==================== div_restore_32
### Supply network, div_restore_32

The bar under the picture is 50 um long. Pins as bars on the die edge. Tap cells in grey.
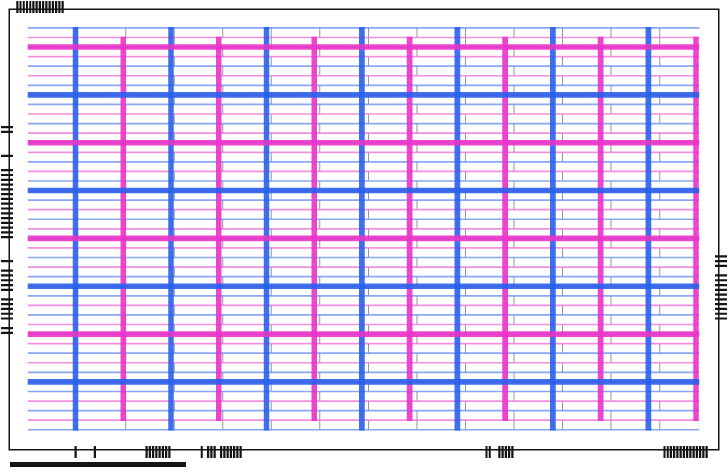
### Wire density map, div_restore_32

20 x 12 tiles, from dark blue (low) to red (high), scaled to the fullest tile. Values are wire area over tile area, all layers added.
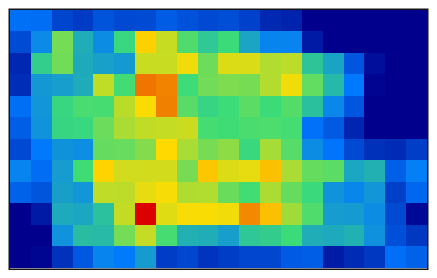
--- src/rtl/multdiv_pkg.sv ---
// multdiv_pkg: shared state encoding and constants for the multdiv unit
package multdiv_pkg;
  typedef enum logic [1:0] {IDLE, RUN, DONE} state_t;
  localparam int ITER_COUNT = 32;
  localparam logic [31:0] INT_MIN = 32'h8000_0000;
endpackage

--- src/rtl/comp_32.sv ---
// comp_32: 32-bit unsigned magnitude comparator
module comp_32 (
  input  logic [31:0] i_a,
  input  logic [31:0] i_b,
  output logic        o_eq,
  output logic        o_gt
);
  assign o_eq = i_a == i_b;
  assign o_gt = i_a > i_b;
endmodule

--- src/rtl/div_restore_32.sv ---
// div_restore_32: iterative signed restoring divider, one quotient bit per clock
module div_restore_32
  import multdiv_pkg::*;
#(
  parameter int WIDTH  = 32,
  parameter bit SIGNED = 1'b1
) (
  input  logic             clock,
  input  logic             reset_n,
  input  logic             ctrl_DIV,
  input  logic [WIDTH-1:0] data_operandA,
  input  logic [WIDTH-1:0] data_operandB,
  output logic [WIDTH-1:0] data_result,
  output logic             data_exception,
  output logic             data_resultRDY
);
  state_t      r_state;
  logic [5:0]  r_cnt;
  logic [31:0] r_rem, r_q, r_div;
  logic        r_sign, r_dz, r_ovf;
  logic [31:0] w_a_abs, w_b_abs, w_sh, w_sub;
  logic        w_eq, w_gt, w_ge;
  assign w_a_abs = (SIGNED && data_operandA[31]) ? -data_operandA : data_operandA;
  assign w_b_abs = (SIGNED && data_operandB[31]) ? -data_operandB : data_operandB;
  // rem < divisor <= 2^31, so the shifted remainder always fits in 32 bits
  assign w_sh  = {r_rem[30:0], r_q[31]};
  assign w_sub = w_sh - r_div;
  assign w_ge  = w_gt | w_eq;
  comp_32 u_comp (
    .i_a (w_sh),
    .i_b (r_div),
    .o_eq(w_eq),
    .o_gt(w_gt)
  );
  always_ff @(posedge clock or negedge reset_n) begin
    if (!reset_n) begin
      r_state        <= IDLE;
      r_cnt          <= '0;
      r_rem          <= '0;
      r_q            <= '0;
      r_div          <= '0;
      r_sign         <= 1'b0;
      r_dz           <= 1'b0;
      r_ovf          <= 1'b0;
      data_result    <= '0;
      data_exception <= 1'b0;
      data_resultRDY <= 1'b0;
    end else begin
      data_resultRDY <= 1'b0;
      if (ctrl_DIV) begin
        r_rem   <= '0;
        r_q     <= w_a_abs;
        r_div   <= w_b_abs;
        r_sign  <= SIGNED && (data_operandA[31] ^ data_operandB[31]);
        r_dz    <= data_operandB == '0;
        r_ovf   <= SIGNED && data_operandA == INT_MIN && data_operandB == '1;
        r_cnt   <= '0;
        r_state <= (data_operandB == '0) ? DONE : RUN;
      end else begin
        case (r_state)
          RUN: begin
            r_rem <= w_ge ? w_sub : w_sh;
            r_q   <= {r_q[30:0], w_ge};
            r_cnt <= r_cnt + 6'd1;
            if (r_cnt == 6'(ITER_COUNT - 1)) r_state <= DONE;
          end
          DONE: begin
            data_result    <= r_dz ? '0 : (r_sign ? -r_q : r_q);
            data_exception <= r_dz | r_ovf;
            data_resultRDY <= 1'b1;
            r_state        <= IDLE;
          end
          default: ;
        endcase
      end
    end
  end
endmodule

--- config.mk ---
export PLATFORM = sky130hd
export DESIGN_NAME = div_restore_32
export DESIGN_NICKNAME = d
export VERILOG_FILES = /design/src/rtl/multdiv_pkg.sv /design/src/rtl/comp_32.sv /design/src/rtl/div_restore_32.sv
export SDC_FILE = /design/constraint.sdc
export NUM_CORES = 1
export LEC_CHECK = 0
export CAP_MARGIN = 15
export CELL_PAD_IN_SITES_DETAIL_PLACEMENT = 1
export CELL_PAD_IN_SITES_GLOBAL_PLACEMENT = 1
export CORE_ASPECT_RATIO = 0.6
export CORE_MARGIN = 5
export CORE_UTILIZATION = 44
export DETAILED_ROUTE_END_ITERATION = 6
export PLACE_DENSITY = 0.85
export SLEW_MARGIN = 10
export SYNTH_ARGS = -nofsm -noshare
export SYNTH_HDL_FRONTEND = slang
export SYNTH_SLANG_ARGS = --single-unit
--- constraint.sdc ---
create_clock -name clock -period 3.6 [get_ports clock]
set_input_delay 0.54 -clock clock [delete_from_list [all_inputs] [get_ports clock]]
set_output_delay 0.54 -clock clock [all_outputs]
set_load 0.005 [all_outputs]
==> reports/notes.md <==
For the number of different library cells in the post-synthesis netlist, the log shows 69. The worst setup path is captured at a flop. The floorplan-stage core utilization is 0.443, and the aggregate global routing overflow is 0.

The count of placed standard cells in the final layout, fillers left out is 1522, and the total of flip-flops plus latches after synthesis is 140. Pins over their slew limit in the final report were tallied at 0. The maximum buffer depth of the clock tree is 2, and the area taken by flip-flops and latches is 3500 um^2. The flip-flop and latch power was 1.93 mW. The number of instances in the synthesized netlist is 1148, and the setup TNS is 0 ps. After detailed routing, the met3 layer carries 2.44 mm of wire. The logs give 140 for the number of clock sinks seen by CTS and 5.17 nW for the static leakage.

For the worst reg-to-reg path, the startpoint reported by OpenROAD is r_div[19]. The layer flagged by global routing as most heavily used is met1. For the pin with the worst max-slew slack, the measured transition is 1040 ps.

For the quantity of gates resized following cts, the log shows 0. Detailed routing placed a total of 13.6 mm of wire on met2. Total number of cells along the worst setup path: 10. In the power breakdown, the biggest contributor is sequential cells.

The time the worst path needs with I/O delays and setup is 3310 ps. The run finished with clean final reports. Walking the worst path, the cells encountered are inv_1 > ha_1 > nand4_1 > nor3_1 > a211oi_1 > a22oi_1 > and2_1 > nand3_1 > or4_1 > o21ai_0. The run gives 9276 for the number of global-route vias before repair.

The largest single stage delay on the critical path is 600 ps. In this run the power density over the cells is 434 nW/um^2. The run gives 0.0655 for the layout cell share with drive strength beyond 1. The area fraction in and, or, nand and nor cells was 0.180. With the number of warning messages in the yosys log at 0, the routed via count is 9137.

The tools report the startpoint type of the worst setup path as a flop. In the per-layer breakdown of the detailed-route log, met1 shows 17.0 mm. In the post-synthesis netlist, the biggest area contributors are dfrtp_1, xor2_1, nand2_1, o21ai_0, a21oi_1. The tool flagged a number of max-cap violations equal to 0. With the logic gate share of total power at 0.255, the number of buffer and inverter instances along the worst setup path is 1. With the chip area from the yosys synthesis statistics at 9660 um^2, the final standard cell utilization of the core is 0.530.

The tools report the root buffer cell as clkbuf_16.
About 'Supply network' of div_restore_32:
[VSS] blue
[VDD] magenta
rows: 42
tap cells: 286
met4 straps: 14
met1 rails: 43
met5 straps: 8
y dimension of the die: 125 um
VDD IR-drop max: 0.336 mV

About 'Wire density map' of div_restore_32:
emptiest ninth of the die: top right
densest ninth of the die: middle
fullest tile: 0.57

flip-flops by register name, summed over array words and instances (netlist names):
signal	count
data_result	32
r_div	32
r_q	32
r_rem	31
r_cnt	6
r_state	2
data_exception	1
data_resultRDY	1
r_dz	1
r_ovf	1
r_sign	1
cell type report:
type | instances | area share
Inverter | 51 | 0.0166
Multi-Input combinational cell | 891 | 0.495
Timing Repair Buffer | 122 | 0.103
Tap cell | 286 | 0.0310
Clock inverter | 14 | 0.0144
Clock buffer | 18 | 0.0371
Sequential cell | 140 | 0.303

==================== conv1d_sequencer_flat
[src/rtl/conv1d_sequencer_if.sv]
// Memory-controller handshake bundle for conv1d_sequencer: phase busy flags in,
// resets and phase-start pulses out.
interface conv1d_sequencer_if;
    logic Weight_Loading_From_File;
    logic Output_Loading_From_File;
    logic Input_Loading_From_File;
    logic Computing;
    logic Output_Writing_To_File;

    logic Mem_Reset;
    logic Comp_Reset;
    logic Weight_Mem_Index_Reset;
    logic Output_Mem_Index_Reset;
    logic Input_Mem_Index_Reset;

    logic Weight_Loading_Signal;
    logic Output_Loading_Signal;
    logic Input_Loading_Signal;
    logic Computing_Signal;
    logic Output_Writing_Signal;

    modport master (
        input  Weight_Loading_From_File, Output_Loading_From_File, Input_Loading_From_File,
               Computing, Output_Writing_To_File,
        output Mem_Reset, Comp_Reset, Weight_Mem_Index_Reset, Output_Mem_Index_Reset,
               Input_Mem_Index_Reset, Weight_Loading_Signal, Output_Loading_Signal,
               Input_Loading_Signal, Computing_Signal, Output_Writing_Signal
    );

    modport slave (
        output Weight_Loading_From_File, Output_Loading_From_File, Input_Loading_From_File,
               Computing, Output_Writing_To_File,
        input  Mem_Reset, Comp_Reset, Weight_Mem_Index_Reset, Output_Mem_Index_Reset,
               Input_Mem_Index_Reset, Weight_Loading_Signal, Output_Loading_Signal,
               Input_Loading_Signal, Computing_Signal, Output_Writing_Signal
    );
endinterface

[src/rtl/conv1d_sequencer.sv]
// Phase sequencer for a 1-D convolution run: clear, load weights/outputs/inputs,
// compute, write back. Define SEQ_TIMEOUT_EN to add the WAIT-state watchdog and ERROR state.
module conv1d_sequencer #(
    parameter int Clear_Cycles    = 2,
    parameter int Timeout_Cycles  = 64,
    parameter int Timeout_in_bits = 7,
    parameter bit Load_Output     = 1'b1
) (
    input  logic                clk,
    input  logic                Reset_n,
    input  logic                Start,
    conv1d_sequencer_if.master  mem,
    output logic                Busy,
    output logic                Done,
    output logic                Error,
    output logic [3:0]          State
);

    typedef enum logic [3:0] {
        S_IDLE    = 4'd0,
        S_CLEAR   = 4'd1,
        S_LOAD_W  = 4'd2,
        S_WAIT_W  = 4'd3,
        S_LOAD_O  = 4'd4,
        S_WAIT_O  = 4'd5,
        S_LOAD_I  = 4'd6,
        S_WAIT_I  = 4'd7,
        S_COMP    = 4'd8,
        S_WAIT_C  = 4'd9,
        S_WRITE   = 4'd10,
        S_WAIT_WR = 4'd11,
        S_DONE    = 4'd12,
        S_ERROR   = 4'd13
    } state_t;

    localparam int CLR_W = (Clear_Cycles > 1) ? $clog2(Clear_Cycles) : 1;
    localparam logic [CLR_W-1:0] CLR_LAST = CLR_W'(Clear_Cycles - 1);

    if (Clear_Cycles < 1 || Timeout_Cycles < 1 || Timeout_in_bits < 1 ||
        (Timeout_Cycles - 1) >= (1 << Timeout_in_bits)) begin : g_bad_params
        $error("conv1d_sequencer: illegal parameter combination");
    end

    state_t             state_q, state_d;
    logic [CLR_W-1:0]   clr_cnt_q, clr_cnt_d;
    logic               seen_q, seen_d;
    logic [4:0]         pulse_q, pulse_d;
    logic               clr_rst_q, clr_rst_d;
    logic               busy_q, busy_d;
    logic               done_q, done_d;
    logic               in_wait;
    logic               wait_flag;
    logic               wait_done;

`ifdef SEQ_TIMEOUT_EN
    localparam logic [Timeout_in_bits-1:0] WD_LAST = Timeout_in_bits'(Timeout_Cycles - 1);
    logic [Timeout_in_bits-1:0] wd_q, wd_d;
    logic                       error_q, error_d;
`endif

    always_comb begin
        state_d   = state_q;
        clr_cnt_d = '0;
        in_wait   = 1'b0;
        wait_flag = 1'b0;

        // Only the busy flag owned by the current WAIT state is looked at.
        case (state_q)
            S_WAIT_W:  begin in_wait = 1'b1; wait_flag = mem.Weight_Loading_From_File; end
            S_WAIT_O:  begin in_wait = 1'b1; wait_flag = mem.Output_Loading_From_File; end
            S_WAIT_I:  begin in_wait = 1'b1; wait_flag = mem.Input_Loading_From_File;  end
            S_WAIT_C:  begin in_wait = 1'b1; wait_flag = mem.Computing;                end
            S_WAIT_WR: begin in_wait = 1'b1; wait_flag = mem.Output_Writing_To_File;   end
            default:   ;
        endcase
        wait_done = in_wait && seen_q && !wait_flag;

        case (state_q)
            S_IDLE:    if (Start) state_d = S_CLEAR;
            S_CLEAR: begin
                if (clr_cnt_q == CLR_LAST) state_d = S_LOAD_W;
                else                       clr_cnt_d = clr_cnt_q + 1'b1;
            end
            S_LOAD_W:  state_d = S_WAIT_W;
            S_WAIT_W:  if (wait_done) state_d = Load_Output ? S_LOAD_O : S_LOAD_I;
            S_LOAD_O:  state_d = S_WAIT_O;
            S_WAIT_O:  if (wait_done) state_d = S_LOAD_I;
            S_LOAD_I:  state_d = S_WAIT_I;
            S_WAIT_I:  if (wait_done) state_d = S_COMP;
            S_COMP:    state_d = S_WAIT_C;
            S_WAIT_C:  if (wait_done) state_d = S_WRITE;
            S_WRITE:   state_d = S_WAIT_WR;
            S_WAIT_WR: if (wait_done) state_d = S_DONE;
            S_DONE:    state_d = S_IDLE;
            S_ERROR:   if (Start) state_d = S_CLEAR;
            default:   state_d = S_IDLE;
        endcase

`ifdef SEQ_TIMEOUT_EN
        wd_d = '0;
        if (in_wait && state_d == state_q) begin
            if (wd_q == WD_LAST) state_d = S_ERROR;
            else                 wd_d = wd_q + 1'b1;
        end
        error_d = (state_d == S_ERROR);
`endif

        // A flag that is low on entry must rise before its fall counts as completion.
        seen_d = in_wait && (state_d == state_q) && (seen_q || wait_flag);

        pulse_d[0] = (state_q == S_LOAD_W);
        pulse_d[1] = (state_q == S_LOAD_O);
        pulse_d[2] = (state_q == S_LOAD_I);
        pulse_d[3] = (state_q == S_COMP);
        pulse_d[4] = (state_q == S_WRITE);

        clr_rst_d = (state_d == S_CLEAR);
        busy_d    = (state_d != S_IDLE) && (state_d != S_ERROR);
        done_d    = (state_d == S_DONE);
    end

    always_ff @(posedge clk or negedge Reset_n) begin
        if (!Reset_n) begin
            state_q   <= S_IDLE;
            clr_cnt_q <= '0;
            seen_q    <= 1'b0;
            pulse_q   <= '0;
            clr_rst_q <= 1'b1;
            busy_q    <= 1'b0;
            done_q    <= 1'b0;
        end else begin
            state_q   <= state_d;
            clr_cnt_q <= clr_cnt_d;
            seen_q    <= seen_d;
            pulse_q   <= pulse_d;
            clr_rst_q <= clr_rst_d;
            busy_q    <= busy_d;
            done_q    <= done_d;
        end
    end

`ifdef SEQ_TIMEOUT_EN
    always_ff @(posedge clk or negedge Reset_n) begin
        if (!Reset_n) begin
            wd_q    <= '0;
            error_q <= 1'b0;
        end else begin
            wd_q    <= wd_d;
            error_q <= error_d;
        end
    end
    assign Error = error_q;
`else
    assign Error = 1'b0;
`endif

    assign State = state_q;
    assign Busy  = busy_q;
    assign Done  = done_q;

    assign mem.Mem_Reset              = clr_rst_q;
    assign mem.Comp_Reset             = clr_rst_q;
    assign mem.Weight_Mem_Index_Reset = clr_rst_q;
    assign mem.Output_Mem_Index_Reset = clr_rst_q;
    assign mem.Input_Mem_Index_Reset  = clr_rst_q;

    assign mem.Weight_Loading_Signal  = pulse_q[0];
    assign mem.Output_Loading_Signal  = pulse_q[1];
    assign mem.Input_Loading_Signal   = pulse_q[2];
    assign mem.Computing_Signal       = pulse_q[3];
    assign mem.Output_Writing_Signal  = pulse_q[4];

endmodule

[src/flat_wrapper.sv]
// flat-port wrapper written by rule: the top's interface ports become plain ports
module conv1d_sequencer_flat 
#(
    parameter int Clear_Cycles    = 2,
    parameter int Timeout_Cycles  = 64,
    parameter int Timeout_in_bits = 7,
    parameter bit Load_Output     = 1'b1
)
  (clk, Reset_n, Start, Busy, Done, Error, State, mem_Weight_Loading_From_File, mem_Output_Loading_From_File, mem_Input_Loading_From_File, mem_Computing, mem_Output_Writing_To_File, mem_Mem_Reset, mem_Comp_Reset, mem_Weight_Mem_Index_Reset, mem_Output_Mem_Index_Reset, mem_Input_Mem_Index_Reset, mem_Weight_Loading_Signal, mem_Output_Loading_Signal, mem_Input_Loading_Signal, mem_Computing_Signal, mem_Output_Writing_Signal);
  conv1d_sequencer_if mem_i ();
  input  logic clk;
  input  logic Reset_n;
  input  logic Start;
  output logic Busy;
  output logic Done;
  output logic Error;
  output logic [3:0] State;
  input wire logic [$bits(mem_i.Weight_Loading_From_File)-1:0] mem_Weight_Loading_From_File;
  input wire logic [$bits(mem_i.Output_Loading_From_File)-1:0] mem_Output_Loading_From_File;
  input wire logic [$bits(mem_i.Input_Loading_From_File)-1:0] mem_Input_Loading_From_File;
  input wire logic [$bits(mem_i.Computing)-1:0] mem_Computing;
  input wire logic [$bits(mem_i.Output_Writing_To_File)-1:0] mem_Output_Writing_To_File;
  output wire logic [$bits(mem_i.Mem_Reset)-1:0] mem_Mem_Reset;
  output wire logic [$bits(mem_i.Comp_Reset)-1:0] mem_Comp_Reset;
  output wire logic [$bits(mem_i.Weight_Mem_Index_Reset)-1:0] mem_Weight_Mem_Index_Reset;
  output wire logic [$bits(mem_i.Output_Mem_Index_Reset)-1:0] mem_Output_Mem_Index_Reset;
  output wire logic [$bits(mem_i.Input_Mem_Index_Reset)-1:0] mem_Input_Mem_Index_Reset;
  output wire logic [$bits(mem_i.Weight_Loading_Signal)-1:0] mem_Weight_Loading_Signal;
  output wire logic [$bits(mem_i.Output_Loading_Signal)-1:0] mem_Output_Loading_Signal;
  output wire logic [$bits(mem_i.Input_Loading_Signal)-1:0] mem_Input_Loading_Signal;
  output wire logic [$bits(mem_i.Computing_Signal)-1:0] mem_Computing_Signal;
  output wire logic [$bits(mem_i.Output_Writing_Signal)-1:0] mem_Output_Writing_Signal;
  assign mem_i.Weight_Loading_From_File = mem_Weight_Loading_From_File;
  assign mem_i.Output_Loading_From_File = mem_Output_Loading_From_File;
  assign mem_i.Input_Loading_From_File = mem_Input_Loading_From_File;
  assign mem_i.Computing = mem_Computing;
  assign mem_i.Output_Writing_To_File = mem_Output_Writing_To_File;
  assign mem_Mem_Reset = mem_i.Mem_Reset;
  assign mem_Comp_Reset = mem_i.Comp_Reset;
  assign mem_Weight_Mem_Index_Reset = mem_i.Weight_Mem_Index_Reset;
  assign mem_Output_Mem_Index_Reset = mem_i.Output_Mem_Index_Reset;
  assign mem_Input_Mem_Index_Reset = mem_i.Input_Mem_Index_Reset;
  assign mem_Weight_Loading_Signal = mem_i.Weight_Loading_Signal;
  assign mem_Output_Loading_Signal = mem_i.Output_Loading_Signal;
  assign mem_Input_Loading_Signal = mem_i.Input_Loading_Signal;
  assign mem_Computing_Signal = mem_i.Computing_Signal;
  assign mem_Output_Writing_Signal = mem_i.Output_Writing_Signal;
  conv1d_sequencer #(.Clear_Cycles(Clear_Cycles), .Timeout_Cycles(Timeout_Cycles), .Timeout_in_bits(Timeout_in_bits), .Load_Output(Load_Output)) u_core (.clk(clk), .Reset_n(Reset_n), .Start(Start), .mem(mem_i), .Busy(Busy), .Done(Done), .Error(Error), .State(State));
endmodule
[config.mk]
export PLATFORM = sky130hd
export DESIGN_NAME = conv1d_sequencer_flat
export DESIGN_NICKNAME = d
export VERILOG_FILES = /design/src/rtl/conv1d_sequencer_if.sv /design/src/rtl/conv1d_sequencer.sv /design/src/flat_wrapper.sv
export SDC_FILE = /design/constraint.sdc
export NUM_CORES = 1
export LEC_CHECK = 0
export CORE_MARGIN = 1
export CORE_UTILIZATION = 45
export DETAILED_ROUTE_END_ITERATION = 16
export MAX_ROUTING_LAYER = met4
export PLACE_DENSITY = 0.84
export SKIP_CTS_REPAIR_TIMING = 1
export SYNTH_ARGS = -nofsm -noshare
export SYNTH_HDL_FRONTEND = slang
export SYNTH_SLANG_ARGS = --single-unit
[constraint.sdc]
create_clock -name clk -period 3.2 [get_ports clk]
set_input_delay 0.64 -clock clk [delete_from_list [all_inputs] [get_ports clk]]
set_output_delay 0.64 -clock clk [all_outputs]
set_load 0.01 [all_outputs]
### Wire density map, conv1d_sequencer_flat

9 x 9 tiles, from dark blue (low) to red (high), scaled to the fullest tile. Values are wire area over tile area, all layers added.
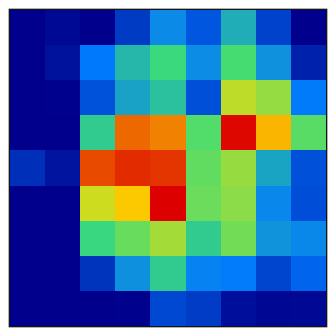
fullest tile: 0.45
nearly empty tiles: 26%
tiles over half the peak: 27%
mean over tiles: 0.14
emptiest ninth of the die: top left
densest ninth of the die: middle
total wirelength of the detailed-routed design: 1.70 mm
average routed wire per standard cell: 13.7 um

==> reports/notes.md <==
The flow ran to the end, and the final reports show no timing, DRC or antenna violations. Per the summary, power density relative to cell area is 963 nW/um^2. For the die footprint, the log shows 1980 um^2. The logic share of the area was 0.367.

The fraction of the mapped netlist area in compound gates is 0.237. The capture point of the worst register-to-register path is recorded as u_core.Busy. Growth of design area from synthesis to finish: 28.9%.

The skew report gives the latency at the later pin of the worst-skew pair as 290 ps. The area fraction in full adders, half adders and majority gates came out at 0. The most frequent cell after synthesis was dfrtp_1. The timing report gives the biggest stage delay along the critical path as 650 ps. During synthesis, Yosys emitted a total of 0 warnings.

Vias per cell: 5.38. The run gives 0.336 as the part of the power in registers. The level count of the clock H-tree was 1; the instance count after placement with tap cells included was 120. The run gives 1 for the number of buffer and inverter instances along the worst setup path. The worst-case vdd ir drop is 0.448 mV. Setup repair after global routing left no endpoint under its margin. STA classifies the critical path endpoint as an output port. Port buffering added 23 buffers.

The logs give 1.23 mm for the estimated wirelength of the detail-placed design and 1710 um^2 for the floorplan core area. The first global-routing pass estimated 2.77 mm of wire.
[flip-flops by register name (all words and copies together), names as in the netlist]
register               count
u_core.clr_cnt_q           1
u_core.seen_q              1
u_core.State               4
u_core.mem.Comp_Reset      1
u_core.Busy                1
u_core.pulse_q             5
u_core.Done                1
[per-layer routing]
metal / up-vias / global-route usage / routed length, um
met3: 4 / 0.0367 / 85
li1: 321 / - / -
met1: 313 / 0.241 / 688
met4: 0 / 0.164 / 59
met5: - / - / 0
met2: 29 / 0.326 / 869

==================== yutorina_bus_if_flat
**src/rtl/yutorina_bus_if_if.sv**
```systemverilog
// Shared-bus handshake bundle between the yutorina bus interface unit (master)
// and the external bus arbiter/slave side.
interface yutorina_bus_if_if #(
    parameter int ADDR_W = 30,
    parameter int DATA_W = 32
);
    logic              bus_req_;
    logic              bus_grnt_;
    logic [ADDR_W-1:0] bus_addr;
    logic              bus_as_;
    logic              bus_rw;
    logic [DATA_W-1:0] bus_w_data;
    logic [DATA_W-1:0] bus_r_data;
    logic              bus_rdy_;

    modport master (
        output bus_req_, bus_addr, bus_as_, bus_rw, bus_w_data,
        input  bus_grnt_, bus_r_data, bus_rdy_
    );

    modport slave (
        input  bus_req_, bus_addr, bus_as_, bus_rw, bus_w_data,
        output bus_grnt_, bus_r_data, bus_rdy_
    );
endinterface

```
**src/rtl/yutorina_bus_if.sv**
```systemverilog
// Memory-access front end for the IF/MEM stages: routes each access to the
// scratch-pad memory or runs the external bus handshake with flush abort and timeout.
//
// state  | meaning
// IDLE   | no bus transaction; SPM accesses are served combinationally
// REQ    | bus_req_ low, waiting for bus_grnt_
// ACCESS | address phase issued, waiting for bus_rdy_
// STALL  | transaction done, holding read data while the pipeline is stalled
module yutorina_bus_if #(
    parameter int ADDR_W     = 30,
    parameter int DATA_W     = 32,
    parameter int SPM_ADDR_W = 12,
    parameter int SEL_W      = 3,
    parameter int SPM_BASE   = 0,
    parameter int TIMEOUT    = 255
) (
    input  logic                  clk,
    input  logic                  rst,
    input  logic                  stall,
    input  logic                  flush,
    input  logic [ADDR_W-1:0]     addr,
    input  logic                  as_,
    input  logic                  rw,
    input  logic [DATA_W-1:0]     w_data,
    output logic [DATA_W-1:0]     r_data,
    output logic                  busy,
    output logic                  err,
    output logic [SPM_ADDR_W-1:0] spm_addr,
    output logic                  spm_as_,
    output logic                  spm_rw,
    output logic [DATA_W-1:0]     spm_w_data,
    input  logic [DATA_W-1:0]     spm_r_data,
    yutorina_bus_if_if.master     bus
);
    localparam int CNT_W = (TIMEOUT < 2) ? 1 : $clog2(TIMEOUT + 1);
    localparam logic [CNT_W-1:0] TO_VAL  = CNT_W'(TIMEOUT);
    localparam logic [SEL_W-1:0] SPM_SEL = SEL_W'(SPM_BASE);

    typedef enum logic [1:0] {IDLE, REQ, ACCESS, STALL} state_t;

    state_t            state;
    logic [DATA_W-1:0] rd_buf;
    logic [CNT_W-1:0]  cnt;
    logic              drop;
    logic              spm_hit;
    logic              timeout;

    assign spm_hit    = (addr[ADDR_W-1 -: SEL_W] == SPM_SEL);
    assign spm_addr   = addr[SPM_ADDR_W-1:0];
    assign spm_rw     = rw;
    assign spm_w_data = w_data;
    assign spm_as_    = as_ | ~spm_hit | flush;

    // Timeout only fires when the state would otherwise not advance this cycle.
    assign timeout = (TIMEOUT != 0) && (cnt == TO_VAL) &&
                     (((state == REQ) && !flush && bus.bus_grnt_) ||
                      ((state == ACCESS) && bus.bus_rdy_));

    always_comb begin
        busy   = 1'b0;
        err    = 1'b0;
        r_data = '0;
        case (state)
            IDLE: begin
                if (spm_hit)
                    r_data = spm_r_data;
                else if (!as_ && !flush)
                    busy = 1'b1;
            end
            REQ, ACCESS: begin
                if (timeout)
                    err = 1'b1;
                else if ((state == ACCESS) && !bus.bus_rdy_)
                    r_data = bus.bus_r_data;
                else
                    busy = 1'b1;
            end
            STALL: r_data = rd_buf;
            default: ;
        endcase
        if (!rst) begin
            busy = 1'b0;
            err  = 1'b0;
        end
    end

    always_ff @(posedge clk) begin
        if (!rst) begin
            state          <= IDLE;
            bus.bus_req_   <= 1'b1;
            bus.bus_as_    <= 1'b1;
            bus.bus_addr   <= '0;
            bus.bus_rw     <= 1'b1;
            bus.bus_w_data <= '0;
            rd_buf         <= '0;
            cnt            <= '0;
            drop           <= 1'b0;
        end else begin
            case (state)
                IDLE: begin
                    if (!as_ && !spm_hit && !flush) begin
                        bus.bus_req_ <= 1'b0;
                        cnt          <= '0;
                        state        <= REQ;
                    end
                end
                REQ: begin
                    cnt <= cnt + 1'b1;
                    if (flush) begin
                        bus.bus_req_ <= 1'b1;
                        state        <= IDLE;
                    end else if (!bus.bus_grnt_) begin
                        bus.bus_addr   <= addr;
                        bus.bus_rw     <= rw;
                        bus.bus_w_data <= w_data;
                        bus.bus_as_    <= 1'b0;
                        state          <= ACCESS;
                    end else if (timeout) begin
                        bus.bus_req_ <= 1'b1;
                        bus.bus_as_  <= 1'b1;
                        state        <= IDLE;
                    end
                end
                ACCESS: begin
                    cnt         <= cnt + 1'b1;
                    bus.bus_as_ <= 1'b1;
                    if (flush)
                        drop <= 1'b1;
                    if (!bus.bus_rdy_) begin
                        rd_buf       <= bus.bus_r_data;
                        bus.bus_req_ <= 1'b1;
                        drop         <= 1'b0;
                        state        <= (stall && !drop && !flush) ? STALL : IDLE;
                    end else if (timeout) begin
                        bus.bus_req_ <= 1'b1;
                        drop         <= 1'b0;
                        state        <= IDLE;
                    end
                end
                STALL: begin
                    if (!stall || flush)
                        state <= IDLE;
                end
                default: state <= IDLE;
            endcase
        end
    end
endmodule

```
**src/flat_wrapper.sv**
```systemverilog
// flat-port wrapper written by rule: the top's interface ports become plain ports
module yutorina_bus_if_flat 
#(
    parameter int ADDR_W     = 30,
    parameter int DATA_W     = 32,
    parameter int SPM_ADDR_W = 12,
    parameter int SEL_W      = 3,
    parameter int SPM_BASE   = 0,
    parameter int TIMEOUT    = 255
)
  (clk, rst, stall, flush, addr, as_, rw, w_data, r_data, busy, err, spm_addr, spm_as_, spm_rw, spm_w_data, spm_r_data, bus_bus_req_, bus_bus_addr, bus_bus_as_, bus_bus_rw, bus_bus_w_data, bus_bus_grnt_, bus_bus_r_data, bus_bus_rdy_);
  yutorina_bus_if_if #(.ADDR_W(ADDR_W), .DATA_W(DATA_W)) bus_i ();
  input  logic clk;
  input  logic rst;
  input  logic stall;
  input  logic flush;
  input  logic [ADDR_W-1:0] addr;
  input  logic as_;
  input  logic rw;
  input  logic [DATA_W-1:0] w_data;
  output logic [DATA_W-1:0] r_data;
  output logic busy;
  output logic err;
  output logic [SPM_ADDR_W-1:0] spm_addr;
  output logic spm_as_;
  output logic spm_rw;
  output logic [DATA_W-1:0] spm_w_data;
  input  logic [DATA_W-1:0] spm_r_data;
  output wire logic [$bits(bus_i.bus_req_)-1:0] bus_bus_req_;
  output wire logic [$bits(bus_i.bus_addr)-1:0] bus_bus_addr;
  output wire logic [$bits(bus_i.bus_as_)-1:0] bus_bus_as_;
  output wire logic [$bits(bus_i.bus_rw)-1:0] bus_bus_rw;
  output wire logic [$bits(bus_i.bus_w_data)-1:0] bus_bus_w_data;
  input wire logic [$bits(bus_i.bus_grnt_)-1:0] bus_bus_grnt_;
  input wire logic [$bits(bus_i.bus_r_data)-1:0] bus_bus_r_data;
  input wire logic [$bits(bus_i.bus_rdy_)-1:0] bus_bus_rdy_;
  assign bus_bus_req_ = bus_i.bus_req_;
  assign bus_bus_addr = bus_i.bus_addr;
  assign bus_bus_as_ = bus_i.bus_as_;
  assign bus_bus_rw = bus_i.bus_rw;
  assign bus_bus_w_data = bus_i.bus_w_data;
  assign bus_i.bus_grnt_ = bus_bus_grnt_;
  assign bus_i.bus_r_data = bus_bus_r_data;
  assign bus_i.bus_rdy_ = bus_bus_rdy_;
  yutorina_bus_if #(.ADDR_W(ADDR_W), .DATA_W(DATA_W), .SPM_ADDR_W(SPM_ADDR_W), .SEL_W(SEL_W), .SPM_BASE(SPM_BASE), .TIMEOUT(TIMEOUT)) u_core (.clk(clk), .rst(rst), .stall(stall), .flush(flush), .addr(addr), .as_(as_), .rw(rw), .w_data(w_data), .r_data(r_data), .busy(busy), .err(err), .spm_addr(spm_addr), .spm_as_(spm_as_), .spm_rw(spm_rw), .spm_w_data(spm_w_data), .spm_r_data(spm_r_data), .bus(bus_i));
endmodule
```
**config.mk**
```make
export PLATFORM = sky130hd
export DESIGN_NAME = yutorina_bus_if_flat
export DESIGN_NICKNAME = d
export VERILOG_FILES = /design/src/rtl/yutorina_bus_if_if.sv /design/src/rtl/yutorina_bus_if.sv /design/src/flat_wrapper.sv
export SDC_FILE = /design/constraint.sdc
export NUM_CORES = 1
export LEC_CHECK = 0
export CORE_ASPECT_RATIO = 0.8
export CORE_UTILIZATION = 32
export CTS_CLUSTER_SIZE = 24
export DETAILED_ROUTE_END_ITERATION = 12
export PLACE_DENSITY = 0.67
export SLEW_MARGIN = 20
export SYNTH_ARGS = -nofsm -noshare
export SYNTH_HDL_FRONTEND = slang
export SYNTH_SLANG_ARGS = --single-unit
```
**constraint.sdc**
```tcl
create_clock -name clk -period 2.65 [get_ports clk]
set_input_delay 0.795 -clock clk [delete_from_list [all_inputs] [get_ports clk]]
set_output_delay 0.795 -clock clk [all_outputs]
set_load 0.01 [all_outputs]
```
### Wires at chosen ports, followed through buffers, yutorina_bus_if_flat

The bar under the picture is 50 um long.
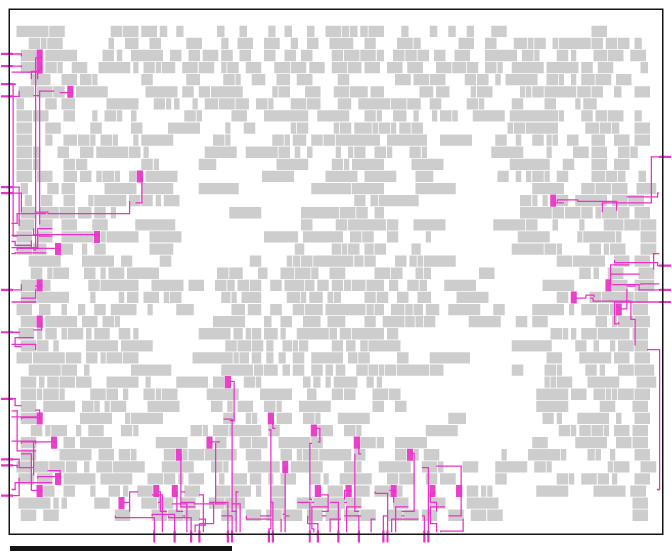
[w_data] magenta | bits: 32 | direction: input | edge: 16 bottom, 12 left, 4 right | end cells: 32 | buffers: 73 | wire: 1070 um
IO Pins: 279
input/output buffers: 278

### Placement view, yutorina_bus_if_flat

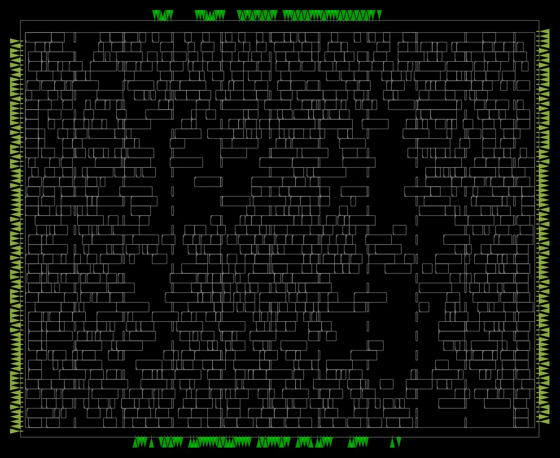
register share of the cell area: 0.238
standard-cell rows: 41
final instance count without filler cells: 1178

==> reports/notes.md <==
The run finished, with violations left. The checks that failed: negative setup slack. Detailed placement finished with a half-perimeter wire length of 11.8 mm.

For the chip area from the yosys synthesis statistics, the log shows 5350 um^2. The end point of the critical path was r_data[22]. The total of flip-flops plus latches after synthesis came out at 108.

Walking the worst path, the cells encountered are buf_6 > nand3b_1 > a211oi_4 > nor4b_4 > buf_4 > buf_6 > buf_12 > a21o_1 > buf_2. For the number of clock sinks seen by CTS, the log shows 108. The worst setup path is captured at an output port. Looking at the max-slew report, the worst-margin pin has a slew of 654 ps.

The run gives 3.15 mW as the internal power contribution. The fraction of synthesized cell area in xor and xnor cells is 0. Counting instances, the worst hold path has a depth of 2. The number of global-route vias before repair was 5117; the total wire length was 17.4 mm.

The cell that appears most often on the critical path is buf_6. The logs give 9 for the number of buffers added by the clock tree synthesis step and 34 for the number of setup violations in the final report. With the number of buffer and inverter instances along the worst setup path at 5, the data required time of the worst path is 1860 ps. The run gives 3 for the level count of the clock H-tree. The tools report the worst-case vdd ir drop as 0.348 mV. The count of final hold-check violations was 0.

The share of synthesized area occupied by flip-flops and latches is 0.404. For reference, the top cells by area after synthesis are dfxtp_1, nand2_1, a21boi_0, buf_4, a22o_1. The area fraction in and, or, nand and nor cells is 0.206, and the area taken by flip-flops and latches is 2170 um^2. The run gives 0 for the fraction of registers with async set or reset after synthesis.

The fraction of synthesized area in multiplexers works out to 0. For the setup slack of the critical path after layout, the log shows -391 ps. The top cell types in the final layout, fill and taps aside, are clkdlybuf4s50_1, nand2_1, dfxtp_1, a21boi_0, buf_4. According to the finish report, the design has a final net count of 1097.

The logs give 792 for the number of nets at floorplan and -954 ps for the placement-stage worst setup slack. The total number of cells along the worst setup path works out to 9. The number of different library cells used by synthesis comes to 42. Per the OpenROAD floorplan log, the width of the die is 147 um. The script logs the ratio of routed vias to standard cells as 4.65.

The run gives 4.35 mW for the power after layout. In this run the maximum-capacitance check reported violations numbering 0.
routing by layer:
metal / vias to the layer above / track usage / wire (um)
met5: - / 0 / 0
met4: 0 / 0.0391 / 120
met3: 9 / 0.0651 / 1420
met2: 199 / 0.303 / 7640
met1: 2477 / 0.263 / 8200
li1: 2792 / - / -
cell type report:
| type | count | area share |
|---|---|---|
| timing repair buffer | 386 | 0.399 |
| clock inverter | 7 | 0.00892 |
| multi-input combinational | 449 | 0.298 |
| tap | 215 | 0.0295 |
| inverter | 4 | 0.00220 |
| clock buffer | 9 | 0.0247 |
| sequential | 108 | 0.238 |

==================== serial_to_parallel_l1
### Placed cells, one colour a class, serial_to_parallel_l1

Fill, decap, tap and diode cells in grey.
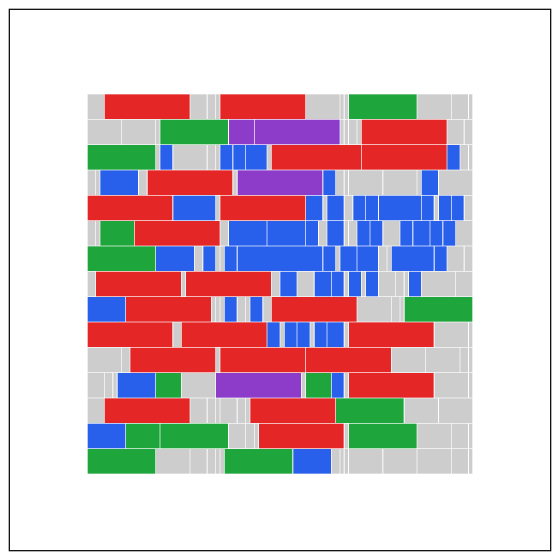
### Wires at chosen ports, followed through buffers, serial_to_parallel_l1

The bar under the picture is 20 um long.
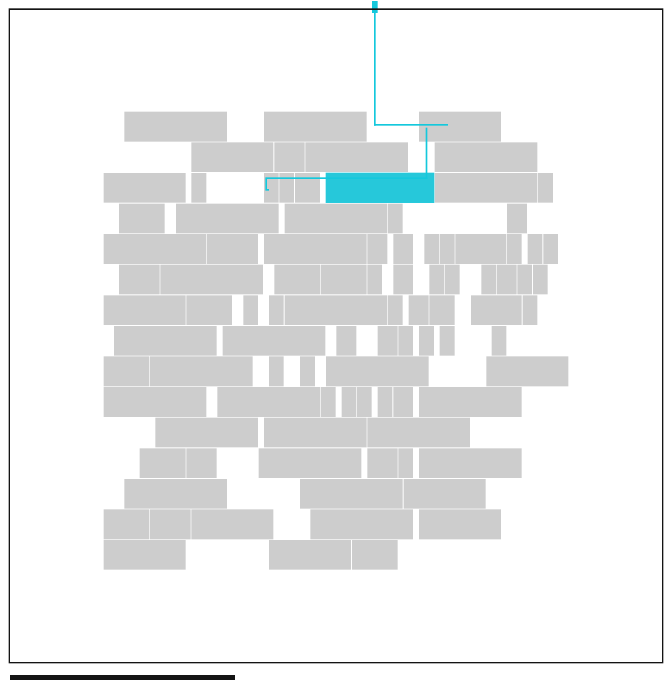
$ cat src/rtl/serial_to_parallel_l1_pkg.sv
// Shared constants for the L1 Rx stages: idle symbol, alignment depth
// and the link FSM state encoding.
package serial_to_parallel_l1_pkg;

  // Alignment / idle filler symbol
  localparam logic [7:0] RX_COMMA     = 8'hBC;
  // Consecutive COMMA words needed before the link is declared active
  localparam int         RX_BC_NEEDED = 4;

  // Link FSM state encoding
  typedef enum logic {
    ST_WAIT_BC = 1'b0,
    ST_ACTIVE  = 1'b1
  } rx_state_e;

endpackage

$ cat src/rtl/serial_to_parallel_l1.sv
// Serial-to-parallel L1 Rx stage: shifts in MSB-first bits on clk_16f,
// frames fixed 8-bit words and gates payload words behind COMMA alignment.
module serial_to_parallel_l1
  import serial_to_parallel_l1_pkg::*;
#(
  parameter logic [7:0] COMMA     = RX_COMMA,
  parameter int         BC_NEEDED = RX_BC_NEEDED
) (
  input  logic       clk_16f,
  input  logic       reset_L,
  input  logic       data_in,
  output logic [7:0] data_out,
  output logic       valid_out,
  output logic       active
);

  localparam int BCW = $clog2(BC_NEEDED + 1);
  localparam logic [BCW-1:0] BC_MAX = BCW'(BC_NEEDED);

  logic [7:0]     shift_q;
  logic [2:0]     bit_cnt_q;
  logic [7:0]     word;
  logic           word_edge;

  rx_state_e      state_q, state_d;
  logic [BCW-1:0] bc_q, bc_d, bc_inc;
  logic [7:0]     data_q, data_d;
  logic           valid_q, valid_d;

  // The word completes with the bit sampled on this edge, so no extra cycle.
  assign word      = {shift_q[6:0], data_in};
  assign word_edge = (bit_cnt_q == 3'd7);
  assign bc_inc    = (bc_q == BC_MAX) ? bc_q : bc_q + BCW'(1);

  // Bit capture and free-running word framing counter (no bit slipping)
  always_ff @(posedge clk_16f or negedge reset_L) begin
    if (!reset_L) begin
      shift_q   <= 8'h00;
      bit_cnt_q <= 3'd0;
    end else begin
      shift_q   <= word;
      bit_cnt_q <= bit_cnt_q + 3'd1;
    end
  end

  // Link FSM and output registers, updated only on word edges
  always_ff @(posedge clk_16f or negedge reset_L) begin
    if (!reset_L) begin
      state_q <= ST_WAIT_BC;
      bc_q    <= '0;
      data_q  <= 8'h00;
      valid_q <= 1'b0;
    end else begin
      state_q <= state_d;
      bc_q    <= bc_d;
      data_q  <= data_d;
      valid_q <= valid_d;
    end
  end

  // Next-state: count consecutive COMMAs, then pass non-COMMA words as payload
  always_comb begin
    state_d = state_q;
    bc_d    = bc_q;
    data_d  = data_q;
    valid_d = valid_q;
    if (word_edge) begin
      data_d = word;
      case (state_q)
        ST_WAIT_BC: begin
          valid_d = 1'b0;
          if (word == COMMA) begin
            bc_d = bc_inc;
            if (bc_inc == BC_MAX) state_d = ST_ACTIVE;
          end else begin
            bc_d = '0;
          end
        end
        ST_ACTIVE: begin
          // COMMA in ACTIVE is idle filler; the link stays up until reset
          valid_d = (word != COMMA);
        end
        default: begin
          state_d = ST_WAIT_BC;
          valid_d = 1'b0;
        end
      endcase
    end
  end

  assign data_out  = data_q;
  assign valid_out = valid_q;
  assign active    = (state_q == ST_ACTIVE);

endmodule

$ cat config.mk
export PLATFORM = sky130hd
export DESIGN_NAME = serial_to_parallel_l1
export DESIGN_NICKNAME = d
export VERILOG_FILES = /design/src/rtl/serial_to_parallel_l1_pkg.sv /design/src/rtl/serial_to_parallel_l1.sv
export SDC_FILE = /design/constraint.sdc
export NUM_CORES = 1
export LEC_CHECK = 0
export ABC_AREA = 1
export CAP_MARGIN = 20
export CORE_MARGIN = 8
export CORE_UTILIZATION = 51
export CTS_BUF_LIST = sky130_fd_sc_hd__clkbuf_16
export DETAILED_ROUTE_END_ITERATION = 12
export GPL_ROUTABILITY_DRIVEN = 0
export PLACE_DENSITY = 0.87
export SETUP_SLACK_MARGIN = 0.05
export SYNTH_ARGS = -nofsm -noshare
export SYNTH_HDL_FRONTEND = slang
export SYNTH_SLANG_ARGS = --single-unit
$ cat constraint.sdc
create_clock -name clk_16f -period 1.4 [get_ports clk_16f]
set_input_delay 0.21 -clock clk_16f [delete_from_list [all_inputs] [get_ports clk_16f]]
set_output_delay 0.21 -clock clk_16f [all_outputs]
set_load 0.1 [all_outputs]
==> reports/notes.md <==
The run finished with clean final reports. The final report gives the standard cell area, fillers excluded, as 1240 um^2. The number of clock buffer instances in the layout came out at 3. Per the finish-stage timing summary, setup violations number 0.

In the routed layout, each cell is associated on average with a via count of 5.05. The instance count after placement with tap cells included is 108. The final layout report lists a non-clock buffer count of 14. Average wire per cell in the routed design: 14.2 um.

CTS added clock buffers totalling 3. The run gives 17 as the number of tap cells inserted. The OpenROAD report gives the critical path a required time of 1540 ps.

The first-pass detailed-route iteration total is 4. The run gives 577 um^2 for the area taken by flip-flops and latches. The largest individual stage delay along the critical path comes from the cell dfrtp_1.

The logs give a warning total of 28. The library cells used most frequently in the layout, excluding fill and tap cells, are dfrtp_1, nand2_1, inv_1, buf_12, mux2_2. The analysis attributes to cell leakage a power of 0.623 nW. Setup repair after global routing could not meet its margin everywhere. In this run, synthesis inferred 0 flip-flops with an integrated enable.

The fraction of synthesized cell area taken by the top area cell type was 0.641. The biggest slice of the total power is consumed by sequential cells. Gates resized during post-CTS repair numbered 2.

The number of warning messages in the yosys log came out at 0. The tools report the end point of the critical path as bc_q[2]. The level count of the clock H-tree came out at 1. The worst-case vdd ir drop is 0.965 mV. The run gives 112 for the count of placed standard cells in the final layout, fillers left out. The floorplan-stage core utilization was 0.532; the post-detailed-placement cell area was 1140 um^2. The worst setup path is captured at a flop. With the routing usage on met1 at 0.120, the area used by multi-input combinational logic is 285 um^2. The worst register-to-register path depth is 6. TritonCTS built the clock tree. The global-route track usage on met2 is 0.193, and the chip area from the yosys synthesis statistics is 898 um^2. Per STA, the startpoint of the critical path is bit_cnt_q[0]. The run gives -77.1 ps as the placement-stage worst setup slack. The path category of the worst min-delay check was input port to async pin. The most common cell after layout, fill and taps aside was dfrtp_1. The first global-routing pass estimated 2.79 mm of wire.

By area, registers come first. Startpoint type of the worst setup path: a flop. The total wire length was 1.59 mm.
## Picture notes: 'Placed cells, one colour a class' of serial_to_parallel_l1
[remaining buffers and delay cells] green | cells: 14
[clock drivers and dummy loads] purple | cells: 4
[remaining logic cells] blue | cells: 54
[registers] red | cells: 23

## Picture notes: 'Wires at chosen ports, followed through buffers' of serial_to_parallel_l1
[active] cyan | bits: 1 | direction: output | edge: top | end cells: 1 | buffers: 1 | wire: 36.3 um
IO Pins: 13
input/output buffers: 12

[worst max-delay path: cells and delay by family, from the launching register on]
kind	cells	cell delay [ps]
buffers and inverters	1	80
DFF	1	390
adders and majority gates	2	460
and+or+nand+nor	3	250
[metal layers]
layer	share of wire	routed length [um]
met1	0.42	666
met2	0.53	840
met3	0.037	59
met4	0.012	19
met5	0	0
[cells by family after synthesis]
kind of cell,after synthesis,share of synthesized area
simple gates,29,0.141
flops,23,0.641
buf+inv,12,0.0585
mux,7,0.0877
fa+ha+maj,4,0.0557
compound gates,3,0.0167

==================== instruction_fetch
`src/rtl/instruction_fetch.sv`:
```
// IF stage: instruction memory with a program write port feeding the IF/ID
// register, with post-reset warm-up bubbles, stall hold and flush squash.
module instruction_fetch #(
    parameter int bus_counter = 5,
    parameter int instr_width = 32,
    parameter int mem_depth   = 2 ** bus_counter,
    parameter int cnt_width   = 16
) (
    input  logic                   clk,
    input  logic                   rst,
    input  logic [bus_counter-1:0] pc_in,
    input  logic                   stall,
    input  logic                   flush,
    input  logic                   prog_we,
    input  logic [bus_counter-1:0] prog_addr,
    input  logic [instr_width-1:0] prog_data,
    output logic                   pc_ena,
    output logic [instr_width-1:0] instr_out,
    output logic [bus_counter-1:0] pc_out,
    output logic                   valid_out,
    output logic [cnt_width-1:0]   fetch_cnt
);
    localparam int addr_w = (mem_depth > 1) ? $clog2(mem_depth) : 1;

    typedef enum logic [1:0] {
        IDLE = 2'd0,
        WARM = 2'd1,
        RUN  = 2'd2
    } state_t;

    state_t                 state_r;
    state_t                 state_next_s;
    logic [instr_width-1:0] mem_r [mem_depth];
    logic [instr_width-1:0] rd_data_s;
    logic                   rd_ok_s;
    logic                   wr_ok_s;
    logic [instr_width-1:0] instr_next_s;
    logic [bus_counter-1:0] pc_next_s;
    logic                   valid_next_s;
    logic                   load_valid_s;

    // Addresses beyond a shallow memory read as zero and drop writes
    if (mem_depth < 2 ** bus_counter) begin : g_partial
        assign rd_ok_s = (pc_in < bus_counter'(mem_depth));
        assign wr_ok_s = (prog_addr < bus_counter'(mem_depth));
    end else begin : g_full
        assign rd_ok_s = 1'b1;
        assign wr_ok_s = 1'b1;
    end

    // Program write port; active in every state, reset leaves contents alone
    always_ff @(posedge clk) begin
        if (prog_we && wr_ok_s) begin
            mem_r[prog_addr[addr_w-1:0]] <= prog_data;
        end
    end

    // Combinational read; a same-edge write is seen only on the next visit
    always_comb begin
        rd_data_s = '0;
        if (rd_ok_s) begin
            rd_data_s = mem_r[pc_in[addr_w-1:0]];
        end else begin
            rd_data_s = '0;
        end
    end

    // FSM state register
    always_ff @(posedge clk) begin
        if (rst) begin
            state_r <= IDLE;
        end else begin
            state_r <= state_next_s;
        end
    end

    // Next state, PC enable and next IF/ID contents (flush > stall > normal)
    always_comb begin
        state_next_s = state_r;
        pc_ena       = 1'b1;
        instr_next_s = '0;
        pc_next_s    = pc_in;
        valid_next_s = 1'b0;
        load_valid_s = 1'b0;
        case (state_r)
            IDLE: begin
                state_next_s = WARM;
            end
            WARM: begin
                // Bubble swallows the all-ones value the PC holds after its reset
                state_next_s = RUN;
            end
            RUN: begin
                state_next_s = RUN;
                pc_ena       = !stall || flush;
                if (flush) begin
                    instr_next_s = '0;
                    pc_next_s    = pc_in;
                    valid_next_s = 1'b0;
                end else if (stall) begin
                    instr_next_s = instr_out;
                    pc_next_s    = pc_out;
                    valid_next_s = valid_out;
                end else begin
                    instr_next_s = rd_data_s;
                    pc_next_s    = pc_in;
                    valid_next_s = 1'b1;
                    load_valid_s = 1'b1;
                end
            end
            default: begin
                state_next_s = IDLE;
            end
        endcase
    end

    // IF/ID pipeline register
    always_ff @(posedge clk) begin
        if (rst) begin
            instr_out <= '0;
            pc_out    <= '0;
            valid_out <= 1'b0;
        end else begin
            instr_out <= instr_next_s;
            pc_out    <= pc_next_s;
            valid_out <= valid_next_s;
        end
    end

    // Saturating count of valid instructions handed to decode
    always_ff @(posedge clk) begin
        if (rst) begin
            fetch_cnt <= '0;
        end else if (load_valid_s && (fetch_cnt != '1)) begin
            fetch_cnt <= fetch_cnt + cnt_width'(1);
        end else begin
            fetch_cnt <= fetch_cnt;
        end
    end
endmodule

```
`config.mk`:
```
export PLATFORM = sky130hd
export DESIGN_NAME = instruction_fetch
export DESIGN_NICKNAME = d
export VERILOG_FILES = /design/src/rtl/instruction_fetch.sv
export SDC_FILE = /design/constraint.sdc
export NUM_CORES = 1
export LEC_CHECK = 0
export ABC_CLOCK_PERIOD_IN_PS = 4900
export CAP_MARGIN = 20
export CORE_MARGIN = 10
export CORE_UTILIZATION = 40
export CTS_CLUSTER_DIAMETER = 50
export DETAILED_ROUTE_END_ITERATION = 8
export GPL_TIMING_DRIVEN = 0
export SYNTH_ARGS = -nofsm -noshare
export SYNTH_HDL_FRONTEND = slang
export SYNTH_SLANG_ARGS = --single-unit
```
`constraint.sdc`:
```
create_clock -name clk -period 4.9 [get_ports clk]
set_input_delay 1.47 -clock clk [delete_from_list [all_inputs] [get_ports clk]]
set_output_delay 1.47 -clock clk [all_outputs]
set_load 0.05 [all_outputs]
```
### Placement view, instruction_fetch

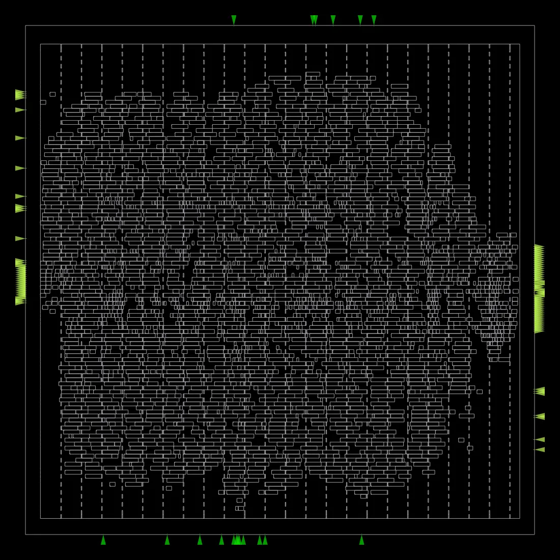
Std-Cell Core Area: 104000 um^2
register share of the cell area: 0.635

### Supply network, instruction_fetch

The bar under the picture is 100 um long. Pins as bars on the die edge. Tap cells in grey.
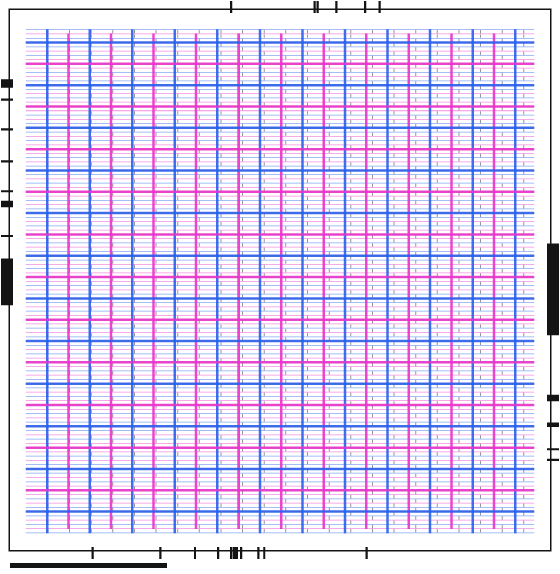
[VDD] magenta
[VSS] blue
signal pins: 102
met1 rails: 119
met5 straps: 23
rows: 118

==> reports/notes.md <==
The run gives 0 as the aggregate global routing overflow. Total of flip-flops plus latches after synthesis: 1080. Among all flip-flop cells after synthesis, the most frequent one is edfxtp_1. Before any placement, the netlist area is recorded as 42100 um^2. The area fraction in full adders, half adders and majority gates came out at 0.000892.

Per the skew report, the later register of the worst-skew pair sees a clock latency of 690 ps. The run gives 0.482 for the final standard cell utilization of the core. The post-route antenna net violation count came out at 0. The leakage component of the power was reported as 16.2 nW. The tools report the number of antenna repair diodes as 1. The all-layer global routing usage came out at 0.177.

Count of nets after finishing: 2596. Looking at the max-slew report, the worst-margin pin has a slew of 1080 ps. Wire length of the first global-routing pass: 155 mm. Layout cell share with drive strength beyond 1: 0.204. The final cycle utilization of the critical path is 0.966, and the hold path depth is 2. The flip-flop and latch count was 1080. In the layout the commonest cells are edfxtp_1, mux2i_1, clkbuf_16, mux4_2, clkbuf_1.

The number of multi-input combinational cells in the layout is 1047. The top cell type by total area after synthesis was edfxtp_1. TritonCTS built the clock tree. The fraction of synthesized cell area in xor and xnor cells was 0.00208; the clock input transition at the sequential cells of the worst setup and hold paths was 50 ps. The flow ran to the end, and the final reports show no timing, DRC or antenna violations. The level count of the clock H-tree is 3. The logs give 0.516 for the part of the power in registers and 6 for the first-pass detailed-route iteration total. For this floorplan the total number of well-tap instances is 1380. The number of clock buffer instances in the layout is 153.
-- critical path: stages --
cell and delay (ps):
clkdlybuf4s50_1 690, clkbuf_2 420, nand3b_1 210, dlygate4sd2_1 470
-- per-stage QoR --
| stage | cell area [um^2] | total power [mW] |
|---|---|---|
| floorplan | 42100 | 11.0 |
| global placement | 44800 | 11.5 |
| detailed placement | 45900 | 11.6 |
| CTS | 49600 | 20.0 |
| global route | 50200 | 20.5 |
| finish | 50200 | 19.9 |
-- routing by layer --
layer	wire, um	share of wire
met5	13	0.00012
met3	8490	0.080
met2	50200	0.47
met4	2340	0.022
met1	45800	0.43

==================== render_wb_ctrl
### Wire density map, render_wb_ctrl

20 x 20 tiles, from dark blue (low) to red (high), scaled to the fullest tile. Values are wire area over tile area, all layers added.
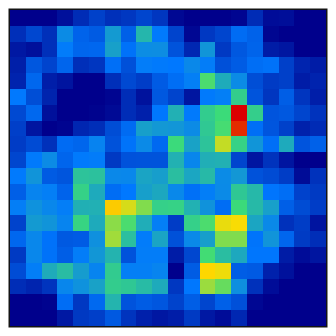
### Placement view, render_wb_ctrl

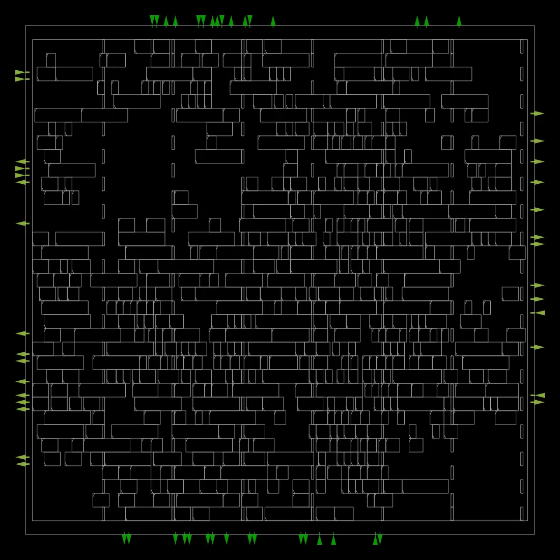
<file path="config.mk">
export PLATFORM = sky130hd
export DESIGN_NAME = render_wb_ctrl
export DESIGN_NICKNAME = d
export VERILOG_FILES = /design/src/rtl/render_wb_ctrl.sv
export SDC_FILE = /design/constraint.sdc
export NUM_CORES = 1
export LEC_CHECK = 0
export ABC_AREA = 1
export ABC_CLOCK_PERIOD_IN_PS = 1500
export CORE_UTILIZATION = 36
export CTS_BUF_LIST = sky130_fd_sc_hd__clkbuf_8
export DETAILED_ROUTE_END_ITERATION = 12
export SYNTH_ARGS = -nofsm -noshare
export SYNTH_HDL_FRONTEND = slang
export SYNTH_SLANG_ARGS = --single-unit
</file>
<file path="constraint.sdc">
create_clock -name clk -period 1.5 [get_ports clk]
set_input_delay 0.3 -clock clk [delete_from_list [all_inputs] [get_ports clk]]
set_output_delay 0.3 -clock clk [all_outputs]
set_load 0.02 [all_outputs]
</file>
<file path="src/rtl/render_wb_ctrl.sv">
// render_wb_ctrl
// Write-buffer controller between the Mandelbrot render pipeline and the SRAM
// line DMA. Counts x/y over a raster-order iter8 pixel stream, writes each
// pixel into the current ping-pong bank, publishes a completed bank as full
// together with its line number, and recycles banks as the DMA takes and
// finishes them. It pulses frame_done once every line has been committed.
//
// Ports:
//   clk, rst_n           clock, async active-low reset
//   start                1-cycle pulse, begin a frame at line 0 (ignored while busy)
//   px_valid/px_ready    pixel stream handshake, px_data = iter8 value
//   wb_we/bank/addr/data write-buffer BRAM write port (1 cycle after accept)
//   wb_full0/1, wb_y0/1  per-bank "complete line awaiting commit" flag + line number
//   commit_take/done     DMA start/finish of commit_bank
//   busy                 frame in progress
//   frame_done           1-cycle pulse when the last line has been committed
//   proto_err            sticky, take on a non-FULL bank or done on a non-BUSY bank
//
// state | meaning
// IDLE  | no frame, px_ready low
// RUN   | streaming pixels into fill_bank
// DRAIN | last line written, waiting for the DMA to empty both banks
//
// bank  | meaning
// EMPTY | free
// FILL  | being written by the pixel stream
// FULL  | complete line, waiting for commit_take
// BUSY  | DMA is committing it
module render_wb_ctrl #(
    parameter int FB_W = 960,
    parameter int FB_H = 544
) (
    input  logic       clk,
    input  logic       rst_n,
    input  logic       start,
    input  logic       px_valid,
    output logic       px_ready,
    input  logic [7:0] px_data,
    output logic       wb_we,
    output logic       wb_bank,
    output logic [9:0] wb_addr,
    output logic [7:0] wb_data,
    output logic       wb_full0,
    output logic       wb_full1,
    output logic [9:0] wb_y0,
    output logic [9:0] wb_y1,
    input  logic       commit_take,
    input  logic       commit_done,
    input  logic       commit_bank,
    output logic       busy,
    output logic       frame_done,
    output logic       proto_err
);

    typedef enum logic [1:0] {S_IDLE, S_RUN, S_DRAIN} top_t;
    typedef enum logic [1:0] {B_EMPTY, B_FILL, B_FULL, B_BUSY} bank_t;

    localparam logic [9:0] X_LAST = 10'(FB_W - 1);
    localparam logic [9:0] Y_LAST = 10'(FB_H - 1);

    top_t       state;
    bank_t      bank_st [2];
    logic [9:0] x;
    logic [9:0] y;
    logic       fill_bank;

    logic       other_bank;
    logic       accept;
    logic       take_ok;
    logic       done_ok;
    logic       other_free;

    assign other_bank = ~fill_bank;
    assign px_ready   = (state == S_RUN) && (bank_st[fill_bank] == B_FILL);
    assign accept     = px_valid && px_ready;
    assign take_ok    = commit_take && (bank_st[commit_bank] == B_FULL);
    assign done_ok    = commit_done && (bank_st[commit_bank] == B_BUSY);
    // A done on the other bank in the same cycle as a line end frees it in
    // time to start filling immediately, so the stream never stalls.
    assign other_free = (bank_st[other_bank] == B_EMPTY) ||
                        (done_ok && (commit_bank == other_bank));
    assign busy       = (state != S_IDLE);

    always_ff @(posedge clk or negedge rst_n) begin
        if (!rst_n) begin
            state      <= S_IDLE;
            bank_st[0] <= B_EMPTY;
            bank_st[1] <= B_EMPTY;
            x          <= '0;
            y          <= '0;
            fill_bank  <= 1'b0;
            wb_we      <= 1'b0;
            wb_bank    <= 1'b0;
            wb_addr    <= '0;
            wb_data    <= '0;
            wb_full0   <= 1'b0;
            wb_full1   <= 1'b0;
            wb_y0      <= '0;
            wb_y1      <= '0;
            frame_done <= 1'b0;
            proto_err  <= 1'b0;
        end else begin
            // Write port: one cycle behind acceptance, so the final byte of a
            // line lands in the BRAM on the same edge its FULL flag rises.
            wb_we <= accept;
            if (accept) begin
                wb_bank <= fill_bank;
                wb_addr <= x;
                wb_data <= px_data;
            end

            frame_done <= 1'b0;

            if ((commit_take && !take_ok) || (commit_done && !done_ok)) begin
                proto_err <= 1'b1;
            end

            // Commit updates come first; the fill logic below may override a
            // freshly freed bank with FILL in the same cycle.
            if (take_ok) begin
                bank_st[commit_bank] <= B_BUSY;
                if (commit_bank) begin
                    wb_full1 <= 1'b0;
                end else begin
                    wb_full0 <= 1'b0;
                end
            end
            if (done_ok) begin
                bank_st[commit_bank] <= B_EMPTY;
            end

            case (state)
                S_IDLE: begin
                    if (start) begin
                        x          <= '0;
                        y          <= '0;
                        fill_bank  <= 1'b0;
                        bank_st[0] <= B_FILL;
                        state      <= S_RUN;
                    end
                end
                S_RUN: begin
                    if (accept) begin
                        if (x == X_LAST) begin
                            x                  <= '0;
                            y                  <= y + 10'd1;
                            bank_st[fill_bank] <= B_FULL;
                            fill_bank          <= other_bank;
                            if (fill_bank) begin
                                wb_full1 <= 1'b1;
                                wb_y1    <= y;
                            end else begin
                                wb_full0 <= 1'b1;
                                wb_y0    <= y;
                            end
                            if (y == Y_LAST) begin
                                state <= S_DRAIN;
                            end else if (other_free) begin
                                bank_st[other_bank] <= B_FILL;
                            end
                        end else begin
                            x <= x + 10'd1;
                        end
                    end else if (bank_st[fill_bank] == B_EMPTY) begin
                        // Stalled on a bank that has just come back from the DMA.
                        bank_st[fill_bank] <= B_FILL;
                    end
                end
                S_DRAIN: begin
                    if ((bank_st[0] == B_EMPTY) && (bank_st[1] == B_EMPTY)) begin
                        frame_done <= 1'b1;
                        state      <= S_IDLE;
                    end
                end
                default: state <= S_IDLE;
            endcase
        end
    end

endmodule

</file>
==> reports/notes.md <==
The run finished, with violations left. The final reports fail on negative setup slack. After floorplanning, the die was sized to cover 10100 um^2.

Subtracting the final worst setup slack from the clock period gives 1680 ps. After technology mapping, the gate count stands at 416. The worst setup path is launched from a flop. The final timing report lists a hold violation count of 0. The number of buffers inserted by hold repair at cts was 1; the setup TNS was -6070 ps. Looking at the reg2reg group, the worst path ends at wb_y1[7]. The number of different library cells in the post-synthesis netlist is 36.

The number of antenna diodes in the final layout is 0. The tools report the post-synthesis instance area as 3510 um^2. The most common logic cell in the final layout is nand2_1. With the initial detailed-routing violation count at 111, the number of setup violations in the final report is 49. The logs give 0.506 for the share of synthesized area occupied by flip-flops and latches and 392 um for the met3 routed wirelength. For this design the static power due to leakage is 2.73 nW. The site row count is 35.

For the setup slack of the critical path after layout, the log shows -184 ps. With the fraction of registers with async set or reset after synthesis at 1.00, the overall die width is 101 um. STA classifies the critical path endpoint as a flop.
## Picture notes: 'Wire density map' of render_wb_ctrl
emptiest ninth of the die: top left
nearly empty tiles: 13%
mean over tiles: 0.14
fullest tile: 0.64
densest ninth of the die: middle
average routed wire per standard cell: 13.1 um
total global-route track usage: 0.187
via count of the routed design: 3190
total wirelength of the detailed-routed design: 8.86 mm

## Picture notes: 'Placement view' of render_wb_ctrl
number of well taps: 129
Std-Cell Core Area: 9330 um^2
final instance count without filler cells: 677
Filler Cell Count: 892

## kinds of logic (layout without fill, tap and decap cells)
logic type	Yosys count	in the layout	synth area share
muxes	1	1	0.00285
adders and majority gates	2	2	0.00713
buffers and inverters	58	190	0.0777
AOI/OAI and AO/OA	66	66	0.118
DFF	71	71	0.506
xor gates and xnor gates	7	7	0.0175
and+or+nand+nor	211	211	0.270
## final cells by class
type | instances | area, um^2
sequential | 71 | 1780
multi-input combinational | 287 | 1640
clock buffer | 9 | 124
clock inverter | 7 | 120
fill | 892 | 4100
timing repair buffer | 129 | 1190
tap | 129 | 161
timing repair inverter | 2 | 27.5
inverter | 43 | 190

==================== atcaxi2tluh500_sync_multi
### Placed cells, one colour a class, atcaxi2tluh500_sync_multi

Fill, decap, tap and diode cells in grey.
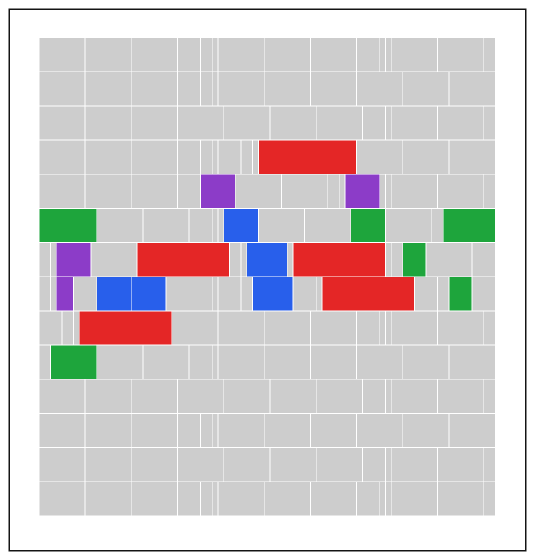
### Wires at chosen ports, followed through buffers, atcaxi2tluh500_sync_multi

The bar under the picture is 10 um long.
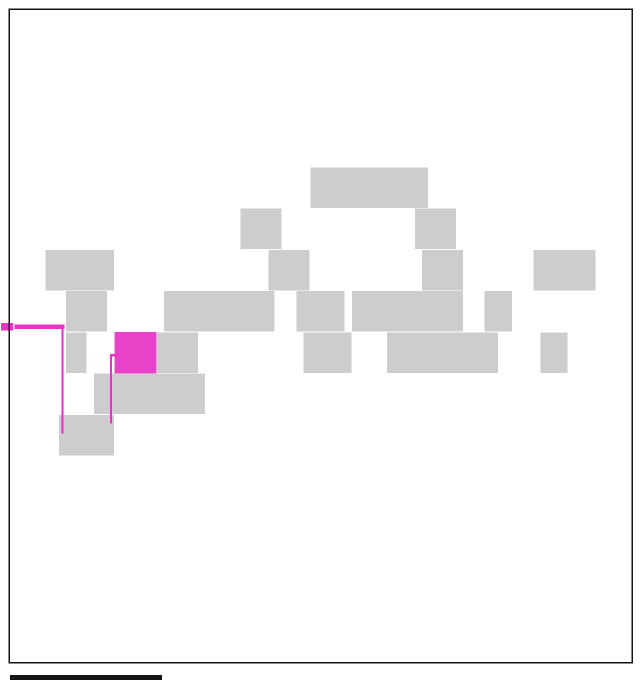
<file path="config.mk">
export PLATFORM = sky130hd
export DESIGN_NAME = atcaxi2tluh500_sync_multi
export DESIGN_NICKNAME = d
export VERILOG_FILES = /design/src/rtl/atcaxi2tluh500_sync_multi.sv
export SDC_FILE = /design/constraint.sdc
export NUM_CORES = 1
export LEC_CHECK = 0
export CORE_AREA = 2 2 39 41
export DETAILED_ROUTE_END_ITERATION = 6
export DIE_AREA = 0 0 41 43
export GPL_ROUTABILITY_DRIVEN = 0
export PLACE_DENSITY = 0.3
export RECOVER_POWER = 50
export SYNTH_ARGS = -nofsm -noshare
export SYNTH_HDL_FRONTEND = slang
export SYNTH_SLANG_ARGS = --single-unit
</file>
<file path="constraint.sdc">
create_clock -name clk -period 0.8 [get_ports clk]
set_clock_uncertainty 0.15 [all_clocks]
set_input_delay 0.08 -clock clk [delete_from_list [all_inputs] [get_ports clk]]
set_output_delay 0.08 -clock clk [all_outputs]
set_load 0.01 [all_outputs]
</file>
<file path="src/rtl/atcaxi2tluh500_sync_multi.sv">
// rtl/atcaxi2tluh500_sync_multi.sv - multi-channel level synchronizer with optional glitch filter and edge pulses
//
// Purpose : Brings WIDTH independent asynchronous level inputs into the clk domain
//           through SYNC_STAGE flops each. It optionally filters out levels that
//           are not stable for FILTER_CYCLES cycles, and flags q transitions with
//           one-cycle rise/fall pulses.
// Macro   : ATCAXI2TLUH500_SYNC_FILTER_EN - when defined, builds the per-channel
//           glitch filter. When undefined, q is s registered once and
//           FILTER_CYCLES is ignored.
// Ports   : clk    - destination clock, all state on posedge
//           resetn - synchronous active-low reset
//           d      - asynchronous level inputs, one per channel
//           q      - synchronized (and filtered) levels, registered
//           rise   - one-cycle pulse in the first cycle q[i] is 1 after 0
//           fall   - one-cycle pulse in the first cycle q[i] is 0 after 1

module atcaxi2tluh500_sync_multi #(
    parameter int               WIDTH         = 1,
    parameter int               SYNC_STAGE    = 2,
    parameter logic [WIDTH-1:0] RESET_VALUE   = {WIDTH{1'b0}},
    parameter int               FILTER_CYCLES = 2
) (
    input  logic             clk,
    input  logic             resetn,
    input  logic [WIDTH-1:0] d,
    output logic [WIDTH-1:0] q,
    output logic [WIDTH-1:0] rise,
    output logic [WIDTH-1:0] fall
);

    if (SYNC_STAGE < 2 || SYNC_STAGE > 4 || FILTER_CYCLES < 1 || FILTER_CYCLES > 255) begin : g_bad_param
        $error("atcaxi2tluh500_sync_multi: SYNC_STAGE or FILTER_CYCLES out of range");
    end

    logic [WIDTH-1:0] s;       // last synchronizer stage per channel
    logic [WIDTH-1:0] q_next;  // value q takes on the coming edge

    for (genvar i = 0; i < WIDTH; i++) begin : g_ch
        logic [SYNC_STAGE-1:0] sync_r;

        // Plain flop chain: no logic between stages, so metastability can settle.
        always_ff @(posedge clk) begin
            if (!resetn) begin
                sync_r <= {SYNC_STAGE{RESET_VALUE[i]}};
            end else begin
                sync_r <= {sync_r[SYNC_STAGE-2:0], d[i]};
            end
        end

        assign s[i] = sync_r[SYNC_STAGE-1];

`ifdef ATCAXI2TLUH500_SYNC_FILTER_EN
        localparam int             CW       = $clog2(FILTER_CYCLES + 1);
        localparam logic [CW-1:0]  CNT_LAST = CW'(FILTER_CYCLES - 1);

        logic [CW-1:0] cnt_r;
        logic [CW-1:0] cnt_next;
        logic          q_ch_next;

        // The counter only advances while s differs from q and stops at CNT_LAST,
        // where q is updated, so it saturates and never wraps. Any edge with s == q
        // (including a reversal mid-count) restarts the count from zero.
        always_comb begin
            q_ch_next = q[i];
            cnt_next  = cnt_r;
            if (s[i] == q[i]) begin
                cnt_next = '0;
            end else if (cnt_r == CNT_LAST) begin
                q_ch_next = s[i];
                cnt_next  = '0;
            end else begin
                cnt_next = cnt_r + CW'(1);
            end
        end

        always_ff @(posedge clk) begin
            if (!resetn) begin
                cnt_r <= '0;
            end else begin
                cnt_r <= cnt_next;
            end
        end

        assign q_next[i] = q_ch_next;
`else
        assign q_next[i] = s[i];
`endif
    end

    // Edge pulses come from the q update itself, so they line up with the first
    // cycle of the new q level. Reset forces q without producing a pulse.
    always_ff @(posedge clk) begin
        if (!resetn) begin
            q    <= RESET_VALUE;
            rise <= '0;
            fall <= '0;
        end else begin
            q    <= q_next;
            rise <= q_next & ~q;
            fall <= ~q_next & q;
        end
    end

endmodule

</file>
==> reports/notes.md <==
The run finished, with violations left. The checks that failed: negative setup slack. The logic share of the area works out to 0.168.

The layout has 4 clock buffers. The maximum buffer depth of the clock tree was 2; the number of setup violations in the final report was 5. The largest cell class by area is registers. For the die footprint, the log shows 1760 um^2.

In the synthesized netlist the dominant register cell turns out to be dfxtp_1. With the clock-cell share of area at 0.110, the quantity of gates resized following cts is 14. The yosys stat cell total was 10.

The finished design was reported to have a net count of 24. The fraction of registers with async set or reset after synthesis was 0. The setup slack of the critical path after layout was -92.9 ps; the number of ordinary inverters in the final layout was 0.

Between the synthesized netlist and the finished layout, the area growth was recorded as 70.5%. For reference, the final report shows the max-slew violation count at 0. Traced cell by cell, the critical path runs through buf_6. Leaving out fill and tap cells, the most frequent cell in the layout is dfxtp_1.

Total power for the finished layout comes to 566 uW. Measured along the x axis, the die boundary spans 41 um. The tools report the area taken by flip-flops and latches as 101 um^2.

The vias per cell was 2.75; the layout cell share with drive strength beyond 1 was 0.550.
About 'Placed cells, one colour a class' of atcaxi2tluh500_sync_multi:
[clock drivers and dummy loads] purple | cells: 4
[registers] red | cells: 5
[remaining logic cells] blue | cells: 5
[remaining buffers and delay cells] green | cells: 6
standard-cell rows: 14
summed area of non-filler cells in the final layout: 239 um^2

About 'Wires at chosen ports, followed through buffers' of atcaxi2tluh500_sync_multi:
[d] magenta | bits: 1 | direction: input | edge: left | end cells: 1 | buffers: 1 | wire: 14.8 um

[sequential cells by signal, indices dropped and copies added (netlist names)]
name         count
q                1
fall             1
g_ch.sync_r      2
rise             1
[logic make-up (layout without fill, tap and decap cells)]
| family | Yosys count | count (layout) | synth area share |
|---|---|---|---|
| buf+inv | 0 | 10 | 0 |
| flops | 5 | 5 | 0.714 |
| simple gates | 5 | 5 | 0.286 |
[power by group]
part / internal, mW / switching (mW) / total, mW
combinational: 0.0176 / 0.00735 / 0.0250
clock: 0.188 / 0.0921 / 0.280
sequential: 0.259 / 0.00254 / 0.261

==================== obc_dft_bin_mac
File: config.mk
export PLATFORM = sky130hd
export DESIGN_NAME = obc_dft_bin_mac
export DESIGN_NICKNAME = d
export VERILOG_FILES = /design/src/rtl/obc_dft_bin_mac.sv
export SDC_FILE = /design/constraint.sdc
export NUM_CORES = 2
export LEC_CHECK = 0
export CORE_MARGIN = 1.5
export CORE_UTILIZATION = 35
export CTS_BUF_LIST = sky130_fd_sc_hd__clkbuf_16
export DETAILED_ROUTE_END_ITERATION = 10
export SYNTH_ARGS = -nofsm -noshare
export SYNTH_HDL_FRONTEND = slang
export SYNTH_SLANG_ARGS = --single-unit
export TNS_END_PERCENT = 10
File: constraint.sdc
create_clock -name clk -period 25 [get_ports clk]
set_input_delay 5 -clock clk [delete_from_list [all_inputs] [get_ports clk]]
set_output_delay 5 -clock clk [all_outputs]
set_load 0.1 [all_outputs]
File: src/rtl/obc_dft_bin_mac.sv
// OBC distributed-arithmetic engine: one DFT bin component over 2*PAIRS samples, bit-serial LSB first.
// Optional OBC_OUT_SAT_EN clamps the result to the signed OUT_W range instead of wrapping.
module obc_dft_bin_mac #(
    parameter int PAIRS  = 8,
    parameter int DATA_W = 16,
    parameter int COEF_W = 32,
    parameter int OUT_W  = 32
) (
    input  logic                       clk,
    input  logic                       rst_n,
    input  logic                       coef_we,
    input  logic [$clog2(PAIRS):0]     coef_addr,
    input  logic [COEF_W-1:0]          coef_wdata,
    input  logic                       off_we,
    input  logic [COEF_W-1:0]          off_wdata,
    input  logic                       in_valid,
    output logic                       in_ready,
    input  logic [2*PAIRS*DATA_W-1:0]  in_data,
    output logic                       out_valid,
    input  logic                       out_ready,
    output logic [OUT_W-1:0]           out_data,
    output logic                       sat_flag,
    output logic                       busy
);

    localparam int ACC_W = COEF_W + DATA_W + $clog2(PAIRS) + 1;
    localparam int AW    = $clog2(PAIRS) + 1;
    localparam int NS    = 2 * PAIRS;
    localparam int CNT_W = $clog2(DATA_W);

    typedef enum logic [1:0] {S_IDLE, S_RUN, S_DONE} state_t;

    state_t              state_q, state_d;
    logic [COEF_W-1:0]   coef_q [NS];
    logic [COEF_W-1:0]   coef_d [NS];
    logic [COEF_W-1:0]   off_q, off_d;
    logic [DATA_W-1:0]   smp_q [NS];
    logic [DATA_W-1:0]   smp_d [NS];
    logic [ACC_W-1:0]    acc_q, acc_d;
    logic [CNT_W-1:0]    cnt_q, cnt_d;
    logic [OUT_W-1:0]    out_data_q, out_data_d;
    logic                sat_q, sat_d;
    logic                out_valid_q, out_valid_d;

    logic [ACC_W-1:0]    p_sum;
    logic [ACC_W-1:0]    p_shift;
    logic [ACC_W-1:0]    acc_run;
    logic [AW-1:0]       p_idx;
    logic                last_bit;
    logic [OUT_W-1:0]    res_data;
    logic                res_sat;

    // Partial product for the current bit plane: each pair picks C[k][x_2k ^ x_2k+1].
    always_comb begin
        p_sum = '0;
        p_idx = '0;
        for (int unsigned k = 0; k < PAIRS; k++) begin
            p_idx = {k[AW-2:0], smp_q[2*k][0] ^ smp_q[2*k+1][0]};
            p_sum = p_sum + ACC_W'($signed(coef_q[p_idx]));
        end
    end

    always_comb begin
        last_bit = (cnt_q == CNT_W'(DATA_W - 1));
        p_shift  = p_sum << cnt_q;
        acc_run  = last_bit ? (acc_q - p_shift) : (acc_q + p_shift);
    end

`ifdef OBC_OUT_SAT_EN
    always_comb begin
        res_data = acc_run[OUT_W-1:0];
        res_sat  = 1'b0;
        if (!((&acc_run[ACC_W-1:OUT_W-1]) || !(|acc_run[ACC_W-1:OUT_W-1]))) begin
            res_sat  = 1'b1;
            res_data = acc_run[ACC_W-1] ? {1'b1, {(OUT_W-1){1'b0}}}
                                        : {1'b0, {(OUT_W-1){1'b1}}};
        end
    end
`else
    logic acc_hi_unused;
    always_comb begin
        res_data      = acc_run[OUT_W-1:0];
        res_sat       = 1'b0;
        acc_hi_unused = ^acc_run[ACC_W-1:OUT_W];
    end
`endif

    always_comb begin
        state_d     = state_q;
        coef_d      = coef_q;
        off_d       = off_q;
        smp_d       = smp_q;
        acc_d       = acc_q;
        cnt_d       = cnt_q;
        out_data_d  = out_data_q;
        sat_d       = sat_q;
        out_valid_d = out_valid_q;

        case (state_q)
            S_IDLE: begin
                if (coef_we) coef_d[coef_addr] = coef_wdata;
                if (off_we)  off_d = off_wdata;
                if (in_valid) begin
                    // off_d already carries a same-cycle offset write.
                    for (int unsigned i = 0; i < NS; i++)
                        smp_d[i] = in_data[i*DATA_W +: DATA_W];
                    acc_d   = ACC_W'($signed(off_d));
                    cnt_d   = '0;
                    state_d = S_RUN;
                end
            end
            S_RUN: begin
                for (int unsigned i = 0; i < NS; i++)
                    smp_d[i] = smp_q[i] >> 1;
                acc_d = acc_run;
                cnt_d = cnt_q + 1'b1;
                if (last_bit) begin
                    out_data_d  = res_data;
                    sat_d       = res_sat;
                    out_valid_d = 1'b1;
                    cnt_d       = '0;
                    state_d     = S_DONE;
                end
            end
            S_DONE: begin
                if (out_ready) begin
                    out_valid_d = 1'b0;
                    state_d     = S_IDLE;
                end
            end
            default: state_d = S_IDLE;
        endcase
    end

    always_ff @(posedge clk or negedge rst_n) begin
        if (!rst_n) begin
            state_q     <= S_IDLE;
            off_q       <= '0;
            acc_q       <= '0;
            cnt_q       <= '0;
            out_data_q  <= '0;
            sat_q       <= 1'b0;
            out_valid_q <= 1'b0;
            for (int unsigned i = 0; i < NS; i++) begin
                coef_q[i] <= '0;
                smp_q[i]  <= '0;
            end
        end else begin
            state_q     <= state_d;
            coef_q      <= coef_d;
            off_q       <= off_d;
            smp_q       <= smp_d;
            acc_q       <= acc_d;
            cnt_q       <= cnt_d;
            out_data_q  <= out_data_d;
            sat_q       <= sat_d;
            out_valid_q <= out_valid_d;
        end
    end

    assign in_ready  = (state_q == S_IDLE);
    assign busy      = (state_q != S_IDLE);
    assign out_valid = out_valid_q;
    assign out_data  = out_data_q;
    assign sat_flag  = sat_q;

endmodule

### Wires at chosen ports, followed through buffers, obc_dft_bin_mac

The bar under the picture is 100 um long.
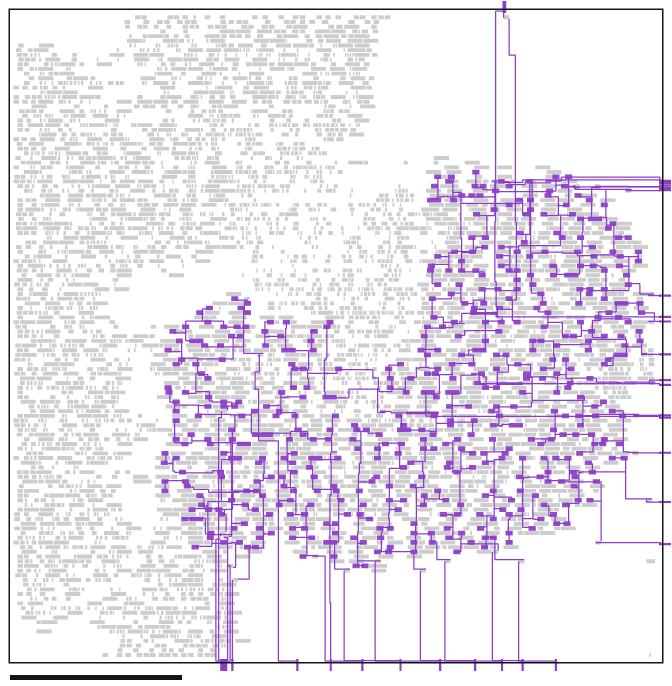
[coef_wdata] purple | bits: 32 | direction: input | edge: 16 right, 14 bottom, 2 top | end cells: 512 | buffers: 32 | wire: 7880 um

### Placed cells, one colour a class, obc_dft_bin_mac

Fill, decap, tap and diode cells in grey.
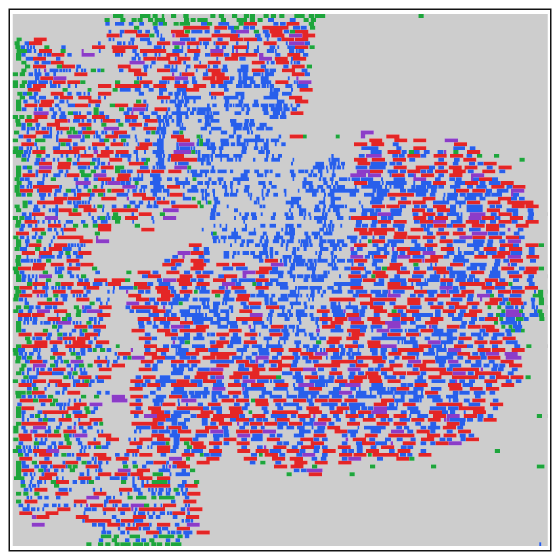
[clock drivers and dummy loads] purple | cells: 186
[remaining logic cells] blue | cells: 3273
[registers] red | cells: 871
[remaining buffers and delay cells] green | cells: 426

### Supply network, obc_dft_bin_mac

The bar under the picture is 100 um long. Pins as bars on the die edge. Tap cells in grey.
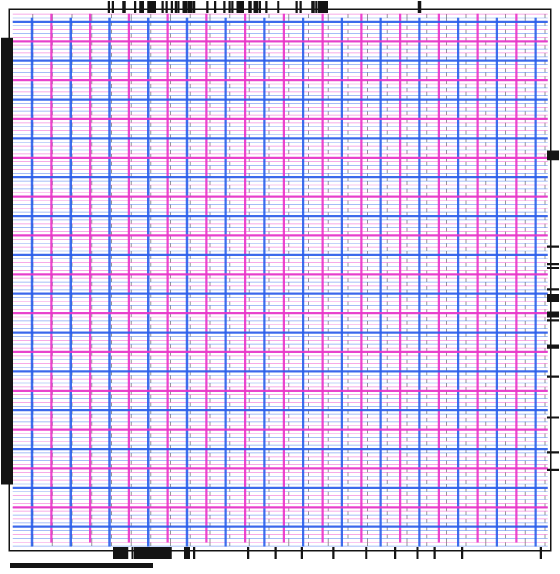
[VDD] magenta
[VSS] blue
met4 straps: 27
rows: 137
tap cells: 1876
y dimension of the die: 378 um
die extent in x: 378 um
Std-Cell Core Area: 140000 um^2

## metal layers
metal / wire length [um] / vias to the layer above
met3: 9290 / 235
met1: 63700 / 17600
met4: 3170 / 54
met5: 364 / -
met2: 63700 / 890
li1: - / 16200
## cells by family (layout without fill, tap and decap cells)
kind of cell	after synthesis	in the layout	synth area share
buffers and inverters	516	805	0.0398
other	1	6	0.0000761
AND/OR/NAND/NOR	947	947	0.105
adder cells (fa/ha/maj)	249	249	0.0912
multiplexers	847	847	0.190
XOR/XNOR	90	90	0.0160
AND-OR/OR-AND	946	946	0.115
flip-flops	871	871	0.442
==> reports/notes.md <==
The flow ran to the end, and the final reports show no timing, DRC or antenna violations. For this run the aggregate overflow at the end of global routing stands at 0. The area taken by multi-input combinational cells is reported as 25800 um^2. The category of the critical setup timing path is flop to flop. Dividing the synthesized area by the synthesized cell count gives 11.0 um^2. Per the skew report, the later register of the worst-skew pair sees a clock latency of 750 ps. The layout cell share with drive strength beyond 1 was 0.206.

After detailed placement, the design holds a cell count of 6446. The cell area that synthesis handed to floorplanning was 49300 um^2. On the worst setup and hold paths after CTS, the clock-pin slew comes to 60 ps.

The number of buffers inserted by hold repair at cts was 0; the peak fanout along the critical path was 19. The script parses the final routing iteration and logs DRC violations as 0. The terminating pin of the worst hold path is smp_q[253]. The net count after synthesis is 5046. During tapcell insertion the tool placed 1876 well taps. The worst setup path is launched from a flop. The sequential fraction of total cell area came out at 0.375. The placement-stage worst setup slack was 13700 ps.

For the wire length of the first global-routing pass, the log shows 220 mm. In the finished design the tool counted flip-flops and latches totalling 871. In the final layout, the registers with the most flip-flops are coef_q (512), smp_q (256). For the completed layout, the total cell area is recorded as 58100 um^2.

The wire-length estimate of the detail-placed layout is 92.6 mm. The run gives 476 ps for the worst hold slack after final layout. CTS placed an instance of clkbuf_16 at the clock tree root. The run gives 6637 as the count of placed standard cells in the final layout, fillers left out. The number of buffer and inverter instances along the worst setup path works out to 5. For the worst min-delay path, the startpoint reported by OpenROAD is smp_q[253]. The most critical min-delay path falls under flop to flop. Number of ordinary and repair buffers in the finished layout: 426. The register name with the most flops was coef_q.

==================== keypad_scanner
### src/rtl/keypad_pkg.sv
// keypad_pkg
// Shared types and constants for the 4x4 keypad scanner.
//   state_t    : scanner FSM states (SCAN, DEBOUNCE, HELD)
//   KEY_W      : width of the {row_idx, col_idx} key code
//   ROWS/COLS  : keypad geometry
//   ROW_RESET  : row strobe driven out of reset (row 0)
// Helpers: one-hot test, one-hot to index, index to column mask, row rotate.
package keypad_pkg;

    typedef enum logic [1:0] {
        SCAN     = 2'd0,
        DEBOUNCE = 2'd1,
        HELD     = 2'd2
    } state_t;

    localparam int KEY_W = 4;
    localparam int ROWS  = 4;
    localparam int COLS  = 4;

    localparam logic [ROWS-1:0] ROW_RESET = 4'b0001;

    // Exactly one bit set; zero and multi-key patterns both return 0.
    function automatic logic is_onehot(input logic [3:0] v);
        return (v != 4'b0000) && ((v & (v - 4'b0001)) == 4'b0000);
    endfunction

    // Index of the set bit of a one-hot nibble.
    function automatic logic [1:0] onehot_idx(input logic [3:0] v);
        logic [1:0] idx;
        idx = 2'd0;
        case (v)
            4'b0010: idx = 2'd1;
            4'b0100: idx = 2'd2;
            4'b1000: idx = 2'd3;
            default: idx = 2'd0;
        endcase
        return idx;
    endfunction

    function automatic logic [3:0] col_mask(input logic [1:0] idx);
        return 4'b0001 << idx;
    endfunction

    // 0001 -> 0010 -> 0100 -> 1000 -> 0001
    function automatic logic [3:0] next_row(input logic [3:0] r);
        return {r[2:0], r[3]};
    endfunction

endpackage

### src/rtl/keypad_scan_tick.sv
// keypad_scan_tick
// Row-slot divider: counts 0..SCAN_DIV-1 and asserts tick while the count
// sits at SCAN_DIV-1, i.e. for the last clock of every row slot.
// Ports:
//   clock_100Mhz : system clock
//   reset        : synchronous active-high, clears the count
//   tick         : one-cycle end-of-slot strobe
module keypad_scan_tick #(
    parameter int SCAN_DIV = 100000
) (
    input  logic clock_100Mhz,
    input  logic reset,
    output logic tick
);

    localparam int CNT_W = (SCAN_DIV > 2) ? $clog2(SCAN_DIV) : 1;
    localparam logic [CNT_W-1:0] LAST = CNT_W'(SCAN_DIV - 1);

    logic [CNT_W-1:0] count;

    always_ff @(posedge clock_100Mhz) begin
        if (reset) begin
            count <= '0;
        end else if (count == LAST) begin
            count <= '0;
        end else begin
            count <= count + 1'b1;
        end
    end

    assign tick = (count == LAST);

endmodule

### src/rtl/keypad_scanner.sv
// keypad_scanner
// Row-scanning front end for a 4x4 keypad. Drives one-hot row strobes,
// samples the column returns once per row slot, debounces one key and emits
// one key_valid strobe per accepted press.
// Configuration macro: KEYPAD_DEBOUNCE_EN
//   defined   : press and release each need DEBOUNCE_SCANS matching ticks
//   undefined : a one-hot detect is accepted at once, a single zero tick
//               releases, DEBOUNCE_SCANS has no effect on behaviour
// Ports:
//   clock_100Mhz : system clock
//   reset        : synchronous active-high
//   in[3:0]      : column returns, active-high, asynchronous
//   out[3:0]     : row strobes, one-hot
//   key_code[3:0]: {row_idx, col_idx} of the last accepted key
//   key_valid    : one-cycle strobe, key_code valid in the same cycle
//   key_held     : high from acceptance until the release is confirmed
//   fsm_state    : current FSM state, for observation
//
// Handshake: key_valid is a pure strobe with no ready/backpressure. The
// consumer must capture key_code in the cycle key_valid is high; key_code
// stays stable afterwards until the next acceptance.
module keypad_scanner
    import keypad_pkg::*;
#(
    parameter int SCAN_DIV       = 100000,
    parameter int DEBOUNCE_SCANS = 4
) (
    input  logic             clock_100Mhz,
    input  logic             reset,
    input  logic [COLS-1:0]  in,
    output logic [ROWS-1:0]  out,
    output logic [KEY_W-1:0] key_code,
    output logic             key_valid,
    output logic             key_held,
    output state_t           fsm_state
);

    // Counters are sized for the largest configured scan count.
    localparam int CNT_W = $clog2(DEBOUNCE_SCANS + 1);

`ifdef KEYPAD_DEBOUNCE_EN
    localparam int RELEASE_SCANS = DEBOUNCE_SCANS;
`else
    localparam int RELEASE_SCANS = 1;
`endif

    // Compared against the count *before* the current tick, so reaching the
    // threshold and acting on it happen on the same tick.
    localparam logic [CNT_W-1:0] REL_LAST = CNT_W'(RELEASE_SCANS - 1);

    logic [COLS-1:0]  col_m;
    logic [COLS-1:0]  col_s;
    logic             tick;
    logic [KEY_W-1:0] det_code;
    logic [CNT_W-1:0] rel_cnt;
    state_t           state;

`ifdef KEYPAD_DEBOUNCE_EN
    localparam logic [CNT_W-1:0] ACCEPT_LAST = CNT_W'(DEBOUNCE_SCANS - 1);
    logic [CNT_W-1:0] match_cnt;
    logic [KEY_W-1:0] lat_code;
`endif

    keypad_scan_tick #(
        .SCAN_DIV(SCAN_DIV)
    ) u_tick (
        .clock_100Mhz(clock_100Mhz),
        .reset       (reset),
        .tick        (tick)
    );

    // out is always one-hot, so its index is the row currently being scanned.
    assign det_code  = {onehot_idx(out), onehot_idx(col_s)};
    assign fsm_state = state;

    always_ff @(posedge clock_100Mhz) begin
        if (reset) begin
            col_m     <= '0;
            col_s     <= '0;
            state     <= SCAN;
            out       <= ROW_RESET;
            key_code  <= '0;
            key_valid <= 1'b0;
            key_held  <= 1'b0;
            rel_cnt   <= '0;
`ifdef KEYPAD_DEBOUNCE_EN
            match_cnt <= '0;
            lat_code  <= '0;
`endif
        end else begin
            col_m     <= in;
            col_s     <= col_m;
            key_valid <= 1'b0;

            if (tick) begin
                case (state)
                    SCAN: begin
                        if (is_onehot(col_s)) begin
`ifdef KEYPAD_DEBOUNCE_EN
                            if (DEBOUNCE_SCANS <= 1) begin
                                // The detect tick alone satisfies the count.
                                key_code  <= det_code;
                                key_valid <= 1'b1;
                                key_held  <= 1'b1;
                                rel_cnt   <= '0;
                                state     <= HELD;
                            end else begin
                                lat_code  <= det_code;
                                match_cnt <= CNT_W'(1);
                                state     <= DEBOUNCE;
                            end
`else
                            key_code  <= det_code;
                            key_valid <= 1'b1;
                            key_held  <= 1'b1;
                            rel_cnt   <= '0;
                            state     <= HELD;
`endif
                        end else begin
                            out <= next_row(out);
                        end
                    end

`ifdef KEYPAD_DEBOUNCE_EN
                    DEBOUNCE: begin
                        // Multi-key patterns never equal the single latched mask.
                        if (col_s == col_mask(lat_code[1:0])) begin
                            if (match_cnt == ACCEPT_LAST) begin
                                key_code  <= lat_code;
                                key_valid <= 1'b1;
                                key_held  <= 1'b1;
                                rel_cnt   <= '0;
                                state     <= HELD;
                            end else begin
                                match_cnt <= match_cnt + 1'b1;
                            end
                        end else begin
                            out   <= next_row(out);
                            state <= SCAN;
                        end
                    end
`endif

                    HELD: begin
                        if (col_s == '0) begin
                            if (rel_cnt == REL_LAST) begin
                                out      <= next_row(out);
                                key_held <= 1'b0;
                                rel_cnt  <= '0;
                                state    <= SCAN;
                            end else begin
                                rel_cnt <= rel_cnt + 1'b1;
                            end
                        end else begin
                            rel_cnt <= '0;
                        end
                    end

                    default: begin
                        state <= SCAN;
                    end
                endcase
            end
        end
    end

endmodule

### config.mk
export PLATFORM = sky130hd
export DESIGN_NAME = keypad_scanner
export DESIGN_NICKNAME = d
export VERILOG_FILES = /design/src/rtl/keypad_pkg.sv /design/src/rtl/keypad_scan_tick.sv /design/src/rtl/keypad_scanner.sv
export SDC_FILE = /design/constraint.sdc
export NUM_CORES = 1
export LEC_CHECK = 0
export CAP_MARGIN = 20
export CORE_AREA = 2 2 57 59
export CTS_BUF_LIST = sky130_fd_sc_hd__clkbuf_4 sky130_fd_sc_hd__clkbuf_8
export DETAILED_ROUTE_END_ITERATION = 16
export DIE_AREA = 0 0 59 61
export PLACE_DENSITY_LB_ADDON = 0.05
export SYNTH_ARGS = -nofsm -noshare
export SYNTH_HDL_FRONTEND = slang
export SYNTH_SLANG_ARGS = --single-unit
### constraint.sdc
create_clock -name clock_100Mhz -period 6.35 [get_ports clock_100Mhz]
set_input_delay 0.635 -clock clock_100Mhz [delete_from_list [all_inputs] [get_ports clock_100Mhz]]
set_output_delay 0.635 -clock clock_100Mhz [all_outputs]
set_load 0.1 [all_outputs]
### Supply network, keypad_scanner

The bar under the picture is 20 um long. Pins as bars on the die edge. Tap cells in grey.
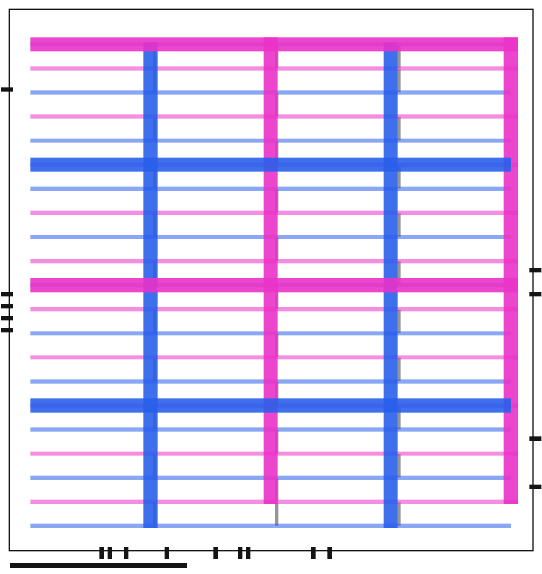
[VSS] blue
[VDD] magenta
tap cells: 33
met5 straps: 4

==> reports/notes.md <==
The run finished with clean final reports. The tools report the post-synthesis instance area as 1720 um^2. For the final estimated routing congestion in global placement, the log shows 0.925. The launch point of the worst register-to-register path is recorded as u_tick.count[8]. Setup repair after global routing left no endpoint under its margin. The routed via count was 1374; the number of warning messages in the yosys log was 0. The run gives 3690 ps for the placement-stage worst setup slack. The startpoint type of the worst setup path is a flop.

For reference, the top cells by count after synthesis are dfxtp_1, nor2_1, nand2_1, xnor2_1. The fraction of the mapped netlist area in compound gates is 0.0895. Data arrives at the worst endpoint at 2070 ps. Power comes to 404 uW.

Timing would allow up to 370 MHz. For this run, the detailed router's first-pass iteration total came to 4. Counting the inverters off the clock network in the layout gives 7.

The logs give 0.183 mV for the worst-case vdd ir drop and 5 for the number of buffers added by the clock tree synthesis step. In the layout the tool counted multi-input logic cells amounting to 133. The layout cell share with drive strength beyond 1 came out at 0.0693. Summed over all instances, the cell type with the most area after synthesis is dfxtp_1. The fraction of power consumed by the clock network was 0.334; the met3 routing resource usage after global routing was 0.0746. With the average wire per cell in the routed design at 13.4 um, the wire length of the first global-routing pass is 5.46 mm.
### Wires at chosen ports, followed through buffers, keypad_scanner

The bar under the picture is 20 um long.
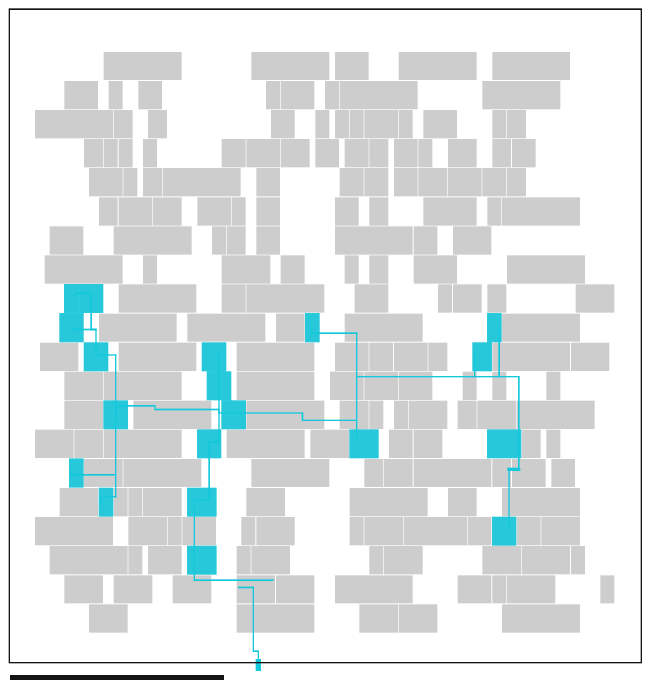
[reset] cyan | bits: 1 | direction: input | edge: bottom | end cells: 19 | buffers: 1 | wire: 148 um
IO Pins: 18
input/output buffers: 16

==> registers in the layout, summed over array words and instances (netlist names) <==
name          cells
key_code          4
key_valid         1
key_held          1
col_s             4
out               4
u_tick.count     17
col_m             4
rel_cnt           3
==> power by group through the flow <==
stage,logic (mW),registers [mW],clock network [mW]
3_3_place_gp,0.0220,0.251,0
2_1_floorplan,0.0183,0.250,0
5_1_grt,0.0254,0.247,0.149
3_5_place_dp,0.0226,0.251,0
6_report,0.0226,0.246,0.135
4_1_cts,0.0226,0.246,0.138

==================== seg7_scan_driver
### Placed cells, one colour a class, seg7_scan_driver

Fill, decap, tap and diode cells in grey.
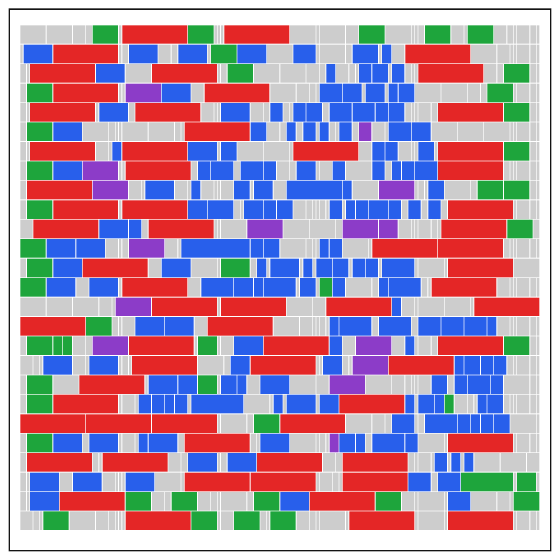
### Supply network, seg7_scan_driver

The bar under the picture is 20 um long. Pins as bars on the die edge. Tap cells in grey.
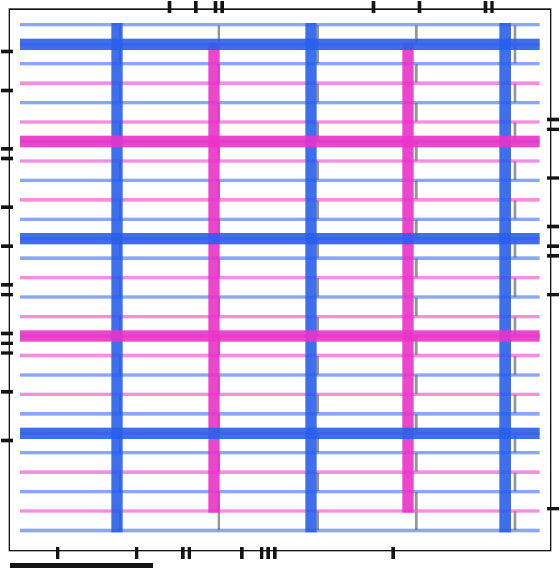
--- config.mk ---
export PLATFORM = sky130hd
export DESIGN_NAME = seg7_scan_driver
export DESIGN_NICKNAME = d
export VERILOG_FILES = /design/src/rtl/seg7_scan_driver.sv
export SDC_FILE = /design/constraint.sdc
export NUM_CORES = 1
export LEC_CHECK = 0
export CORE_UTILIZATION = 55
export CTS_CLUSTER_DIAMETER = 50
export DETAILED_ROUTE_END_ITERATION = 6
export GPL_TIMING_DRIVEN = 0
export HOLD_SLACK_MARGIN = 0.1
export MAX_ROUTING_LAYER = met4
export PLACE_DENSITY_LB_ADDON = 0.12
export SLEW_MARGIN = 20
export SYNTH_ARGS = -nofsm -noshare
export SYNTH_HDL_FRONTEND = slang
export SYNTH_SLANG_ARGS = --single-unit
--- constraint.sdc ---
create_clock -name CLK -period 5.1 [get_ports CLK]
set_clock_uncertainty 0.05 [all_clocks]
set_input_delay 0.51 -clock CLK [delete_from_list [all_inputs] [get_ports CLK]]
set_output_delay 0.51 -clock CLK [all_outputs]
set_load 0.05 [all_outputs]
--- src/rtl/seg7_scan_driver.sv ---
// Multiplexed NDIGIT seven-segment scan driver with a tear-free load/commit handshake.
// Optional build macro SEG7_SCAN_GAP_EN adds a two-count dead time at the start of every digit slot.
module seg7_scan_driver #(
    parameter int NDIGIT   = 4,
    parameter int SCAN_DIV = 1000
) (
    input  logic                  CLK,
    input  logic                  RSTX,
    input  logic                  LOAD,
    input  logic [4*NDIGIT-1:0]   DIN,
    input  logic [NDIGIT-1:0]     DP_IN,
    input  logic                  HEX,
    input  logic                  LZ_EN,
    output logic                  PEND,
    output logic [6:0]            SEG,
    output logic                  DP,
    output logic [NDIGIT-1:0]     DIG
);

    localparam int PW = $clog2(SCAN_DIV);
    localparam int IW = $clog2(NDIGIT);
    localparam logic [PW-1:0] PRESC_TC = PW'(SCAN_DIV - 1);
    localparam logic [IW-1:0] IDX_LAST = IW'(NDIGIT - 1);

    logic [PW-1:0]         presc_q, presc_d;
    logic [IW-1:0]         idx_q, idx_d;
    logic [4*NDIGIT-1:0]   shd_din_q, shd_din_d;
    logic [NDIGIT-1:0]     shd_dp_q, shd_dp_d;
    logic                  pend_q, pend_d;
    logic [4*NDIGIT-1:0]   disp_din_q, disp_din_d;
    logic [NDIGIT-1:0]     disp_dp_q, disp_dp_d;
    logic [6:0]            seg_q, seg_d;
    logic                  dp_q, dp_d;
    logic [NDIGIT-1:0]     dig_q, dig_d;

    logic                  presc_tc;
    logic                  frame_end;
    logic                  in_gap;
    logic [3:0]            cur_code;
    logic                  cur_dp;
    logic                  suppress;
    logic [NDIGIT:0]       zero_from;

    function automatic logic [6:0] seg_decode(input logic [3:0] code, input logic hex);
        logic [6:0] s;
        s = 7'b0000000;
        case (code)
            4'h0: s = 7'b0111111;
            4'h1: s = 7'b0000110;
            4'h2: s = 7'b1011011;
            4'h3: s = 7'b1001111;
            4'h4: s = 7'b1100110;
            4'h5: s = 7'b1101101;
            4'h6: s = 7'b1111101;
            4'h7: s = 7'b0000111;
            4'h8: s = 7'b1111111;
            4'h9: s = 7'b1101111;
            4'hA: s = hex ? 7'b1110111 : 7'b0000000;
            4'hB: s = hex ? 7'b1111100 : 7'b0000000;
            4'hC: s = hex ? 7'b0111001 : 7'b0000000;
            4'hD: s = hex ? 7'b1011110 : 7'b0000000;
            4'hE: s = hex ? 7'b1111001 : 7'b0000000;
            default: s = hex ? 7'b1110001 : 7'b0000000;
        endcase
        return s;
    endfunction

    // Scan timing and the shadow/display handshake.
    always_comb begin
        presc_tc  = (presc_q == PRESC_TC);
        frame_end = presc_tc && (idx_q == IDX_LAST);

        presc_d = presc_tc ? '0 : presc_q + 1'b1;
        idx_d   = idx_q;
        if (presc_tc) begin
            idx_d = (idx_q == IDX_LAST) ? '0 : idx_q + 1'b1;
        end

        shd_din_d  = shd_din_q;
        shd_dp_d   = shd_dp_q;
        disp_din_d = disp_din_q;
        disp_dp_d  = disp_dp_q;
        pend_d     = pend_q;

        // Commit uses the pre-edge shadow, so a coincident LOAD is held for the next frame.
        if (frame_end && pend_q) begin
            disp_din_d = shd_din_q;
            disp_dp_d  = shd_dp_q;
            pend_d     = 1'b0;
        end
        if (LOAD) begin
            shd_din_d = DIN;
            shd_dp_d  = DP_IN;
            pend_d    = 1'b1;
        end
    end

    // Digit selection, leading-zero detection and output decode.
    always_comb begin
        cur_code = 4'h0;
        cur_dp   = 1'b0;
        for (int i = 0; i < NDIGIT; i++) begin
            if (idx_q == IW'(i)) begin
                cur_code = disp_din_q[4*i +: 4];
                cur_dp   = disp_dp_q[i];
            end
        end

        zero_from         = '0;
        zero_from[NDIGIT] = 1'b1;
        for (int i = NDIGIT - 1; i >= 0; i--) begin
            zero_from[i] = zero_from[i+1] && (disp_din_q[4*i +: 4] == 4'h0);
        end

        suppress = 1'b0;
        for (int i = 1; i < NDIGIT; i++) begin
            if (idx_q == IW'(i)) begin
                suppress = LZ_EN && zero_from[i];
            end
        end

`ifdef SEG7_SCAN_GAP_EN
        in_gap = (presc_q == '0) || (presc_q == PW'(1));
`else
        in_gap = 1'b0;
`endif

        dig_d = '0;
        if (!in_gap) begin
            for (int i = 0; i < NDIGIT; i++) begin
                dig_d[i] = (idx_q == IW'(i));
            end
        end
        seg_d = (in_gap || suppress) ? 7'b0000000 : seg_decode(cur_code, HEX);
        dp_d  = in_gap ? 1'b0 : cur_dp;
    end

    always_ff @(posedge CLK or negedge RSTX) begin
        if (!RSTX) begin
            presc_q    <= '0;
            idx_q      <= '0;
            shd_din_q  <= '0;
            shd_dp_q   <= '0;
            pend_q     <= 1'b0;
            disp_din_q <= '0;
            disp_dp_q  <= '0;
            seg_q      <= 7'b0000000;
            dp_q       <= 1'b0;
            dig_q      <= '0;
        end else begin
            presc_q    <= presc_d;
            idx_q      <= idx_d;
            shd_din_q  <= shd_din_d;
            shd_dp_q   <= shd_dp_d;
            pend_q     <= pend_d;
            disp_din_q <= disp_din_d;
            disp_dp_q  <= disp_dp_d;
            seg_q      <= seg_d;
            dp_q       <= dp_d;
            dig_q      <= dig_d;
        end
    end

    assign PEND = pend_q;
    assign SEG  = seg_q;
    assign DP   = dp_q;
    assign DIG  = dig_q;

endmodule
==> reports/notes.md <==
The run gives 22.4% for the growth of design area from synthesis to finish. The run gives 1950 as the number of global-route vias before repair. The sequential cells in the finished layout cover a total of 1630 um^2. TritonCTS built the clock tree. The post-route DRC violation count came out at 0.

The run gives 0 for the number of buffers inserted to repair setup after CTS. Overall die width: 75.5 um. Dominant delay contributor by cell family on the critical path: AND-OR/OR-AND gates. For the all-layer global routing usage, the log shows 0.228. The post-detailed-placement cell area was 3450 um^2.

The clock input transition at the sequential cells of the worst setup and hold paths is 70 ps, and the fraction of cell area in non-clock buffers is 0.121. The static leakage came out at 1.51 nW. Setup repair after global routing left no endpoint under its margin.

The netlist uses 48 different library cells. Area fraction in full adders, half adders and majority gates: 0.0211. The setup slack of the critical path after layout was 2820 ps; the clock-cell share of area was 0.0499. The sequential fraction of total cell area came out at 0.447. Counting the fill cells in the layout gives 389.

The logic share of the area was 0.354. The fraction of the mapped netlist area in compound gates was 0.128. The synthesized design spends more area on one cell type than any other, namely dfrtp_1. The flow ran to the end, and the final reports show no timing, DRC or antenna violations. The placement-stage worst setup slack is 2850 ps.
Notes on 'Placed cells, one colour a class' of seg7_scan_driver above:
[clock drivers and dummy loads] purple | cells: 15
[remaining logic cells] blue | cells: 171
[remaining buffers and delay cells] green | cells: 46
[registers] red | cells: 65
Std-Cell Core Area: 5140 um^2
fin util: 0.708

Notes on 'Supply network' of seg7_scan_driver above:
[VDD] magenta
[VSS] blue
rows: 26
signal pins: 38
met4 straps: 5

final timing paths:
check,slack [ps],startpoint,cells after the start,end
max,2820,idx_q[1],8,SEG[5]
min,410,presc_q[0],1,presc_q[0]
max reg2reg,2820,idx_q[1],8,SEG[5]
min reg2reg,410,presc_q[0],1,presc_q[0]
max in group asynchronous,3930,RSTX,3,shd_din_q[13]
min in group asynchronous,560,RSTX,2,presc_q[9]
report_power, final:
group	internal, mW	total (mW)	switching, mW
combinational	0.0325	0.0523	0.0198
clock	0.213	0.393	0.179
sequential	0.531	0.540	0.00814
total	0.777	0.984	0.207

==================== cfsr_monitor
[src/rtl/cfsr_pkg.sv]
// rtl/cfsr_pkg.sv - shared definitions for the 4-bit CFSR generator and its monitor
// Contents: FSM state type and encodings, seed and period constants, successor function.
package cfsr_pkg;

    typedef logic [0:0] cfsr_state_t;

    localparam cfsr_state_t ST_ACQUIRE = 1'b0;
    localparam cfsr_state_t ST_LOCKED  = 1'b1;

    localparam logic [3:0] SEED   = 4'b1111;
    localparam int         PERIOD = 16;

    // Feedback term includes the all-zero detect on s[3:1], which splices
    // 0000 into the cycle so all 16 codes appear in one period.
    function automatic logic [3:0] cfsr_next(input logic [3:0] s);
        logic fb;
        fb = (~s[3] & ~s[2] & ~s[1]) ^ s[0];
        return {fb, s[3] ^ fb, s[2], s[1]};
    endfunction

endpackage

[src/rtl/cfsr_monitor.sv]
// rtl/cfsr_monitor.sv - lock/error monitor for a 4-bit CFSR sample stream
// Ports:
//   clk, rst          clock, asynchronous active-high reset
//   in_valid, cfsr_in incoming sample and its qualifier
//   clr               synchronous clear of err_cnt
//   locked            high while in LOCKED
//   err               one-cycle pulse per misprediction while locked
//   wrap              one-cycle pulse on a correctly predicted SEED while locked
//   err_cnt           saturating count of err pulses
module cfsr_monitor
    import cfsr_pkg::*;
#(
    parameter int LOCK_N = 4,
    parameter int LOSS_N = 2,
    parameter int CNT_W  = 8
) (
    input  logic             clk,
    input  logic             rst,
    input  logic             in_valid,
    input  logic [3:0]       cfsr_in,
    input  logic             clr,
    output logic             locked,
    output logic             err,
    output logic             wrap,
    output logic [CNT_W-1:0] err_cnt
);

    localparam logic [3:0] LOCK_N_C = 4'(LOCK_N);
    localparam logic [3:0] LOSS_N_C = 4'(LOSS_N);

    cfsr_state_t      state_q, state_d;
    logic [3:0]       pred_q, pred_d;
    logic             pred_vld_q, pred_vld_d;
    logic [3:0]       match_cnt_q, match_cnt_d;
    logic [3:0]       miss_cnt_q, miss_cnt_d;
    logic             err_q, err_d;
    logic             wrap_q, wrap_d;
    logic [CNT_W-1:0] err_cnt_q, err_cnt_d;

    logic             hit;
    logic [3:0]       match_inc;
    logic [3:0]       miss_inc;

    assign hit       = (cfsr_in == pred_q);
    assign match_inc = match_cnt_q + 4'd1;
    assign miss_inc  = miss_cnt_q + 4'd1;

    always_comb begin
        state_d     = state_q;
        pred_d      = pred_q;
        pred_vld_d  = pred_vld_q;
        match_cnt_d = match_cnt_q;
        miss_cnt_d  = miss_cnt_q;
        err_d       = 1'b0;
        wrap_d      = 1'b0;
        err_cnt_d   = err_cnt_q;

        if (in_valid) begin
            if (state_q == ST_ACQUIRE) begin
                // While acquiring, always resync to the incoming sample.
                pred_d     = cfsr_next(cfsr_in);
                pred_vld_d = 1'b1;
                if (!pred_vld_q || !hit) begin
                    match_cnt_d = 4'd0;
                end else if (match_inc == LOCK_N_C) begin
                    state_d     = ST_LOCKED;
                    match_cnt_d = 4'd0;
                    miss_cnt_d  = 4'd0;
                end else begin
                    match_cnt_d = match_inc;
                end
            end else begin
                // Free-running prediction: a single bad sample must not
                // derail the following ones.
                pred_d = cfsr_next(pred_q);
                if (hit) begin
                    miss_cnt_d = 4'd0;
                    wrap_d     = (cfsr_in == SEED);
                end else begin
                    err_d = 1'b1;
                    if (miss_inc == LOSS_N_C) begin
                        state_d     = ST_ACQUIRE;
                        pred_vld_d  = 1'b0;
                        match_cnt_d = 4'd0;
                        miss_cnt_d  = 4'd0;
                    end else begin
                        miss_cnt_d = miss_inc;
                    end
                end
            end
        end

        // clr wins over a same-cycle increment.
        if (clr) begin
            err_cnt_d = '0;
        end else if (err_d && (err_cnt_q != '1)) begin
            err_cnt_d = err_cnt_q + CNT_W'(1);
        end
    end

    always_ff @(posedge clk or posedge rst) begin
        if (rst) begin
            state_q     <= ST_ACQUIRE;
            pred_q      <= SEED;
            pred_vld_q  <= 1'b0;
            match_cnt_q <= 4'd0;
            miss_cnt_q  <= 4'd0;
            err_q       <= 1'b0;
            wrap_q      <= 1'b0;
            err_cnt_q   <= '0;
        end else begin
            state_q     <= state_d;
            pred_q      <= pred_d;
            pred_vld_q  <= pred_vld_d;
            match_cnt_q <= match_cnt_d;
            miss_cnt_q  <= miss_cnt_d;
            err_q       <= err_d;
            wrap_q      <= wrap_d;
            err_cnt_q   <= err_cnt_d;
        end
    end

    assign locked  = (state_q == ST_LOCKED);
    assign err     = err_q;
    assign wrap    = wrap_q;
    assign err_cnt = err_cnt_q;

endmodule

[config.mk]
export PLATFORM = sky130hd
export DESIGN_NAME = cfsr_monitor
export DESIGN_NICKNAME = d
export VERILOG_FILES = /design/src/rtl/cfsr_pkg.sv /design/src/rtl/cfsr_monitor.sv
export SDC_FILE = /design/constraint.sdc
export NUM_CORES = 1
export LEC_CHECK = 0
export CAP_MARGIN = 15
export CORE_UTILIZATION = 49
export DETAILED_ROUTE_END_ITERATION = 12
export GPL_ROUTABILITY_DRIVEN = 0
export PLACE_DENSITY = 0.74
export SYNTH_ARGS = -nofsm -noshare
export SYNTH_HDL_FRONTEND = slang
export SYNTH_SLANG_ARGS = --single-unit
export TNS_END_PERCENT = 50
[constraint.sdc]
create_clock -name clk -period 1.8 [get_ports clk]
set_clock_uncertainty 0.1 [all_clocks]
set_input_delay 0.36 -clock clk [delete_from_list [all_inputs] [get_ports clk]]
set_output_delay 0.36 -clock clk [all_outputs]
set_load 0.02 [all_outputs]
### Placed cells, one colour a class, cfsr_monitor

Fill, decap, tap and diode cells in grey.
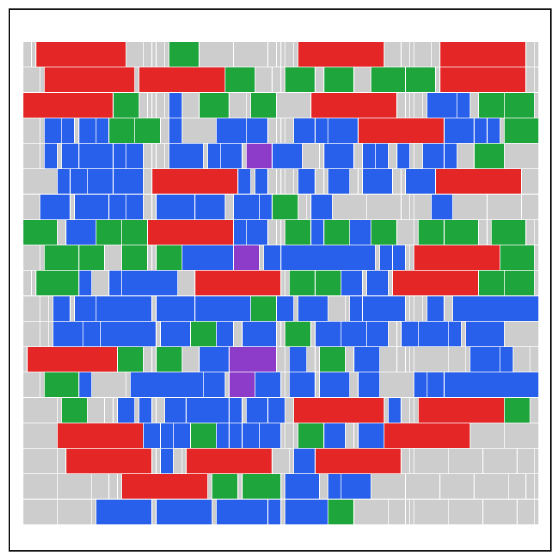
[remaining buffers and delay cells] green | cells: 49
[remaining logic cells] blue | cells: 132
[clock drivers and dummy loads] purple | cells: 4
[registers] red | cells: 24

## worst max-delay path, delay by kind of cell, from the launching register on
family	cells	cell delay [ps]
AND-OR/OR-AND	3	680
adder cells (fa/ha/maj)	1	180
flip-flops	1	420
AND/OR/NAND/NOR	2	330
## cell families after synthesis
family | count (synthesis) | synth area share
multiplexers | 3 | 0.0197
AND-OR/OR-AND | 34 | 0.184
buffers and inverters | 13 | 0.0451
flip-flops | 24 | 0.397
AND/OR/NAND/NOR | 68 | 0.233
XOR/XNOR | 14 | 0.0804
adder cells (fa/ha/maj) | 5 | 0.0410
==> reports/notes.md <==
The logic share of the area is 0.456, and the growth of design area from synthesis to finish is 34.9%. For the post-route antenna net violation count, the log shows 0. The type of element capturing the critical path is a flop. The layout cell share with drive strength beyond 1 works out to 0.316. The end point of the critical path was miss_cnt_q[2]. The run finished, with violations left. The post-synth register bit count is 24. The run gives 0 for the number of antenna repair diodes. With the setup slack of the critical path after layout at -27.9 ps, the data required time of the worst path is 1900 ps. The most used routing layer is met2. Post-route DRC violation count: 2. The top flip-flop cell by instance count after synthesis was dfrtp_1. The checks that failed: design-rule violations, negative setup slack. The detailed-route wire length on metal 1 is 1.65 mm. With the initial antenna violation count at 0, the count of cells along the worst register-to-register path is 6. The number of port buffers was 18; the fraction of power spent switching nets was 0.263. According to the CTS report, the clock sink count is 24. The run gives 1366 as the number of global-route vias before repair.

The run gives 1.91 mm as the met2 wire length. The number of setup violations in the final report came out at 2. On the critical path the data arrives at 1930 ps. The site row count was 19.

==================== pipe_stage_buf
[config.mk]
export PLATFORM = sky130hd
export DESIGN_NAME = pipe_stage_buf
export DESIGN_NICKNAME = d
export VERILOG_FILES = /design/src/rtl/pipe_stage_buf.sv
export SDC_FILE = /design/constraint.sdc
export NUM_CORES = 1
export LEC_CHECK = 0
export CORE_UTILIZATION = 45
export CTS_CLUSTER_SIZE = 12
export DETAILED_ROUTE_END_ITERATION = 8
export MAX_ROUTING_LAYER = met4
export PLACE_DENSITY_LB_ADDON = 0.15
export SYNTH_ARGS = -nofsm -noshare
export SYNTH_HDL_FRONTEND = slang
export SYNTH_SLANG_ARGS = --single-unit
export TNS_END_PERCENT = 20
[constraint.sdc]
create_clock -name clk -period 3.15 [get_ports clk]
set_input_delay 0.4725 -clock clk [delete_from_list [all_inputs] [get_ports clk]]
set_output_delay 0.4725 -clock clk [all_outputs]
set_load 0.01 [all_outputs]
[src/rtl/pipe_stage_buf.sv]
// Pipeline-stage register for an inter-stage boundary (IF/ID, ID/EX, EX/MEM, MEM/WB).
// Carries packed data channels, a control bundle and a valid bit. Stall holds
// the stage and flush inserts a bubble. Two saturating counters record stalled
// cycles and bubbles for hazard-unit debug.
module pipe_stage_buf #(
  parameter int DATA_W   = 16,
  parameter int NUM_DATA = 2,
  parameter int CTRL_W   = 2,
  parameter int CNT_W    = 8
) (
  input  logic                       clk,
  input  logic                       rst,
  input  logic                       stall,
  input  logic                       flush,
  input  logic                       cnt_clr,
  input  logic                       valid_in,
  input  logic [NUM_DATA*DATA_W-1:0] data_in,
  input  logic [CTRL_W-1:0]          ctrl_in,
  output logic                       valid_out,
  output logic [NUM_DATA*DATA_W-1:0] data_out,
  output logic [CTRL_W-1:0]          ctrl_out,
  output logic [CNT_W-1:0]           stall_cnt,
  output logic [CNT_W-1:0]           bubble_cnt
);

  localparam logic [CNT_W-1:0] CNT_ONE = CNT_W'(1);

  logic stall_evt;
  logic bubble_evt;

  // Hazard events, decoded from the values present before the edge
  always_comb begin
    stall_evt  = stall & ~flush & valid_out;
    bubble_evt = flush | (~stall & ~valid_in);
  end

  // Stage register: flush clears valid/ctrl but keeps data; stall holds everything
  always_ff @(posedge clk or posedge rst) begin
    if (rst) begin
      valid_out <= 1'b0;
      data_out  <= '0;
      ctrl_out  <= '0;
    end else if (flush) begin
      valid_out <= 1'b0;
      ctrl_out  <= '0;
    end else if (!stall) begin
      valid_out <= valid_in;
      data_out  <= data_in;
      // An invalid load is a bubble: control is forced low so that
      // valid_out=0 always implies ctrl_out=0
      ctrl_out  <= valid_in ? ctrl_in : '0;
    end
  end

  // Saturating count of cycles spent holding a valid instruction
  always_ff @(posedge clk or posedge rst) begin
    if (rst) begin
      stall_cnt <= '0;
    end else if (cnt_clr) begin
      stall_cnt <= '0;
    end else if (stall_evt && (stall_cnt != '1)) begin
      stall_cnt <= stall_cnt + CNT_ONE;
    end
  end

  // Saturating count of bubbles entering the stage (flush or invalid load)
  always_ff @(posedge clk or posedge rst) begin
    if (rst) begin
      bubble_cnt <= '0;
    end else if (cnt_clr) begin
      bubble_cnt <= '0;
    end else if (bubble_evt && (bubble_cnt != '1)) begin
      bubble_cnt <= bubble_cnt + CNT_ONE;
    end
  end

endmodule

### Supply network, pipe_stage_buf

The bar under the picture is 20 um long. Pins as bars on the die edge. Tap cells in grey.
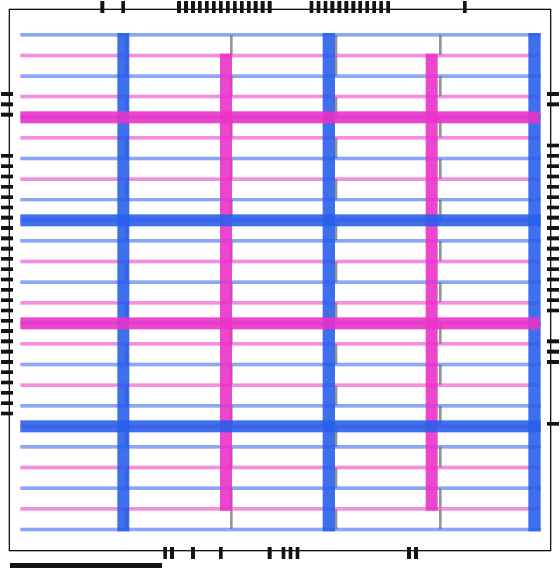
[VSS] blue
[VDD] magenta
tap cells: 52
met1 rails: 25
met4 straps: 5
Std-Cell Core Area: 4470 um^2
die extent in x: 71.3 um
VDD IR-drop max: 0.351 mV
y dimension of the die: 71.3 um

### Wire density map, pipe_stage_buf

14 x 14 tiles, from dark blue (low) to red (high), scaled to the fullest tile. Values are wire area over tile area, all layers added.
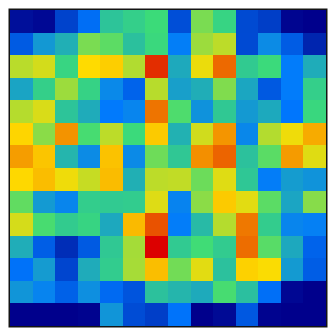
tiles over half the peak: 38%
fullest tile: 0.33
emptiest ninth of the die: bottom left
via count of the routed design: 1614
total wirelength of the detailed-routed design: 4.66 mm
total global-route track usage: 0.202

### Placed cells, one colour a class, pipe_stage_buf

Fill, decap, tap and diode cells in grey.
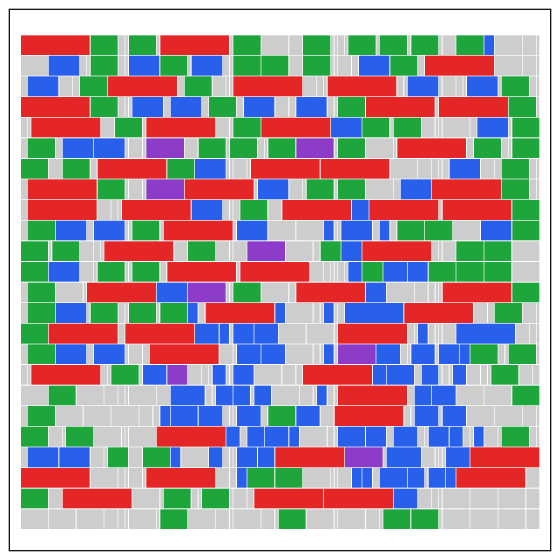
[registers] red | cells: 51
[remaining buffers and delay cells] green | cells: 93
[clock drivers and dummy loads] purple | cells: 8
[remaining logic cells] blue | cells: 103

==> reports/notes.md <==
Data arrives at the worst endpoint at 1350 ps. Summing over the stages, the warning tally comes to 26. After detailed routing, the average wire length per cell comes to 15.2 um. The run gives 0.245 for the fraction of power spent switching nets. The post-synth tally of flip-flops with integrated enable was 0; the estimated wirelength of the detail-placed design was 3.34 mm. The cell with the biggest individual delay on the critical path was clkdlybuf4s50_1.

The run gives 159 for the yosys stat cell total. Heaviest power group: sequential cells. The fraction of registers with async set or reset after synthesis came out at 1.00.

The final reports fail on design-rule violations. The post-route DRC violation count is 5. The run gives 2 as the maximum buffer depth of the clock tree. For the headroom to the max-slew limit, the log shows 0.522. The layout cell share with drive strength beyond 1 is 0.196. More flip-flops sit in one register than any other, and that register is data_out.

STA lists the startpoint of the worst register-to-register path as stall_cnt[0]. The number of nets handed over by synthesis was 201. The clock input transition at the sequential cells of the worst setup and hold paths works out to 90 ps.

The run gives 300 ps for the clock insertion delay at the later pin of the skew report. For the detailed-route wire length on metal 1, the log shows 1.98 mm. Once routing completed, OpenROAD measured the worst setup slack at 1330 ps. The fraction of the mapped netlist area in compound gates works out to 0.0707. At the pin with the least slew margin, the transition time is 716 ps.

The buffer_ports step reported a buffer count of 90. The run gives 0.0116 for the area fraction in full adders, half adders and majority gates. The run gives 0 as the count of final hold-check violations. dfrtp_1 takes more of the synthesized area than any other cell. The cell sitting at the root of the clock tree is a clkbuf_8. The run gives 1660 ps for the worst reg-to-reg setup slack. The level count of the clock H-tree is 2. TritonCTS reports the number of clock sinks as 51. The tool flagged a number of max-cap violations equal to 0. Once layout is complete, the cells apart from fillers number 307. The fraction of synthesized cell area taken by the top area cell type is 0.591. The area fraction in and, or, nand and nor cells was 0.0898. On the final layout, the worst hold slack is 512 ps. Before CTS, the worst setup slack after placement is 1060 ps. Summing all placed instances gives a cell area of 3130 um^2. The flow ran to the end, but the final reports show violations. The power in the clock group was 413 uW; the share of synthesized area occupied by flip-flops and latches was 0.591.

In the final report, the number of endpoints failing setup comes to 0. By instance count after routing, the leading logic cell type is clkdlybuf4s50_1. The run gives 296 for the count of nets after finishing.
cell type report:
cell class,instances,area (um^2)
clock buffers,7,96.3
clock inverters,1,7.51
fillers,318,1240
inverters,3,11.3
multi-input cells,100,851
flip-flops and latches,51,1280
well taps,52,65.1
repair buffers,93,923
kinds of logic (layout without fill, tap and decap cells):
kind of cell | Yosys count | in the layout
XOR/XNOR | 11 | 11
AND/OR/NAND/NOR | 35 | 35
adder cells (fa/ha/maj) | 2 | 2
multiplexers | 34 | 34
AND-OR/OR-AND | 18 | 18
flip-flops | 51 | 51
buffers and inverters | 8 | 104

==================== led_panel_bcm
### Supply network, led_panel_bcm

The bar under the picture is 100 um long. Pins as bars on the die edge. Tap cells in grey.
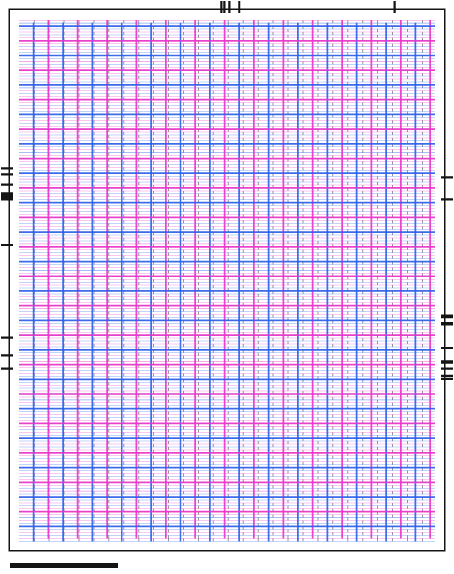
### Wires at chosen ports, followed through buffers, led_panel_bcm

The bar under the picture is 100 um long.
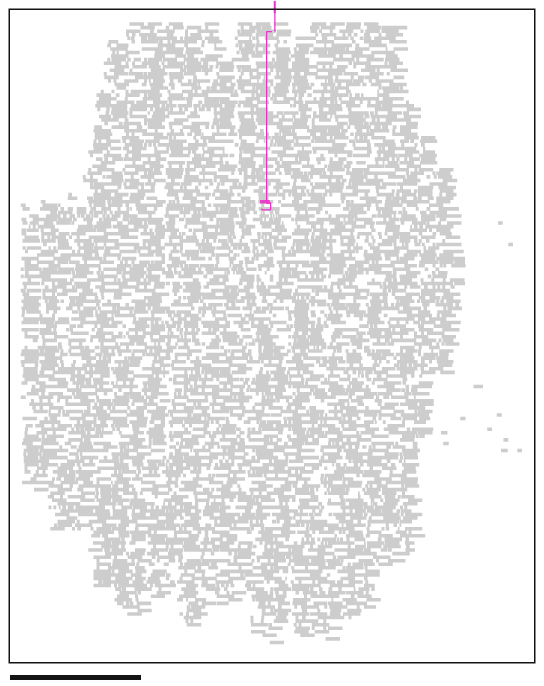
### Wire density map, led_panel_bcm

20 x 25 tiles, from dark blue (low) to red (high), scaled to the fullest tile. Values are wire area over tile area, all layers added.
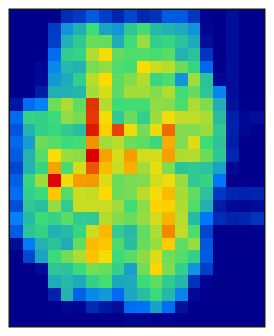
[src/rtl/led_panel_bcm.sv]
// HUB75-style LED panel driver: a dual-half RGB frame buffer scanned out with
// binary-coded modulation, one bit-plane per shift/latch/display pass.

module led_panel_bcm_lane #(
  parameter  int COLS     = 32,
  parameter  int ROW_BITS = 2,
  parameter  int BPP      = 2,
  localparam int CW       = $clog2(COLS),
  localparam int PW       = (BPP > 1) ? $clog2(BPP) : 1,
  localparam int DEPTH    = (1 << ROW_BITS) * COLS
) (
  input  logic                   clk,
  input  logic                   reset,
  input  logic                   wr_en,
  input  logic [ROW_BITS+CW-1:0] wr_addr,
  input  logic [3*BPP-1:0]       wr_data,
  input  logic [ROW_BITS+CW-1:0] rd_addr,
  input  logic [PW-1:0]          plane,
  input  logic                   load,
  input  logic                   clr,
  output logic [2:0]             rgb
);
  localparam int PADW = 1 << PW;

  logic [3*BPP-1:0] mem [DEPTH];
  logic [3*BPP-1:0] word;
  logic [PADW-1:0]  r_pad, g_pad, b_pad;

  always_ff @(posedge clk) begin
    if (reset) begin
      for (int i = 0; i < DEPTH; i++) mem[i] <= '0;
    end else if (wr_en) begin
      mem[wr_addr] <= wr_data;
    end
  end

  // Channels are padded to a power-of-two width so the plane index always
  // addresses a full-width vector, including the BPP=1 and BPP=3 cases.
  assign word  = mem[rd_addr];
  assign r_pad = PADW'(word[3*BPP-1:2*BPP]);
  assign g_pad = PADW'(word[2*BPP-1:BPP]);
  assign b_pad = PADW'(word[BPP-1:0]);

  always_ff @(posedge clk) begin
    if (reset)     rgb <= '0;
    else if (load) rgb <= {r_pad[plane], g_pad[plane], b_pad[plane]};
    else if (clr)  rgb <= '0;
  end
endmodule

module led_panel_bcm #(
  parameter  int COLS       = 32,
  parameter  int ROW_BITS   = 2,
  parameter  int BPP        = 2,
  parameter  int PAUSE_BASE = 4,
  localparam int CW         = $clog2(COLS),
  localparam int AW         = 1 + ROW_BITS + CW,
  localparam int PW         = (BPP > 1) ? $clog2(BPP) : 1,
  localparam int DW         = $clog2((PAUSE_BASE << (BPP - 1)) + 1)
) (
  input  logic                clk,
  input  logic                reset,
  input  logic                wr_en,
  input  logic [AW-1:0]       wr_addr,
  input  logic [3*BPP-1:0]    wr_data,
  output logic                r0,
  output logic                g0,
  output logic                b0,
  output logic                r1,
  output logic                g1,
  output logic                b1,
  output logic                sclk,
  output logic                latch,
  output logic                blank,
  output logic [ROW_BITS-1:0] row_addr,
  output logic                frame_start
);
  typedef enum logic [2:0] {SHIFT_LO, SHIFT_HI, BLANK, LATCH, DISPLAY} state_t;

  state_t              state, state_nxt;
  logic [CW-1:0]       col;
  logic [ROW_BITS-1:0] shift_row;
  logic [PW-1:0]       plane;
  logic [DW-1:0]       delay;
  logic                load, clr;
  logic                col_last, plane_last, delay_done;
  logic [1:0][2:0]     lane_rgb;

  assign col_last   = col == CW'(COLS - 1);
  assign plane_last = plane == PW'(BPP - 1);
  assign delay_done = delay == '0;

  always_ff @(posedge clk) begin
    if (reset) state <= SHIFT_LO;
    else       state <= state_nxt;
  end

  always_comb begin
    state_nxt = state;
    load      = 1'b0;
    clr       = 1'b0;
    case (state)
      SHIFT_LO: begin
        load      = 1'b1;
        state_nxt = SHIFT_HI;
      end
      SHIFT_HI: state_nxt = col_last ? BLANK : SHIFT_LO;
      BLANK: begin
        clr       = 1'b1;
        state_nxt = LATCH;
      end
      LATCH:    state_nxt = DISPLAY;
      DISPLAY:  if (delay_done) state_nxt = SHIFT_LO;
      default:  state_nxt = SHIFT_LO;
    endcase
  end

  // Scan counters: col steps per shifted pixel, plane/row step after display.
  always_ff @(posedge clk) begin
    if (reset) begin
      col       <= '0;
      shift_row <= '0;
      plane     <= '0;
      delay     <= '0;
    end else begin
      case (state)
        SHIFT_HI: col <= col_last ? '0 : col + 1'b1;
        LATCH:    delay <= DW'((PAUSE_BASE << plane) - 1);
        DISPLAY: begin
          if (!delay_done) begin
            delay <= delay - 1'b1;
          end else if (plane_last) begin
            plane     <= '0;
            shift_row <= shift_row + 1'b1;
          end else begin
            plane <= plane + 1'b1;
          end
        end
        default: ;
      endcase
    end
  end

  // blank is re-asserted as soon as shifting resumes so the low window is
  // exactly the DISPLAY length and never overlaps new data on the lines.
  always_ff @(posedge clk) begin
    if (reset) begin
      sclk        <= 1'b0;
      latch       <= 1'b0;
      blank       <= 1'b1;
      row_addr    <= '0;
      frame_start <= 1'b0;
    end else begin
      frame_start <= 1'b0;
      latch       <= 1'b0;
      case (state)
        SHIFT_LO: begin
          sclk        <= 1'b0;
          blank       <= 1'b1;
          frame_start <= col == '0 && shift_row == '0 && plane == '0;
        end
        SHIFT_HI: begin
          sclk  <= 1'b1;
          blank <= 1'b1;
        end
        BLANK: begin
          sclk  <= 1'b0;
          blank <= 1'b1;
        end
        LATCH: begin
          latch    <= 1'b1;
          row_addr <= shift_row;
        end
        DISPLAY:  blank <= 1'b0;
        default: ;
      endcase
    end
  end

  for (genvar h = 0; h < 2; h++) begin : g_lane
    led_panel_bcm_lane #(
      .COLS     (COLS),
      .ROW_BITS (ROW_BITS),
      .BPP      (BPP)
    ) u_lane (
      .clk     (clk),
      .reset   (reset),
      .wr_en   (wr_en && wr_addr[AW-1] == 1'(h)),
      .wr_addr (wr_addr[AW-2:0]),
      .wr_data (wr_data),
      .rd_addr ({shift_row, col}),
      .plane   (plane),
      .load    (load),
      .clr     (clr),
      .rgb     (lane_rgb[h])
    );
  end

  assign {r0, g0, b0} = lane_rgb[0];
  assign {r1, g1, b1} = lane_rgb[1];
endmodule
[config.mk]
export PLATFORM = sky130hd
export DESIGN_NAME = led_panel_bcm
export DESIGN_NICKNAME = d
export VERILOG_FILES = /design/src/rtl/led_panel_bcm.sv
export SDC_FILE = /design/constraint.sdc
export NUM_CORES = 2
export LEC_CHECK = 0
export CAP_MARGIN = 25
export CORE_AREA = 8 8 393 491
export DETAILED_ROUTE_END_ITERATION = 6
export DIE_AREA = 0 0 401 499
export HOLD_SLACK_MARGIN = 0.05
export SLEW_MARGIN = 40
export SYNTH_ARGS = -nofsm -noshare
export SYNTH_HDL_FRONTEND = slang
export SYNTH_SLANG_ARGS = --single-unit
[constraint.sdc]
create_clock -name clk -period 2.67 [get_ports clk]
set_input_delay 0.267 -clock clk [delete_from_list [all_inputs] [get_ports clk]]
set_output_delay 0.267 -clock clk [all_outputs]
set_load 0.03 [all_outputs]
==> reports/notes.md <==
The estimated wirelength of the detail-placed design is 138 mm. Looking at the reg2reg group, the worst path starts from col[0]. The run finished, with violations left. Summed over all nets, wire length on met3 after detailed routing comes to 14.2 mm. The run gives -23.3 ps as the setup slack of the critical path after layout. The layout has 193 clock buffers. For this run, design rule violations remaining after detail routing come to 0. The tools report the number of global-route vias before repair as 46400. Clock-pin slew was measured on the worst setup and hold paths at 60 ps.

The run gives 4 as the number of setup violations in the final report. Walking the critical path from launch to capture passes 11 cell instances. The checks that failed: negative setup slack. The fraction of cell area in non-clock buffers came out at 0.0737. Non-clock buffers in the final layout number 584.

Across all hold checks on the routed design, the worst slack comes to 86.3 ps. The run gives 177 for the site row count. The headroom to the max-slew limit was 0.388; the initial antenna violation count was 8. Internal power comes to 41.8 mW.
Notes on 'Supply network' of led_panel_bcm above:
[VDD] magenta
[VSS] blue
rows: 177
met1 rails: 178
met5 straps: 35
signal pins: 29

Notes on 'Wires at chosen ports, followed through buffers' of led_panel_bcm above:
[blank] magenta | bits: 1 | direction: output | edge: top | end cells: 1 | buffers: 1 | wire: 168 um
IO Pins: 29
input/output buffers: 28

Notes on 'Wire density map' of led_panel_bcm above:
mean over tiles: 0.18
tiles over half the peak: 36%
emptiest ninth of the die: bottom right
fullest tile: 0.50
nearly empty tiles: 26%
densest ninth of the die: middle

-- worst reg2reg max path: stages, from the launching register on --
cell,delay (ps)
dfxtp_4,390
buf_4,130
buf_12,140
buf_12,160
buf_4,130
mux4_2,520
mux2i_1,210
o21ai_0,150
o211ai_1,230
buf_4,200
a21oi_1,80
a221o_1,250
-- power groups by stage --
stage	combinational [mW]	clock (mW)	sequential [mW]
floorplan	2.64	0	28.8
global placement	4.27	0	29.0
detailed placement	4.30	0	29.0
CTS	4.37	21.6	28.5
global route	4.73	22.4	28.6
finish	4.51	21.3	28.5

==================== nrs_seq_gen_flat
<file path="config.mk">
export PLATFORM = sky130hd
export DESIGN_NAME = nrs_seq_gen_flat
export DESIGN_NICKNAME = d
export VERILOG_FILES = /design/src/rtl/nrs_seq_gen_if.sv /design/src/rtl/nrs_seq_gen.sv /design/src/flat_wrapper.sv
export SDC_FILE = /design/constraint.sdc
export NUM_CORES = 1
export LEC_CHECK = 0
export CAP_MARGIN = 15
export CELL_PAD_IN_SITES_DETAIL_PLACEMENT = 0
export CELL_PAD_IN_SITES_GLOBAL_PLACEMENT = 1
export CORE_ASPECT_RATIO = 0.9
export CORE_MARGIN = 2
export CORE_UTILIZATION = 45
export DETAILED_ROUTE_END_ITERATION = 10
export HOLD_SLACK_MARGIN = 0.08
export PLACE_DENSITY_LB_ADDON = 0.08
export REMOVE_ABC_BUFFERS = 1
export SLEW_MARGIN = 20
export SYNTH_ARGS = -nofsm -noshare
export SYNTH_HDL_FRONTEND = slang
export SYNTH_SLANG_ARGS = --single-unit
export TNS_END_PERCENT = 5
</file>
<file path="constraint.sdc">
create_clock -name clk -period 2.3 [get_ports clk]
set_input_delay 0.345 -clock clk [delete_from_list [all_inputs] [get_ports clk]]
set_output_delay 0.345 -clock clk [all_outputs]
set_load 0.02 [all_outputs]
</file>
<file path="src/rtl/nrs_seq_gen_if.sv">
// Handshake/output bundle between the c_init generator, the NRS sequence
// generator and the NRS RE mapper.
interface nrs_seq_gen_if;
    logic [27:0] cinit;
    logic        cinit_valid;
    logic        ready;
    logic [1:0]  nrs_bits;
    logic        nrs_idx;
    logic        nrs_valid;

    modport master (
        output cinit,
        output cinit_valid,
        input  ready,
        input  nrs_bits,
        input  nrs_idx,
        input  nrs_valid
    );

    modport slave (
        input  cinit,
        input  cinit_valid,
        output ready,
        output nrs_bits,
        output nrs_idx,
        output nrs_valid
    );
endinterface

</file>
<file path="src/rtl/nrs_seq_gen.sv">
// NRS Gold-sequence generator: loads c_init, advances the x1/x2 LFSR pair past
// the discard plus NB-IoT offset, then emits the sign-bit pairs for m = 0 and m = 1.
module nrs_seq_gen #(
    parameter int P     = 18,
    parameter int NC    = 1600,
    parameter int M_OFF = 109
) (
    input  logic          clk,
    input  logic          rst,
    nrs_seq_gen_if.slave  bus
);
    localparam int A  = NC + 2 * M_OFF;
    localparam int N  = A / P;
    localparam int CW = $clog2(N + 1);

    typedef enum logic [1:0] {
        ST_IDLE,
        ST_ADVANCE,
        ST_OUT0,
        ST_OUT1
    } state_t;

    state_t        state_q;
    logic [30:0]   x1_q;
    logic [30:0]   x2_q;
    logic [CW-1:0] cnt_q;
    logic          ready_q;
    logic          nrs_valid_q;
    logic          nrs_idx_q;
    logic [1:0]    nrs_bits_q;

    logic [30:0]   x1_d;
    logic [30:0]   x2_d;
    logic [3:0]    c_bits;

    // P single steps unrolled; bit i of each register holds x(n+i).
    always_comb begin
        x1_d = x1_q;
        x2_d = x2_q;
        for (int i = 0; i < P; i++) begin
            x1_d = {x1_d[3] ^ x1_d[0], x1_d[30:1]};
            x2_d = {x2_d[3] ^ x2_d[2] ^ x2_d[1] ^ x2_d[0], x2_d[30:1]};
        end
    end

    assign c_bits = x1_q[3:0] ^ x2_q[3:0];

    // ready_q lags the return to IDLE by one cycle so the busy window is N+3.
    always_ff @(posedge clk) begin
        if (!rst) begin
            state_q     <= ST_IDLE;
            x1_q        <= '0;
            x2_q        <= '0;
            cnt_q       <= '0;
            ready_q     <= 1'b1;
            nrs_valid_q <= 1'b0;
            nrs_idx_q   <= 1'b0;
            nrs_bits_q  <= 2'b00;
        end else begin
            case (state_q)
                ST_IDLE: begin
                    nrs_valid_q <= 1'b0;
                    nrs_idx_q   <= 1'b0;
                    nrs_bits_q  <= 2'b00;
                    if (ready_q && bus.cinit_valid) begin
                        x1_q    <= 31'd1;
                        x2_q    <= {3'b000, bus.cinit};
                        cnt_q   <= '0;
                        ready_q <= 1'b0;
                        state_q <= ST_ADVANCE;
                    end else begin
                        ready_q <= 1'b1;
                    end
                end
                ST_ADVANCE: begin
                    x1_q  <= x1_d;
                    x2_q  <= x2_d;
                    cnt_q <= cnt_q + CW'(1);
                    if (cnt_q == CW'(N - 1)) begin
                        state_q <= ST_OUT0;
                    end
                end
                ST_OUT0: begin
                    nrs_valid_q <= 1'b1;
                    nrs_idx_q   <= 1'b0;
                    nrs_bits_q  <= {c_bits[0], c_bits[1]};
                    state_q     <= ST_OUT1;
                end
                ST_OUT1: begin
                    nrs_valid_q <= 1'b1;
                    nrs_idx_q   <= 1'b1;
                    nrs_bits_q  <= {c_bits[2], c_bits[3]};
                    state_q     <= ST_IDLE;
                end
                default: begin
                    state_q <= ST_IDLE;
                end
            endcase
        end
    end

    assign bus.ready     = ready_q;
    assign bus.nrs_valid = nrs_valid_q;
    assign bus.nrs_idx   = nrs_idx_q;
    assign bus.nrs_bits  = nrs_bits_q;
endmodule

</file>
<file path="src/flat_wrapper.sv">
// flat-port wrapper written by rule: the top's interface ports become plain ports
module nrs_seq_gen_flat 
#(
    parameter int P     = 18,
    parameter int NC    = 1600,
    parameter int M_OFF = 109
)
  (clk, rst, bus_cinit, bus_cinit_valid, bus_ready, bus_nrs_bits, bus_nrs_idx, bus_nrs_valid);
  nrs_seq_gen_if bus_i ();
  input  logic clk;
  input  logic rst;
  input wire logic [$bits(bus_i.cinit)-1:0] bus_cinit;
  input wire logic [$bits(bus_i.cinit_valid)-1:0] bus_cinit_valid;
  output wire logic [$bits(bus_i.ready)-1:0] bus_ready;
  output wire logic [$bits(bus_i.nrs_bits)-1:0] bus_nrs_bits;
  output wire logic [$bits(bus_i.nrs_idx)-1:0] bus_nrs_idx;
  output wire logic [$bits(bus_i.nrs_valid)-1:0] bus_nrs_valid;
  assign bus_i.cinit = bus_cinit;
  assign bus_i.cinit_valid = bus_cinit_valid;
  assign bus_ready = bus_i.ready;
  assign bus_nrs_bits = bus_i.nrs_bits;
  assign bus_nrs_idx = bus_i.nrs_idx;
  assign bus_nrs_valid = bus_i.nrs_valid;
  nrs_seq_gen #(.P(P), .NC(NC), .M_OFF(M_OFF)) u_core (.clk(clk), .rst(rst), .bus(bus_i));
endmodule
</file>
### Wire density map, nrs_seq_gen_flat

20 x 19 tiles, from dark blue (low) to red (high), scaled to the fullest tile. Values are wire area over tile area, all layers added.
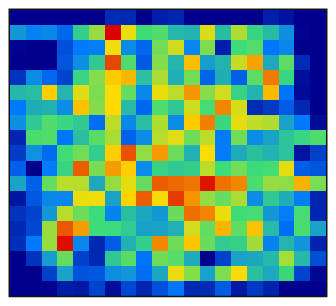
tiles over half the peak: 37%
nearly empty tiles: 11%
fullest tile: 0.33

### Supply network, nrs_seq_gen_flat

The bar under the picture is 20 um long. Pins as bars on the die edge. Tap cells in grey.
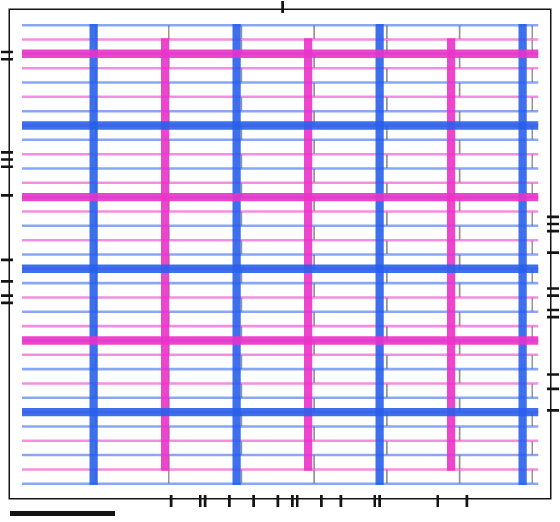
[VDD] magenta
[VSS] blue
tap cells: 119
met4 straps: 7
met1 rails: 33
met5 straps: 6

==> reports/notes.md <==
With the peak fanout along the critical path at 14, the logic share of the area is 0.485. The area fraction in and, or, nand and nor cells came out at 0.117. The final cycle utilization of the critical path works out to 0.786.

Total I/O pin count: 36. The critical path goes through inv_1 > ha_1 > nand2b_4 > nand2_1 > buf_4 > nand2_1 > o211a_1. The fraction of synthesized cell area taken by the top area cell type was 0.387.

In the log, the iteration count for the first detailed-route pass is 4. The total of flip-flops plus latches after synthesis was 76; the number of clock buffer instances in the layout was 9. Sorting the synthesized cells by how often they occur yields dfxtp_1, xnor2_1, a22oi_1, nor2b_1, nand2_1. The worst stage delay on the critical path came out at 420 ps.

The run finished with clean final reports. There are 76 flip-flops and latches. The initial antenna violation count is 0. The layout cell share with drive strength beyond 1 is 0.125.
### Placed cells, one colour a class, nrs_seq_gen_flat

Fill, decap, tap and diode cells in grey.
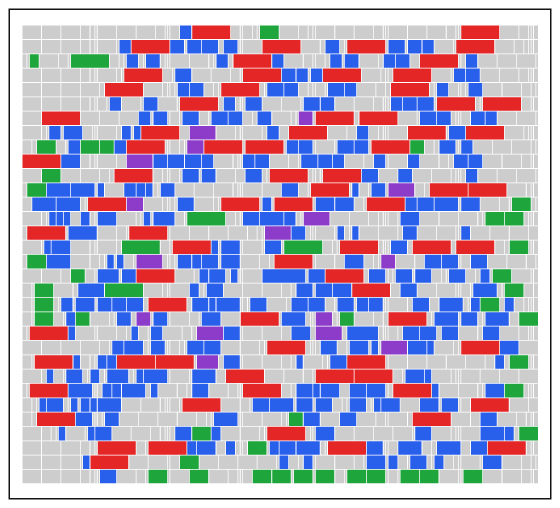
[registers] red | cells: 76
[clock drivers and dummy loads] purple | cells: 16
[remaining buffers and delay cells] green | cells: 46
[remaining logic cells] blue | cells: 286
fin util: 0.537
summed area of non-filler cells in the final layout: 4580 um^2

## per-stage QoR
| stage | instances | setup WS [ps] | total power [mW] |
|---|---|---|---|
| global route | 543 | 357 | 5.71 |
| floorplan | 362 | -809 | 3.67 |
| global placement | 527 | 398 | 4.41 |
| finish | 543 | 492 | 5.34 |
| detailed placement | 527 | 399 | 4.42 |
| CTS | 543 | 492 | 5.40 |
## power by group
| part | switching, mW | total [mW] | internal [mW] |
|---|---|---|---|
| registers | 0.270 | 1.84 | 1.57 |
| clock network | 0.545 | 0.951 | 0.406 |
| logic | 1.37 | 2.54 | 1.17 |

==================== alu_bitserial_seq
### Supply network, alu_bitserial_seq

The bar under the picture is 50 um long. Pins as bars on the die edge. Tap cells in grey.
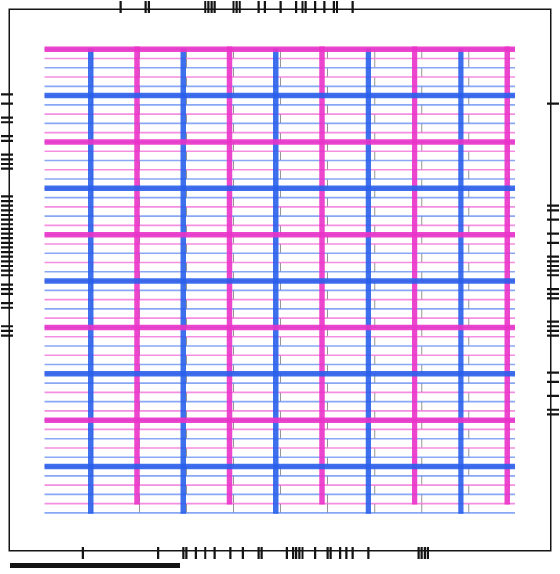
File: src/rtl/alu_serial_pkg.sv
`default_nettype none
// ============================================================================
// Module  : alu_serial_pkg
// Brief   : Opcode map and sequencer state encoding for the bit-serial ALU.
// Revision: 1.0
// ============================================================================
package alu_serial_pkg;

    localparam logic [2:0] OP_MOV = 3'b000;
    localparam logic [2:0] OP_ADD = 3'b001;
    localparam logic [2:0] OP_SUB = 3'b010;
    localparam logic [2:0] OP_AND = 3'b011;
    localparam logic [2:0] OP_OR  = 3'b100;
    localparam logic [2:0] OP_NOT = 3'b101;

    localparam logic [1:0] ST_IDLE = 2'd0;
    localparam logic [1:0] ST_RUN  = 2'd1;
    localparam logic [1:0] ST_DONE = 2'd2;

    function automatic logic f_is_arith(input logic [2:0] op);
        return (op == OP_ADD) || (op == OP_SUB);
    endfunction

    function automatic logic f_is_valid(input logic [2:0] op);
        return op <= OP_NOT;
    endfunction

endpackage
`default_nettype wire

File: src/rtl/FullAdder_1bit.sv
`default_nettype none
// ============================================================================
// Module  : FullAdder_1bit
// Brief   : One-bit full adder.
// Revision: 1.0
// ============================================================================
module FullAdder_1bit (
    input  logic i_a,
    input  logic i_b,
    input  logic i_cin,
    output logic o_sum,
    output logic o_cout
);

    assign o_sum  = i_a ^ i_b ^ i_cin;
    assign o_cout = (i_a & i_b) | (i_cin & (i_a ^ i_b));

endmodule
`default_nettype wire

File: src/rtl/serial_slice.sv
`default_nettype none
// ============================================================================
// Module  : serial_slice
// Brief   : Combinational 1-bit ALU slice (op select, sum, carry).
// Revision: 1.0
// ============================================================================
module serial_slice
    import alu_serial_pkg::*;
(
    input  logic [2:0] i_op,
    input  logic       i_a_bit,
    input  logic       i_b_bit,
    input  logic       i_cin,
    output logic       o_bit,
    output logic       o_cout
);

    logic w_is_mov;
    logic w_fa_b;
    logic w_fa_cin;
    logic w_sum;

    // MOV reuses the adder as A + 0 + 0.
    assign w_is_mov = (i_op == OP_MOV);
    assign w_fa_b   = i_b_bit & ~w_is_mov;
    assign w_fa_cin = i_cin & ~w_is_mov;

    FullAdder_1bit u_fa (
        .i_a    (i_a_bit),
        .i_b    (w_fa_b),
        .i_cin  (w_fa_cin),
        .o_sum  (w_sum),
        .o_cout (o_cout)
    );

    always_comb begin
        o_bit = 1'b0;
        case (i_op)
            OP_MOV, OP_ADD, OP_SUB: o_bit = w_sum;
            OP_AND:                 o_bit = i_a_bit & i_b_bit;
            OP_OR:                  o_bit = i_a_bit | i_b_bit;
            OP_NOT:                 o_bit = ~i_a_bit;
            default:                o_bit = 1'b0;
        endcase
    end

endmodule
`default_nettype wire

File: src/rtl/alu_bitserial_seq.sv
`default_nettype none
// ============================================================================
// Module  : alu_bitserial_seq
// Brief   : Bit-serial ALU sequencer, LSB-first over WIDTH cycles.
//           Flags built only when ALU_SERIAL_FLAGS_EN is defined.
// Revision: 1.0
// ============================================================================
module alu_bitserial_seq
    import alu_serial_pkg::*;
#(
    parameter int WIDTH = 32,
    parameter int CNT_W = 6
) (
    input  logic             clk,
    input  logic             reset,
    input  logic             start,
    input  logic [2:0]       op,
    input  logic [WIDTH-1:0] a,
    input  logic [WIDTH-1:0] b,
    output logic             busy,
    output logic             done,
    output logic [WIDTH-1:0] result,
    output logic             zero,
    output logic             cout,
    output logic             ovf
);

    logic [1:0]       r_state;
    logic [1:0]       w_state_next;
    logic [2:0]       r_op;
    logic [WIDTH-1:0] r_sha;
    logic [WIDTH-1:0] r_shb;
    logic [WIDTH-1:0] r_shr;
    logic [CNT_W-1:0] r_count;
    logic             r_carry;
    logic             w_accept;
    logic             w_last;
    logic             w_bit;
    logic             w_slice_cout;
    logic [WIDTH:0]   w_shr_cat;

    // A request arriving alongside the done pulse is dropped.
    assign w_accept  = (r_state == ST_IDLE) && start && !done;
    assign w_last    = (r_count == CNT_W'(WIDTH - 1));
    assign busy      = (r_state == ST_RUN);
    assign w_shr_cat = {w_bit, r_shr};

    serial_slice u_slice (
        .i_op    (r_op),
        .i_a_bit (r_sha[0]),
        .i_b_bit (r_shb[0]),
        .i_cin   (r_carry),
        .o_bit   (w_bit),
        .o_cout  (w_slice_cout)
    );

    always_ff @(posedge clk or posedge reset) begin
        if (reset) r_state <= ST_IDLE;
        else       r_state <= w_state_next;
    end

    always_comb begin
        w_state_next = r_state;
        case (r_state)
            ST_IDLE: if (w_accept) w_state_next = ST_RUN;
            ST_RUN:  if (w_last)   w_state_next = ST_DONE;
            ST_DONE: w_state_next = ST_IDLE;
            default: w_state_next = ST_IDLE;
        endcase
    end

    always_ff @(posedge clk or posedge reset) begin
        if (reset) begin
            r_op    <= OP_MOV;
            r_sha   <= '0;
            r_shb   <= '0;
            r_shr   <= '0;
            r_count <= '0;
            r_carry <= 1'b0;
            done    <= 1'b0;
            result  <= '0;
        end else begin
            done <= 1'b0;
            case (r_state)
                ST_IDLE: begin
                    if (w_accept) begin
                        r_op    <= op;
                        r_sha   <= a;
                        r_shb   <= (op == OP_SUB) ? ~b : b;
                        r_carry <= (op == OP_SUB);
                        r_count <= '0;
                    end
                end
                ST_RUN: begin
                    r_shr   <= w_shr_cat[WIDTH:1];
                    r_sha   <= r_sha >> 1;
                    r_shb   <= r_shb >> 1;
                    r_count <= r_count + 1'b1;
                    if (f_is_arith(r_op)) r_carry <= w_slice_cout;
                end
                ST_DONE: begin
                    done   <= 1'b1;
                    result <= r_shr;
                end
                default: ;
            endcase
        end
    end

`ifdef ALU_SERIAL_FLAGS_EN
    logic r_cmsb;

    // r_cmsb holds the carry into the MSB, captured on the final slice cycle.
    always_ff @(posedge clk or posedge reset) begin
        if (reset) begin
            r_cmsb <= 1'b0;
            zero   <= 1'b0;
            cout   <= 1'b0;
            ovf    <= 1'b0;
        end else begin
            if (r_state == ST_RUN && w_last) r_cmsb <= r_carry;
            if (r_state == ST_DONE) begin
                zero <= f_is_valid(r_op) && (r_shr == '0);
                cout <= r_carry;
                ovf  <= f_is_arith(r_op) && (r_cmsb ^ r_carry);
            end
        end
    end
`else
    assign zero = 1'b0;
    assign cout = 1'b0;
    assign ovf  = 1'b0;
`endif

endmodule
`default_nettype wire

File: config.mk
export PLATFORM = sky130hd
export DESIGN_NAME = alu_bitserial_seq
export DESIGN_NICKNAME = d
export VERILOG_FILES = /design/src/rtl/alu_serial_pkg.sv /design/src/rtl/FullAdder_1bit.sv /design/src/rtl/serial_slice.sv /design/src/rtl/alu_bitserial_seq.sv
export SDC_FILE = /design/constraint.sdc
export NUM_CORES = 1
export LEC_CHECK = 0
export ABC_AREA = 1
export CAP_MARGIN = 20
export CORE_MARGIN = 10
export CORE_UTILIZATION = 35
export DETAILED_ROUTE_END_ITERATION = 8
export GPL_ROUTABILITY_DRIVEN = 0
export GPL_TIMING_DRIVEN = 1
export SLEW_MARGIN = 25
export SYNTH_ARGS = -nofsm -noshare
export SYNTH_HDL_FRONTEND = slang
export SYNTH_SLANG_ARGS = --single-unit
export TNS_END_PERCENT = 100
File: constraint.sdc
create_clock -name clk -period 5.1 [get_ports clk]
set_input_delay 0.765 -clock clk [delete_from_list [all_inputs] [get_ports clk]]
set_output_delay 0.765 -clock clk [all_outputs]
set_load 0.01 [all_outputs]
==> reports/notes.md <==
The run finished with clean final reports. The run gives 0.336 for the fraction of power spent switching nets. The startpoint identified for the worst register-to-register timing path is r_state[1]. The run gives 0.283 for the logic gate share of total power.

The final standard cell utilization of the core came out at 0.444. Across all stage logs, warnings added up to 29. Summing all non-filler instances in the final layout gives an area of 8330 um^2. With the wire length of the first global-routing pass at 26.6 mm, the final-report max-slew violation count is 0.

The OpenROAD report gives the critical path a required time of 4340 ps. The run gives 1.00 for the fraction of registers with async set or reset after synthesis. The mapped netlist covers 6700 um^2. For the part of the power in registers, the log shows 0.427. Met3 routing resource usage after global routing: 0.0440.

Counting the fill cells in the layout gives 1874.
Notes on 'Supply network' of alu_bitserial_seq above:
[VSS] blue
[VDD] magenta
tap cells: 234
signal pins: 107
y dimension of the die: 158 um
VDD IR-drop max: 0.280 mV

[area by class of cell]
class,count,area [um^2],area share
inverters,82,313,0.0376
flip-flops and latches,141,3530,0.424
multi-input cells,592,2560,0.308
diodes,1,2.50,0.000300
clock buffers,23,448,0.0538
clock inverters,8,93.8,0.0113
repair buffers,110,1090,0.131
well taps,234,293,0.0352
[sequential cells by signal (all words and copies together), names as in the netlist]
signal   cells
r_carry      1
r_shb       32
result      32
r_count      6
r_op         3
done         1
r_sha       32
r_state      2
r_shr       32
[tightest hold or removal path, cell delays in order, from the launching register on]
cell,delay [ps]
dfrtp_1,340
nand2_1,60
nand2_1,50

==================== traffic_stop_monitor
### Placement view, traffic_stop_monitor

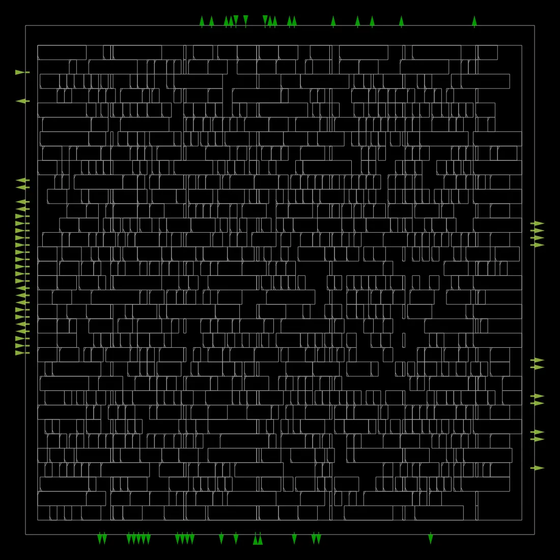
<file path="src/rtl/traffic_stop_monitor.sv">
// traffic_stop_monitor: per-approach red-light wait counters with congestion
// flags and a single-offer valid/ack arbiter towards the light controller.
//
// Ports:
//   CLK, Reset (async, active-high)
//   Traffic, Waiting  : per-approach sensor / held-at-red inputs
//   Thresh            : congestion threshold (0 disables congestion)
//   Traffic_stop      : packed wait counters, approach i at [i*CNT_W +: CNT_W]
//   Congested         : registered congestion flags
//   Sat_sticky        : set once a counter reaches all-ones
//   Req_valid/Req_id  : offered congested approach
//   Req_ack           : controller accepts the offered approach
module traffic_stop_monitor #(
    parameter int  N_APPROACH = 4,
    parameter int  CNT_W      = 10,
    parameter int  TICK_DIV   = 1,
    localparam int ID_W       = (N_APPROACH > 1) ? $clog2(N_APPROACH) : 1
) (
    input  logic                        CLK,
    input  logic                        Reset,
    input  logic [N_APPROACH-1:0]       Traffic,
    input  logic [N_APPROACH-1:0]       Waiting,
    input  logic [CNT_W-1:0]            Thresh,
    output logic [N_APPROACH*CNT_W-1:0] Traffic_stop,
    output logic [N_APPROACH-1:0]       Congested,
    output logic [N_APPROACH-1:0]       Sat_sticky,
    output logic                        Req_valid,
    output logic [ID_W-1:0]             Req_id,
    input  logic                        Req_ack
);

    localparam int DIV_W = (TICK_DIV > 1) ? $clog2(TICK_DIV) : 1;
    localparam logic [CNT_W-1:0] CNT_MAX = '1;

    typedef enum logic {IDLE, OFFER} state_t;

    state_t                 state_q, state_d;
    logic [ID_W-1:0]        id_q, id_d;
    logic [DIV_W-1:0]       div_q, div_d;
    logic [CNT_W-1:0]       cnt_q [N_APPROACH];
    logic [CNT_W-1:0]       cnt_d [N_APPROACH];
    logic [N_APPROACH-1:0]  cong_q, cong_d;
    logic [N_APPROACH-1:0]  sat_q, sat_d;
    logic [N_APPROACH-1:0]  hold;
    logic [N_APPROACH-1:0]  ack_clr;
    logic                   tick;
    logic                   found;
    logic [ID_W-1:0]        best_id;
    logic [CNT_W-1:0]       best_cnt;

    // Free-running time base; only Reset re-aligns it.
    assign tick  = (div_q == DIV_W'(TICK_DIV - 1));
    assign div_d = tick ? '0 : div_q + 1'b1;

    assign hold = Traffic & Waiting;

    always_comb begin
        ack_clr = '0;
        for (int i = 0; i < N_APPROACH; i++) begin
            ack_clr[i] = Req_valid & Req_ack & (id_q == ID_W'(i));
        end
    end

    // Counter, congestion and sticky-saturation next state.
    always_comb begin
        for (int i = 0; i < N_APPROACH; i++) begin
            cnt_d[i] = cnt_q[i];
            if (ack_clr[i] || !hold[i]) begin
                cnt_d[i] = '0;
            end else if (tick && (cnt_q[i] != CNT_MAX)) begin
                cnt_d[i] = cnt_q[i] + 1'b1;
            end
        end
        cong_d = '0;
        sat_d  = sat_q;
        for (int i = 0; i < N_APPROACH; i++) begin
            cong_d[i] = !ack_clr[i] && (Thresh != '0) && (cnt_q[i] >= Thresh);
            if (cnt_d[i] == CNT_MAX) begin
                sat_d[i] = 1'b1;
            end
        end
    end

    // Largest wait among congested approaches; strict '>' keeps lowest index on ties.
    always_comb begin
        found    = 1'b0;
        best_id  = '0;
        best_cnt = '0;
        for (int i = 0; i < N_APPROACH; i++) begin
            if (cong_q[i] && (!found || (cnt_q[i] > best_cnt))) begin
                found    = 1'b1;
                best_id  = ID_W'(i);
                best_cnt = cnt_q[i];
            end
        end
    end

    // Arbiter: ack wins over withdraw; returning to IDLE guarantees a gap cycle.
    always_comb begin
        state_d = state_q;
        id_d    = id_q;
        unique case (state_q)
            IDLE: begin
                if (found) begin
                    state_d = OFFER;
                    id_d    = best_id;
                end
            end
            OFFER: begin
                if (Req_ack || !cong_q[id_q]) begin
                    state_d = IDLE;
                end
            end
            default: state_d = IDLE;
        endcase
    end

    always_ff @(posedge CLK or posedge Reset) begin
        if (Reset) begin
            state_q <= IDLE;
            id_q    <= '0;
            div_q   <= '0;
            cong_q  <= '0;
            sat_q   <= '0;
            for (int i = 0; i < N_APPROACH; i++) begin
                cnt_q[i] <= '0;
            end
        end else begin
            state_q <= state_d;
            id_q    <= id_d;
            div_q   <= div_d;
            cong_q  <= cong_d;
            sat_q   <= sat_d;
            for (int i = 0; i < N_APPROACH; i++) begin
                cnt_q[i] <= cnt_d[i];
            end
        end
    end

    for (genvar g = 0; g < N_APPROACH; g++) begin : g_pack
        assign Traffic_stop[g*CNT_W +: CNT_W] = cnt_q[g];
    end

    assign Congested  = cong_q;
    assign Sat_sticky = sat_q;
    assign Req_valid  = (state_q == OFFER);
    assign Req_id     = id_q;

endmodule

</file>
<file path="config.mk">
export PLATFORM = sky130hd
export DESIGN_NAME = traffic_stop_monitor
export DESIGN_NICKNAME = d
export VERILOG_FILES = /design/src/rtl/traffic_stop_monitor.sv
export SDC_FILE = /design/constraint.sdc
export NUM_CORES = 1
export LEC_CHECK = 0
export ABC_AREA = 1
export CORE_MARGIN = 2
export CORE_UTILIZATION = 59
export DETAILED_ROUTE_END_ITERATION = 8
export HOLD_SLACK_MARGIN = 0.08
export PLACE_DENSITY = 0.85
export SETUP_SLACK_MARGIN = 0.5
export SLEW_MARGIN = 30
export SYNTH_ARGS = -nofsm -noshare
export SYNTH_HDL_FRONTEND = slang
export SYNTH_SLANG_ARGS = --single-unit
</file>
<file path="constraint.sdc">
create_clock -name CLK -period 9 [get_ports CLK]
set_input_delay 2.7 -clock CLK [delete_from_list [all_inputs] [get_ports CLK]]
set_output_delay 2.7 -clock CLK [all_outputs]
set_load 0.02 [all_outputs]
</file>
==> reports/notes.md <==
The logic share of the area was 0.546; the floorplan-stage core utilization was 0.611. The tools report the initial antenna violation count as 0. Note that the worst hold path type here is flop to flop.

With the yosys stat cell total at 740, the number of buffer and inverter instances along the worst setup path is 1. The logs give 51 for the number of clock sinks seen by CTS and 5020 um^2 for the chip area from the yosys synthesis statistics. The global-route track usage on met2 was 0.518; the area taken by flip-flops and latches was 1280 um^2.

The number of buffers inserted to repair setup after CTS was 0. Per the run report, area growth between synthesis and finish was 18.5%. The source of the worst register-to-register timing path is Congested[0].

Per the cell usage report, the commonest logic cell in the layout is nand2_1. By instance count after routing, the leading logic cell types are nand2_1, inv_1, nand3_1, ha_1, clkdlybuf4s50_1. Counting along the longest clock path gives a buffer depth of 2.

The flow ran to the end, and the final reports show no timing, DRC or antenna violations. The H-tree generated during clock tree synthesis spans 2 levels. Launching element of the worst setup path: Congested[0]. The flow reports an fmax of 200 MHz.

The tools report the number of nets at floorplan as 835. The fraction of synthesized cell area taken by the top area cell type was 0.254; the layout cell share with drive strength beyond 1 was 0.0417. The run gives 72 as the total I/O pin count.

TritonCTS built the clock tree. After layout, the inverter instance count without clock inverters stands at 127. The run gives 0.418 as the routing usage on met1.

The pre-CTS setup check shows a worst slack of 4040 ps. The first global-routing pass estimated 22.2 mm of wire. The Yosys step of the flow raised 0 warnings. Among cell families on the critical path, the largest total delay comes from simple AND/OR/NAND/NOR gates. The root buffer cell chosen for the clock tree is clkbuf_8. With the total wire length at 13.8 mm, the post-detailed-placement cell area is 5850 um^2. After layout, the setup clock skew is reported as 7.79 ps. Per STA, the library cell used most along the worst path is nand2_1.

STA classifies the critical path endpoint as a flop. Actual transition at the worst max-transition pin: 669 ps.
Notes on 'Placement view' of traffic_stop_monitor above:
number of well taps: 105
registers: 51
standard-cell rows: 33
fin util: 0.724

-- flip-flops by register name, summed over array words and instances, names as in the netlist --
register / flops
Req_id: 2
Sat_sticky: 4
Congested: 4
Req_valid: 1
Traffic_stop: 40
-- report_power, final --
group | internal [mW] | switching [mW]
sequential | 0.234 | 0.0117
clock | 0.0705 | 0.0835
combinational | 0.0306 | 0.0446
total | 0.335 | 0.140
-- cells by family after synthesis --
group	after synthesis	synth area share
compound gates	67	0.0748
xor+xnor	10	0.0174
fa+ha+maj	74	0.184
buf+inv	131	0.0985
flops	51	0.254
simple gates	407	0.371

==================== stack_renderer
## src/rtl/stacker_pkg.sv

```systemverilog
// Shared definitions for the stack renderer.
//   - 2-bit colour codes used for stack levels and the falling block
//   - RGB332 output constants ({R[2:0], G[2:0], B[1:0]})
//   - coord_t: signed 12-bit coordinate, wide enough that no bound wraps
//   - code_to_rgb(): colour code -> RGB332
package stacker_pkg;

    localparam logic [1:0] CLR_NONE = 2'b00;
    localparam logic [1:0] CLR_GRN  = 2'b01;
    localparam logic [1:0] CLR_BLU  = 2'b10;
    localparam logic [1:0] CLR_RED  = 2'b11;

    localparam logic [7:0] RGB_BLACK = 8'h00;
    localparam logic [7:0] RGB_RED   = 8'hE0;   // 7/0/0
    localparam logic [7:0] RGB_GRN   = 8'h1C;   // 0/7/0
    localparam logic [7:0] RGB_BLU   = 8'h03;   // 0/0/3

    typedef logic signed [11:0] coord_t;

    function automatic logic [7:0] code_to_rgb(input logic [1:0] code);
        logic [7:0] rgb;
        case (code)
            CLR_GRN: rgb = RGB_GRN;
            CLR_BLU: rgb = RGB_BLU;
            CLR_RED: rgb = RGB_RED;
            default: rgb = RGB_BLACK;
        endcase
        return rgb;
    endfunction

endpackage

```

## src/rtl/rect_hit.sv

```systemverilog
// Strict-bounds rectangle comparator.
//   i_en          : rectangle enabled (disabled rectangles never hit)
//   i_px, i_py    : pixel coordinate (signed 12-bit)
//   i_x0, i_x1    : horizontal bounds, hit when i_x0 < i_px < i_x1
//   i_y0, i_y1    : vertical bounds,   hit when i_y0 < i_py < i_y1
//   o_hit         : combinational hit flag
// Bounds may be negative; since pixel coordinates are never negative, any
// part of a rectangle above row 0 simply never matches.
module rect_hit
    import stacker_pkg::*;
(
    input  logic   i_en,
    input  coord_t i_px,
    input  coord_t i_py,
    input  coord_t i_x0,
    input  coord_t i_x1,
    input  coord_t i_y0,
    input  coord_t i_y1,
    output logic   o_hit
);

    assign o_hit = i_en
                && (i_px > i_x0) && (i_px < i_x1)
                && (i_py > i_y0) && (i_py < i_y1);

endmodule

```

## src/rtl/stack_renderer.sv

```systemverilog
// Stack renderer: draws a stack of coloured blocks, its base and one falling
// block over a VGA raster.
//   dclk, rst_n        : pixel clock, asynchronous active-low reset
//   x, y               : current pixel coordinate
//   hs_in, vs_in       : active-low syncs accompanying x/y
//   pos_x, pos_y       : stack anchor
//   colors             : level i colour code at [2i+1:2i]
//   fall_x/fall_y/clr  : falling block position and colour code
//   land               : single-cycle landing pulse, starts the top-level flash
//   HS, VS             : syncs delayed by the 2-cycle pixel latency
//   RED, GREEN, BLUE   : registered RGB332 pixel
// All scene inputs are shadowed on the vs_in falling edge so a frame is drawn
// from one consistent snapshot.
module stack_renderer
    import stacker_pkg::*;
#(
    parameter int DEPTH    = 16,
    parameter int BLK_W    = 100,
    parameter int BLK_H    = 20,
    parameter int FLASH_FR = 30
) (
    input  logic               dclk,
    input  logic               rst_n,
    input  logic [9:0]         x,
    input  logic [9:0]         y,
    input  logic               hs_in,
    input  logic               vs_in,
    input  logic [9:0]         pos_x,
    input  logic [9:0]         pos_y,
    input  logic [2*DEPTH-1:0] colors,
    input  logic [9:0]         fall_x,
    input  logic [9:0]         fall_y,
    input  logic [1:0]         fall_clr,
    input  logic               land,
    output logic               HS,
    output logic               VS,
    output logic [2:0]         RED,
    output logic [2:0]         GREEN,
    output logic [1:0]         BLUE
);

    // Counter needs bit 2 for the blink even when FLASH_FR is tiny.
    localparam int FW = ($clog2(FLASH_FR + 1) < 3) ? 3 : $clog2(FLASH_FR + 1);
    localparam int IW = (DEPTH > 1) ? $clog2(DEPTH) : 1;

    localparam coord_t BLK_W_C  = coord_t'(BLK_W);
    localparam coord_t BLK_H_C  = coord_t'(BLK_H);
    localparam coord_t BLK_H2_C = coord_t'(2 * BLK_H);

    // Frame registers
    logic [9:0]         r_pos_x, r_pos_y, r_fall_x, r_fall_y;
    logic [2*DEPTH-1:0] r_colors;
    logic [1:0]         r_fall_clr;
    logic [FW-1:0]      r_flash;

    // Stage 1
    logic [9:0] r_x, r_y;
    logic       r_hs1, r_vs1;

    // Stage 2
    logic [7:0] r_rgb;
    logic       r_hs2, r_vs2;

    // r_vs1 is last cycle's vs_in, so it doubles as the edge detector.
    logic w_frame_latch;
    assign w_frame_latch = r_vs1 & ~vs_in;

    always_ff @(posedge dclk or negedge rst_n) begin
        if (!rst_n) begin
            r_pos_x    <= '0;
            r_pos_y    <= '0;
            r_colors   <= '0;
            r_fall_x   <= '0;
            r_fall_y   <= '0;
            r_fall_clr <= '0;
        end else if (w_frame_latch) begin
            r_pos_x    <= pos_x;
            r_pos_y    <= pos_y;
            r_colors   <= colors;
            r_fall_x   <= fall_x;
            r_fall_y   <= fall_y;
            r_fall_clr <= fall_clr;
        end
    end

    // A landing always wins over the per-frame decrement.
    always_ff @(posedge dclk or negedge rst_n) begin
        if (!rst_n) begin
            r_flash <= '0;
        end else if (land) begin
            r_flash <= FW'(FLASH_FR);
        end else if (w_frame_latch && (r_flash != '0)) begin
            r_flash <= r_flash - FW'(1);
        end
    end

    always_ff @(posedge dclk or negedge rst_n) begin
        if (!rst_n) begin
            r_x   <= '0;
            r_y   <= '0;
            r_hs1 <= 1'b1;
            r_vs1 <= 1'b1;
        end else begin
            r_x   <= x;
            r_y   <= y;
            r_hs1 <= hs_in;
            r_vs1 <= vs_in;
        end
    end

    // Geometry (signed 12-bit)
    coord_t w_px, w_py, w_sx_lo, w_sx_hi, w_sy, w_fx_lo, w_fx_hi, w_fy_lo, w_fy_hi;
    assign w_px    = coord_t'({2'b00, r_x});
    assign w_py    = coord_t'({2'b00, r_y});
    assign w_sx_lo = coord_t'({2'b00, r_pos_x});
    assign w_sx_hi = w_sx_lo + BLK_W_C;
    assign w_sy    = coord_t'({2'b00, r_pos_y});
    assign w_fx_lo = coord_t'({2'b00, r_fall_x});
    assign w_fx_hi = w_fx_lo + BLK_W_C;
    assign w_fy_lo = coord_t'({2'b00, r_fall_y});
    assign w_fy_hi = w_fy_lo + BLK_H_C;

    logic [DEPTH-1:0] w_lvl_hit;
    logic             w_base_hit, w_fall_hit;

    genvar gi;
    generate
        for (gi = 0; gi < DEPTH; gi++) begin : g_lvl
            // Level gi spans (pos_y - gi*H, pos_y - (gi-1)*H); level 0 sits just below pos_y.
            localparam coord_t LO_OFF = coord_t'(gi * BLK_H);
            localparam coord_t HI_OFF = coord_t'((gi - 1) * BLK_H);
            rect_hit u_hit (
                .i_en (r_colors[2*gi+1:2*gi] != CLR_NONE),
                .i_px (w_px),
                .i_py (w_py),
                .i_x0 (w_sx_lo),
                .i_x1 (w_sx_hi),
                .i_y0 (w_sy - LO_OFF),
                .i_y1 (w_sy - HI_OFF),
                .o_hit(w_lvl_hit[gi])
            );
        end
    endgenerate

    rect_hit u_base (
        .i_en (1'b1),
        .i_px (w_px),
        .i_py (w_py),
        .i_x0 (w_sx_lo),
        .i_x1 (w_sx_hi),
        .i_y0 (w_sy + BLK_H_C),
        .i_y1 (w_sy + BLK_H2_C),
        .o_hit(w_base_hit)
    );

    rect_hit u_fall (
        .i_en (r_fall_clr != CLR_NONE),
        .i_px (w_px),
        .i_py (w_py),
        .i_x0 (w_fx_lo),
        .i_x1 (w_fx_hi),
        .i_y0 (w_fy_lo),
        .i_y1 (w_fy_hi),
        .o_hit(w_fall_hit)
    );

    // Top level: highest index with a non-empty code.
    logic [IW-1:0] w_top_idx;
    logic          w_top_vld;
    always_comb begin
        w_top_idx = '0;
        w_top_vld = 1'b0;
        for (int i = 0; i < DEPTH; i++) begin
            if (r_colors[2*i +: 2] != CLR_NONE) begin
                w_top_idx = IW'(i);
                w_top_vld = 1'b1;
            end
        end
    end

    // Hit level selection: scan downwards so the lowest hit index is kept.
    logic [IW-1:0] w_lvl_idx;
    logic [1:0]    w_lvl_code;
    logic          w_lvl_any;
    always_comb begin
        w_lvl_idx  = '0;
        w_lvl_code = CLR_NONE;
        w_lvl_any  = 1'b0;
        for (int i = DEPTH - 1; i >= 0; i--) begin
            if (w_lvl_hit[i]) begin
                w_lvl_idx  = IW'(i);
                w_lvl_code = r_colors[2*i +: 2];
                w_lvl_any  = 1'b1;
            end
        end
    end

    logic w_blink_off;
    assign w_blink_off = (r_flash != '0) && r_flash[2];

    logic [7:0] w_rgb_next;
    always_comb begin
        w_rgb_next = RGB_BLACK;
        if (w_fall_hit) begin
            w_rgb_next = code_to_rgb(r_fall_clr);
        end else if (w_lvl_any) begin
            if (w_blink_off && w_top_vld && (w_lvl_idx == w_top_idx)) begin
                w_rgb_next = RGB_BLACK;
            end else begin
                w_rgb_next = code_to_rgb(w_lvl_code);
            end
        end else if (w_base_hit) begin
            w_rgb_next = RGB_GRN;
        end
    end

    always_ff @(posedge dclk or negedge rst_n) begin
        if (!rst_n) begin
            r_rgb <= RGB_BLACK;
            r_hs2 <= 1'b1;
            r_vs2 <= 1'b1;
        end else begin
            r_rgb <= w_rgb_next;
            r_hs2 <= r_hs1;
            r_vs2 <= r_vs1;
        end
    end

    assign RED   = r_rgb[7:5];
    assign GREEN = r_rgb[4:2];
    assign BLUE  = r_rgb[1:0];
    assign HS    = r_hs2;
    assign VS    = r_vs2;

endmodule
```

## config.mk

```make
export PLATFORM = sky130hd
export DESIGN_NAME = stack_renderer
export DESIGN_NICKNAME = d
export VERILOG_FILES = /design/src/rtl/stacker_pkg.sv /design/src/rtl/rect_hit.sv /design/src/rtl/stack_renderer.sv
export SDC_FILE = /design/constraint.sdc
export NUM_CORES = 1
export LEC_CHECK = 0
export CAP_MARGIN = 5
export CORE_ASPECT_RATIO = 0.9
export CORE_UTILIZATION = 53
export DETAILED_ROUTE_END_ITERATION = 10
export PLACE_DENSITY = 0.78
export RECOVER_POWER = 50
export SKIP_CTS_REPAIR_TIMING = 1
export SYNTH_ARGS = -nofsm -noshare
export SYNTH_HDL_FRONTEND = slang
export SYNTH_SLANG_ARGS = --single-unit
```

## constraint.sdc

```tcl
create_clock -name dclk -period 4.71 [get_ports dclk]
set_clock_uncertainty 0.15 [all_clocks]
set_input_delay 0.942 -clock dclk [delete_from_list [all_inputs] [get_ports dclk]]
set_output_delay 0.942 -clock dclk [all_outputs]
set_load 0.01 [all_outputs]
```

==> reports/notes.md <==
The run finished, with violations left. Fraction of registers with async set or reset after synthesis: 1.00. Logic share of the area: 0.589. Looking at the gate-level netlist, the highest instance count belongs to ha_1. Non-clock inverters in the final layout number 82. The run gives 17 for the total number of cells along the worst setup path. Max-slew check failures listed in the final report amount to 58. The floorplan report gives the top-level pin count as 109. Prior to clock tree synthesis, the placed netlist has a worst setup slack of 161 ps.

Yosys printed 0 warnings. The category of the critical setup timing path was flop to flop. The number of maximum-capacitance violations was 1.

Detailed routing placed a total of 14.2 mm of wire on met2. At the later pin of the worst-skew pair, clock insertion delay measures 370 ps. Type of element capturing the critical path: a flop. Adding up every negative setup slack in the final design gives 0 ps. In the layout the commonest cells are ha_1, nand2_1, dfrtp_1, xnor2_1, clkdlybuf4s50_1. 983 cells are multi-input combinational gates.

Top cell type by total area after synthesis: dfrtp_1. The cell with the biggest individual delay on the critical path is dfrtp_1. With the flip-flop count of the largest register, all copies and words added at 32, the number of warnings the tools reported is 48. The detailed placer reported the number of placed instances as 1591.

The final reports fail on max-capacitance violations, max-slew violations. More flip-flops sit in one register than any other, and that register is r_colors. For this design, Yosys synthesis ends with a cell count of 1212. The reg-to-reg endpoint was r_rgb[1]. Detailed placement finished with a half-perimeter wire length of 25.8 mm. Note that the worst hold path type here is flop to flop.
==> worst min path at each step <==
stage / start / cells after the start / endpoint / slack [ps]
finish: r_vs1 / 0 / VS / 220
floorplan: r_hs1 / 0 / HS / 200
detailed placement: r_hs1 / 0 / HS / 210
global placement: r_hs1 / 0 / HS / 200
global route: r_vs1 / 0 / VS / 220
CTS: r_vs1 / 0 / VS / 220
==> where the power goes <==
| group | internal, mW | switching, mW |
|---|---|---|
| Sequential | 1.02 | 0.121 |
| Clock | 0.428 | 0.379 |
| Combinational | 1.13 | 1.40 |
### Wire density map, stack_renderer

30 x 27 tiles, from dark blue (low) to red (high), scaled to the fullest tile. Values are wire area over tile area, all layers added.
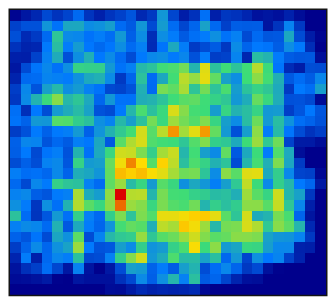
mean over tiles: 0.26
fullest tile: 0.82
tiles over half the peak: 20%
nearly empty tiles: 6.8%
average routed wire per standard cell: 19.9 um
total wirelength of the detailed-routed design: 32.1 mm

### Placement view, stack_renderer

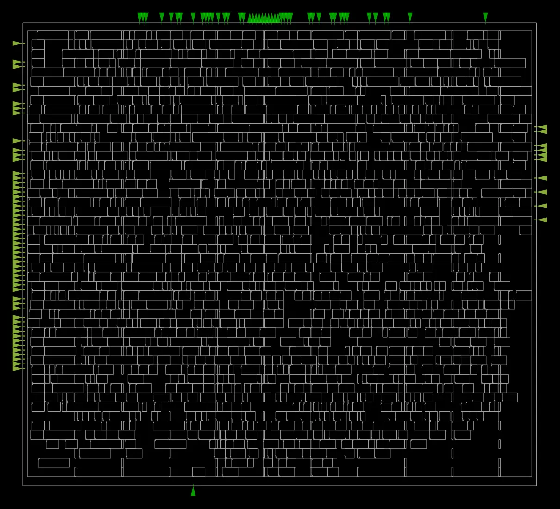
fin util: 0.655
register share of the cell area: 0.210
registers: 106
number of well taps: 250

### Supply network, stack_renderer

The bar under the picture is 50 um long. Pins as bars on the die edge. Tap cells in grey.
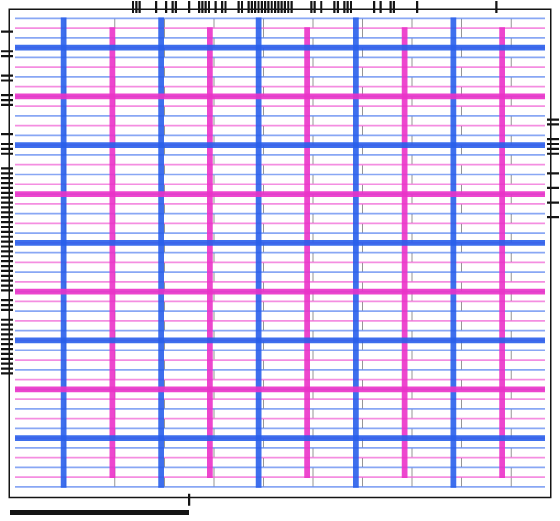
[VSS] blue
[VDD] magenta
met1 rails: 49
met4 straps: 10
met5 straps: 9
Std-Cell Core Area: 19300 um^2
VDD IR-drop max: 0.190 mV
y dimension of the die: 136 um
die extent in x: 150 um


==================== mp_addsub_seq
==> src/rtl/mp_addsub_seq.sv <==
// Multi-precision add/subtract sequencer: walks WORDS 16-bit slices through one
// shared 16-bit adder, least-significant slice first, chaining carry/borrow.

module fullAddSub_mux_16b (
    input  logic [15:0] inA,
    input  logic [15:0] inB,
    input  logic        add_sub_sel,
    input  logic        c_in,
    output logic [15:0] out,
    output logic        c_out
);
    logic [15:0] w_b_eff;
    logic [16:0] w_total;

    assign w_b_eff = add_sub_sel ? ~inB : inB;
    assign w_total = {1'b0, inA} + {1'b0, w_b_eff} + {16'd0, c_in};
    assign out     = w_total[15:0];
    assign c_out   = w_total[16];
endmodule

module mp_addsub_seq #(
    parameter int WORDS = 4
) (
    input  logic                 clk,
    input  logic                 rst,
    input  logic                 start_valid,
    output logic                 start_ready,
    input  logic                 op_sub,
    input  logic [16*WORDS-1:0]  opA,
    input  logic [16*WORDS-1:0]  opB,
    output logic                 res_valid,
    input  logic                 res_ready,
    output logic [16*WORDS-1:0]  result,
    output logic                 c_out,
    output logic                 overflow
);
    localparam int IDXW = (WORDS <= 2) ? 1 : $clog2(WORDS);
    localparam logic [IDXW-1:0] LAST_IDX = IDXW'(WORDS - 1);

    typedef enum logic [1:0] {
        S_IDLE = 2'd0,
        S_RUN  = 2'd1,
        S_DONE = 2'd2
    } state_t;

    state_t                 r_state;
    logic [IDXW-1:0]        r_idx;
    logic                   r_carry;
    logic                   r_sub;
    logic [WORDS-1:0][15:0] r_a;
    logic [WORDS-1:0][15:0] r_b;
    logic [WORDS-1:0][15:0] r_result;
    logic                   r_c_out;
    logic                   r_ovf;
    logic                   r_start_ready;
    logic                   r_res_valid;

    logic [15:0] w_a_slice;
    logic [15:0] w_b_slice;
    logic [15:0] w_sum;
    logic        w_cout;
    logic        w_sb;
    logic        w_ovf;

    assign w_a_slice = r_a[r_idx];
    assign w_b_slice = r_b[r_idx];

    fullAddSub_mux_16b u_adder (
        .inA         (w_a_slice),
        .inB         (w_b_slice),
        .add_sub_sel (r_sub),
        .c_in        (r_carry),
        .out         (w_sum),
        .c_out       (w_cout)
    );

    // Signed overflow only matters on the top slice: compare sign bits of A, effective B and sum.
    assign w_sb  = w_b_slice[15] ^ r_sub;
    assign w_ovf = (w_a_slice[15] == w_sb) & (w_sum[15] != w_a_slice[15]);

    // Sequencer FSM with registered handshake and result outputs.
    always_ff @(posedge clk) begin
        if (rst) begin
            r_state       <= S_IDLE;
            r_idx         <= {IDXW{1'b0}};
            r_carry       <= 1'b0;
            r_sub         <= 1'b0;
            r_a           <= '0;
            r_b           <= '0;
            r_result      <= '0;
            r_c_out       <= 1'b0;
            r_ovf         <= 1'b0;
            r_start_ready <= 1'b1;
            r_res_valid   <= 1'b0;
        end else begin
            case (r_state)
                S_IDLE: begin
                    if (start_valid) begin
                        r_a           <= opA;
                        r_b           <= opB;
                        r_sub         <= op_sub;
                        r_carry       <= op_sub;
                        r_idx         <= {IDXW{1'b0}};
                        r_start_ready <= 1'b0;
                        r_state       <= S_RUN;
                    end else begin
                        r_start_ready <= 1'b1;
                    end
                end
                S_RUN: begin
                    r_result[r_idx] <= w_sum;
                    r_carry         <= w_cout;
                    if (r_idx == LAST_IDX) begin
                        r_idx       <= {IDXW{1'b0}};
                        r_c_out     <= w_cout;
                        r_ovf       <= w_ovf;
                        r_res_valid <= 1'b1;
                        r_state     <= S_DONE;
                    end else begin
                        r_idx <= r_idx + 1'b1;
                    end
                end
                S_DONE: begin
                    if (res_ready) begin
                        r_res_valid   <= 1'b0;
                        r_start_ready <= 1'b1;
                        r_state       <= S_IDLE;
                    end else begin
                        r_res_valid <= 1'b1;
                    end
                end
                default: begin
                    r_state       <= S_IDLE;
                    r_start_ready <= 1'b1;
                    r_res_valid   <= 1'b0;
                end
            endcase
        end
    end

    assign start_ready = r_start_ready;
    assign res_valid   = r_res_valid;
    assign result      = r_result;
    assign c_out       = r_c_out;
    assign overflow    = r_ovf;
endmodule
==> config.mk <==
export PLATFORM = sky130hd
export DESIGN_NAME = mp_addsub_seq
export DESIGN_NICKNAME = d
export VERILOG_FILES = /design/src/rtl/mp_addsub_seq.sv
export SDC_FILE = /design/constraint.sdc
export NUM_CORES = 1
export LEC_CHECK = 0
export CORE_MARGIN = 4
export CORE_UTILIZATION = 40
export DETAILED_ROUTE_END_ITERATION = 10
export MAX_ROUTING_LAYER = met4
export PLACE_DENSITY = 0.74
export RECOVER_POWER = 100
export SLEW_MARGIN = 15
export SYNTH_ARGS = -nofsm -noshare
export SYNTH_HDL_FRONTEND = slang
export SYNTH_SLANG_ARGS = --single-unit
==> constraint.sdc <==
create_clock -name clk -period 11 [get_ports clk]
set_clock_uncertainty 0.2 [all_clocks]
set_input_delay 2.2 -clock clk [delete_from_list [all_inputs] [get_ports clk]]
set_output_delay 2.2 -clock clk [all_outputs]
set_load 0.01 [all_outputs]
==> reports/notes.md <==
For this design, Yosys synthesis ends with a cell count of 1055. Fraction of synthesized area in multiplexers: 0.0842. Layout cell share with drive strength beyond 1: 0.0632.

The number of antenna repair diodes was 0. Summed over all sequential cells, the power is 794 uW. In this run the layout overhead on the synthesized area is reported as 31.3%.

Per the STA report, the cell with the highest stage delay on the worst path is clkbuf_1. The fraction of the mapped netlist area in compound gates came out at 0.163. With the detailed-route wire length on metal 1 at 11.4 mm, the critical path data arrival time is 7080 ps. With the number of global-route vias before repair at 7350, the sequential fraction of total cell area is 0.345.

The run gives 0.405 as the fraction of power consumed by the clock network. The run finished, with violations left. The worst-case vdd ir drop came out at 0.107 mV. With the area fraction in full adders, half adders and majority gates at 0.0353, the post-synth tally of flip-flops with integrated enable is 0. The tool flagged a number of max-cap violations equal to 3. The tools report the instance count after placement with tap cells included as 1462. The site row count was 54; the final estimated routing congestion in global placement was 0.867.

For the headroom to the max-slew limit, the log shows -1.58. The run gives 1.37 mW for the internal power contribution. In this run the critical path is formed by dlygate4sd3_1 > nand2_1 > clkbuf_1 > nand2_1 > a21oi_1.

The count of nets left with antenna violations once routing finished came out at 0. The largest total area in the synthesized netlist belongs to dfxtp_1. Of all nets on the critical path, the largest fanout is 94.

The count of cells along the worst register-to-register path came out at 12. Path category of the worst min-delay check: flop to flop. The checks that failed: max-capacitance violations, max-slew violations.

With the final standard cell utilization of the core at 0.536, the final-report max-slew violation count is 209. In the setup report, the worst path falls into the class input port to flop. The iteration count recorded for the first detailed-route pass is 5. The clock insertion delay at the later pin of the skew report is 500 ps.
flip-flops by register name, indices dropped and copies added (netlist names):
register and cells:
r_a 64, start_ready 1, overflow 1, r_b 64, c_out 1, r_state 2
r_carry 1, r_sub 1, r_idx 2, res_valid 1, result 64
worst min-delay path by stage:
stage                     depth (start not counted)  slack [ps]         end        from
after global placement                            2         240     r_b[13]     r_b[13]
after CTS                                         2         250     r_b[36]     r_b[36]
final                                             2         250  result[53]  result[53]
after floorplan                                   2         230     r_a[32]     r_a[32]
after detailed placement                          2         250     r_b[36]     r_b[36]
after global routing                              2         270     r_b[28]     r_b[28]
### Placed cells, one colour a class, mp_addsub_seq

Fill, decap, tap and diode cells in grey.
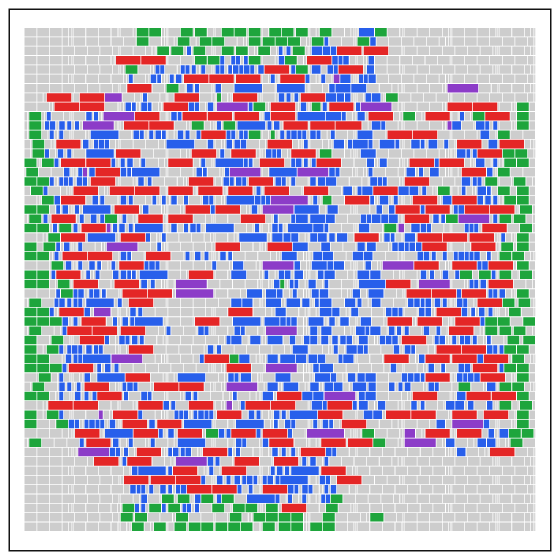
[remaining buffers and delay cells] green | cells: 206
[remaining logic cells] blue | cells: 774
[registers] red | cells: 202
[clock drivers and dummy loads] purple | cells: 36
summed area of non-filler cells in the final layout: 11700 um^2
Std-Cell Core Area: 21900 um^2

### Wire density map, mp_addsub_seq

31 x 31 tiles, from dark blue (low) to red (high), scaled to the fullest tile. Values are wire area over tile area, all layers added.
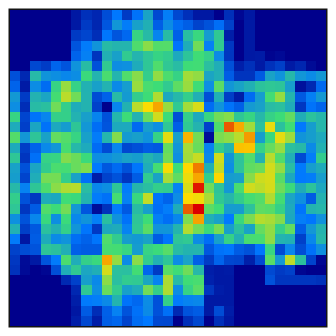
mean over tiles: 0.16
tiles over half the peak: 18%
nearly empty tiles: 16%
fullest tile: 0.53
total global-route track usage: 0.201
average routed wire per standard cell: 16.7 um
via count of the routed design: 7818

### Wires at chosen ports, followed through buffers, mp_addsub_seq

The bar under the picture is 50 um long.
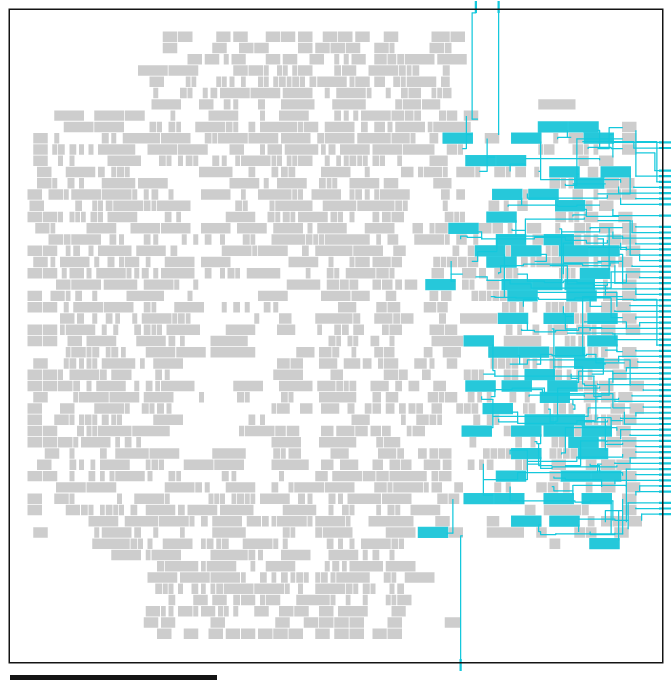
[result] cyan | bits: 64 | direction: output | edge: 61 right, 2 top, 1 bottom | end cells: 64 | buffers: 64 | wire: 2120 um
input/output buffers: 200
IO Pins: 201


==================== escalonador_busca
### Placed cells, one colour a class, escalonador_busca

Fill, decap, tap and diode cells in grey.
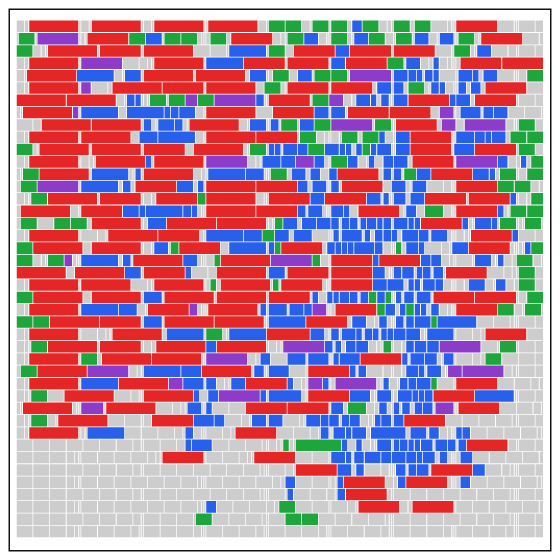
==> config.mk <==
export PLATFORM = sky130hd
export DESIGN_NAME = escalonador_busca
export DESIGN_NICKNAME = d
export VERILOG_FILES = /design/src/rtl/escalonador_busca_pkg.sv /design/src/rtl/escalonador_busca_fifo.sv /design/src/rtl/escalonador_busca.sv
export SDC_FILE = /design/constraint.sdc
export NUM_CORES = 1
export LEC_CHECK = 0
export CORE_UTILIZATION = 55
export DETAILED_ROUTE_END_ITERATION = 16
export GPL_TIMING_DRIVEN = 0
export PLACE_DENSITY = 0.89
export SYNTH_ARGS = -nofsm -noshare
export SYNTH_HDL_FRONTEND = slang
export SYNTH_SLANG_ARGS = --single-unit
==> constraint.sdc <==
create_clock -name clk -period 6.2 [get_ports clk]
set_input_delay 0.62 -clock clk [delete_from_list [all_inputs] [get_ports clk]]
set_output_delay 0.62 -clock clk [all_outputs]
set_load 0.05 [all_outputs]
==> src/rtl/escalonador_busca_pkg.sv <==
// Shared constants for the search-job sequencer: FSM encodings and default widths.
package escalonador_busca_pkg;

    localparam int ESC_ADDR_WIDTH = 10;
    localparam int ESC_TIMEOUT_W  = 16;
    localparam int ESC_STATE_W    = 4;

    localparam logic [ESC_ADDR_WIDTH-1:0] NO_PATH = {ESC_ADDR_WIDTH{1'b1}};

    localparam logic [ESC_STATE_W-1:0] ST_IDLE      = 4'd0;
    localparam logic [ESC_STATE_W-1:0] ST_LOAD_DST  = 4'd1;
    localparam logic [ESC_STATE_W-1:0] ST_LOAD_SRC  = 4'd2;
    localparam logic [ESC_STATE_W-1:0] ST_WAIT_LOW  = 4'd3;
    localparam logic [ESC_STATE_W-1:0] ST_WAIT_HIGH = 4'd4;
    localparam logic [ESC_STATE_W-1:0] ST_READ      = 4'd5;
    localparam logic [ESC_STATE_W-1:0] ST_CAPTURE   = 4'd6;
    localparam logic [ESC_STATE_W-1:0] ST_STREAM    = 4'd7;
    localparam logic [ESC_STATE_W-1:0] ST_DONE      = 4'd8;

endpackage

==> src/rtl/escalonador_busca_fifo.sv <==
// Synchronous job FIFO holding {fonte, destino} pairs; full/empty flags are registered.
module esc_job_fifo
    import escalonador_busca_pkg::*;
#(
    parameter int WIDTH = 2 * ESC_ADDR_WIDTH,
    parameter int DEPTH = 4
) (
    input  logic             clk,
    input  logic             rst,
    input  logic             push_i,
    input  logic             pop_i,
    input  logic [WIDTH-1:0] wdata_i,
    output logic [WIDTH-1:0] rdata_o,
    output logic             full_o,
    output logic             empty_o
);

    localparam int PTR_W = $clog2(DEPTH);
    localparam int CNT_W = PTR_W + 1;

    logic [WIDTH-1:0] mem_q [DEPTH];
    logic [PTR_W-1:0] wr_ptr_q, wr_ptr_d;
    logic [PTR_W-1:0] rd_ptr_q, rd_ptr_d;
    logic [CNT_W-1:0] count_q, count_d;
    logic             full_q, empty_q;
    logic             push_s, pop_s;

    // A push is refused while full even if a pop happens in the same cycle.
    assign push_s  = push_i && !full_q;
    assign pop_s   = pop_i && !empty_q;
    assign rdata_o = mem_q[rd_ptr_q];
    assign full_o  = full_q;
    assign empty_o = empty_q;

    // Next-state pointers and occupancy.
    always_comb begin
        wr_ptr_d = wr_ptr_q;
        rd_ptr_d = rd_ptr_q;
        count_d  = count_q;
        if (push_s) begin
            wr_ptr_d = wr_ptr_q + PTR_W'(1);
        end else begin
            wr_ptr_d = wr_ptr_q;
        end
        if (pop_s) begin
            rd_ptr_d = rd_ptr_q + PTR_W'(1);
        end else begin
            rd_ptr_d = rd_ptr_q;
        end
        case ({push_s, pop_s})
            2'b10:   count_d = count_q + CNT_W'(1);
            2'b01:   count_d = count_q - CNT_W'(1);
            default: count_d = count_q;
        endcase
    end

    // Pointer, count and flag registers.
    always_ff @(posedge clk or posedge rst) begin
        if (rst) begin
            wr_ptr_q <= '0;
            rd_ptr_q <= '0;
            count_q  <= '0;
            full_q   <= 1'b0;
            empty_q  <= 1'b1;
        end else begin
            wr_ptr_q <= wr_ptr_d;
            rd_ptr_q <= rd_ptr_d;
            count_q  <= count_d;
            full_q   <= (count_d == CNT_W'(DEPTH));
            empty_q  <= (count_d == CNT_W'(0));
        end
    end

    // Storage array; contents are don't-care until written.
    always_ff @(posedge clk) begin
        if (push_s) begin
            mem_q[wr_ptr_q] <= wdata_i;
        end
    end

endmodule

==> src/rtl/escalonador_busca.sv <==
// Job sequencer for the path-search core: loads destino/fonte, waits for gma_pronto,
// then streams the path nodes out on a valid/ready port.
module escalonador_busca
    import escalonador_busca_pkg::*;
#(
    parameter int ADDR_WIDTH     = ESC_ADDR_WIDTH,
    parameter int FIFO_DEPTH     = 4,
    parameter int MAX_PATH_LEN   = 64,
    parameter int TIMEOUT_CYCLES = 65535
) (
    input  logic                  clk,
    input  logic                  rst,
    input  logic                  job_valid_in,
    output logic                  job_ready_out,
    input  logic [ADDR_WIDTH-1:0] job_fonte_in,
    input  logic [ADDR_WIDTH-1:0] job_destino_in,
    output logic [ADDR_WIDTH-1:0] core_addr_out,
    output logic                  core_wr_destino_out,
    output logic                  core_wr_fonte_out,
    input  logic                  core_pronto_in,
    output logic [ADDR_WIDTH-1:0] core_rd_addr_out,
    input  logic [ADDR_WIDTH-1:0] core_rd_data_in,
    output logic                  res_valid_out,
    input  logic                  res_ready_in,
    output logic [ADDR_WIDTH-1:0] res_data_out,
    output logic                  res_last_out,
    output logic                  res_erro_out,
    output logic                  busy_out,
    output logic [15:0]           jobs_done_out
);

    localparam int IDX_W = $clog2(MAX_PATH_LEN);
    localparam int TMO_W = ESC_TIMEOUT_W;
    localparam logic [ADDR_WIDTH-1:0] NO_PATH_WORD = {ADDR_WIDTH{1'b1}};
    localparam logic [IDX_W-1:0]      IDX_MAX      = IDX_W'(MAX_PATH_LEN - 1);
    localparam logic [TMO_W-1:0]      TMO_LIMIT    = TMO_W'(TIMEOUT_CYCLES - 1);

    logic [ESC_STATE_W-1:0] state_q, state_d;
    logic [ADDR_WIDTH-1:0]  fonte_q, fonte_d;
    logic [ADDR_WIDTH-1:0]  destino_q, destino_d;
    logic [ADDR_WIDTH-1:0]  addr_q, addr_d;
    logic                   wr_dst_q, wr_dst_d;
    logic                   wr_src_q, wr_src_d;
    logic [ADDR_WIDTH-1:0]  rd_addr_q, rd_addr_d;
    logic [IDX_W-1:0]       idx_q, idx_d;
    logic [TMO_W-1:0]       tmo_q, tmo_d;
    logic [ADDR_WIDTH-1:0]  res_data_q, res_data_d;
    logic                   res_valid_q, res_valid_d;
    logic                   res_last_q, res_last_d;
    logic                   res_erro_q, res_erro_d;
    logic [15:0]            jobs_q, jobs_d;

    logic                        fifo_full_s, fifo_empty_s, pop_s;
    logic [2*ADDR_WIDTH-1:0]     fifo_head_s;
    logic [ADDR_WIDTH-1:0]       head_fonte_s, head_destino_s;
    logic                        hit_fonte_s, at_max_s, tmo_expired_s;

    esc_job_fifo #(
        .WIDTH (2 * ADDR_WIDTH),
        .DEPTH (FIFO_DEPTH)
    ) u_fifo (
        .clk     (clk),
        .rst     (rst),
        .push_i  (job_valid_in),
        .pop_i   (pop_s),
        .wdata_i ({job_fonte_in, job_destino_in}),
        .rdata_o (fifo_head_s),
        .full_o  (fifo_full_s),
        .empty_o (fifo_empty_s)
    );

    assign head_fonte_s   = fifo_head_s[2*ADDR_WIDTH-1:ADDR_WIDTH];
    assign head_destino_s = fifo_head_s[ADDR_WIDTH-1:0];
    assign hit_fonte_s    = (core_rd_data_in == fonte_q);
    assign at_max_s       = (idx_q == IDX_MAX);
    assign tmo_expired_s  = (tmo_q == TMO_LIMIT);

    // Sequencer next-state; every output register is loaded one cycle ahead of its state.
    always_comb begin
        state_d     = state_q;
        fonte_d     = fonte_q;
        destino_d   = destino_q;
        addr_d      = addr_q;
        wr_dst_d    = 1'b0;
        wr_src_d    = 1'b0;
        rd_addr_d   = rd_addr_q;
        idx_d       = idx_q;
        tmo_d       = tmo_q;
        res_data_d  = res_data_q;
        res_valid_d = res_valid_q;
        res_last_d  = res_last_q;
        res_erro_d  = res_erro_q;
        jobs_d      = jobs_q;
        pop_s       = 1'b0;
        case (state_q)
            ST_IDLE: begin
                if (!fifo_empty_s) begin
                    pop_s     = 1'b1;
                    fonte_d   = head_fonte_s;
                    destino_d = head_destino_s;
                    addr_d    = head_destino_s;
                    wr_dst_d  = 1'b1;
                    state_d   = ST_LOAD_DST;
                end else begin
                    state_d   = ST_IDLE;
                end
            end
            ST_LOAD_DST: begin
                addr_d   = fonte_q;
                wr_src_d = 1'b1;
                state_d  = ST_LOAD_SRC;
            end
            ST_LOAD_SRC: begin
                tmo_d   = '0;
                state_d = ST_WAIT_LOW;
            end
            ST_WAIT_LOW, ST_WAIT_HIGH: begin
                // WAIT_LOW discards a pronto left high by the previous job.
                if ((state_q == ST_WAIT_LOW) && !core_pronto_in) begin
                    tmo_d   = '0;
                    state_d = ST_WAIT_HIGH;
                end else if ((state_q == ST_WAIT_HIGH) && core_pronto_in) begin
                    idx_d     = '0;
                    rd_addr_d = '0;
                    state_d   = ST_READ;
                end else if (tmo_expired_s) begin
                    res_data_d  = '0;
                    res_last_d  = 1'b1;
                    res_erro_d  = 1'b1;
                    res_valid_d = 1'b1;
                    state_d     = ST_STREAM;
                end else begin
                    tmo_d = tmo_q + TMO_W'(1);
                end
            end
            ST_READ: begin
                state_d = ST_CAPTURE;
            end
            ST_CAPTURE: begin
                res_valid_d = 1'b1;
                state_d     = ST_STREAM;
                if ((idx_q == '0) && (core_rd_data_in == NO_PATH_WORD)) begin
                    res_data_d = '0;
                    res_last_d = 1'b1;
                    res_erro_d = 1'b1;
                end else begin
                    res_data_d = core_rd_data_in;
                    res_last_d = hit_fonte_s || at_max_s;
                    res_erro_d = !hit_fonte_s && at_max_s;
                    // Prefetch the next index so it can be captured right after the handshake.
                    if (!(hit_fonte_s || at_max_s)) begin
                        rd_addr_d = ADDR_WIDTH'(idx_q + IDX_W'(1));
                    end else begin
                        rd_addr_d = rd_addr_q;
                    end
                end
            end
            ST_STREAM: begin
                if (res_ready_in) begin
                    res_valid_d = 1'b0;
                    if (res_last_q) begin
                        state_d = ST_DONE;
                    end else begin
                        idx_d   = idx_q + IDX_W'(1);
                        state_d = ST_CAPTURE;
                    end
                end else begin
                    state_d = ST_STREAM;
                end
            end
            ST_DONE: begin
                jobs_d  = jobs_q + 16'd1;
                state_d = ST_IDLE;
            end
            default: begin
                state_d = ST_IDLE;
            end
        endcase
    end

    // Sequencer state and output registers.
    always_ff @(posedge clk or posedge rst) begin
        if (rst) begin
            state_q     <= ST_IDLE;
            fonte_q     <= '0;
            destino_q   <= '0;
            addr_q      <= '0;
            wr_dst_q    <= 1'b0;
            wr_src_q    <= 1'b0;
            rd_addr_q   <= '0;
            idx_q       <= '0;
            tmo_q       <= '0;
            res_data_q  <= '0;
            res_valid_q <= 1'b0;
            res_last_q  <= 1'b0;
            res_erro_q  <= 1'b0;
            jobs_q      <= 16'd0;
        end else begin
            state_q     <= state_d;
            fonte_q     <= fonte_d;
            destino_q   <= destino_d;
            addr_q      <= addr_d;
            wr_dst_q    <= wr_dst_d;
            wr_src_q    <= wr_src_d;
            rd_addr_q   <= rd_addr_d;
            idx_q       <= idx_d;
            tmo_q       <= tmo_d;
            res_data_q  <= res_data_d;
            res_valid_q <= res_valid_d;
            res_last_q  <= res_last_d;
            res_erro_q  <= res_erro_d;
            jobs_q      <= jobs_d;
        end
    end

    assign job_ready_out       = !fifo_full_s;
    assign core_addr_out       = addr_q;
    assign core_wr_destino_out = wr_dst_q;
    assign core_wr_fonte_out   = wr_src_q;
    assign core_rd_addr_out    = rd_addr_q;
    assign res_valid_out       = res_valid_q;
    assign res_data_out        = res_data_q;
    assign res_last_out        = res_last_q;
    assign res_erro_out        = res_erro_q;
    assign busy_out            = (state_q != ST_IDLE) || !fifo_empty_s;
    assign jobs_done_out       = jobs_q;

endmodule

==> reports/notes.md <==
The run gives 1.60 mW for the power dissipated by switching net loads. The number of global-route vias before repair is 5074. The most used routing layer is met2. Checking hold timing, the worst path is listed with class flop to flop. The fraction of synthesized cell area taken by the top area cell type came out at 0.318.

The logs give 0.306 mV for the worst-case vdd ir drop and 0.626 for the share of synthesized area occupied by flip-flops and latches. The time the worst path needs with I/O delays and setup is 3010 ps. The run finished with clean final reports. The placement-stage worst setup slack was 3140 ps; the logic share of the area was 0.287.

The run gives 0 as the final-report max-slew violation count. The run gives 0.485 for the final cycle utilization of the critical path. Setup repair after global routing left no endpoint under its margin. From left edge to right edge, the die measures 119 um. Average wire per cell in the routed design: 19.2 um. The finished layout holds 842 standard cells, fillers aside. Row generation in the floorplan step produced 42 rows. With the routing usage on met1 at 0.304, the total I/O pin count is 88.

According to the timing report, the critical path is captured at busy_out. The first TritonRoute pass finished after 5 iterations. The headroom to the max-slew limit was 0.283. The tools report the number of instances in the synthesized netlist as 547. For the aggregate global routing overflow, the log shows 0. For the worst setup path, the data arrival time is 2390 ps. 0 antenna diodes ended up in the layout. Across all setup checks in the final design, the least slack found is 3190 ps. Per STA, the worst path accumulates the most delay in the family buffers and inverters. The first routing iteration left 354 violations. At the worst endpoint, the required time is 5580 ps. The logs give 16.2 mm for the total wire length and 0.246 for the all-layer global routing usage. OpenROAD emitted warnings numbering 31. The register name with the most flops is u_fifo.mem_q.
About 'Placed cells, one colour a class' of escalonador_busca:
[remaining buffers and delay cells] green | cells: 110
[remaining logic cells] blue | cells: 351
[registers] red | cells: 173
[clock drivers and dummy loads] purple | cells: 32

logic make-up after synthesis:
family                     synth area share
AOI/OAI and AO/OA                    0.0674
and+or+nand+nor                       0.119
DFF                                   0.626
other                              0.000496
xor gates and xnor gates             0.0440
muxes                                0.0987
adders and majority gates            0.0192
buffers and inverters                0.0253
worst min-delay path by stage:
stage / to / cells after the start
floorplan: u_fifo.count_q[2] / 1
global placement: jobs_done_out[15] / 1
detailed placement: jobs_done_out[15] / 1
CTS: jobs_done_out[15] / 1
global route: jobs_done_out[15] / 1
finish: jobs_done_out[15] / 1

==================== hazard_bubble_controller
===== src/rtl/hazard_bubble_controller.sv =====
// rtl/hazard_bubble_controller.sv - ID-stage bubble/flush/hold sequencer for the 5-stage pipeline
// Mealy outputs from state and hazard inputs; FSM tracks post-branch flush and memory-wait hold.
module hazard_bubble_controller #(
   parameter int REG_ADDR_W   = 5,
   parameter int FLUSH_CYCLES = 2,
   parameter int CNT_W        = 16
) (
   input  logic                  Clk,
   input  logic                  Rst,
   input  logic [REG_ADDR_W-1:0] IDRs,
   input  logic [REG_ADDR_W-1:0] IDRt,
   input  logic                  IDUsesRt,
   input  logic                  EXMemRead,
   input  logic [REG_ADDR_W-1:0] EXRt,
   input  logic                  EXBranchTaken,
   input  logic                  MemWait,
   output logic [1:0]            CtrlMuxSel,
   output logic                  PCWrite,
   output logic                  IFIDWrite,
   output logic                  IFIDFlush,
   output logic                  PipeHold,
   output logic [CNT_W-1:0]      StallCount,
   output logic [CNT_W-1:0]      FlushCount,
   output logic [1:0]            State
);

   typedef enum logic [1:0] {RUN = 2'd0, FLUSH = 2'd1, HOLD = 2'd2} state_t;

   localparam logic [3:0]       FLUSH_LOAD = 4'(FLUSH_CYCLES - 1);
   localparam logic [CNT_W-1:0] CNT_ONE    = CNT_W'(1);

   state_t     state_q, state_d;
   logic [3:0] flush_cnt_q, flush_cnt_d;
   logic       stall_inc, flush_inc, load_use;

   assign load_use = EXMemRead && (EXRt != '0) &&
                     ((EXRt == IDRs) || (IDUsesRt && (EXRt == IDRt)));
   assign State = state_q;

   always_comb begin
      CtrlMuxSel  = 2'd0;
      PCWrite     = 1'b1;
      IFIDWrite   = 1'b1;
      IFIDFlush   = 1'b0;
      PipeHold    = 1'b0;
      state_d     = state_q;
      flush_cnt_d = flush_cnt_q;
      stall_inc   = 1'b0;
      flush_inc   = 1'b0;
      case (state_q)
         RUN: begin
            if (MemWait) begin
               PipeHold  = 1'b1;
               PCWrite   = 1'b0;
               IFIDWrite = 1'b0;
               stall_inc = 1'b1;
               state_d   = HOLD;
            end else if (EXBranchTaken) begin
               // branch wins over load-use: the stalled instruction is being flushed anyway
               IFIDFlush  = 1'b1;
               CtrlMuxSel = 2'd1;
               flush_inc  = 1'b1;
               if (FLUSH_CYCLES > 1) begin
                  flush_cnt_d = FLUSH_LOAD;
                  state_d     = FLUSH;
               end
            end else if (load_use) begin
               CtrlMuxSel = 2'd1;
               PCWrite    = 1'b0;
               IFIDWrite  = 1'b0;
               stall_inc  = 1'b1;
            end
         end
         FLUSH: begin
            if (MemWait) begin
               PipeHold  = 1'b1;
               PCWrite   = 1'b0;
               IFIDWrite = 1'b0;
               stall_inc = 1'b1;
            end else begin
               IFIDFlush   = 1'b1;
               CtrlMuxSel  = 2'd1;
               flush_cnt_d = flush_cnt_q - 4'd1;
               if (flush_cnt_q == 4'd1) state_d = RUN;
            end
         end
         HOLD: begin
            if (MemWait) begin
               PipeHold  = 1'b1;
               PCWrite   = 1'b0;
               IFIDWrite = 1'b0;
               stall_inc = 1'b1;
            end else begin
               state_d = RUN;
            end
         end
         default: state_d = RUN;
      endcase
      if (!Rst) begin
         CtrlMuxSel = 2'd1;
         PCWrite    = 1'b0;
         IFIDWrite  = 1'b0;
         IFIDFlush  = 1'b0;
         PipeHold   = 1'b0;
      end
   end

   always_ff @(posedge Clk or negedge Rst) begin
      if (!Rst) begin
         state_q     <= RUN;
         flush_cnt_q <= 4'd0;
         StallCount  <= '0;
         FlushCount  <= '0;
      end else begin
         state_q     <= state_d;
         flush_cnt_q <= flush_cnt_d;
         if (stall_inc && (StallCount != '1)) StallCount <= StallCount + CNT_ONE;
         if (flush_inc && (FlushCount != '1)) FlushCount <= FlushCount + CNT_ONE;
      end
   end

endmodule


===== config.mk =====
export PLATFORM = sky130hd
export DESIGN_NAME = hazard_bubble_controller
export DESIGN_NICKNAME = d
export VERILOG_FILES = /design/src/rtl/hazard_bubble_controller.sv
export SDC_FILE = /design/constraint.sdc
export NUM_CORES = 1
export LEC_CHECK = 0
export CAP_MARGIN = 15
export CORE_MARGIN = 4
export CORE_UTILIZATION = 38
export CTS_CLUSTER_DIAMETER = 30
export CTS_CLUSTER_SIZE = 25
export DETAILED_ROUTE_END_ITERATION = 8
export PLACE_DENSITY_LB_ADDON = 0.05
export SLEW_MARGIN = 30
export SYNTH_ARGS = -nofsm -noshare
export SYNTH_HDL_FRONTEND = slang
export SYNTH_SLANG_ARGS = --single-unit

===== constraint.sdc =====
create_clock -name Clk -period 2.2 [get_ports Clk]
set_clock_uncertainty 0.1 [all_clocks]
set_input_delay 0.44 -clock Clk [delete_from_list [all_inputs] [get_ports Clk]]
set_output_delay 0.44 -clock Clk [all_outputs]
set_load 0.02 [all_outputs]

### Placed cells, one colour a class, hazard_bubble_controller

Fill, decap, tap and diode cells in grey.
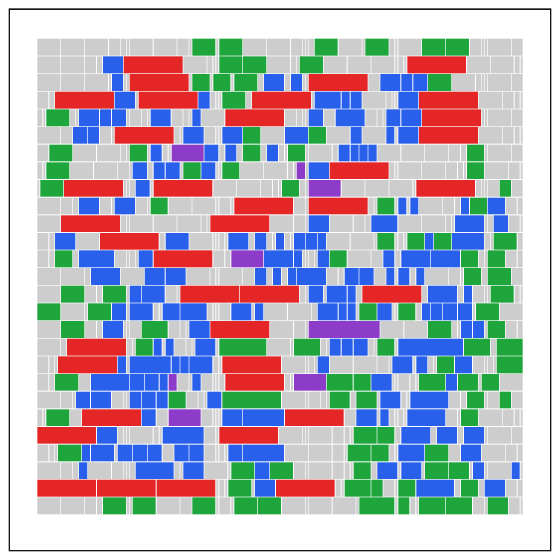
[registers] red | cells: 38
[remaining logic cells] blue | cells: 173
[remaining buffers and delay cells] green | cells: 102
[clock drivers and dummy loads] purple | cells: 8
fin util: 0.614
Std-Cell Core Area: 5510 um^2
register share of the cell area: 0.281
summed area of non-filler cells in the final layout: 3380 um^2
standard-cell rows: 27

==> reports/notes.md <==
The run finished, with violations left. After technology mapping, the gate count stands at 217. The run gives 2 for the level count of the clock H-tree. For this design the ratio of total power to cell area is 888 nW/um^2. The final reports fail on negative setup slack. The fraction of synthesized cell area in xor and xnor cells is 0.155. The run gives 180 ps as the worst reg-to-reg setup slack. The run gives -150 ps for the setup slack of the critical path after layout. The clock-cell share of area was 0.0315; the number of warning messages in the yosys log was 0. For this run, the final setup violation count is recorded as 12. For the instance count after placement with tap cells included, the log shows 380.

The logic gate share of total power came out at 0.468. The dominant power group in this design is combinational logic. With the area fraction in full adders, half adders and majority gates at 0.0465, the vias per cell is 4.82.

The final cycle utilization of the critical path is 1.07. The root buffer cell was clkbuf_8. With the number of global-route vias before repair at 1957, the chip area from the yosys synthesis statistics is 2150 um^2. The fraction of power spent switching nets came out at 0.361.

In this run the critical register-to-register path is captured at FlushCount[1].
## routing by layer
metal / track usage / up-vias / wire length, um
met2: 0.245 / 33 / 2550
met3: 0.0397 / 5 / 178
met1: 0.213 / 897 / 2570
met5: 0 / - / 0
li1: - / 959 / -
met4: 0.0446 / 0 / 52
## registers in the layout, indices dropped and copies added (netlist names)
register and flops:
flush_cnt_q 4, FlushCount 16, State 2, StallCount 16
## critical path, cell delays in order
cell and delay, ps:
buf_8 100, or4_4 530, o21ai_4 150, o21ai_1 90, a21oi_1 140, o31a_1 210, buf_6 140

==================== mp_control_unit
--- src/rtl/mp_control_unit.sv ---
// mp_control_unit: multi-cycle sequencer for the 16-bit MP datapath.
// Walks fetch/decode/execute/memory/writeback and drives every datapath
// strobe and select. It also handles the memory ready handshake, memory
// timeouts, illegal-opcode traps and the halt/run protocol.
module mp_control_unit #(
  parameter bit AUTO_RUN     = 1'b1,
  parameter int MEM_WAIT_MAX = 255
) (
  input  logic        Clk,
  input  logic        Rst_n,
  input  logic        Run,
  input  logic [15:0] Instr,
  input  logic        Mem_ready,
  input  logic        Zero,
  output logic        Mem_req,
  output logic        Mem_we,
  output logic        Addr_sel,
  output logic        Ir_load,
  output logic        Pc_inc,
  output logic        Pc_load,
  output logic [2:0]  Alu_op,
  output logic        Alu_src,
  output logic        Reg_we,
  output logic [1:0]  Wb_sel,
  output logic        Out_load,
  output logic        Halted,
  output logic [1:0]  Err,
  output logic [2:0]  State,
  output logic [15:0] Instr_count
);

  typedef enum logic [2:0] {
    ST_HALT   = 3'd0,
    ST_FETCH  = 3'd1,
    ST_DECODE = 3'd2,
    ST_EXEC   = 3'd3,
    ST_MEM    = 3'd4,
    ST_WB     = 3'd5
  } state_t;

  localparam state_t RESET_STATE = AUTO_RUN ? ST_FETCH : ST_HALT;

  // The last wait-counter value before a stalled handshake gives up.
  localparam logic [7:0] WAIT_LIMIT = 8'(MEM_WAIT_MAX - 1);

  localparam logic [3:0] OP_NOP  = 4'h0;
  localparam logic [3:0] OP_ADD  = 4'h1;
  localparam logic [3:0] OP_SUB  = 4'h2;
  localparam logic [3:0] OP_AND  = 4'h3;
  localparam logic [3:0] OP_OR   = 4'h4;
  localparam logic [3:0] OP_LDI  = 4'h5;
  localparam logic [3:0] OP_LD   = 4'h6;
  localparam logic [3:0] OP_ST   = 4'h7;
  localparam logic [3:0] OP_BEQ  = 4'h8;
  localparam logic [3:0] OP_JMP  = 4'h9;
  localparam logic [3:0] OP_IN   = 4'hA;
  localparam logic [3:0] OP_OUT  = 4'hB;
  localparam logic [3:0] OP_HALT = 4'hF;

  localparam logic [2:0] ALU_ADD    = 3'b000;
  localparam logic [2:0] ALU_SUB    = 3'b001;
  localparam logic [2:0] ALU_AND    = 3'b010;
  localparam logic [2:0] ALU_OR     = 3'b011;
  localparam logic [2:0] ALU_PASS_B = 3'b100;

  localparam logic [1:0] ERR_NONE    = 2'b00;
  localparam logic [1:0] ERR_ILLEGAL = 2'b01;
  localparam logic [1:0] ERR_TIMEOUT = 2'b10;

  state_t      state;
  logic [7:0]  wait_cnt;
  logic [1:0]  err;
  logic [15:0] instr_cnt;
  logic        retire;
  logic        wait_expired;
  logic [3:0]  opcode;
  logic        is_rtype;
  logic        is_illegal;
  logic        unused_instr_bits;

  // Register fields are decoded by the datapath, only the opcode matters here.
  assign opcode            = Instr[15:12];
  assign unused_instr_bits = ^Instr[11:0];

  assign is_rtype     = (opcode == OP_ADD) || (opcode == OP_SUB) ||
                        (opcode == OP_AND) || (opcode == OP_OR);
  assign is_illegal   = (opcode == 4'hC) || (opcode == 4'hD) || (opcode == 4'hE);
  assign wait_expired = (wait_cnt == WAIT_LIMIT);

  assign State       = state;
  assign Err         = err;
  assign Instr_count = instr_cnt;
  assign Halted      = (state == ST_HALT);

  function automatic logic [2:0] rtype_alu(input logic [3:0] op);
    case (op)
      OP_SUB:  rtype_alu = ALU_SUB;
      OP_AND:  rtype_alu = ALU_AND;
      OP_OR:   rtype_alu = ALU_OR;
      default: rtype_alu = ALU_ADD;
    endcase
  endfunction

  // Flag the cycles in which an instruction completes architecturally.
  always_comb begin
    retire = 1'b0;
    case (state)
      ST_DECODE: retire = (opcode == OP_NOP) || (opcode == OP_HALT);
      ST_EXEC:   retire = (opcode == OP_BEQ) || (opcode == OP_JMP) || (opcode == OP_OUT);
      ST_MEM:    retire = Mem_ready && (opcode == OP_ST);
      ST_WB:     retire = 1'b1;
      default:   retire = 1'b0;
    endcase
  end

  // Sequencer: state, sticky error, handshake wait counter and retire count.
  always_ff @(posedge Clk or negedge Rst_n) begin
    if (!Rst_n) begin
      state     <= RESET_STATE;
      wait_cnt  <= 8'd0;
      err       <= ERR_NONE;
      instr_cnt <= 16'd0;
    end else begin
      wait_cnt <= 8'd0;
      if (retire) begin
        instr_cnt <= instr_cnt + 16'd1;
      end
      case (state)
        ST_HALT: begin
          if (Run) begin
            state <= ST_FETCH;
            err   <= ERR_NONE;
          end
        end
        ST_FETCH: begin
          if (Mem_ready) begin
            state <= ST_DECODE;
          end else if (wait_expired) begin
            state <= ST_HALT;
            err   <= ERR_TIMEOUT;
          end else begin
            wait_cnt <= wait_cnt + 8'd1;
          end
        end
        ST_DECODE: begin
          if (opcode == OP_NOP) begin
            state <= ST_FETCH;
          end else if (opcode == OP_HALT) begin
            state <= ST_HALT;
          end else if (is_illegal) begin
            state <= ST_HALT;
            err   <= ERR_ILLEGAL;
          end else begin
            state <= ST_EXEC;
          end
        end
        ST_EXEC: begin
          if (is_rtype || (opcode == OP_LDI) || (opcode == OP_IN)) begin
            state <= ST_WB;
          end else if ((opcode == OP_LD) || (opcode == OP_ST)) begin
            state <= ST_MEM;
          end else begin
            state <= ST_FETCH;
          end
        end
        ST_MEM: begin
          if (Mem_ready) begin
            state <= (opcode == OP_ST) ? ST_FETCH : ST_WB;
          end else if (wait_expired) begin
            state <= ST_HALT;
            err   <= ERR_TIMEOUT;
          end else begin
            wait_cnt <= wait_cnt + 8'd1;
          end
        end
        ST_WB: begin
          state <= ST_FETCH;
        end
        default: begin
          state <= ST_HALT;
        end
      endcase
    end
  end

  // Datapath strobes, forced low while reset is held so a pending request drops at once.
  always_comb begin
    Mem_req  = 1'b0;
    Mem_we   = 1'b0;
    Addr_sel = 1'b0;
    Ir_load  = 1'b0;
    Pc_inc   = 1'b0;
    Pc_load  = 1'b0;
    Alu_op   = ALU_ADD;
    Alu_src  = 1'b0;
    Reg_we   = 1'b0;
    Wb_sel   = 2'b00;
    Out_load = 1'b0;
    if (Rst_n) begin
      case (state)
        ST_FETCH: begin
          Mem_req = 1'b1;
          if (Mem_ready) begin
            Ir_load = 1'b1;
            Pc_inc  = 1'b1;
          end
        end
        ST_EXEC: begin
          case (opcode)
            OP_ADD, OP_SUB, OP_AND, OP_OR: begin
              Alu_op  = rtype_alu(opcode);
              Alu_src = 1'b0;
            end
            OP_LD, OP_ST: begin
              Alu_op  = ALU_ADD;
              Alu_src = 1'b1;
            end
            OP_BEQ: begin
              Alu_op  = ALU_SUB;
              Alu_src = 1'b0;
              Pc_load = Zero;
            end
            OP_JMP: begin
              Alu_op  = ALU_PASS_B;
              Alu_src = 1'b1;
              Pc_load = 1'b1;
            end
            OP_OUT: begin
              Out_load = 1'b1;
            end
            default: begin
              Out_load = 1'b0;
            end
          endcase
        end
        ST_MEM: begin
          Mem_req  = 1'b1;
          Addr_sel = 1'b1;
          Alu_op   = ALU_ADD;
          Alu_src  = 1'b1;
          Mem_we   = (opcode == OP_ST);
        end
        ST_WB: begin
          Reg_we = 1'b1;
          case (opcode)
            OP_LD:   Wb_sel = 2'b01;
            OP_IN:   Wb_sel = 2'b10;
            OP_LDI:  Wb_sel = 2'b11;
            default: begin
              Wb_sel  = 2'b00;
              Alu_op  = rtype_alu(opcode);
              Alu_src = 1'b0;
            end
          endcase
        end
        default: begin
          Mem_req = 1'b0;
        end
      endcase
    end
  end

endmodule

--- config.mk ---
export PLATFORM = sky130hd
export DESIGN_NAME = mp_control_unit
export DESIGN_NICKNAME = d
export VERILOG_FILES = /design/src/rtl/mp_control_unit.sv
export SDC_FILE = /design/constraint.sdc
export NUM_CORES = 1
export LEC_CHECK = 0
export CAP_MARGIN = 25
export CORE_ASPECT_RATIO = 1.25
export CORE_UTILIZATION = 30
export CTS_CLUSTER_DIAMETER = 150
export DETAILED_ROUTE_END_ITERATION = 8
export PLACE_DENSITY_LB_ADDON = 0.08
export SLEW_MARGIN = 20
export SYNTH_ARGS = -nofsm -noshare
export SYNTH_HDL_FRONTEND = slang
export SYNTH_SLANG_ARGS = --single-unit
--- constraint.sdc ---
create_clock -name Clk -period 3.1 [get_ports Clk]
set_clock_uncertainty 0.2 [all_clocks]
set_input_delay 0.465 -clock Clk [delete_from_list [all_inputs] [get_ports Clk]]
set_output_delay 0.465 -clock Clk [all_outputs]
set_load 0.05 [all_outputs]
### Placed cells, one colour a class, mp_control_unit

Fill, decap, tap and diode cells in grey.
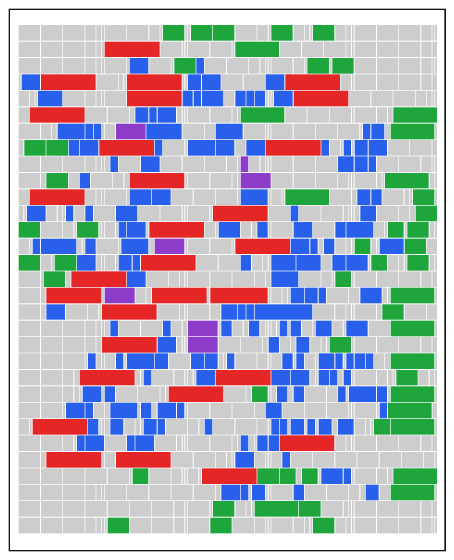
[remaining buffers and delay cells] green | cells: 54
[registers] red | cells: 29
[remaining logic cells] blue | cells: 159
[clock drivers and dummy loads] purple | cells: 7
fin util: 0.454
Std-Cell Core Area: 5860 um^2
register share of the cell area: 0.274

### Supply network, mp_control_unit

The bar under the picture is 20 um long. Pins as bars on the die edge. Tap cells in grey.
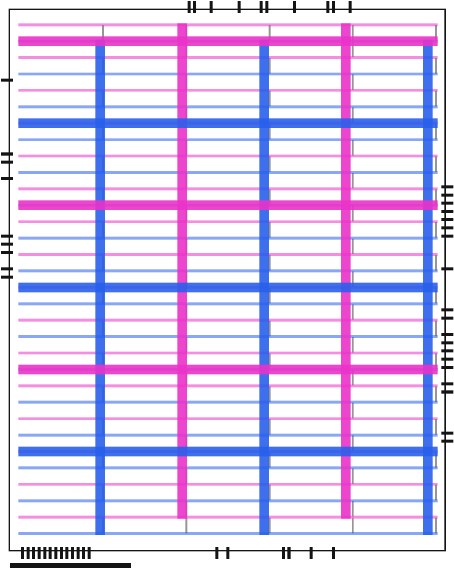
[VSS] blue
[VDD] magenta
met4 straps: 5
signal pins: 57
met1 rails: 32
tap cells: 82
rows: 31

==> reports/notes.md <==
The run finished with clean final reports. The worst register-to-register path ends at Instr_count[15]. The fraction of synthesized area in multiplexers is 0.00613. CTS reports a maximum clock tree buffer depth of 2. Detailed placement ended at an HPWL of 3.27 mm. The tools report the power in the clock group as 305 uW. The area taken by flip-flops and latches is 727 um^2, and the peak fanout along the critical path is 8.

RePlAce ended its routability-driven mode at a weighted congestion of 0.776. The count of placed standard cells in the final layout, fillers left out was 331. The clock reaches the later pin of the worst-skew pair after 270 ps. Launching element of the worst setup path: Instr[15].

The run gives 1030 um^2 for the area used by multi-input combinational logic. Per the timing report, the achievable frequency comes out to 364 MHz. The total combinational power is 794 uW. The final layout report lists a non-clock buffer count of 54. The met3 routing resource usage after global routing came out at 0.0293. The instance count after placement with tap cells included was 324. 57 I/O pins were placed.

The most used routing layer was met2. The run gives 1 for the hold path depth. The aggregate global routing overflow was 0; the routed via count was 1550. The startpoint identified for the worst hold timing path is Instr_count[15].

TritonRoute output was used to compute an average wire per cell of 13.1 um. The first-pass detailed-route iteration total is 4. Warnings reported by Yosys during synthesis add up to 0.
-- through the flow --
step	util	cell area (um^2)
3_3_place_gp	0.439	2570
6_report	0.454	2660
3_5_place_dp	0.439	2570
4_1_cts	0.454	2660
5_1_grt	0.454	2660
2_1_floorplan	-	1860
-- registers in the layout, summed over array words and instances, names as in the netlist --
signal and cells:
wait_cnt 8, Err 2, Instr_count 16, State 3
-- logic make-up after synthesis --
| logic type | Yosys count |
|---|---|
| mux | 1 |
| buf+inv | 23 |
| simple gates | 96 |
| fa+ha+maj | 4 |
| compound gates | 23 |
| flops | 29 |
| xor+xnor | 23 |

==================== pifo_sorted_array
### Wires at chosen ports, followed through buffers, pifo_sorted_array

The bar under the picture is 50 um long.
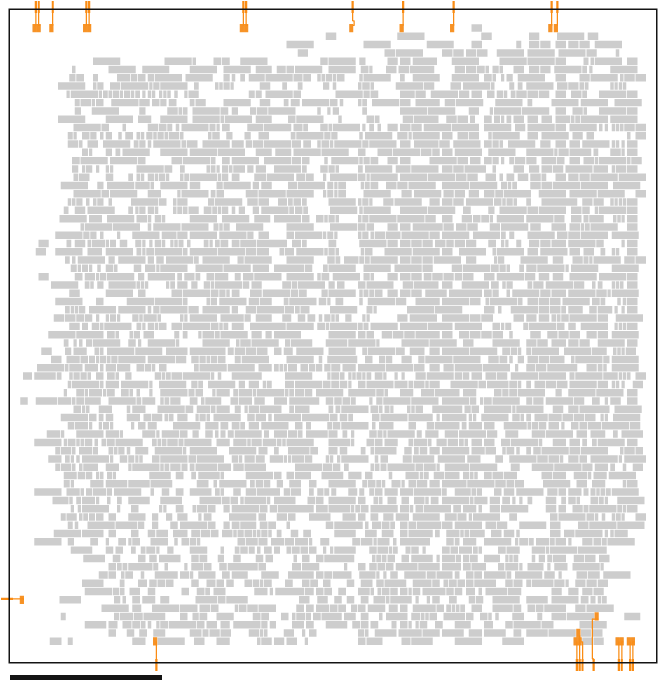
### Placed cells, one colour a class, pifo_sorted_array

Fill, decap, tap and diode cells in grey.
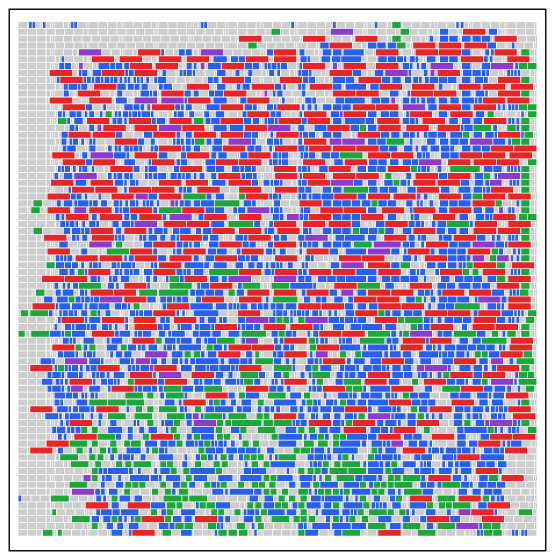
### Placement view, pifo_sorted_array

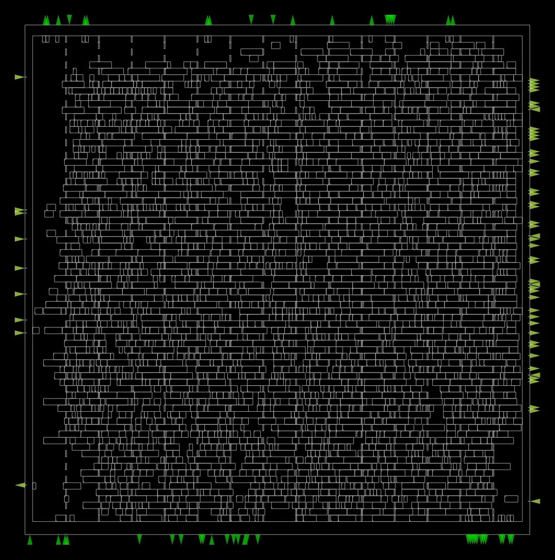
==> src/rtl/pifo_pkg.sv <==
// rtl/pifo_pkg.sv - shared element layout helpers and rank comparison for the PIFO
package pifo_pkg;

  // Widest rank the comparison helper accepts; callers zero-extend into it.
  localparam int RANK_MAX_WIDTH = 32;

  // Cell next-state selection.
  typedef enum logic [2:0] {
    CELL_HOLD,
    CELL_LOAD,
    CELL_TAKE_HEAD,
    CELL_TAKE_TAIL,
    CELL_CLEAR
  } cell_op_e;

  // Element layout is {valid, cos, rank, address}, address at the LSBs.
  function automatic int addr_lsb();
    return 0;
  endfunction

  function automatic int rank_lsb(input int addr_w);
    return addr_w;
  endfunction

  function automatic int cos_lsb(input int addr_w, input int rank_w);
    return addr_w + rank_w;
  endfunction

  function automatic int valid_idx(input int addr_w, input int rank_w, input int cos_w);
    return addr_w + rank_w + cos_w;
  endfunction

  // True when rank a should leave before rank b. Equal ranks never win, which
  // keeps ties in arrival order. Wrap mode treats ranks as serial numbers.
  function automatic logic rank_more_significant(
    input logic [RANK_MAX_WIDTH-1:0] a,
    input logic [RANK_MAX_WIDTH-1:0] b,
    input logic                      wrap,
    input int                        width
  );
    logic [RANK_MAX_WIDTH-1:0] diff;
    diff = a - b;
    if (wrap) begin
      return diff[width-1];
    end
    return a < b;
  endfunction

endpackage

==> src/rtl/pifo_sorted_cell.sv <==
// rtl/pifo_sorted_cell.sv - one sorted-array storage cell with its insert compare
module pifo_sorted_cell
  import pifo_pkg::*;
#(
  parameter int ELEMENT_WIDTH = 22,
  parameter int RANK_LSB      = 12,
  parameter int RANK_WIDTH    = 6,
  parameter int WRAP_COMPARE  = 0
) (
  input  logic                     clk_i,
  input  logic                     rstn_i,
  input  cell_op_e                 op_i,
  input  logic [ELEMENT_WIDTH-1:0] load_elem_i,
  input  logic [ELEMENT_WIDTH-1:0] head_nb_i,
  input  logic [ELEMENT_WIDTH-1:0] tail_nb_i,
  output logic [ELEMENT_WIDTH-1:0] elem_o,
  output logic                     ready_o
);

  logic [ELEMENT_WIDTH-1:0] element_q;
  logic [ELEMENT_WIDTH-1:0] element_d;

  // Ready when empty, or when the incoming element should sit in front of us.
  assign ready_o = ~element_q[ELEMENT_WIDTH-1] |
                   rank_more_significant(
                     RANK_MAX_WIDTH'(load_elem_i[RANK_LSB +: RANK_WIDTH]),
                     RANK_MAX_WIDTH'(element_q[RANK_LSB +: RANK_WIDTH]),
                     WRAP_COMPARE != 0, RANK_WIDTH);

  assign elem_o = element_q;

  // Next-state mux driven by the array-level shift/insert decision.
  always_comb begin
    element_d = element_q;
    case (op_i)
      CELL_LOAD:      element_d = load_elem_i;
      CELL_TAKE_HEAD: element_d = head_nb_i;
      CELL_TAKE_TAIL: element_d = tail_nb_i;
      CELL_CLEAR:     element_d = '0;
      default:        element_d = element_q;
    endcase
  end

  // Cell storage register.
  always_ff @(posedge clk_i or negedge rstn_i) begin
    if (!rstn_i) begin
      element_q <= '0;
    end else begin
      element_q <= element_d;
    end
  end

endmodule

==> src/rtl/pifo_sorted_array.sv <==
// rtl/pifo_sorted_array.sv - rank-sorted PIFO with occupancy tracking and full policy
module pifo_sorted_array
  import pifo_pkg::*;
#(
  parameter int DEPTH             = 16,
  parameter int COS_WIDTH         = 3,
  parameter int RANK_WIDTH        = 6,
  parameter int PKT_ADDRESS_WIDTH = 12,
  parameter int ELEMENT_WIDTH     = 1 + COS_WIDTH + RANK_WIDTH + PKT_ADDRESS_WIDTH,
  parameter int WRAP_COMPARE      = 0,
  parameter int FULL_POLICY       = 0
) (
  input  logic                         clk,
  input  logic                         rstn,
  input  logic                         in_enq_valid,
  input  logic [ELEMENT_WIDTH-1:0]     in_enq_element,
  output logic                         in_enq_ready,
  input  logic                         in_deq_req,
  output logic                         out_deq_valid,
  output logic [ELEMENT_WIDTH-1:0]     out_deq_element,
  output logic [ELEMENT_WIDTH-1:0]     out_head_element,
  output logic                         out_evict_valid,
  output logic [ELEMENT_WIDTH-1:0]     out_evict_element,
  output logic [$clog2(DEPTH+1)-1:0]   out_count,
  output logic                         out_full,
  output logic                         out_empty
);

  localparam int CNT_W     = $clog2(DEPTH + 1);
  localparam int RANK_LSB  = rank_lsb(PKT_ADDRESS_WIDTH);
  localparam int VALID_IDX = valid_idx(PKT_ADDRESS_WIDTH, RANK_WIDTH, COS_WIDTH);

  logic [ELEMENT_WIDTH-1:0] cell_q [DEPTH];
  logic                     cell_rdy [DEPTH];
  cell_op_e                 cell_op [DEPTH];

  logic [ELEMENT_WIDTH-1:0] new_elem;
  logic                     unused_enq_valid_bit;

  logic [CNT_W-1:0]         count_q, count_d;
  logic                     deq_valid_q, deq_valid_d;
  logic [ELEMENT_WIDTH-1:0] deq_elem_q, deq_elem_d;
  logic                     evict_valid_q, evict_valid_d;
  logic [ELEMENT_WIDTH-1:0] evict_elem_q, evict_elem_d;

  logic             full, empty, enq_acc, pop, ins, slot_found;
  logic [CNT_W-1:0] ins_pos;

  // The caller's valid bit is ignored; anything we store is valid.
  always_comb begin
    new_elem            = in_enq_element;
    new_elem[VALID_IDX] = 1'b1;
  end
  assign unused_enq_valid_bit = in_enq_element[VALID_IDX];

  assign full  = (count_q == CNT_W'(DEPTH));
  assign empty = (count_q == '0);

  if (FULL_POLICY == 0) begin : g_backpressure
    assign in_enq_ready = ~full | in_deq_req;
  end else begin : g_pushout
    assign in_enq_ready = 1'b1;
  end

  assign enq_acc = in_enq_valid & in_enq_ready;
  assign pop     = in_deq_req & ~empty;
  assign ins     = enq_acc & slot_found;

  // First ready slot; during a pop every slot effectively looks one cell further.
  always_comb begin
    slot_found = 1'b0;
    ins_pos    = '0;
    for (int i = 0; i < DEPTH; i++) begin
      logic sel;
      sel = (i == DEPTH - 1) ? (pop ? 1'b1 : cell_rdy[i])
                             : (pop ? cell_rdy[(i + 1) % DEPTH] : cell_rdy[i]);
      if (!slot_found && sel) begin
        slot_found = 1'b1;
        ins_pos    = CNT_W'(i);
      end
    end
  end

  // Per-cell shift/load decision for insert, pop, or both at once.
  always_comb begin
    for (int i = 0; i < DEPTH; i++) begin
      cell_op[i] = CELL_HOLD;
      if (pop && ins) begin
        if (CNT_W'(i) < ins_pos)       cell_op[i] = CELL_TAKE_TAIL;
        else if (CNT_W'(i) == ins_pos) cell_op[i] = CELL_LOAD;
      end else if (pop) begin
        cell_op[i] = (i == DEPTH - 1) ? CELL_CLEAR : CELL_TAKE_TAIL;
      end else if (ins) begin
        if (CNT_W'(i) == ins_pos)     cell_op[i] = CELL_LOAD;
        else if (CNT_W'(i) > ins_pos) cell_op[i] = CELL_TAKE_HEAD;
      end
    end
  end

  for (genvar g = 0; g < DEPTH; g++) begin : g_cell
    logic [ELEMENT_WIDTH-1:0] head_nb, tail_nb;
    if (g == 0) begin : g_first
      assign head_nb = '0;
    end else begin : g_mid_h
      assign head_nb = cell_q[g-1];
    end
    if (g == DEPTH - 1) begin : g_last
      assign tail_nb = '0;
    end else begin : g_mid_t
      assign tail_nb = cell_q[g+1];
    end

    pifo_sorted_cell #(
      .ELEMENT_WIDTH (ELEMENT_WIDTH),
      .RANK_LSB      (RANK_LSB),
      .RANK_WIDTH    (RANK_WIDTH),
      .WRAP_COMPARE  (WRAP_COMPARE)
    ) u_cell (
      .clk_i       (clk),
      .rstn_i      (rstn),
      .op_i        (cell_op[g]),
      .load_elem_i (new_elem),
      .head_nb_i   (head_nb),
      .tail_nb_i   (tail_nb),
      .elem_o      (cell_q[g]),
      .ready_o     (cell_rdy[g])
    );
  end

  // Occupancy, dequeue capture and eviction reporting.
  always_comb begin
    count_d       = count_q;
    deq_valid_d   = pop;
    deq_elem_d    = pop ? cell_q[0] : deq_elem_q;
    evict_valid_d = 1'b0;
    evict_elem_d  = evict_elem_q;
    if (ins && !pop && !full) begin
      count_d = count_q + 1'b1;
    end else if (pop && !ins) begin
      count_d = count_q - 1'b1;
    end
    if (FULL_POLICY != 0 && enq_acc && full && !pop) begin
      evict_valid_d = 1'b1;
      evict_elem_d  = slot_found ? cell_q[DEPTH-1] : new_elem;
    end
  end

  // Output and occupancy registers.
  always_ff @(posedge clk or negedge rstn) begin
    if (!rstn) begin
      count_q       <= '0;
      deq_valid_q   <= 1'b0;
      deq_elem_q    <= '0;
      evict_valid_q <= 1'b0;
      evict_elem_q  <= '0;
    end else begin
      count_q       <= count_d;
      deq_valid_q   <= deq_valid_d;
      deq_elem_q    <= deq_elem_d;
      evict_valid_q <= evict_valid_d;
      evict_elem_q  <= evict_elem_d;
    end
  end

  assign out_deq_valid     = deq_valid_q;
  assign out_deq_element   = deq_elem_q;
  assign out_head_element  = cell_q[0];
  assign out_evict_valid   = evict_valid_q;
  assign out_evict_element = evict_elem_q;
  assign out_count         = count_q;
  assign out_full          = full;
  assign out_empty         = empty;

endmodule

==> config.mk <==
export PLATFORM = sky130hd
export DESIGN_NAME = pifo_sorted_array
export DESIGN_NICKNAME = d
export VERILOG_FILES = /design/src/rtl/pifo_pkg.sv /design/src/rtl/pifo_sorted_cell.sv /design/src/rtl/pifo_sorted_array.sv
export SDC_FILE = /design/constraint.sdc
export NUM_CORES = 1
export LEC_CHECK = 0
export CAP_MARGIN = 20
export CORE_AREA = 3 3 209 211
export DETAILED_ROUTE_END_ITERATION = 10
export DIE_AREA = 0 0 212 214
export PLACE_DENSITY = 0.71
export SLEW_MARGIN = 20
export SYNTH_ARGS = -nofsm -noshare
export SYNTH_HDL_FRONTEND = slang
export SYNTH_SLANG_ARGS = --single-unit
export TNS_END_PERCENT = 10
==> constraint.sdc <==
create_clock -name clk -period 4.3 [get_ports clk]
set_clock_uncertainty 0.15 [all_clocks]
set_input_delay 1.075 -clock clk [delete_from_list [all_inputs] [get_ports clk]]
set_output_delay 1.075 -clock clk [all_outputs]
set_load 0.02 [all_outputs]
==> reports/notes.md <==
In this run, post-CTS repair resized a total of 87 instances. The run gives -77.3 ps for the setup slack of the critical path after layout. The fraction of synthesized cell area taken by the top area cell type works out to 0.415. Top cell type by total area after synthesis: dfrtp_1. The logs give 2354 for the yosys stat cell total and 3 for the maximum buffer depth of the clock tree. The number of buffers inserted to repair setup after CTS was 23. The final reports fail on negative setup slack. Detailed routing inserted a total of 19900 vias. Heaviest power group: combinational logic.

The tools report the worst hold slack after final layout as 217 ps. The area fraction in full adders, half adders and majority gates is 0.0462. Counting flops with a built-in enable in the synthesized netlist gives 0. STA reports a reg2reg setup slack of 0 ps. Per the post-place timing report, worst setup slack is -1060 ps. Endpoints with negative setup slack in the final report add up to 45.

The run finished, with violations left. The later pin in the worst-skew pair is clocked with a latency of 580 ps.
About 'Wires at chosen ports, followed through buffers' of pifo_sorted_array:
[out_evict_element] orange | bits: 22 | direction: output | edge: 12 top, 9 bottom, 1 left | end cells: 22 | buffers: 0 | wire: 134 um
IO Pins: 102
input/output buffers: 77

About 'Placed cells, one colour a class' of pifo_sorted_array:
[clock drivers and dummy loads] purple | cells: 77
[remaining logic cells] blue | cells: 1779
[remaining buffers and delay cells] green | cells: 397
[registers] red | cells: 380
fin util: 0.698
standard-cell rows: 75

About 'Placement view' of pifo_sorted_array:
final instance count without filler cells: 3172
Filler Cell Count: 2933
number of well taps: 539
Std-Cell Core Area: 41900 um^2
registers: 380

sequential cells by signal, indices dropped and copies added (netlist names):
name	count
g_cell.u_cell.elem_o	352
out_deq_element	22
out_count	5
out_deq_valid	1
final cells by class:
| cell class | instances | area (um^2) | area share |
|---|---|---|---|
| inverters | 89 | 337 | 0.0115 |
| clock buffers | 61 | 1310 | 0.0446 |
| multi-input cells | 1690 | 12900 | 0.441 |
| repair buffers | 397 | 4430 | 0.151 |
| flip-flops and latches | 380 | 9510 | 0.325 |
| well taps | 539 | 674 | 0.0230 |
| clock inverters | 16 | 126 | 0.00432 |

==================== spike_uart_packetizer_flat
### Wires at chosen ports, followed through buffers, spike_uart_packetizer_flat

The bar under the picture is 20 um long.
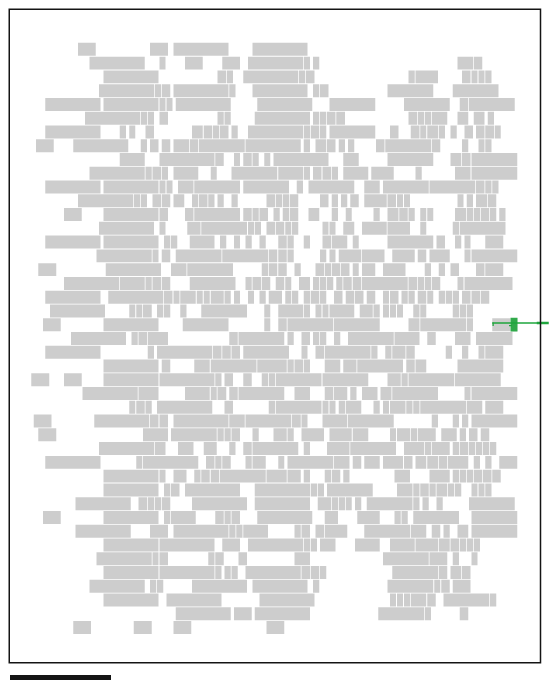
### Placement view, spike_uart_packetizer_flat

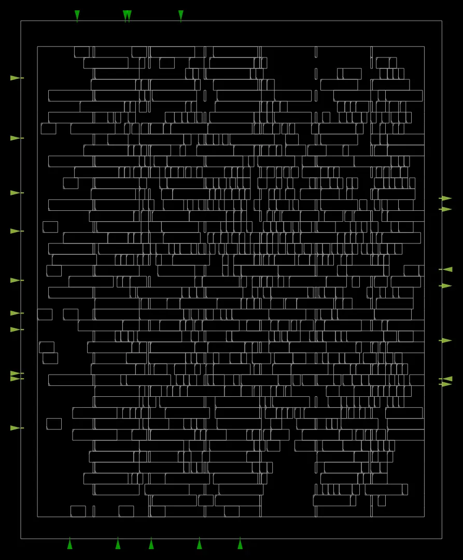
### Placed cells, one colour a class, spike_uart_packetizer_flat

Fill, decap, tap and diode cells in grey.
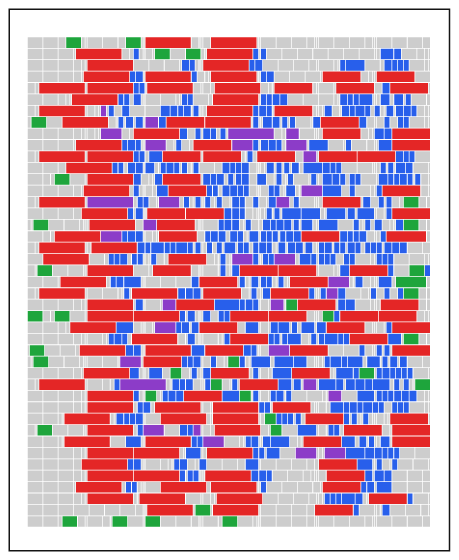
[src/rtl/spike_uart_packetizer_if.sv]
// Handshake bundle between the spike packetizer and its environment.
// The master side drives sampling control and channel levels. The slave side drives the UART line and status.
interface spike_uart_packetizer_if #(
  parameter int N_CH = 18
);
  logic            uart_start;
  logic [N_CH-1:0] ch_in;
  logic            uart_txd;
  logic            tx_busy;
  logic            sample_tick;
  logic            frame_done;
  logic            overflow;

  modport master (
    output uart_start, ch_in,
    input  uart_txd, tx_busy, sample_tick, frame_done, overflow
  );
  modport slave (
    input  uart_start, ch_in,
    output uart_txd, tx_busy, sample_tick, frame_done, overflow
  );
endinterface

[src/rtl/spike_uart_packetizer.sv]
// Periodic spike-vector sampler feeding a snapshot FIFO and an 8N1 UART framer.
// Packet format: SYNC, data bytes LSB-first, XOR checksum of the data bytes.
module spike_uart_packetizer #(
  parameter int         N_CH        = 18,
  parameter int         CLK_DIV     = 576,
  parameter int         SAMPLE_BITS = 64,
  parameter int         FIFO_DEPTH  = 4,
  parameter logic [7:0] SYNC_BYTE   = 8'hA5
) (
  input logic                     sys_clk,
  input logic                     sys_reset,
  spike_uart_packetizer_if.slave  io
);
  localparam int NB = (N_CH + 7) / 8;
  localparam int P  = SAMPLE_BITS * CLK_DIV;
  localparam int CW = (P > 1) ? $clog2(P) : 1;
  localparam int DW = (CLK_DIV > 1) ? $clog2(CLK_DIV) : 1;
  localparam int IW = $clog2(NB + 2);
  localparam int AW = $clog2(FIFO_DEPTH);

  typedef enum logic [2:0] {S_IDLE, S_LOAD, S_START, S_DATA, S_STOP} state_t;

  // Sampler
  logic [CW-1:0] per_q;
  logic          tick;

  assign tick = io.uart_start && (per_q == CW'(P - 1));

  always_ff @(posedge sys_clk or posedge sys_reset) begin
    if (sys_reset)                    per_q <= '0;
    else if (!io.uart_start || tick)  per_q <= '0;
    else                              per_q <= per_q + CW'(1);
  end

  // Snapshot FIFO; pointers carry a wrap bit to tell full from empty
  logic [N_CH-1:0] mem_q [FIFO_DEPTH];
  logic [AW:0]     wr_q, rd_q;
  logic            empty, full, push, pop, ovf_q;

  assign empty = (wr_q == rd_q);
  assign full  = (wr_q[AW] != rd_q[AW]) && (wr_q[AW-1:0] == rd_q[AW-1:0]);
  assign push  = tick && (!full || pop);

  always_ff @(posedge sys_clk) begin
    if (push) mem_q[wr_q[AW-1:0]] <= io.ch_in;
  end

  always_ff @(posedge sys_clk or posedge sys_reset) begin
    if (sys_reset) begin
      wr_q  <= '0;
      rd_q  <= '0;
      ovf_q <= 1'b0;
    end else begin
      if (push) wr_q <= wr_q + (AW+1)'(1);
      if (pop)  rd_q <= rd_q + (AW+1)'(1);
      if (tick && full && !pop) ovf_q <= 1'b1;
    end
  end

  // Serialiser
  state_t              state_q, state_d;
  logic [DW-1:0]       div_q, div_d;
  logic [2:0]          bit_q, bit_d;
  logic [IW-1:0]       idx_q, idx_d;
  logic [NB-1:0][7:0]  data_q, data_d, head;
  logic [7:0]          chk_q, chk_d, head_chk, cur_byte;
  logic                txd_q, txd_d, frame_done;
  logic                div_end, last_byte;

  assign head      = (NB*8)'(mem_q[rd_q[AW-1:0]]);
  assign div_end   = (div_q == DW'(CLK_DIV - 1));
  assign last_byte = (idx_q == IW'(NB + 1));

  always_comb begin
    head_chk = '0;
    for (int i = 0; i < NB; i++) head_chk = head_chk ^ head[i];
  end

  // idx 0 is SYNC, 1..NB are data, NB+1 is the checksum
  always_comb begin
    cur_byte = chk_q;
    if (idx_q == '0) cur_byte = SYNC_BYTE;
    for (int i = 0; i < NB; i++)
      if (idx_q == IW'(i + 1)) cur_byte = data_q[i];
  end

  always_comb begin
    state_d    = state_q;
    div_d      = div_q;
    bit_d      = bit_q;
    idx_d      = idx_q;
    data_d     = data_q;
    chk_d      = chk_q;
    txd_d      = txd_q;
    pop        = 1'b0;
    frame_done = 1'b0;
    case (state_q)
      S_IDLE: begin
        txd_d = 1'b1;
        if (!empty) state_d = S_LOAD;
      end
      S_LOAD: begin
        pop     = 1'b1;
        data_d  = head;
        chk_d   = head_chk;
        idx_d   = '0;
        div_d   = '0;
        bit_d   = '0;
        txd_d   = 1'b0;
        state_d = S_START;
      end
      S_START: begin
        if (div_end) begin
          div_d   = '0;
          bit_d   = '0;
          txd_d   = cur_byte[0];
          state_d = S_DATA;
        end else div_d = div_q + DW'(1);
      end
      S_DATA: begin
        if (div_end) begin
          div_d = '0;
          if (bit_q == 3'd7) begin
            txd_d   = 1'b1;
            state_d = S_STOP;
          end else begin
            bit_d = bit_q + 3'd1;
            txd_d = cur_byte[bit_q + 3'd1];
          end
        end else div_d = div_q + DW'(1);
      end
      S_STOP: begin
        if (div_end) begin
          div_d = '0;
          if (last_byte) begin
            frame_done = 1'b1;
            txd_d      = 1'b1;
            state_d    = S_IDLE;
          end else begin
            idx_d   = idx_q + IW'(1);
            txd_d   = 1'b0;
            state_d = S_START;
          end
        end else div_d = div_q + DW'(1);
      end
      default: state_d = S_IDLE;
    endcase
  end

  always_ff @(posedge sys_clk or posedge sys_reset) begin
    if (sys_reset) begin
      state_q <= S_IDLE;
      div_q   <= '0;
      bit_q   <= '0;
      idx_q   <= '0;
      data_q  <= '0;
      chk_q   <= '0;
      txd_q   <= 1'b1;
    end else begin
      state_q <= state_d;
      div_q   <= div_d;
      bit_q   <= bit_d;
      idx_q   <= idx_d;
      data_q  <= data_d;
      chk_q   <= chk_d;
      txd_q   <= txd_d;
    end
  end

  assign io.uart_txd    = txd_q;
  assign io.tx_busy     = (state_q != S_IDLE);
  assign io.sample_tick = tick;
  assign io.frame_done  = frame_done;
  assign io.overflow    = ovf_q;
endmodule

[src/flat_wrapper.sv]
// flat-port wrapper written by rule: the top's interface ports become plain ports
module spike_uart_packetizer_flat 
#(
  parameter int         N_CH        = 18,
  parameter int         CLK_DIV     = 576,
  parameter int         SAMPLE_BITS = 64,
  parameter int         FIFO_DEPTH  = 4,
  parameter logic [7:0] SYNC_BYTE   = 8'hA5
)
  (sys_clk, sys_reset, io_uart_start, io_ch_in, io_uart_txd, io_tx_busy, io_sample_tick, io_frame_done, io_overflow);
  spike_uart_packetizer_if #(.N_CH(N_CH)) io_i ();
  input logic sys_clk;
  input logic sys_reset;
  input wire logic [$bits(io_i.uart_start)-1:0] io_uart_start;
  input wire logic [$bits(io_i.ch_in)-1:0] io_ch_in;
  output wire logic [$bits(io_i.uart_txd)-1:0] io_uart_txd;
  output wire logic [$bits(io_i.tx_busy)-1:0] io_tx_busy;
  output wire logic [$bits(io_i.sample_tick)-1:0] io_sample_tick;
  output wire logic [$bits(io_i.frame_done)-1:0] io_frame_done;
  output wire logic [$bits(io_i.overflow)-1:0] io_overflow;
  assign io_i.uart_start = io_uart_start;
  assign io_i.ch_in = io_ch_in;
  assign io_uart_txd = io_i.uart_txd;
  assign io_tx_busy = io_i.tx_busy;
  assign io_sample_tick = io_i.sample_tick;
  assign io_frame_done = io_i.frame_done;
  assign io_overflow = io_i.overflow;
  spike_uart_packetizer #(.N_CH(N_CH), .CLK_DIV(CLK_DIV), .SAMPLE_BITS(SAMPLE_BITS), .FIFO_DEPTH(FIFO_DEPTH), .SYNC_BYTE(SYNC_BYTE)) u_core (.sys_clk(sys_clk), .sys_reset(sys_reset), .io(io_i));
endmodule
[config.mk]
export PLATFORM = sky130hd
export DESIGN_NAME = spike_uart_packetizer_flat
export DESIGN_NICKNAME = d
export VERILOG_FILES = /design/src/rtl/spike_uart_packetizer_if.sv /design/src/rtl/spike_uart_packetizer.sv /design/src/flat_wrapper.sv
export SDC_FILE = /design/constraint.sdc
export NUM_CORES = 1
export LEC_CHECK = 0
export ABC_AREA = 1
export CORE_ASPECT_RATIO = 1.25
export CORE_MARGIN = 4
export CORE_UTILIZATION = 55
export CTS_BUF_LIST = sky130_fd_sc_hd__clkbuf_8
export DETAILED_ROUTE_END_ITERATION = 8
export PLACE_DENSITY = 0.75
export SYNTH_ARGS = -nofsm -noshare
export SYNTH_HDL_FRONTEND = slang
export SYNTH_SLANG_ARGS = --single-unit
[constraint.sdc]
create_clock -name sys_clk -period 3.08 [get_ports sys_clk]
set_clock_uncertainty 0.15 [all_clocks]
set_input_delay 0.308 -clock sys_clk [delete_from_list [all_inputs] [get_ports sys_clk]]
set_output_delay 0.308 -clock sys_clk [all_outputs]
set_load 0.01 [all_outputs]
==> reports/notes.md <==
The initial antenna violation count was 0. The tools report the number of antenna repair diodes as 0. The run gives 2430 ps for the critical path data arrival time. The run gives 0.553 as the part of the power in registers.

The most common logic cells in the final layout are nand2_1, edfxtp_1, dfrtp_1, nand3_1, inv_1. Setup repair after global routing left no endpoint under its margin. Counting flops with a built-in enable in the synthesized netlist gives 72.

In this run the number of H-tree levels came out at 4. For the worst hold slack after final layout, the log shows 116 ps. The floorplan-stage core utilization came out at 0.571. The fraction of power consumed by the clock network is 0.428, and the overall die height is 129 um. In the finished layout, the clock tree contains a buffer count of 17.

For this design, the CTS-stage hold fixing added 0 buffers. The growth of design area from synthesis to finish was 13.2%. Detailed routing placed a total of 6.50 mm of wire on met2.

In this run the maximum-capacitance check reported violations numbering 0. For the aggregate global routing overflow, the log shows 0. The post-route DRC violation count is 0. Summing internal, switching and leakage power gives 3.59 mW.

The run finished with clean final reports. The area fraction in and, or, nand and nor cells works out to 0.206. Largest non-sequential cell family by area: simple AND/OR/NAND/NOR gates.

The post-route antenna net violation count was 0. The clock-cell share of area is 0.0576. The path category of the worst min-delay check was input port to async pin.

Counting the buffers created by CTS gives 17. The all-layer global routing usage was 0.198. The run gives 66.5 uW for the total combinational power.
About 'Wires at chosen ports, followed through buffers' of spike_uart_packetizer_flat:
[sys_reset] green | bits: 1 | direction: input | edge: right | end cells: 1 | buffers: 1 | wire: 9.90 um
IO Pins: 26
input/output buffers: 25

About 'Placement view' of spike_uart_packetizer_flat:
register share of the cell area: 0.535
Filler Cell Count: 869
registers: 141
Std-Cell Core Area: 11200 um^2
standard-cell rows: 43

About 'Placed cells, one colour a class' of spike_uart_packetizer_flat:
[remaining buffers and delay cells] green | cells: 35
[remaining logic cells] blue | cells: 496
[registers] red | cells: 141
[clock drivers and dummy loads] purple | cells: 32

[worst max-delay path, cell delays in order, from the launching register on]
cell and delay [ps]:
dfrtp_1 380, ha_1 220, nand3_2 120, nor2_2 120, nand2_2 80, nor2_4 120
nand2_2 90, nor2_4 110, nand2_2 80, nor2_4 120, clkdlybuf4s50_1 560


==> layout pictures side by side <==
Placement view.
picture 1
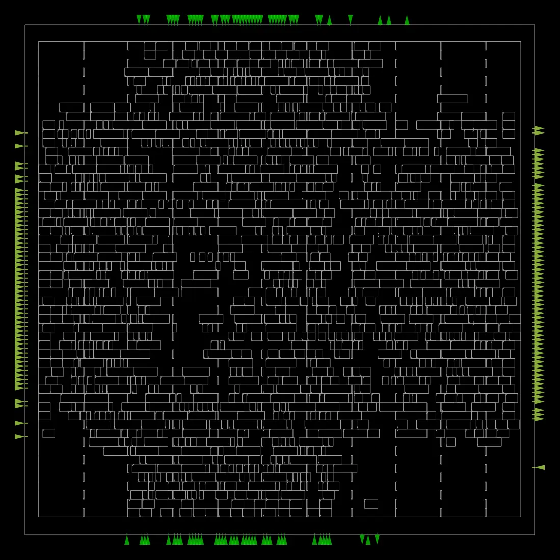
picture 2
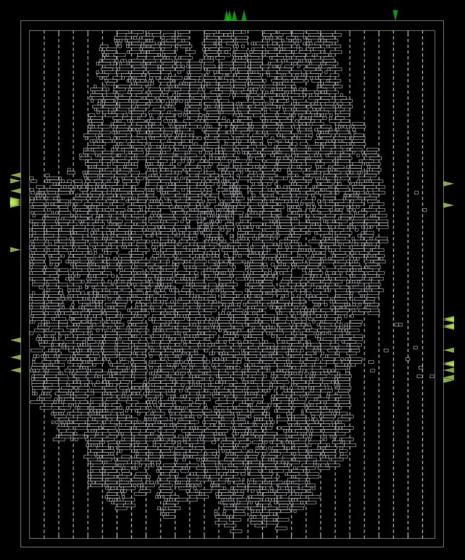
picture 3
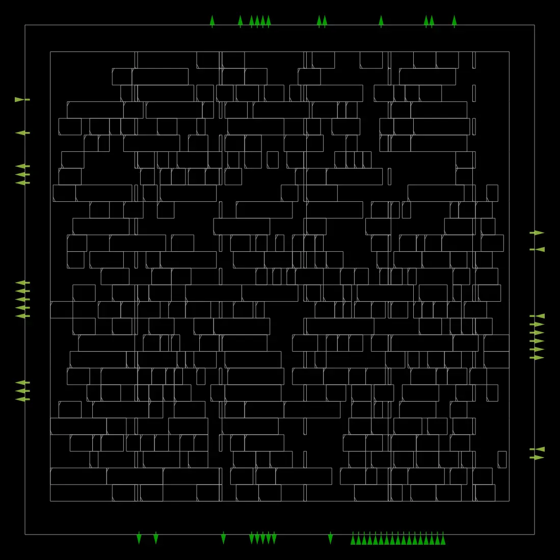
picture 4
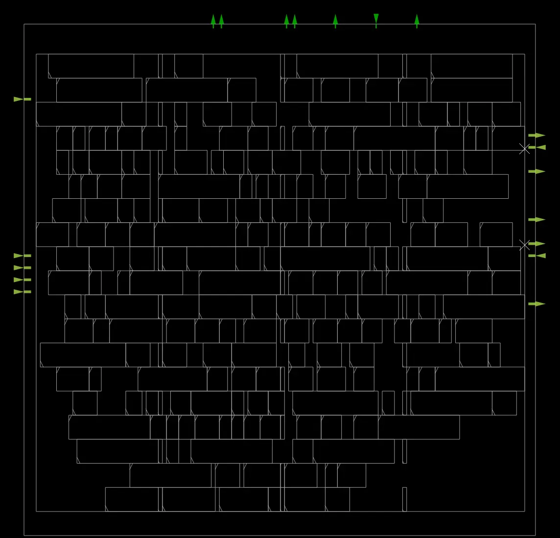
picture 5
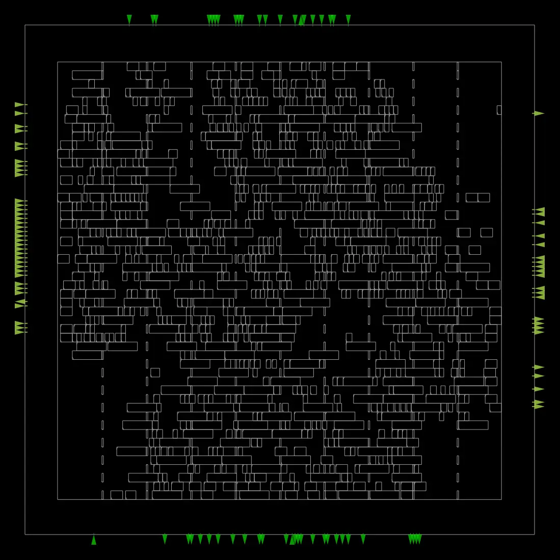
picture 6
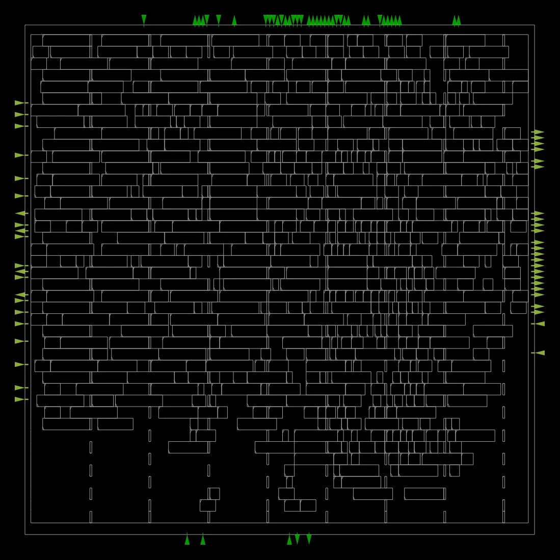
cfsr_monitor -> picture 4
escalonador_busca -> picture 6
led_panel_bcm -> picture 2
mp_addsub_seq -> picture 1
hazard_bubble_controller -> picture 3
alu_bitserial_seq -> picture 5


==> screenshots <==
Supply network.
panel A
The bar under the picture is 10 um long. Pins as bars on the die edge. Tap cells in grey.
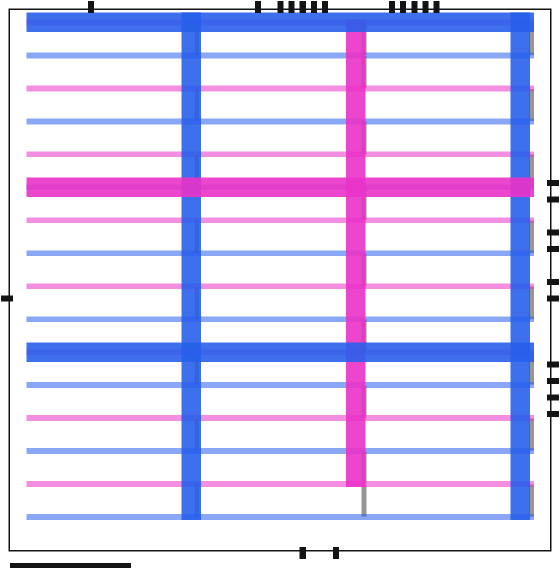
panel B
The bar under the picture is 20 um long. Pins as bars on the die edge. Tap cells in grey.
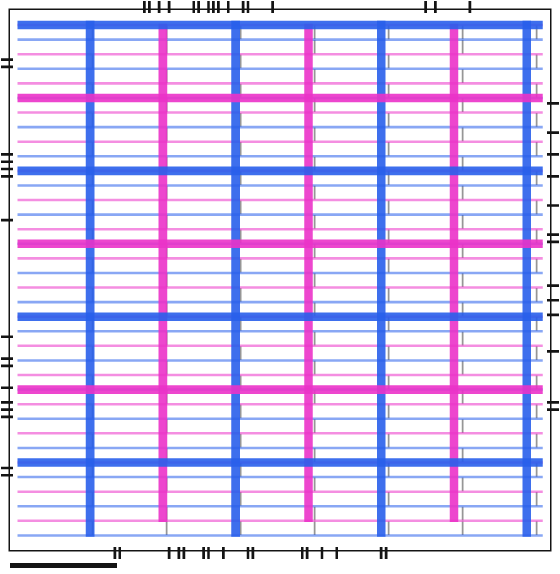
panel C
The bar under the picture is 20 um long. Pins as bars on the die edge. Tap cells in grey.
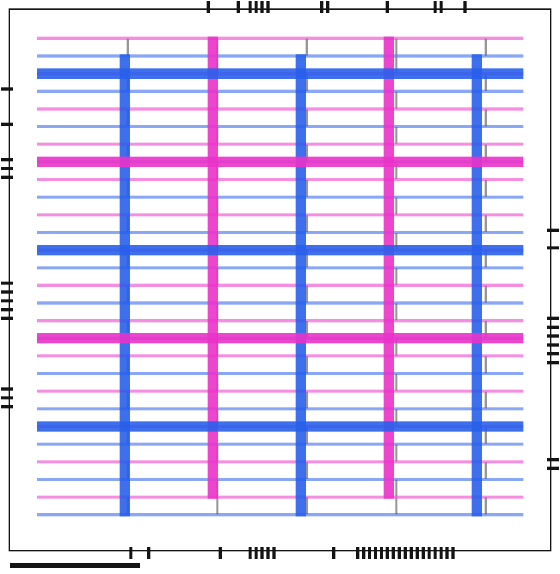
panel D
The bar under the picture is 10 um long. Pins as bars on the die edge. Tap cells in grey.
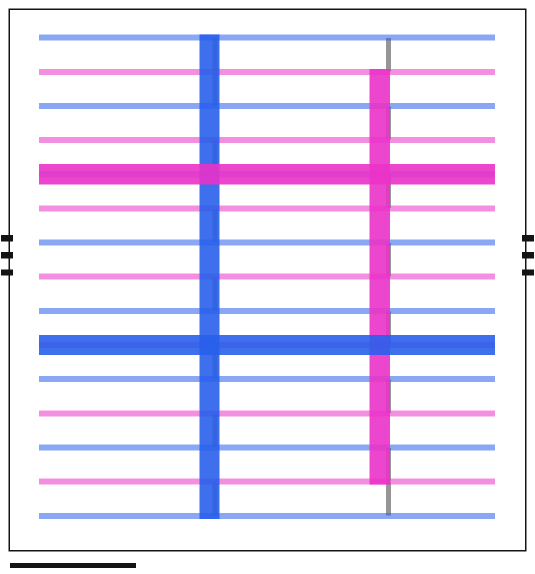
panel E
The bar under the picture is 50 um long. Pins as bars on the die edge. Tap cells in grey.
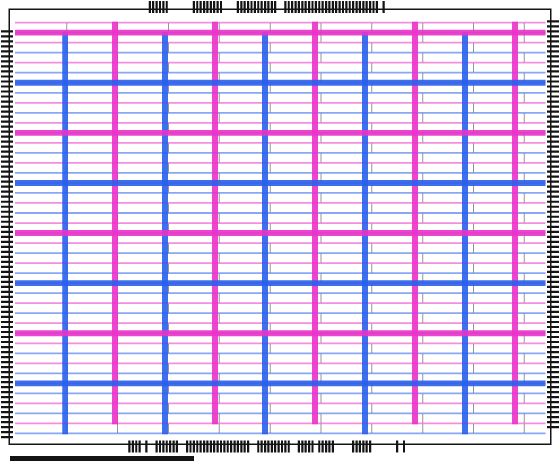
panel F
The bar under the picture is 20 um long. Pins as bars on the die edge. Tap cells in grey.
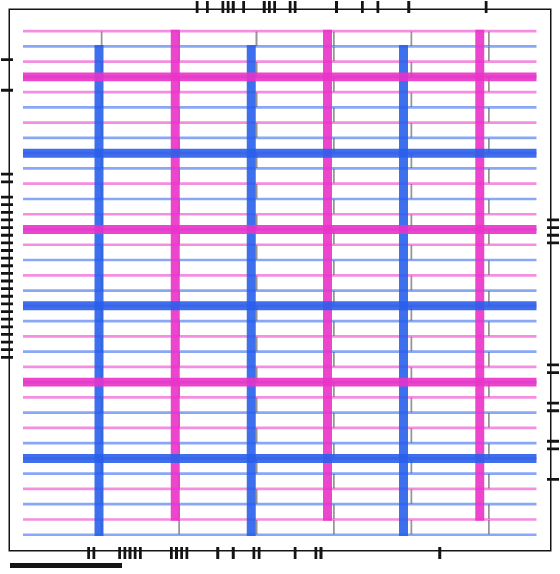
conv1d_sequencer_flat: panel A
yutorina_bus_if_flat: panel E
render_wb_ctrl: panel B
traffic_stop_monitor: panel F
hazard_bubble_controller: panel C
atcaxi2tluh500_sync_multi: panel D
The one with the fewest pins is panel D.

Power and IR drop assume default switching activity.
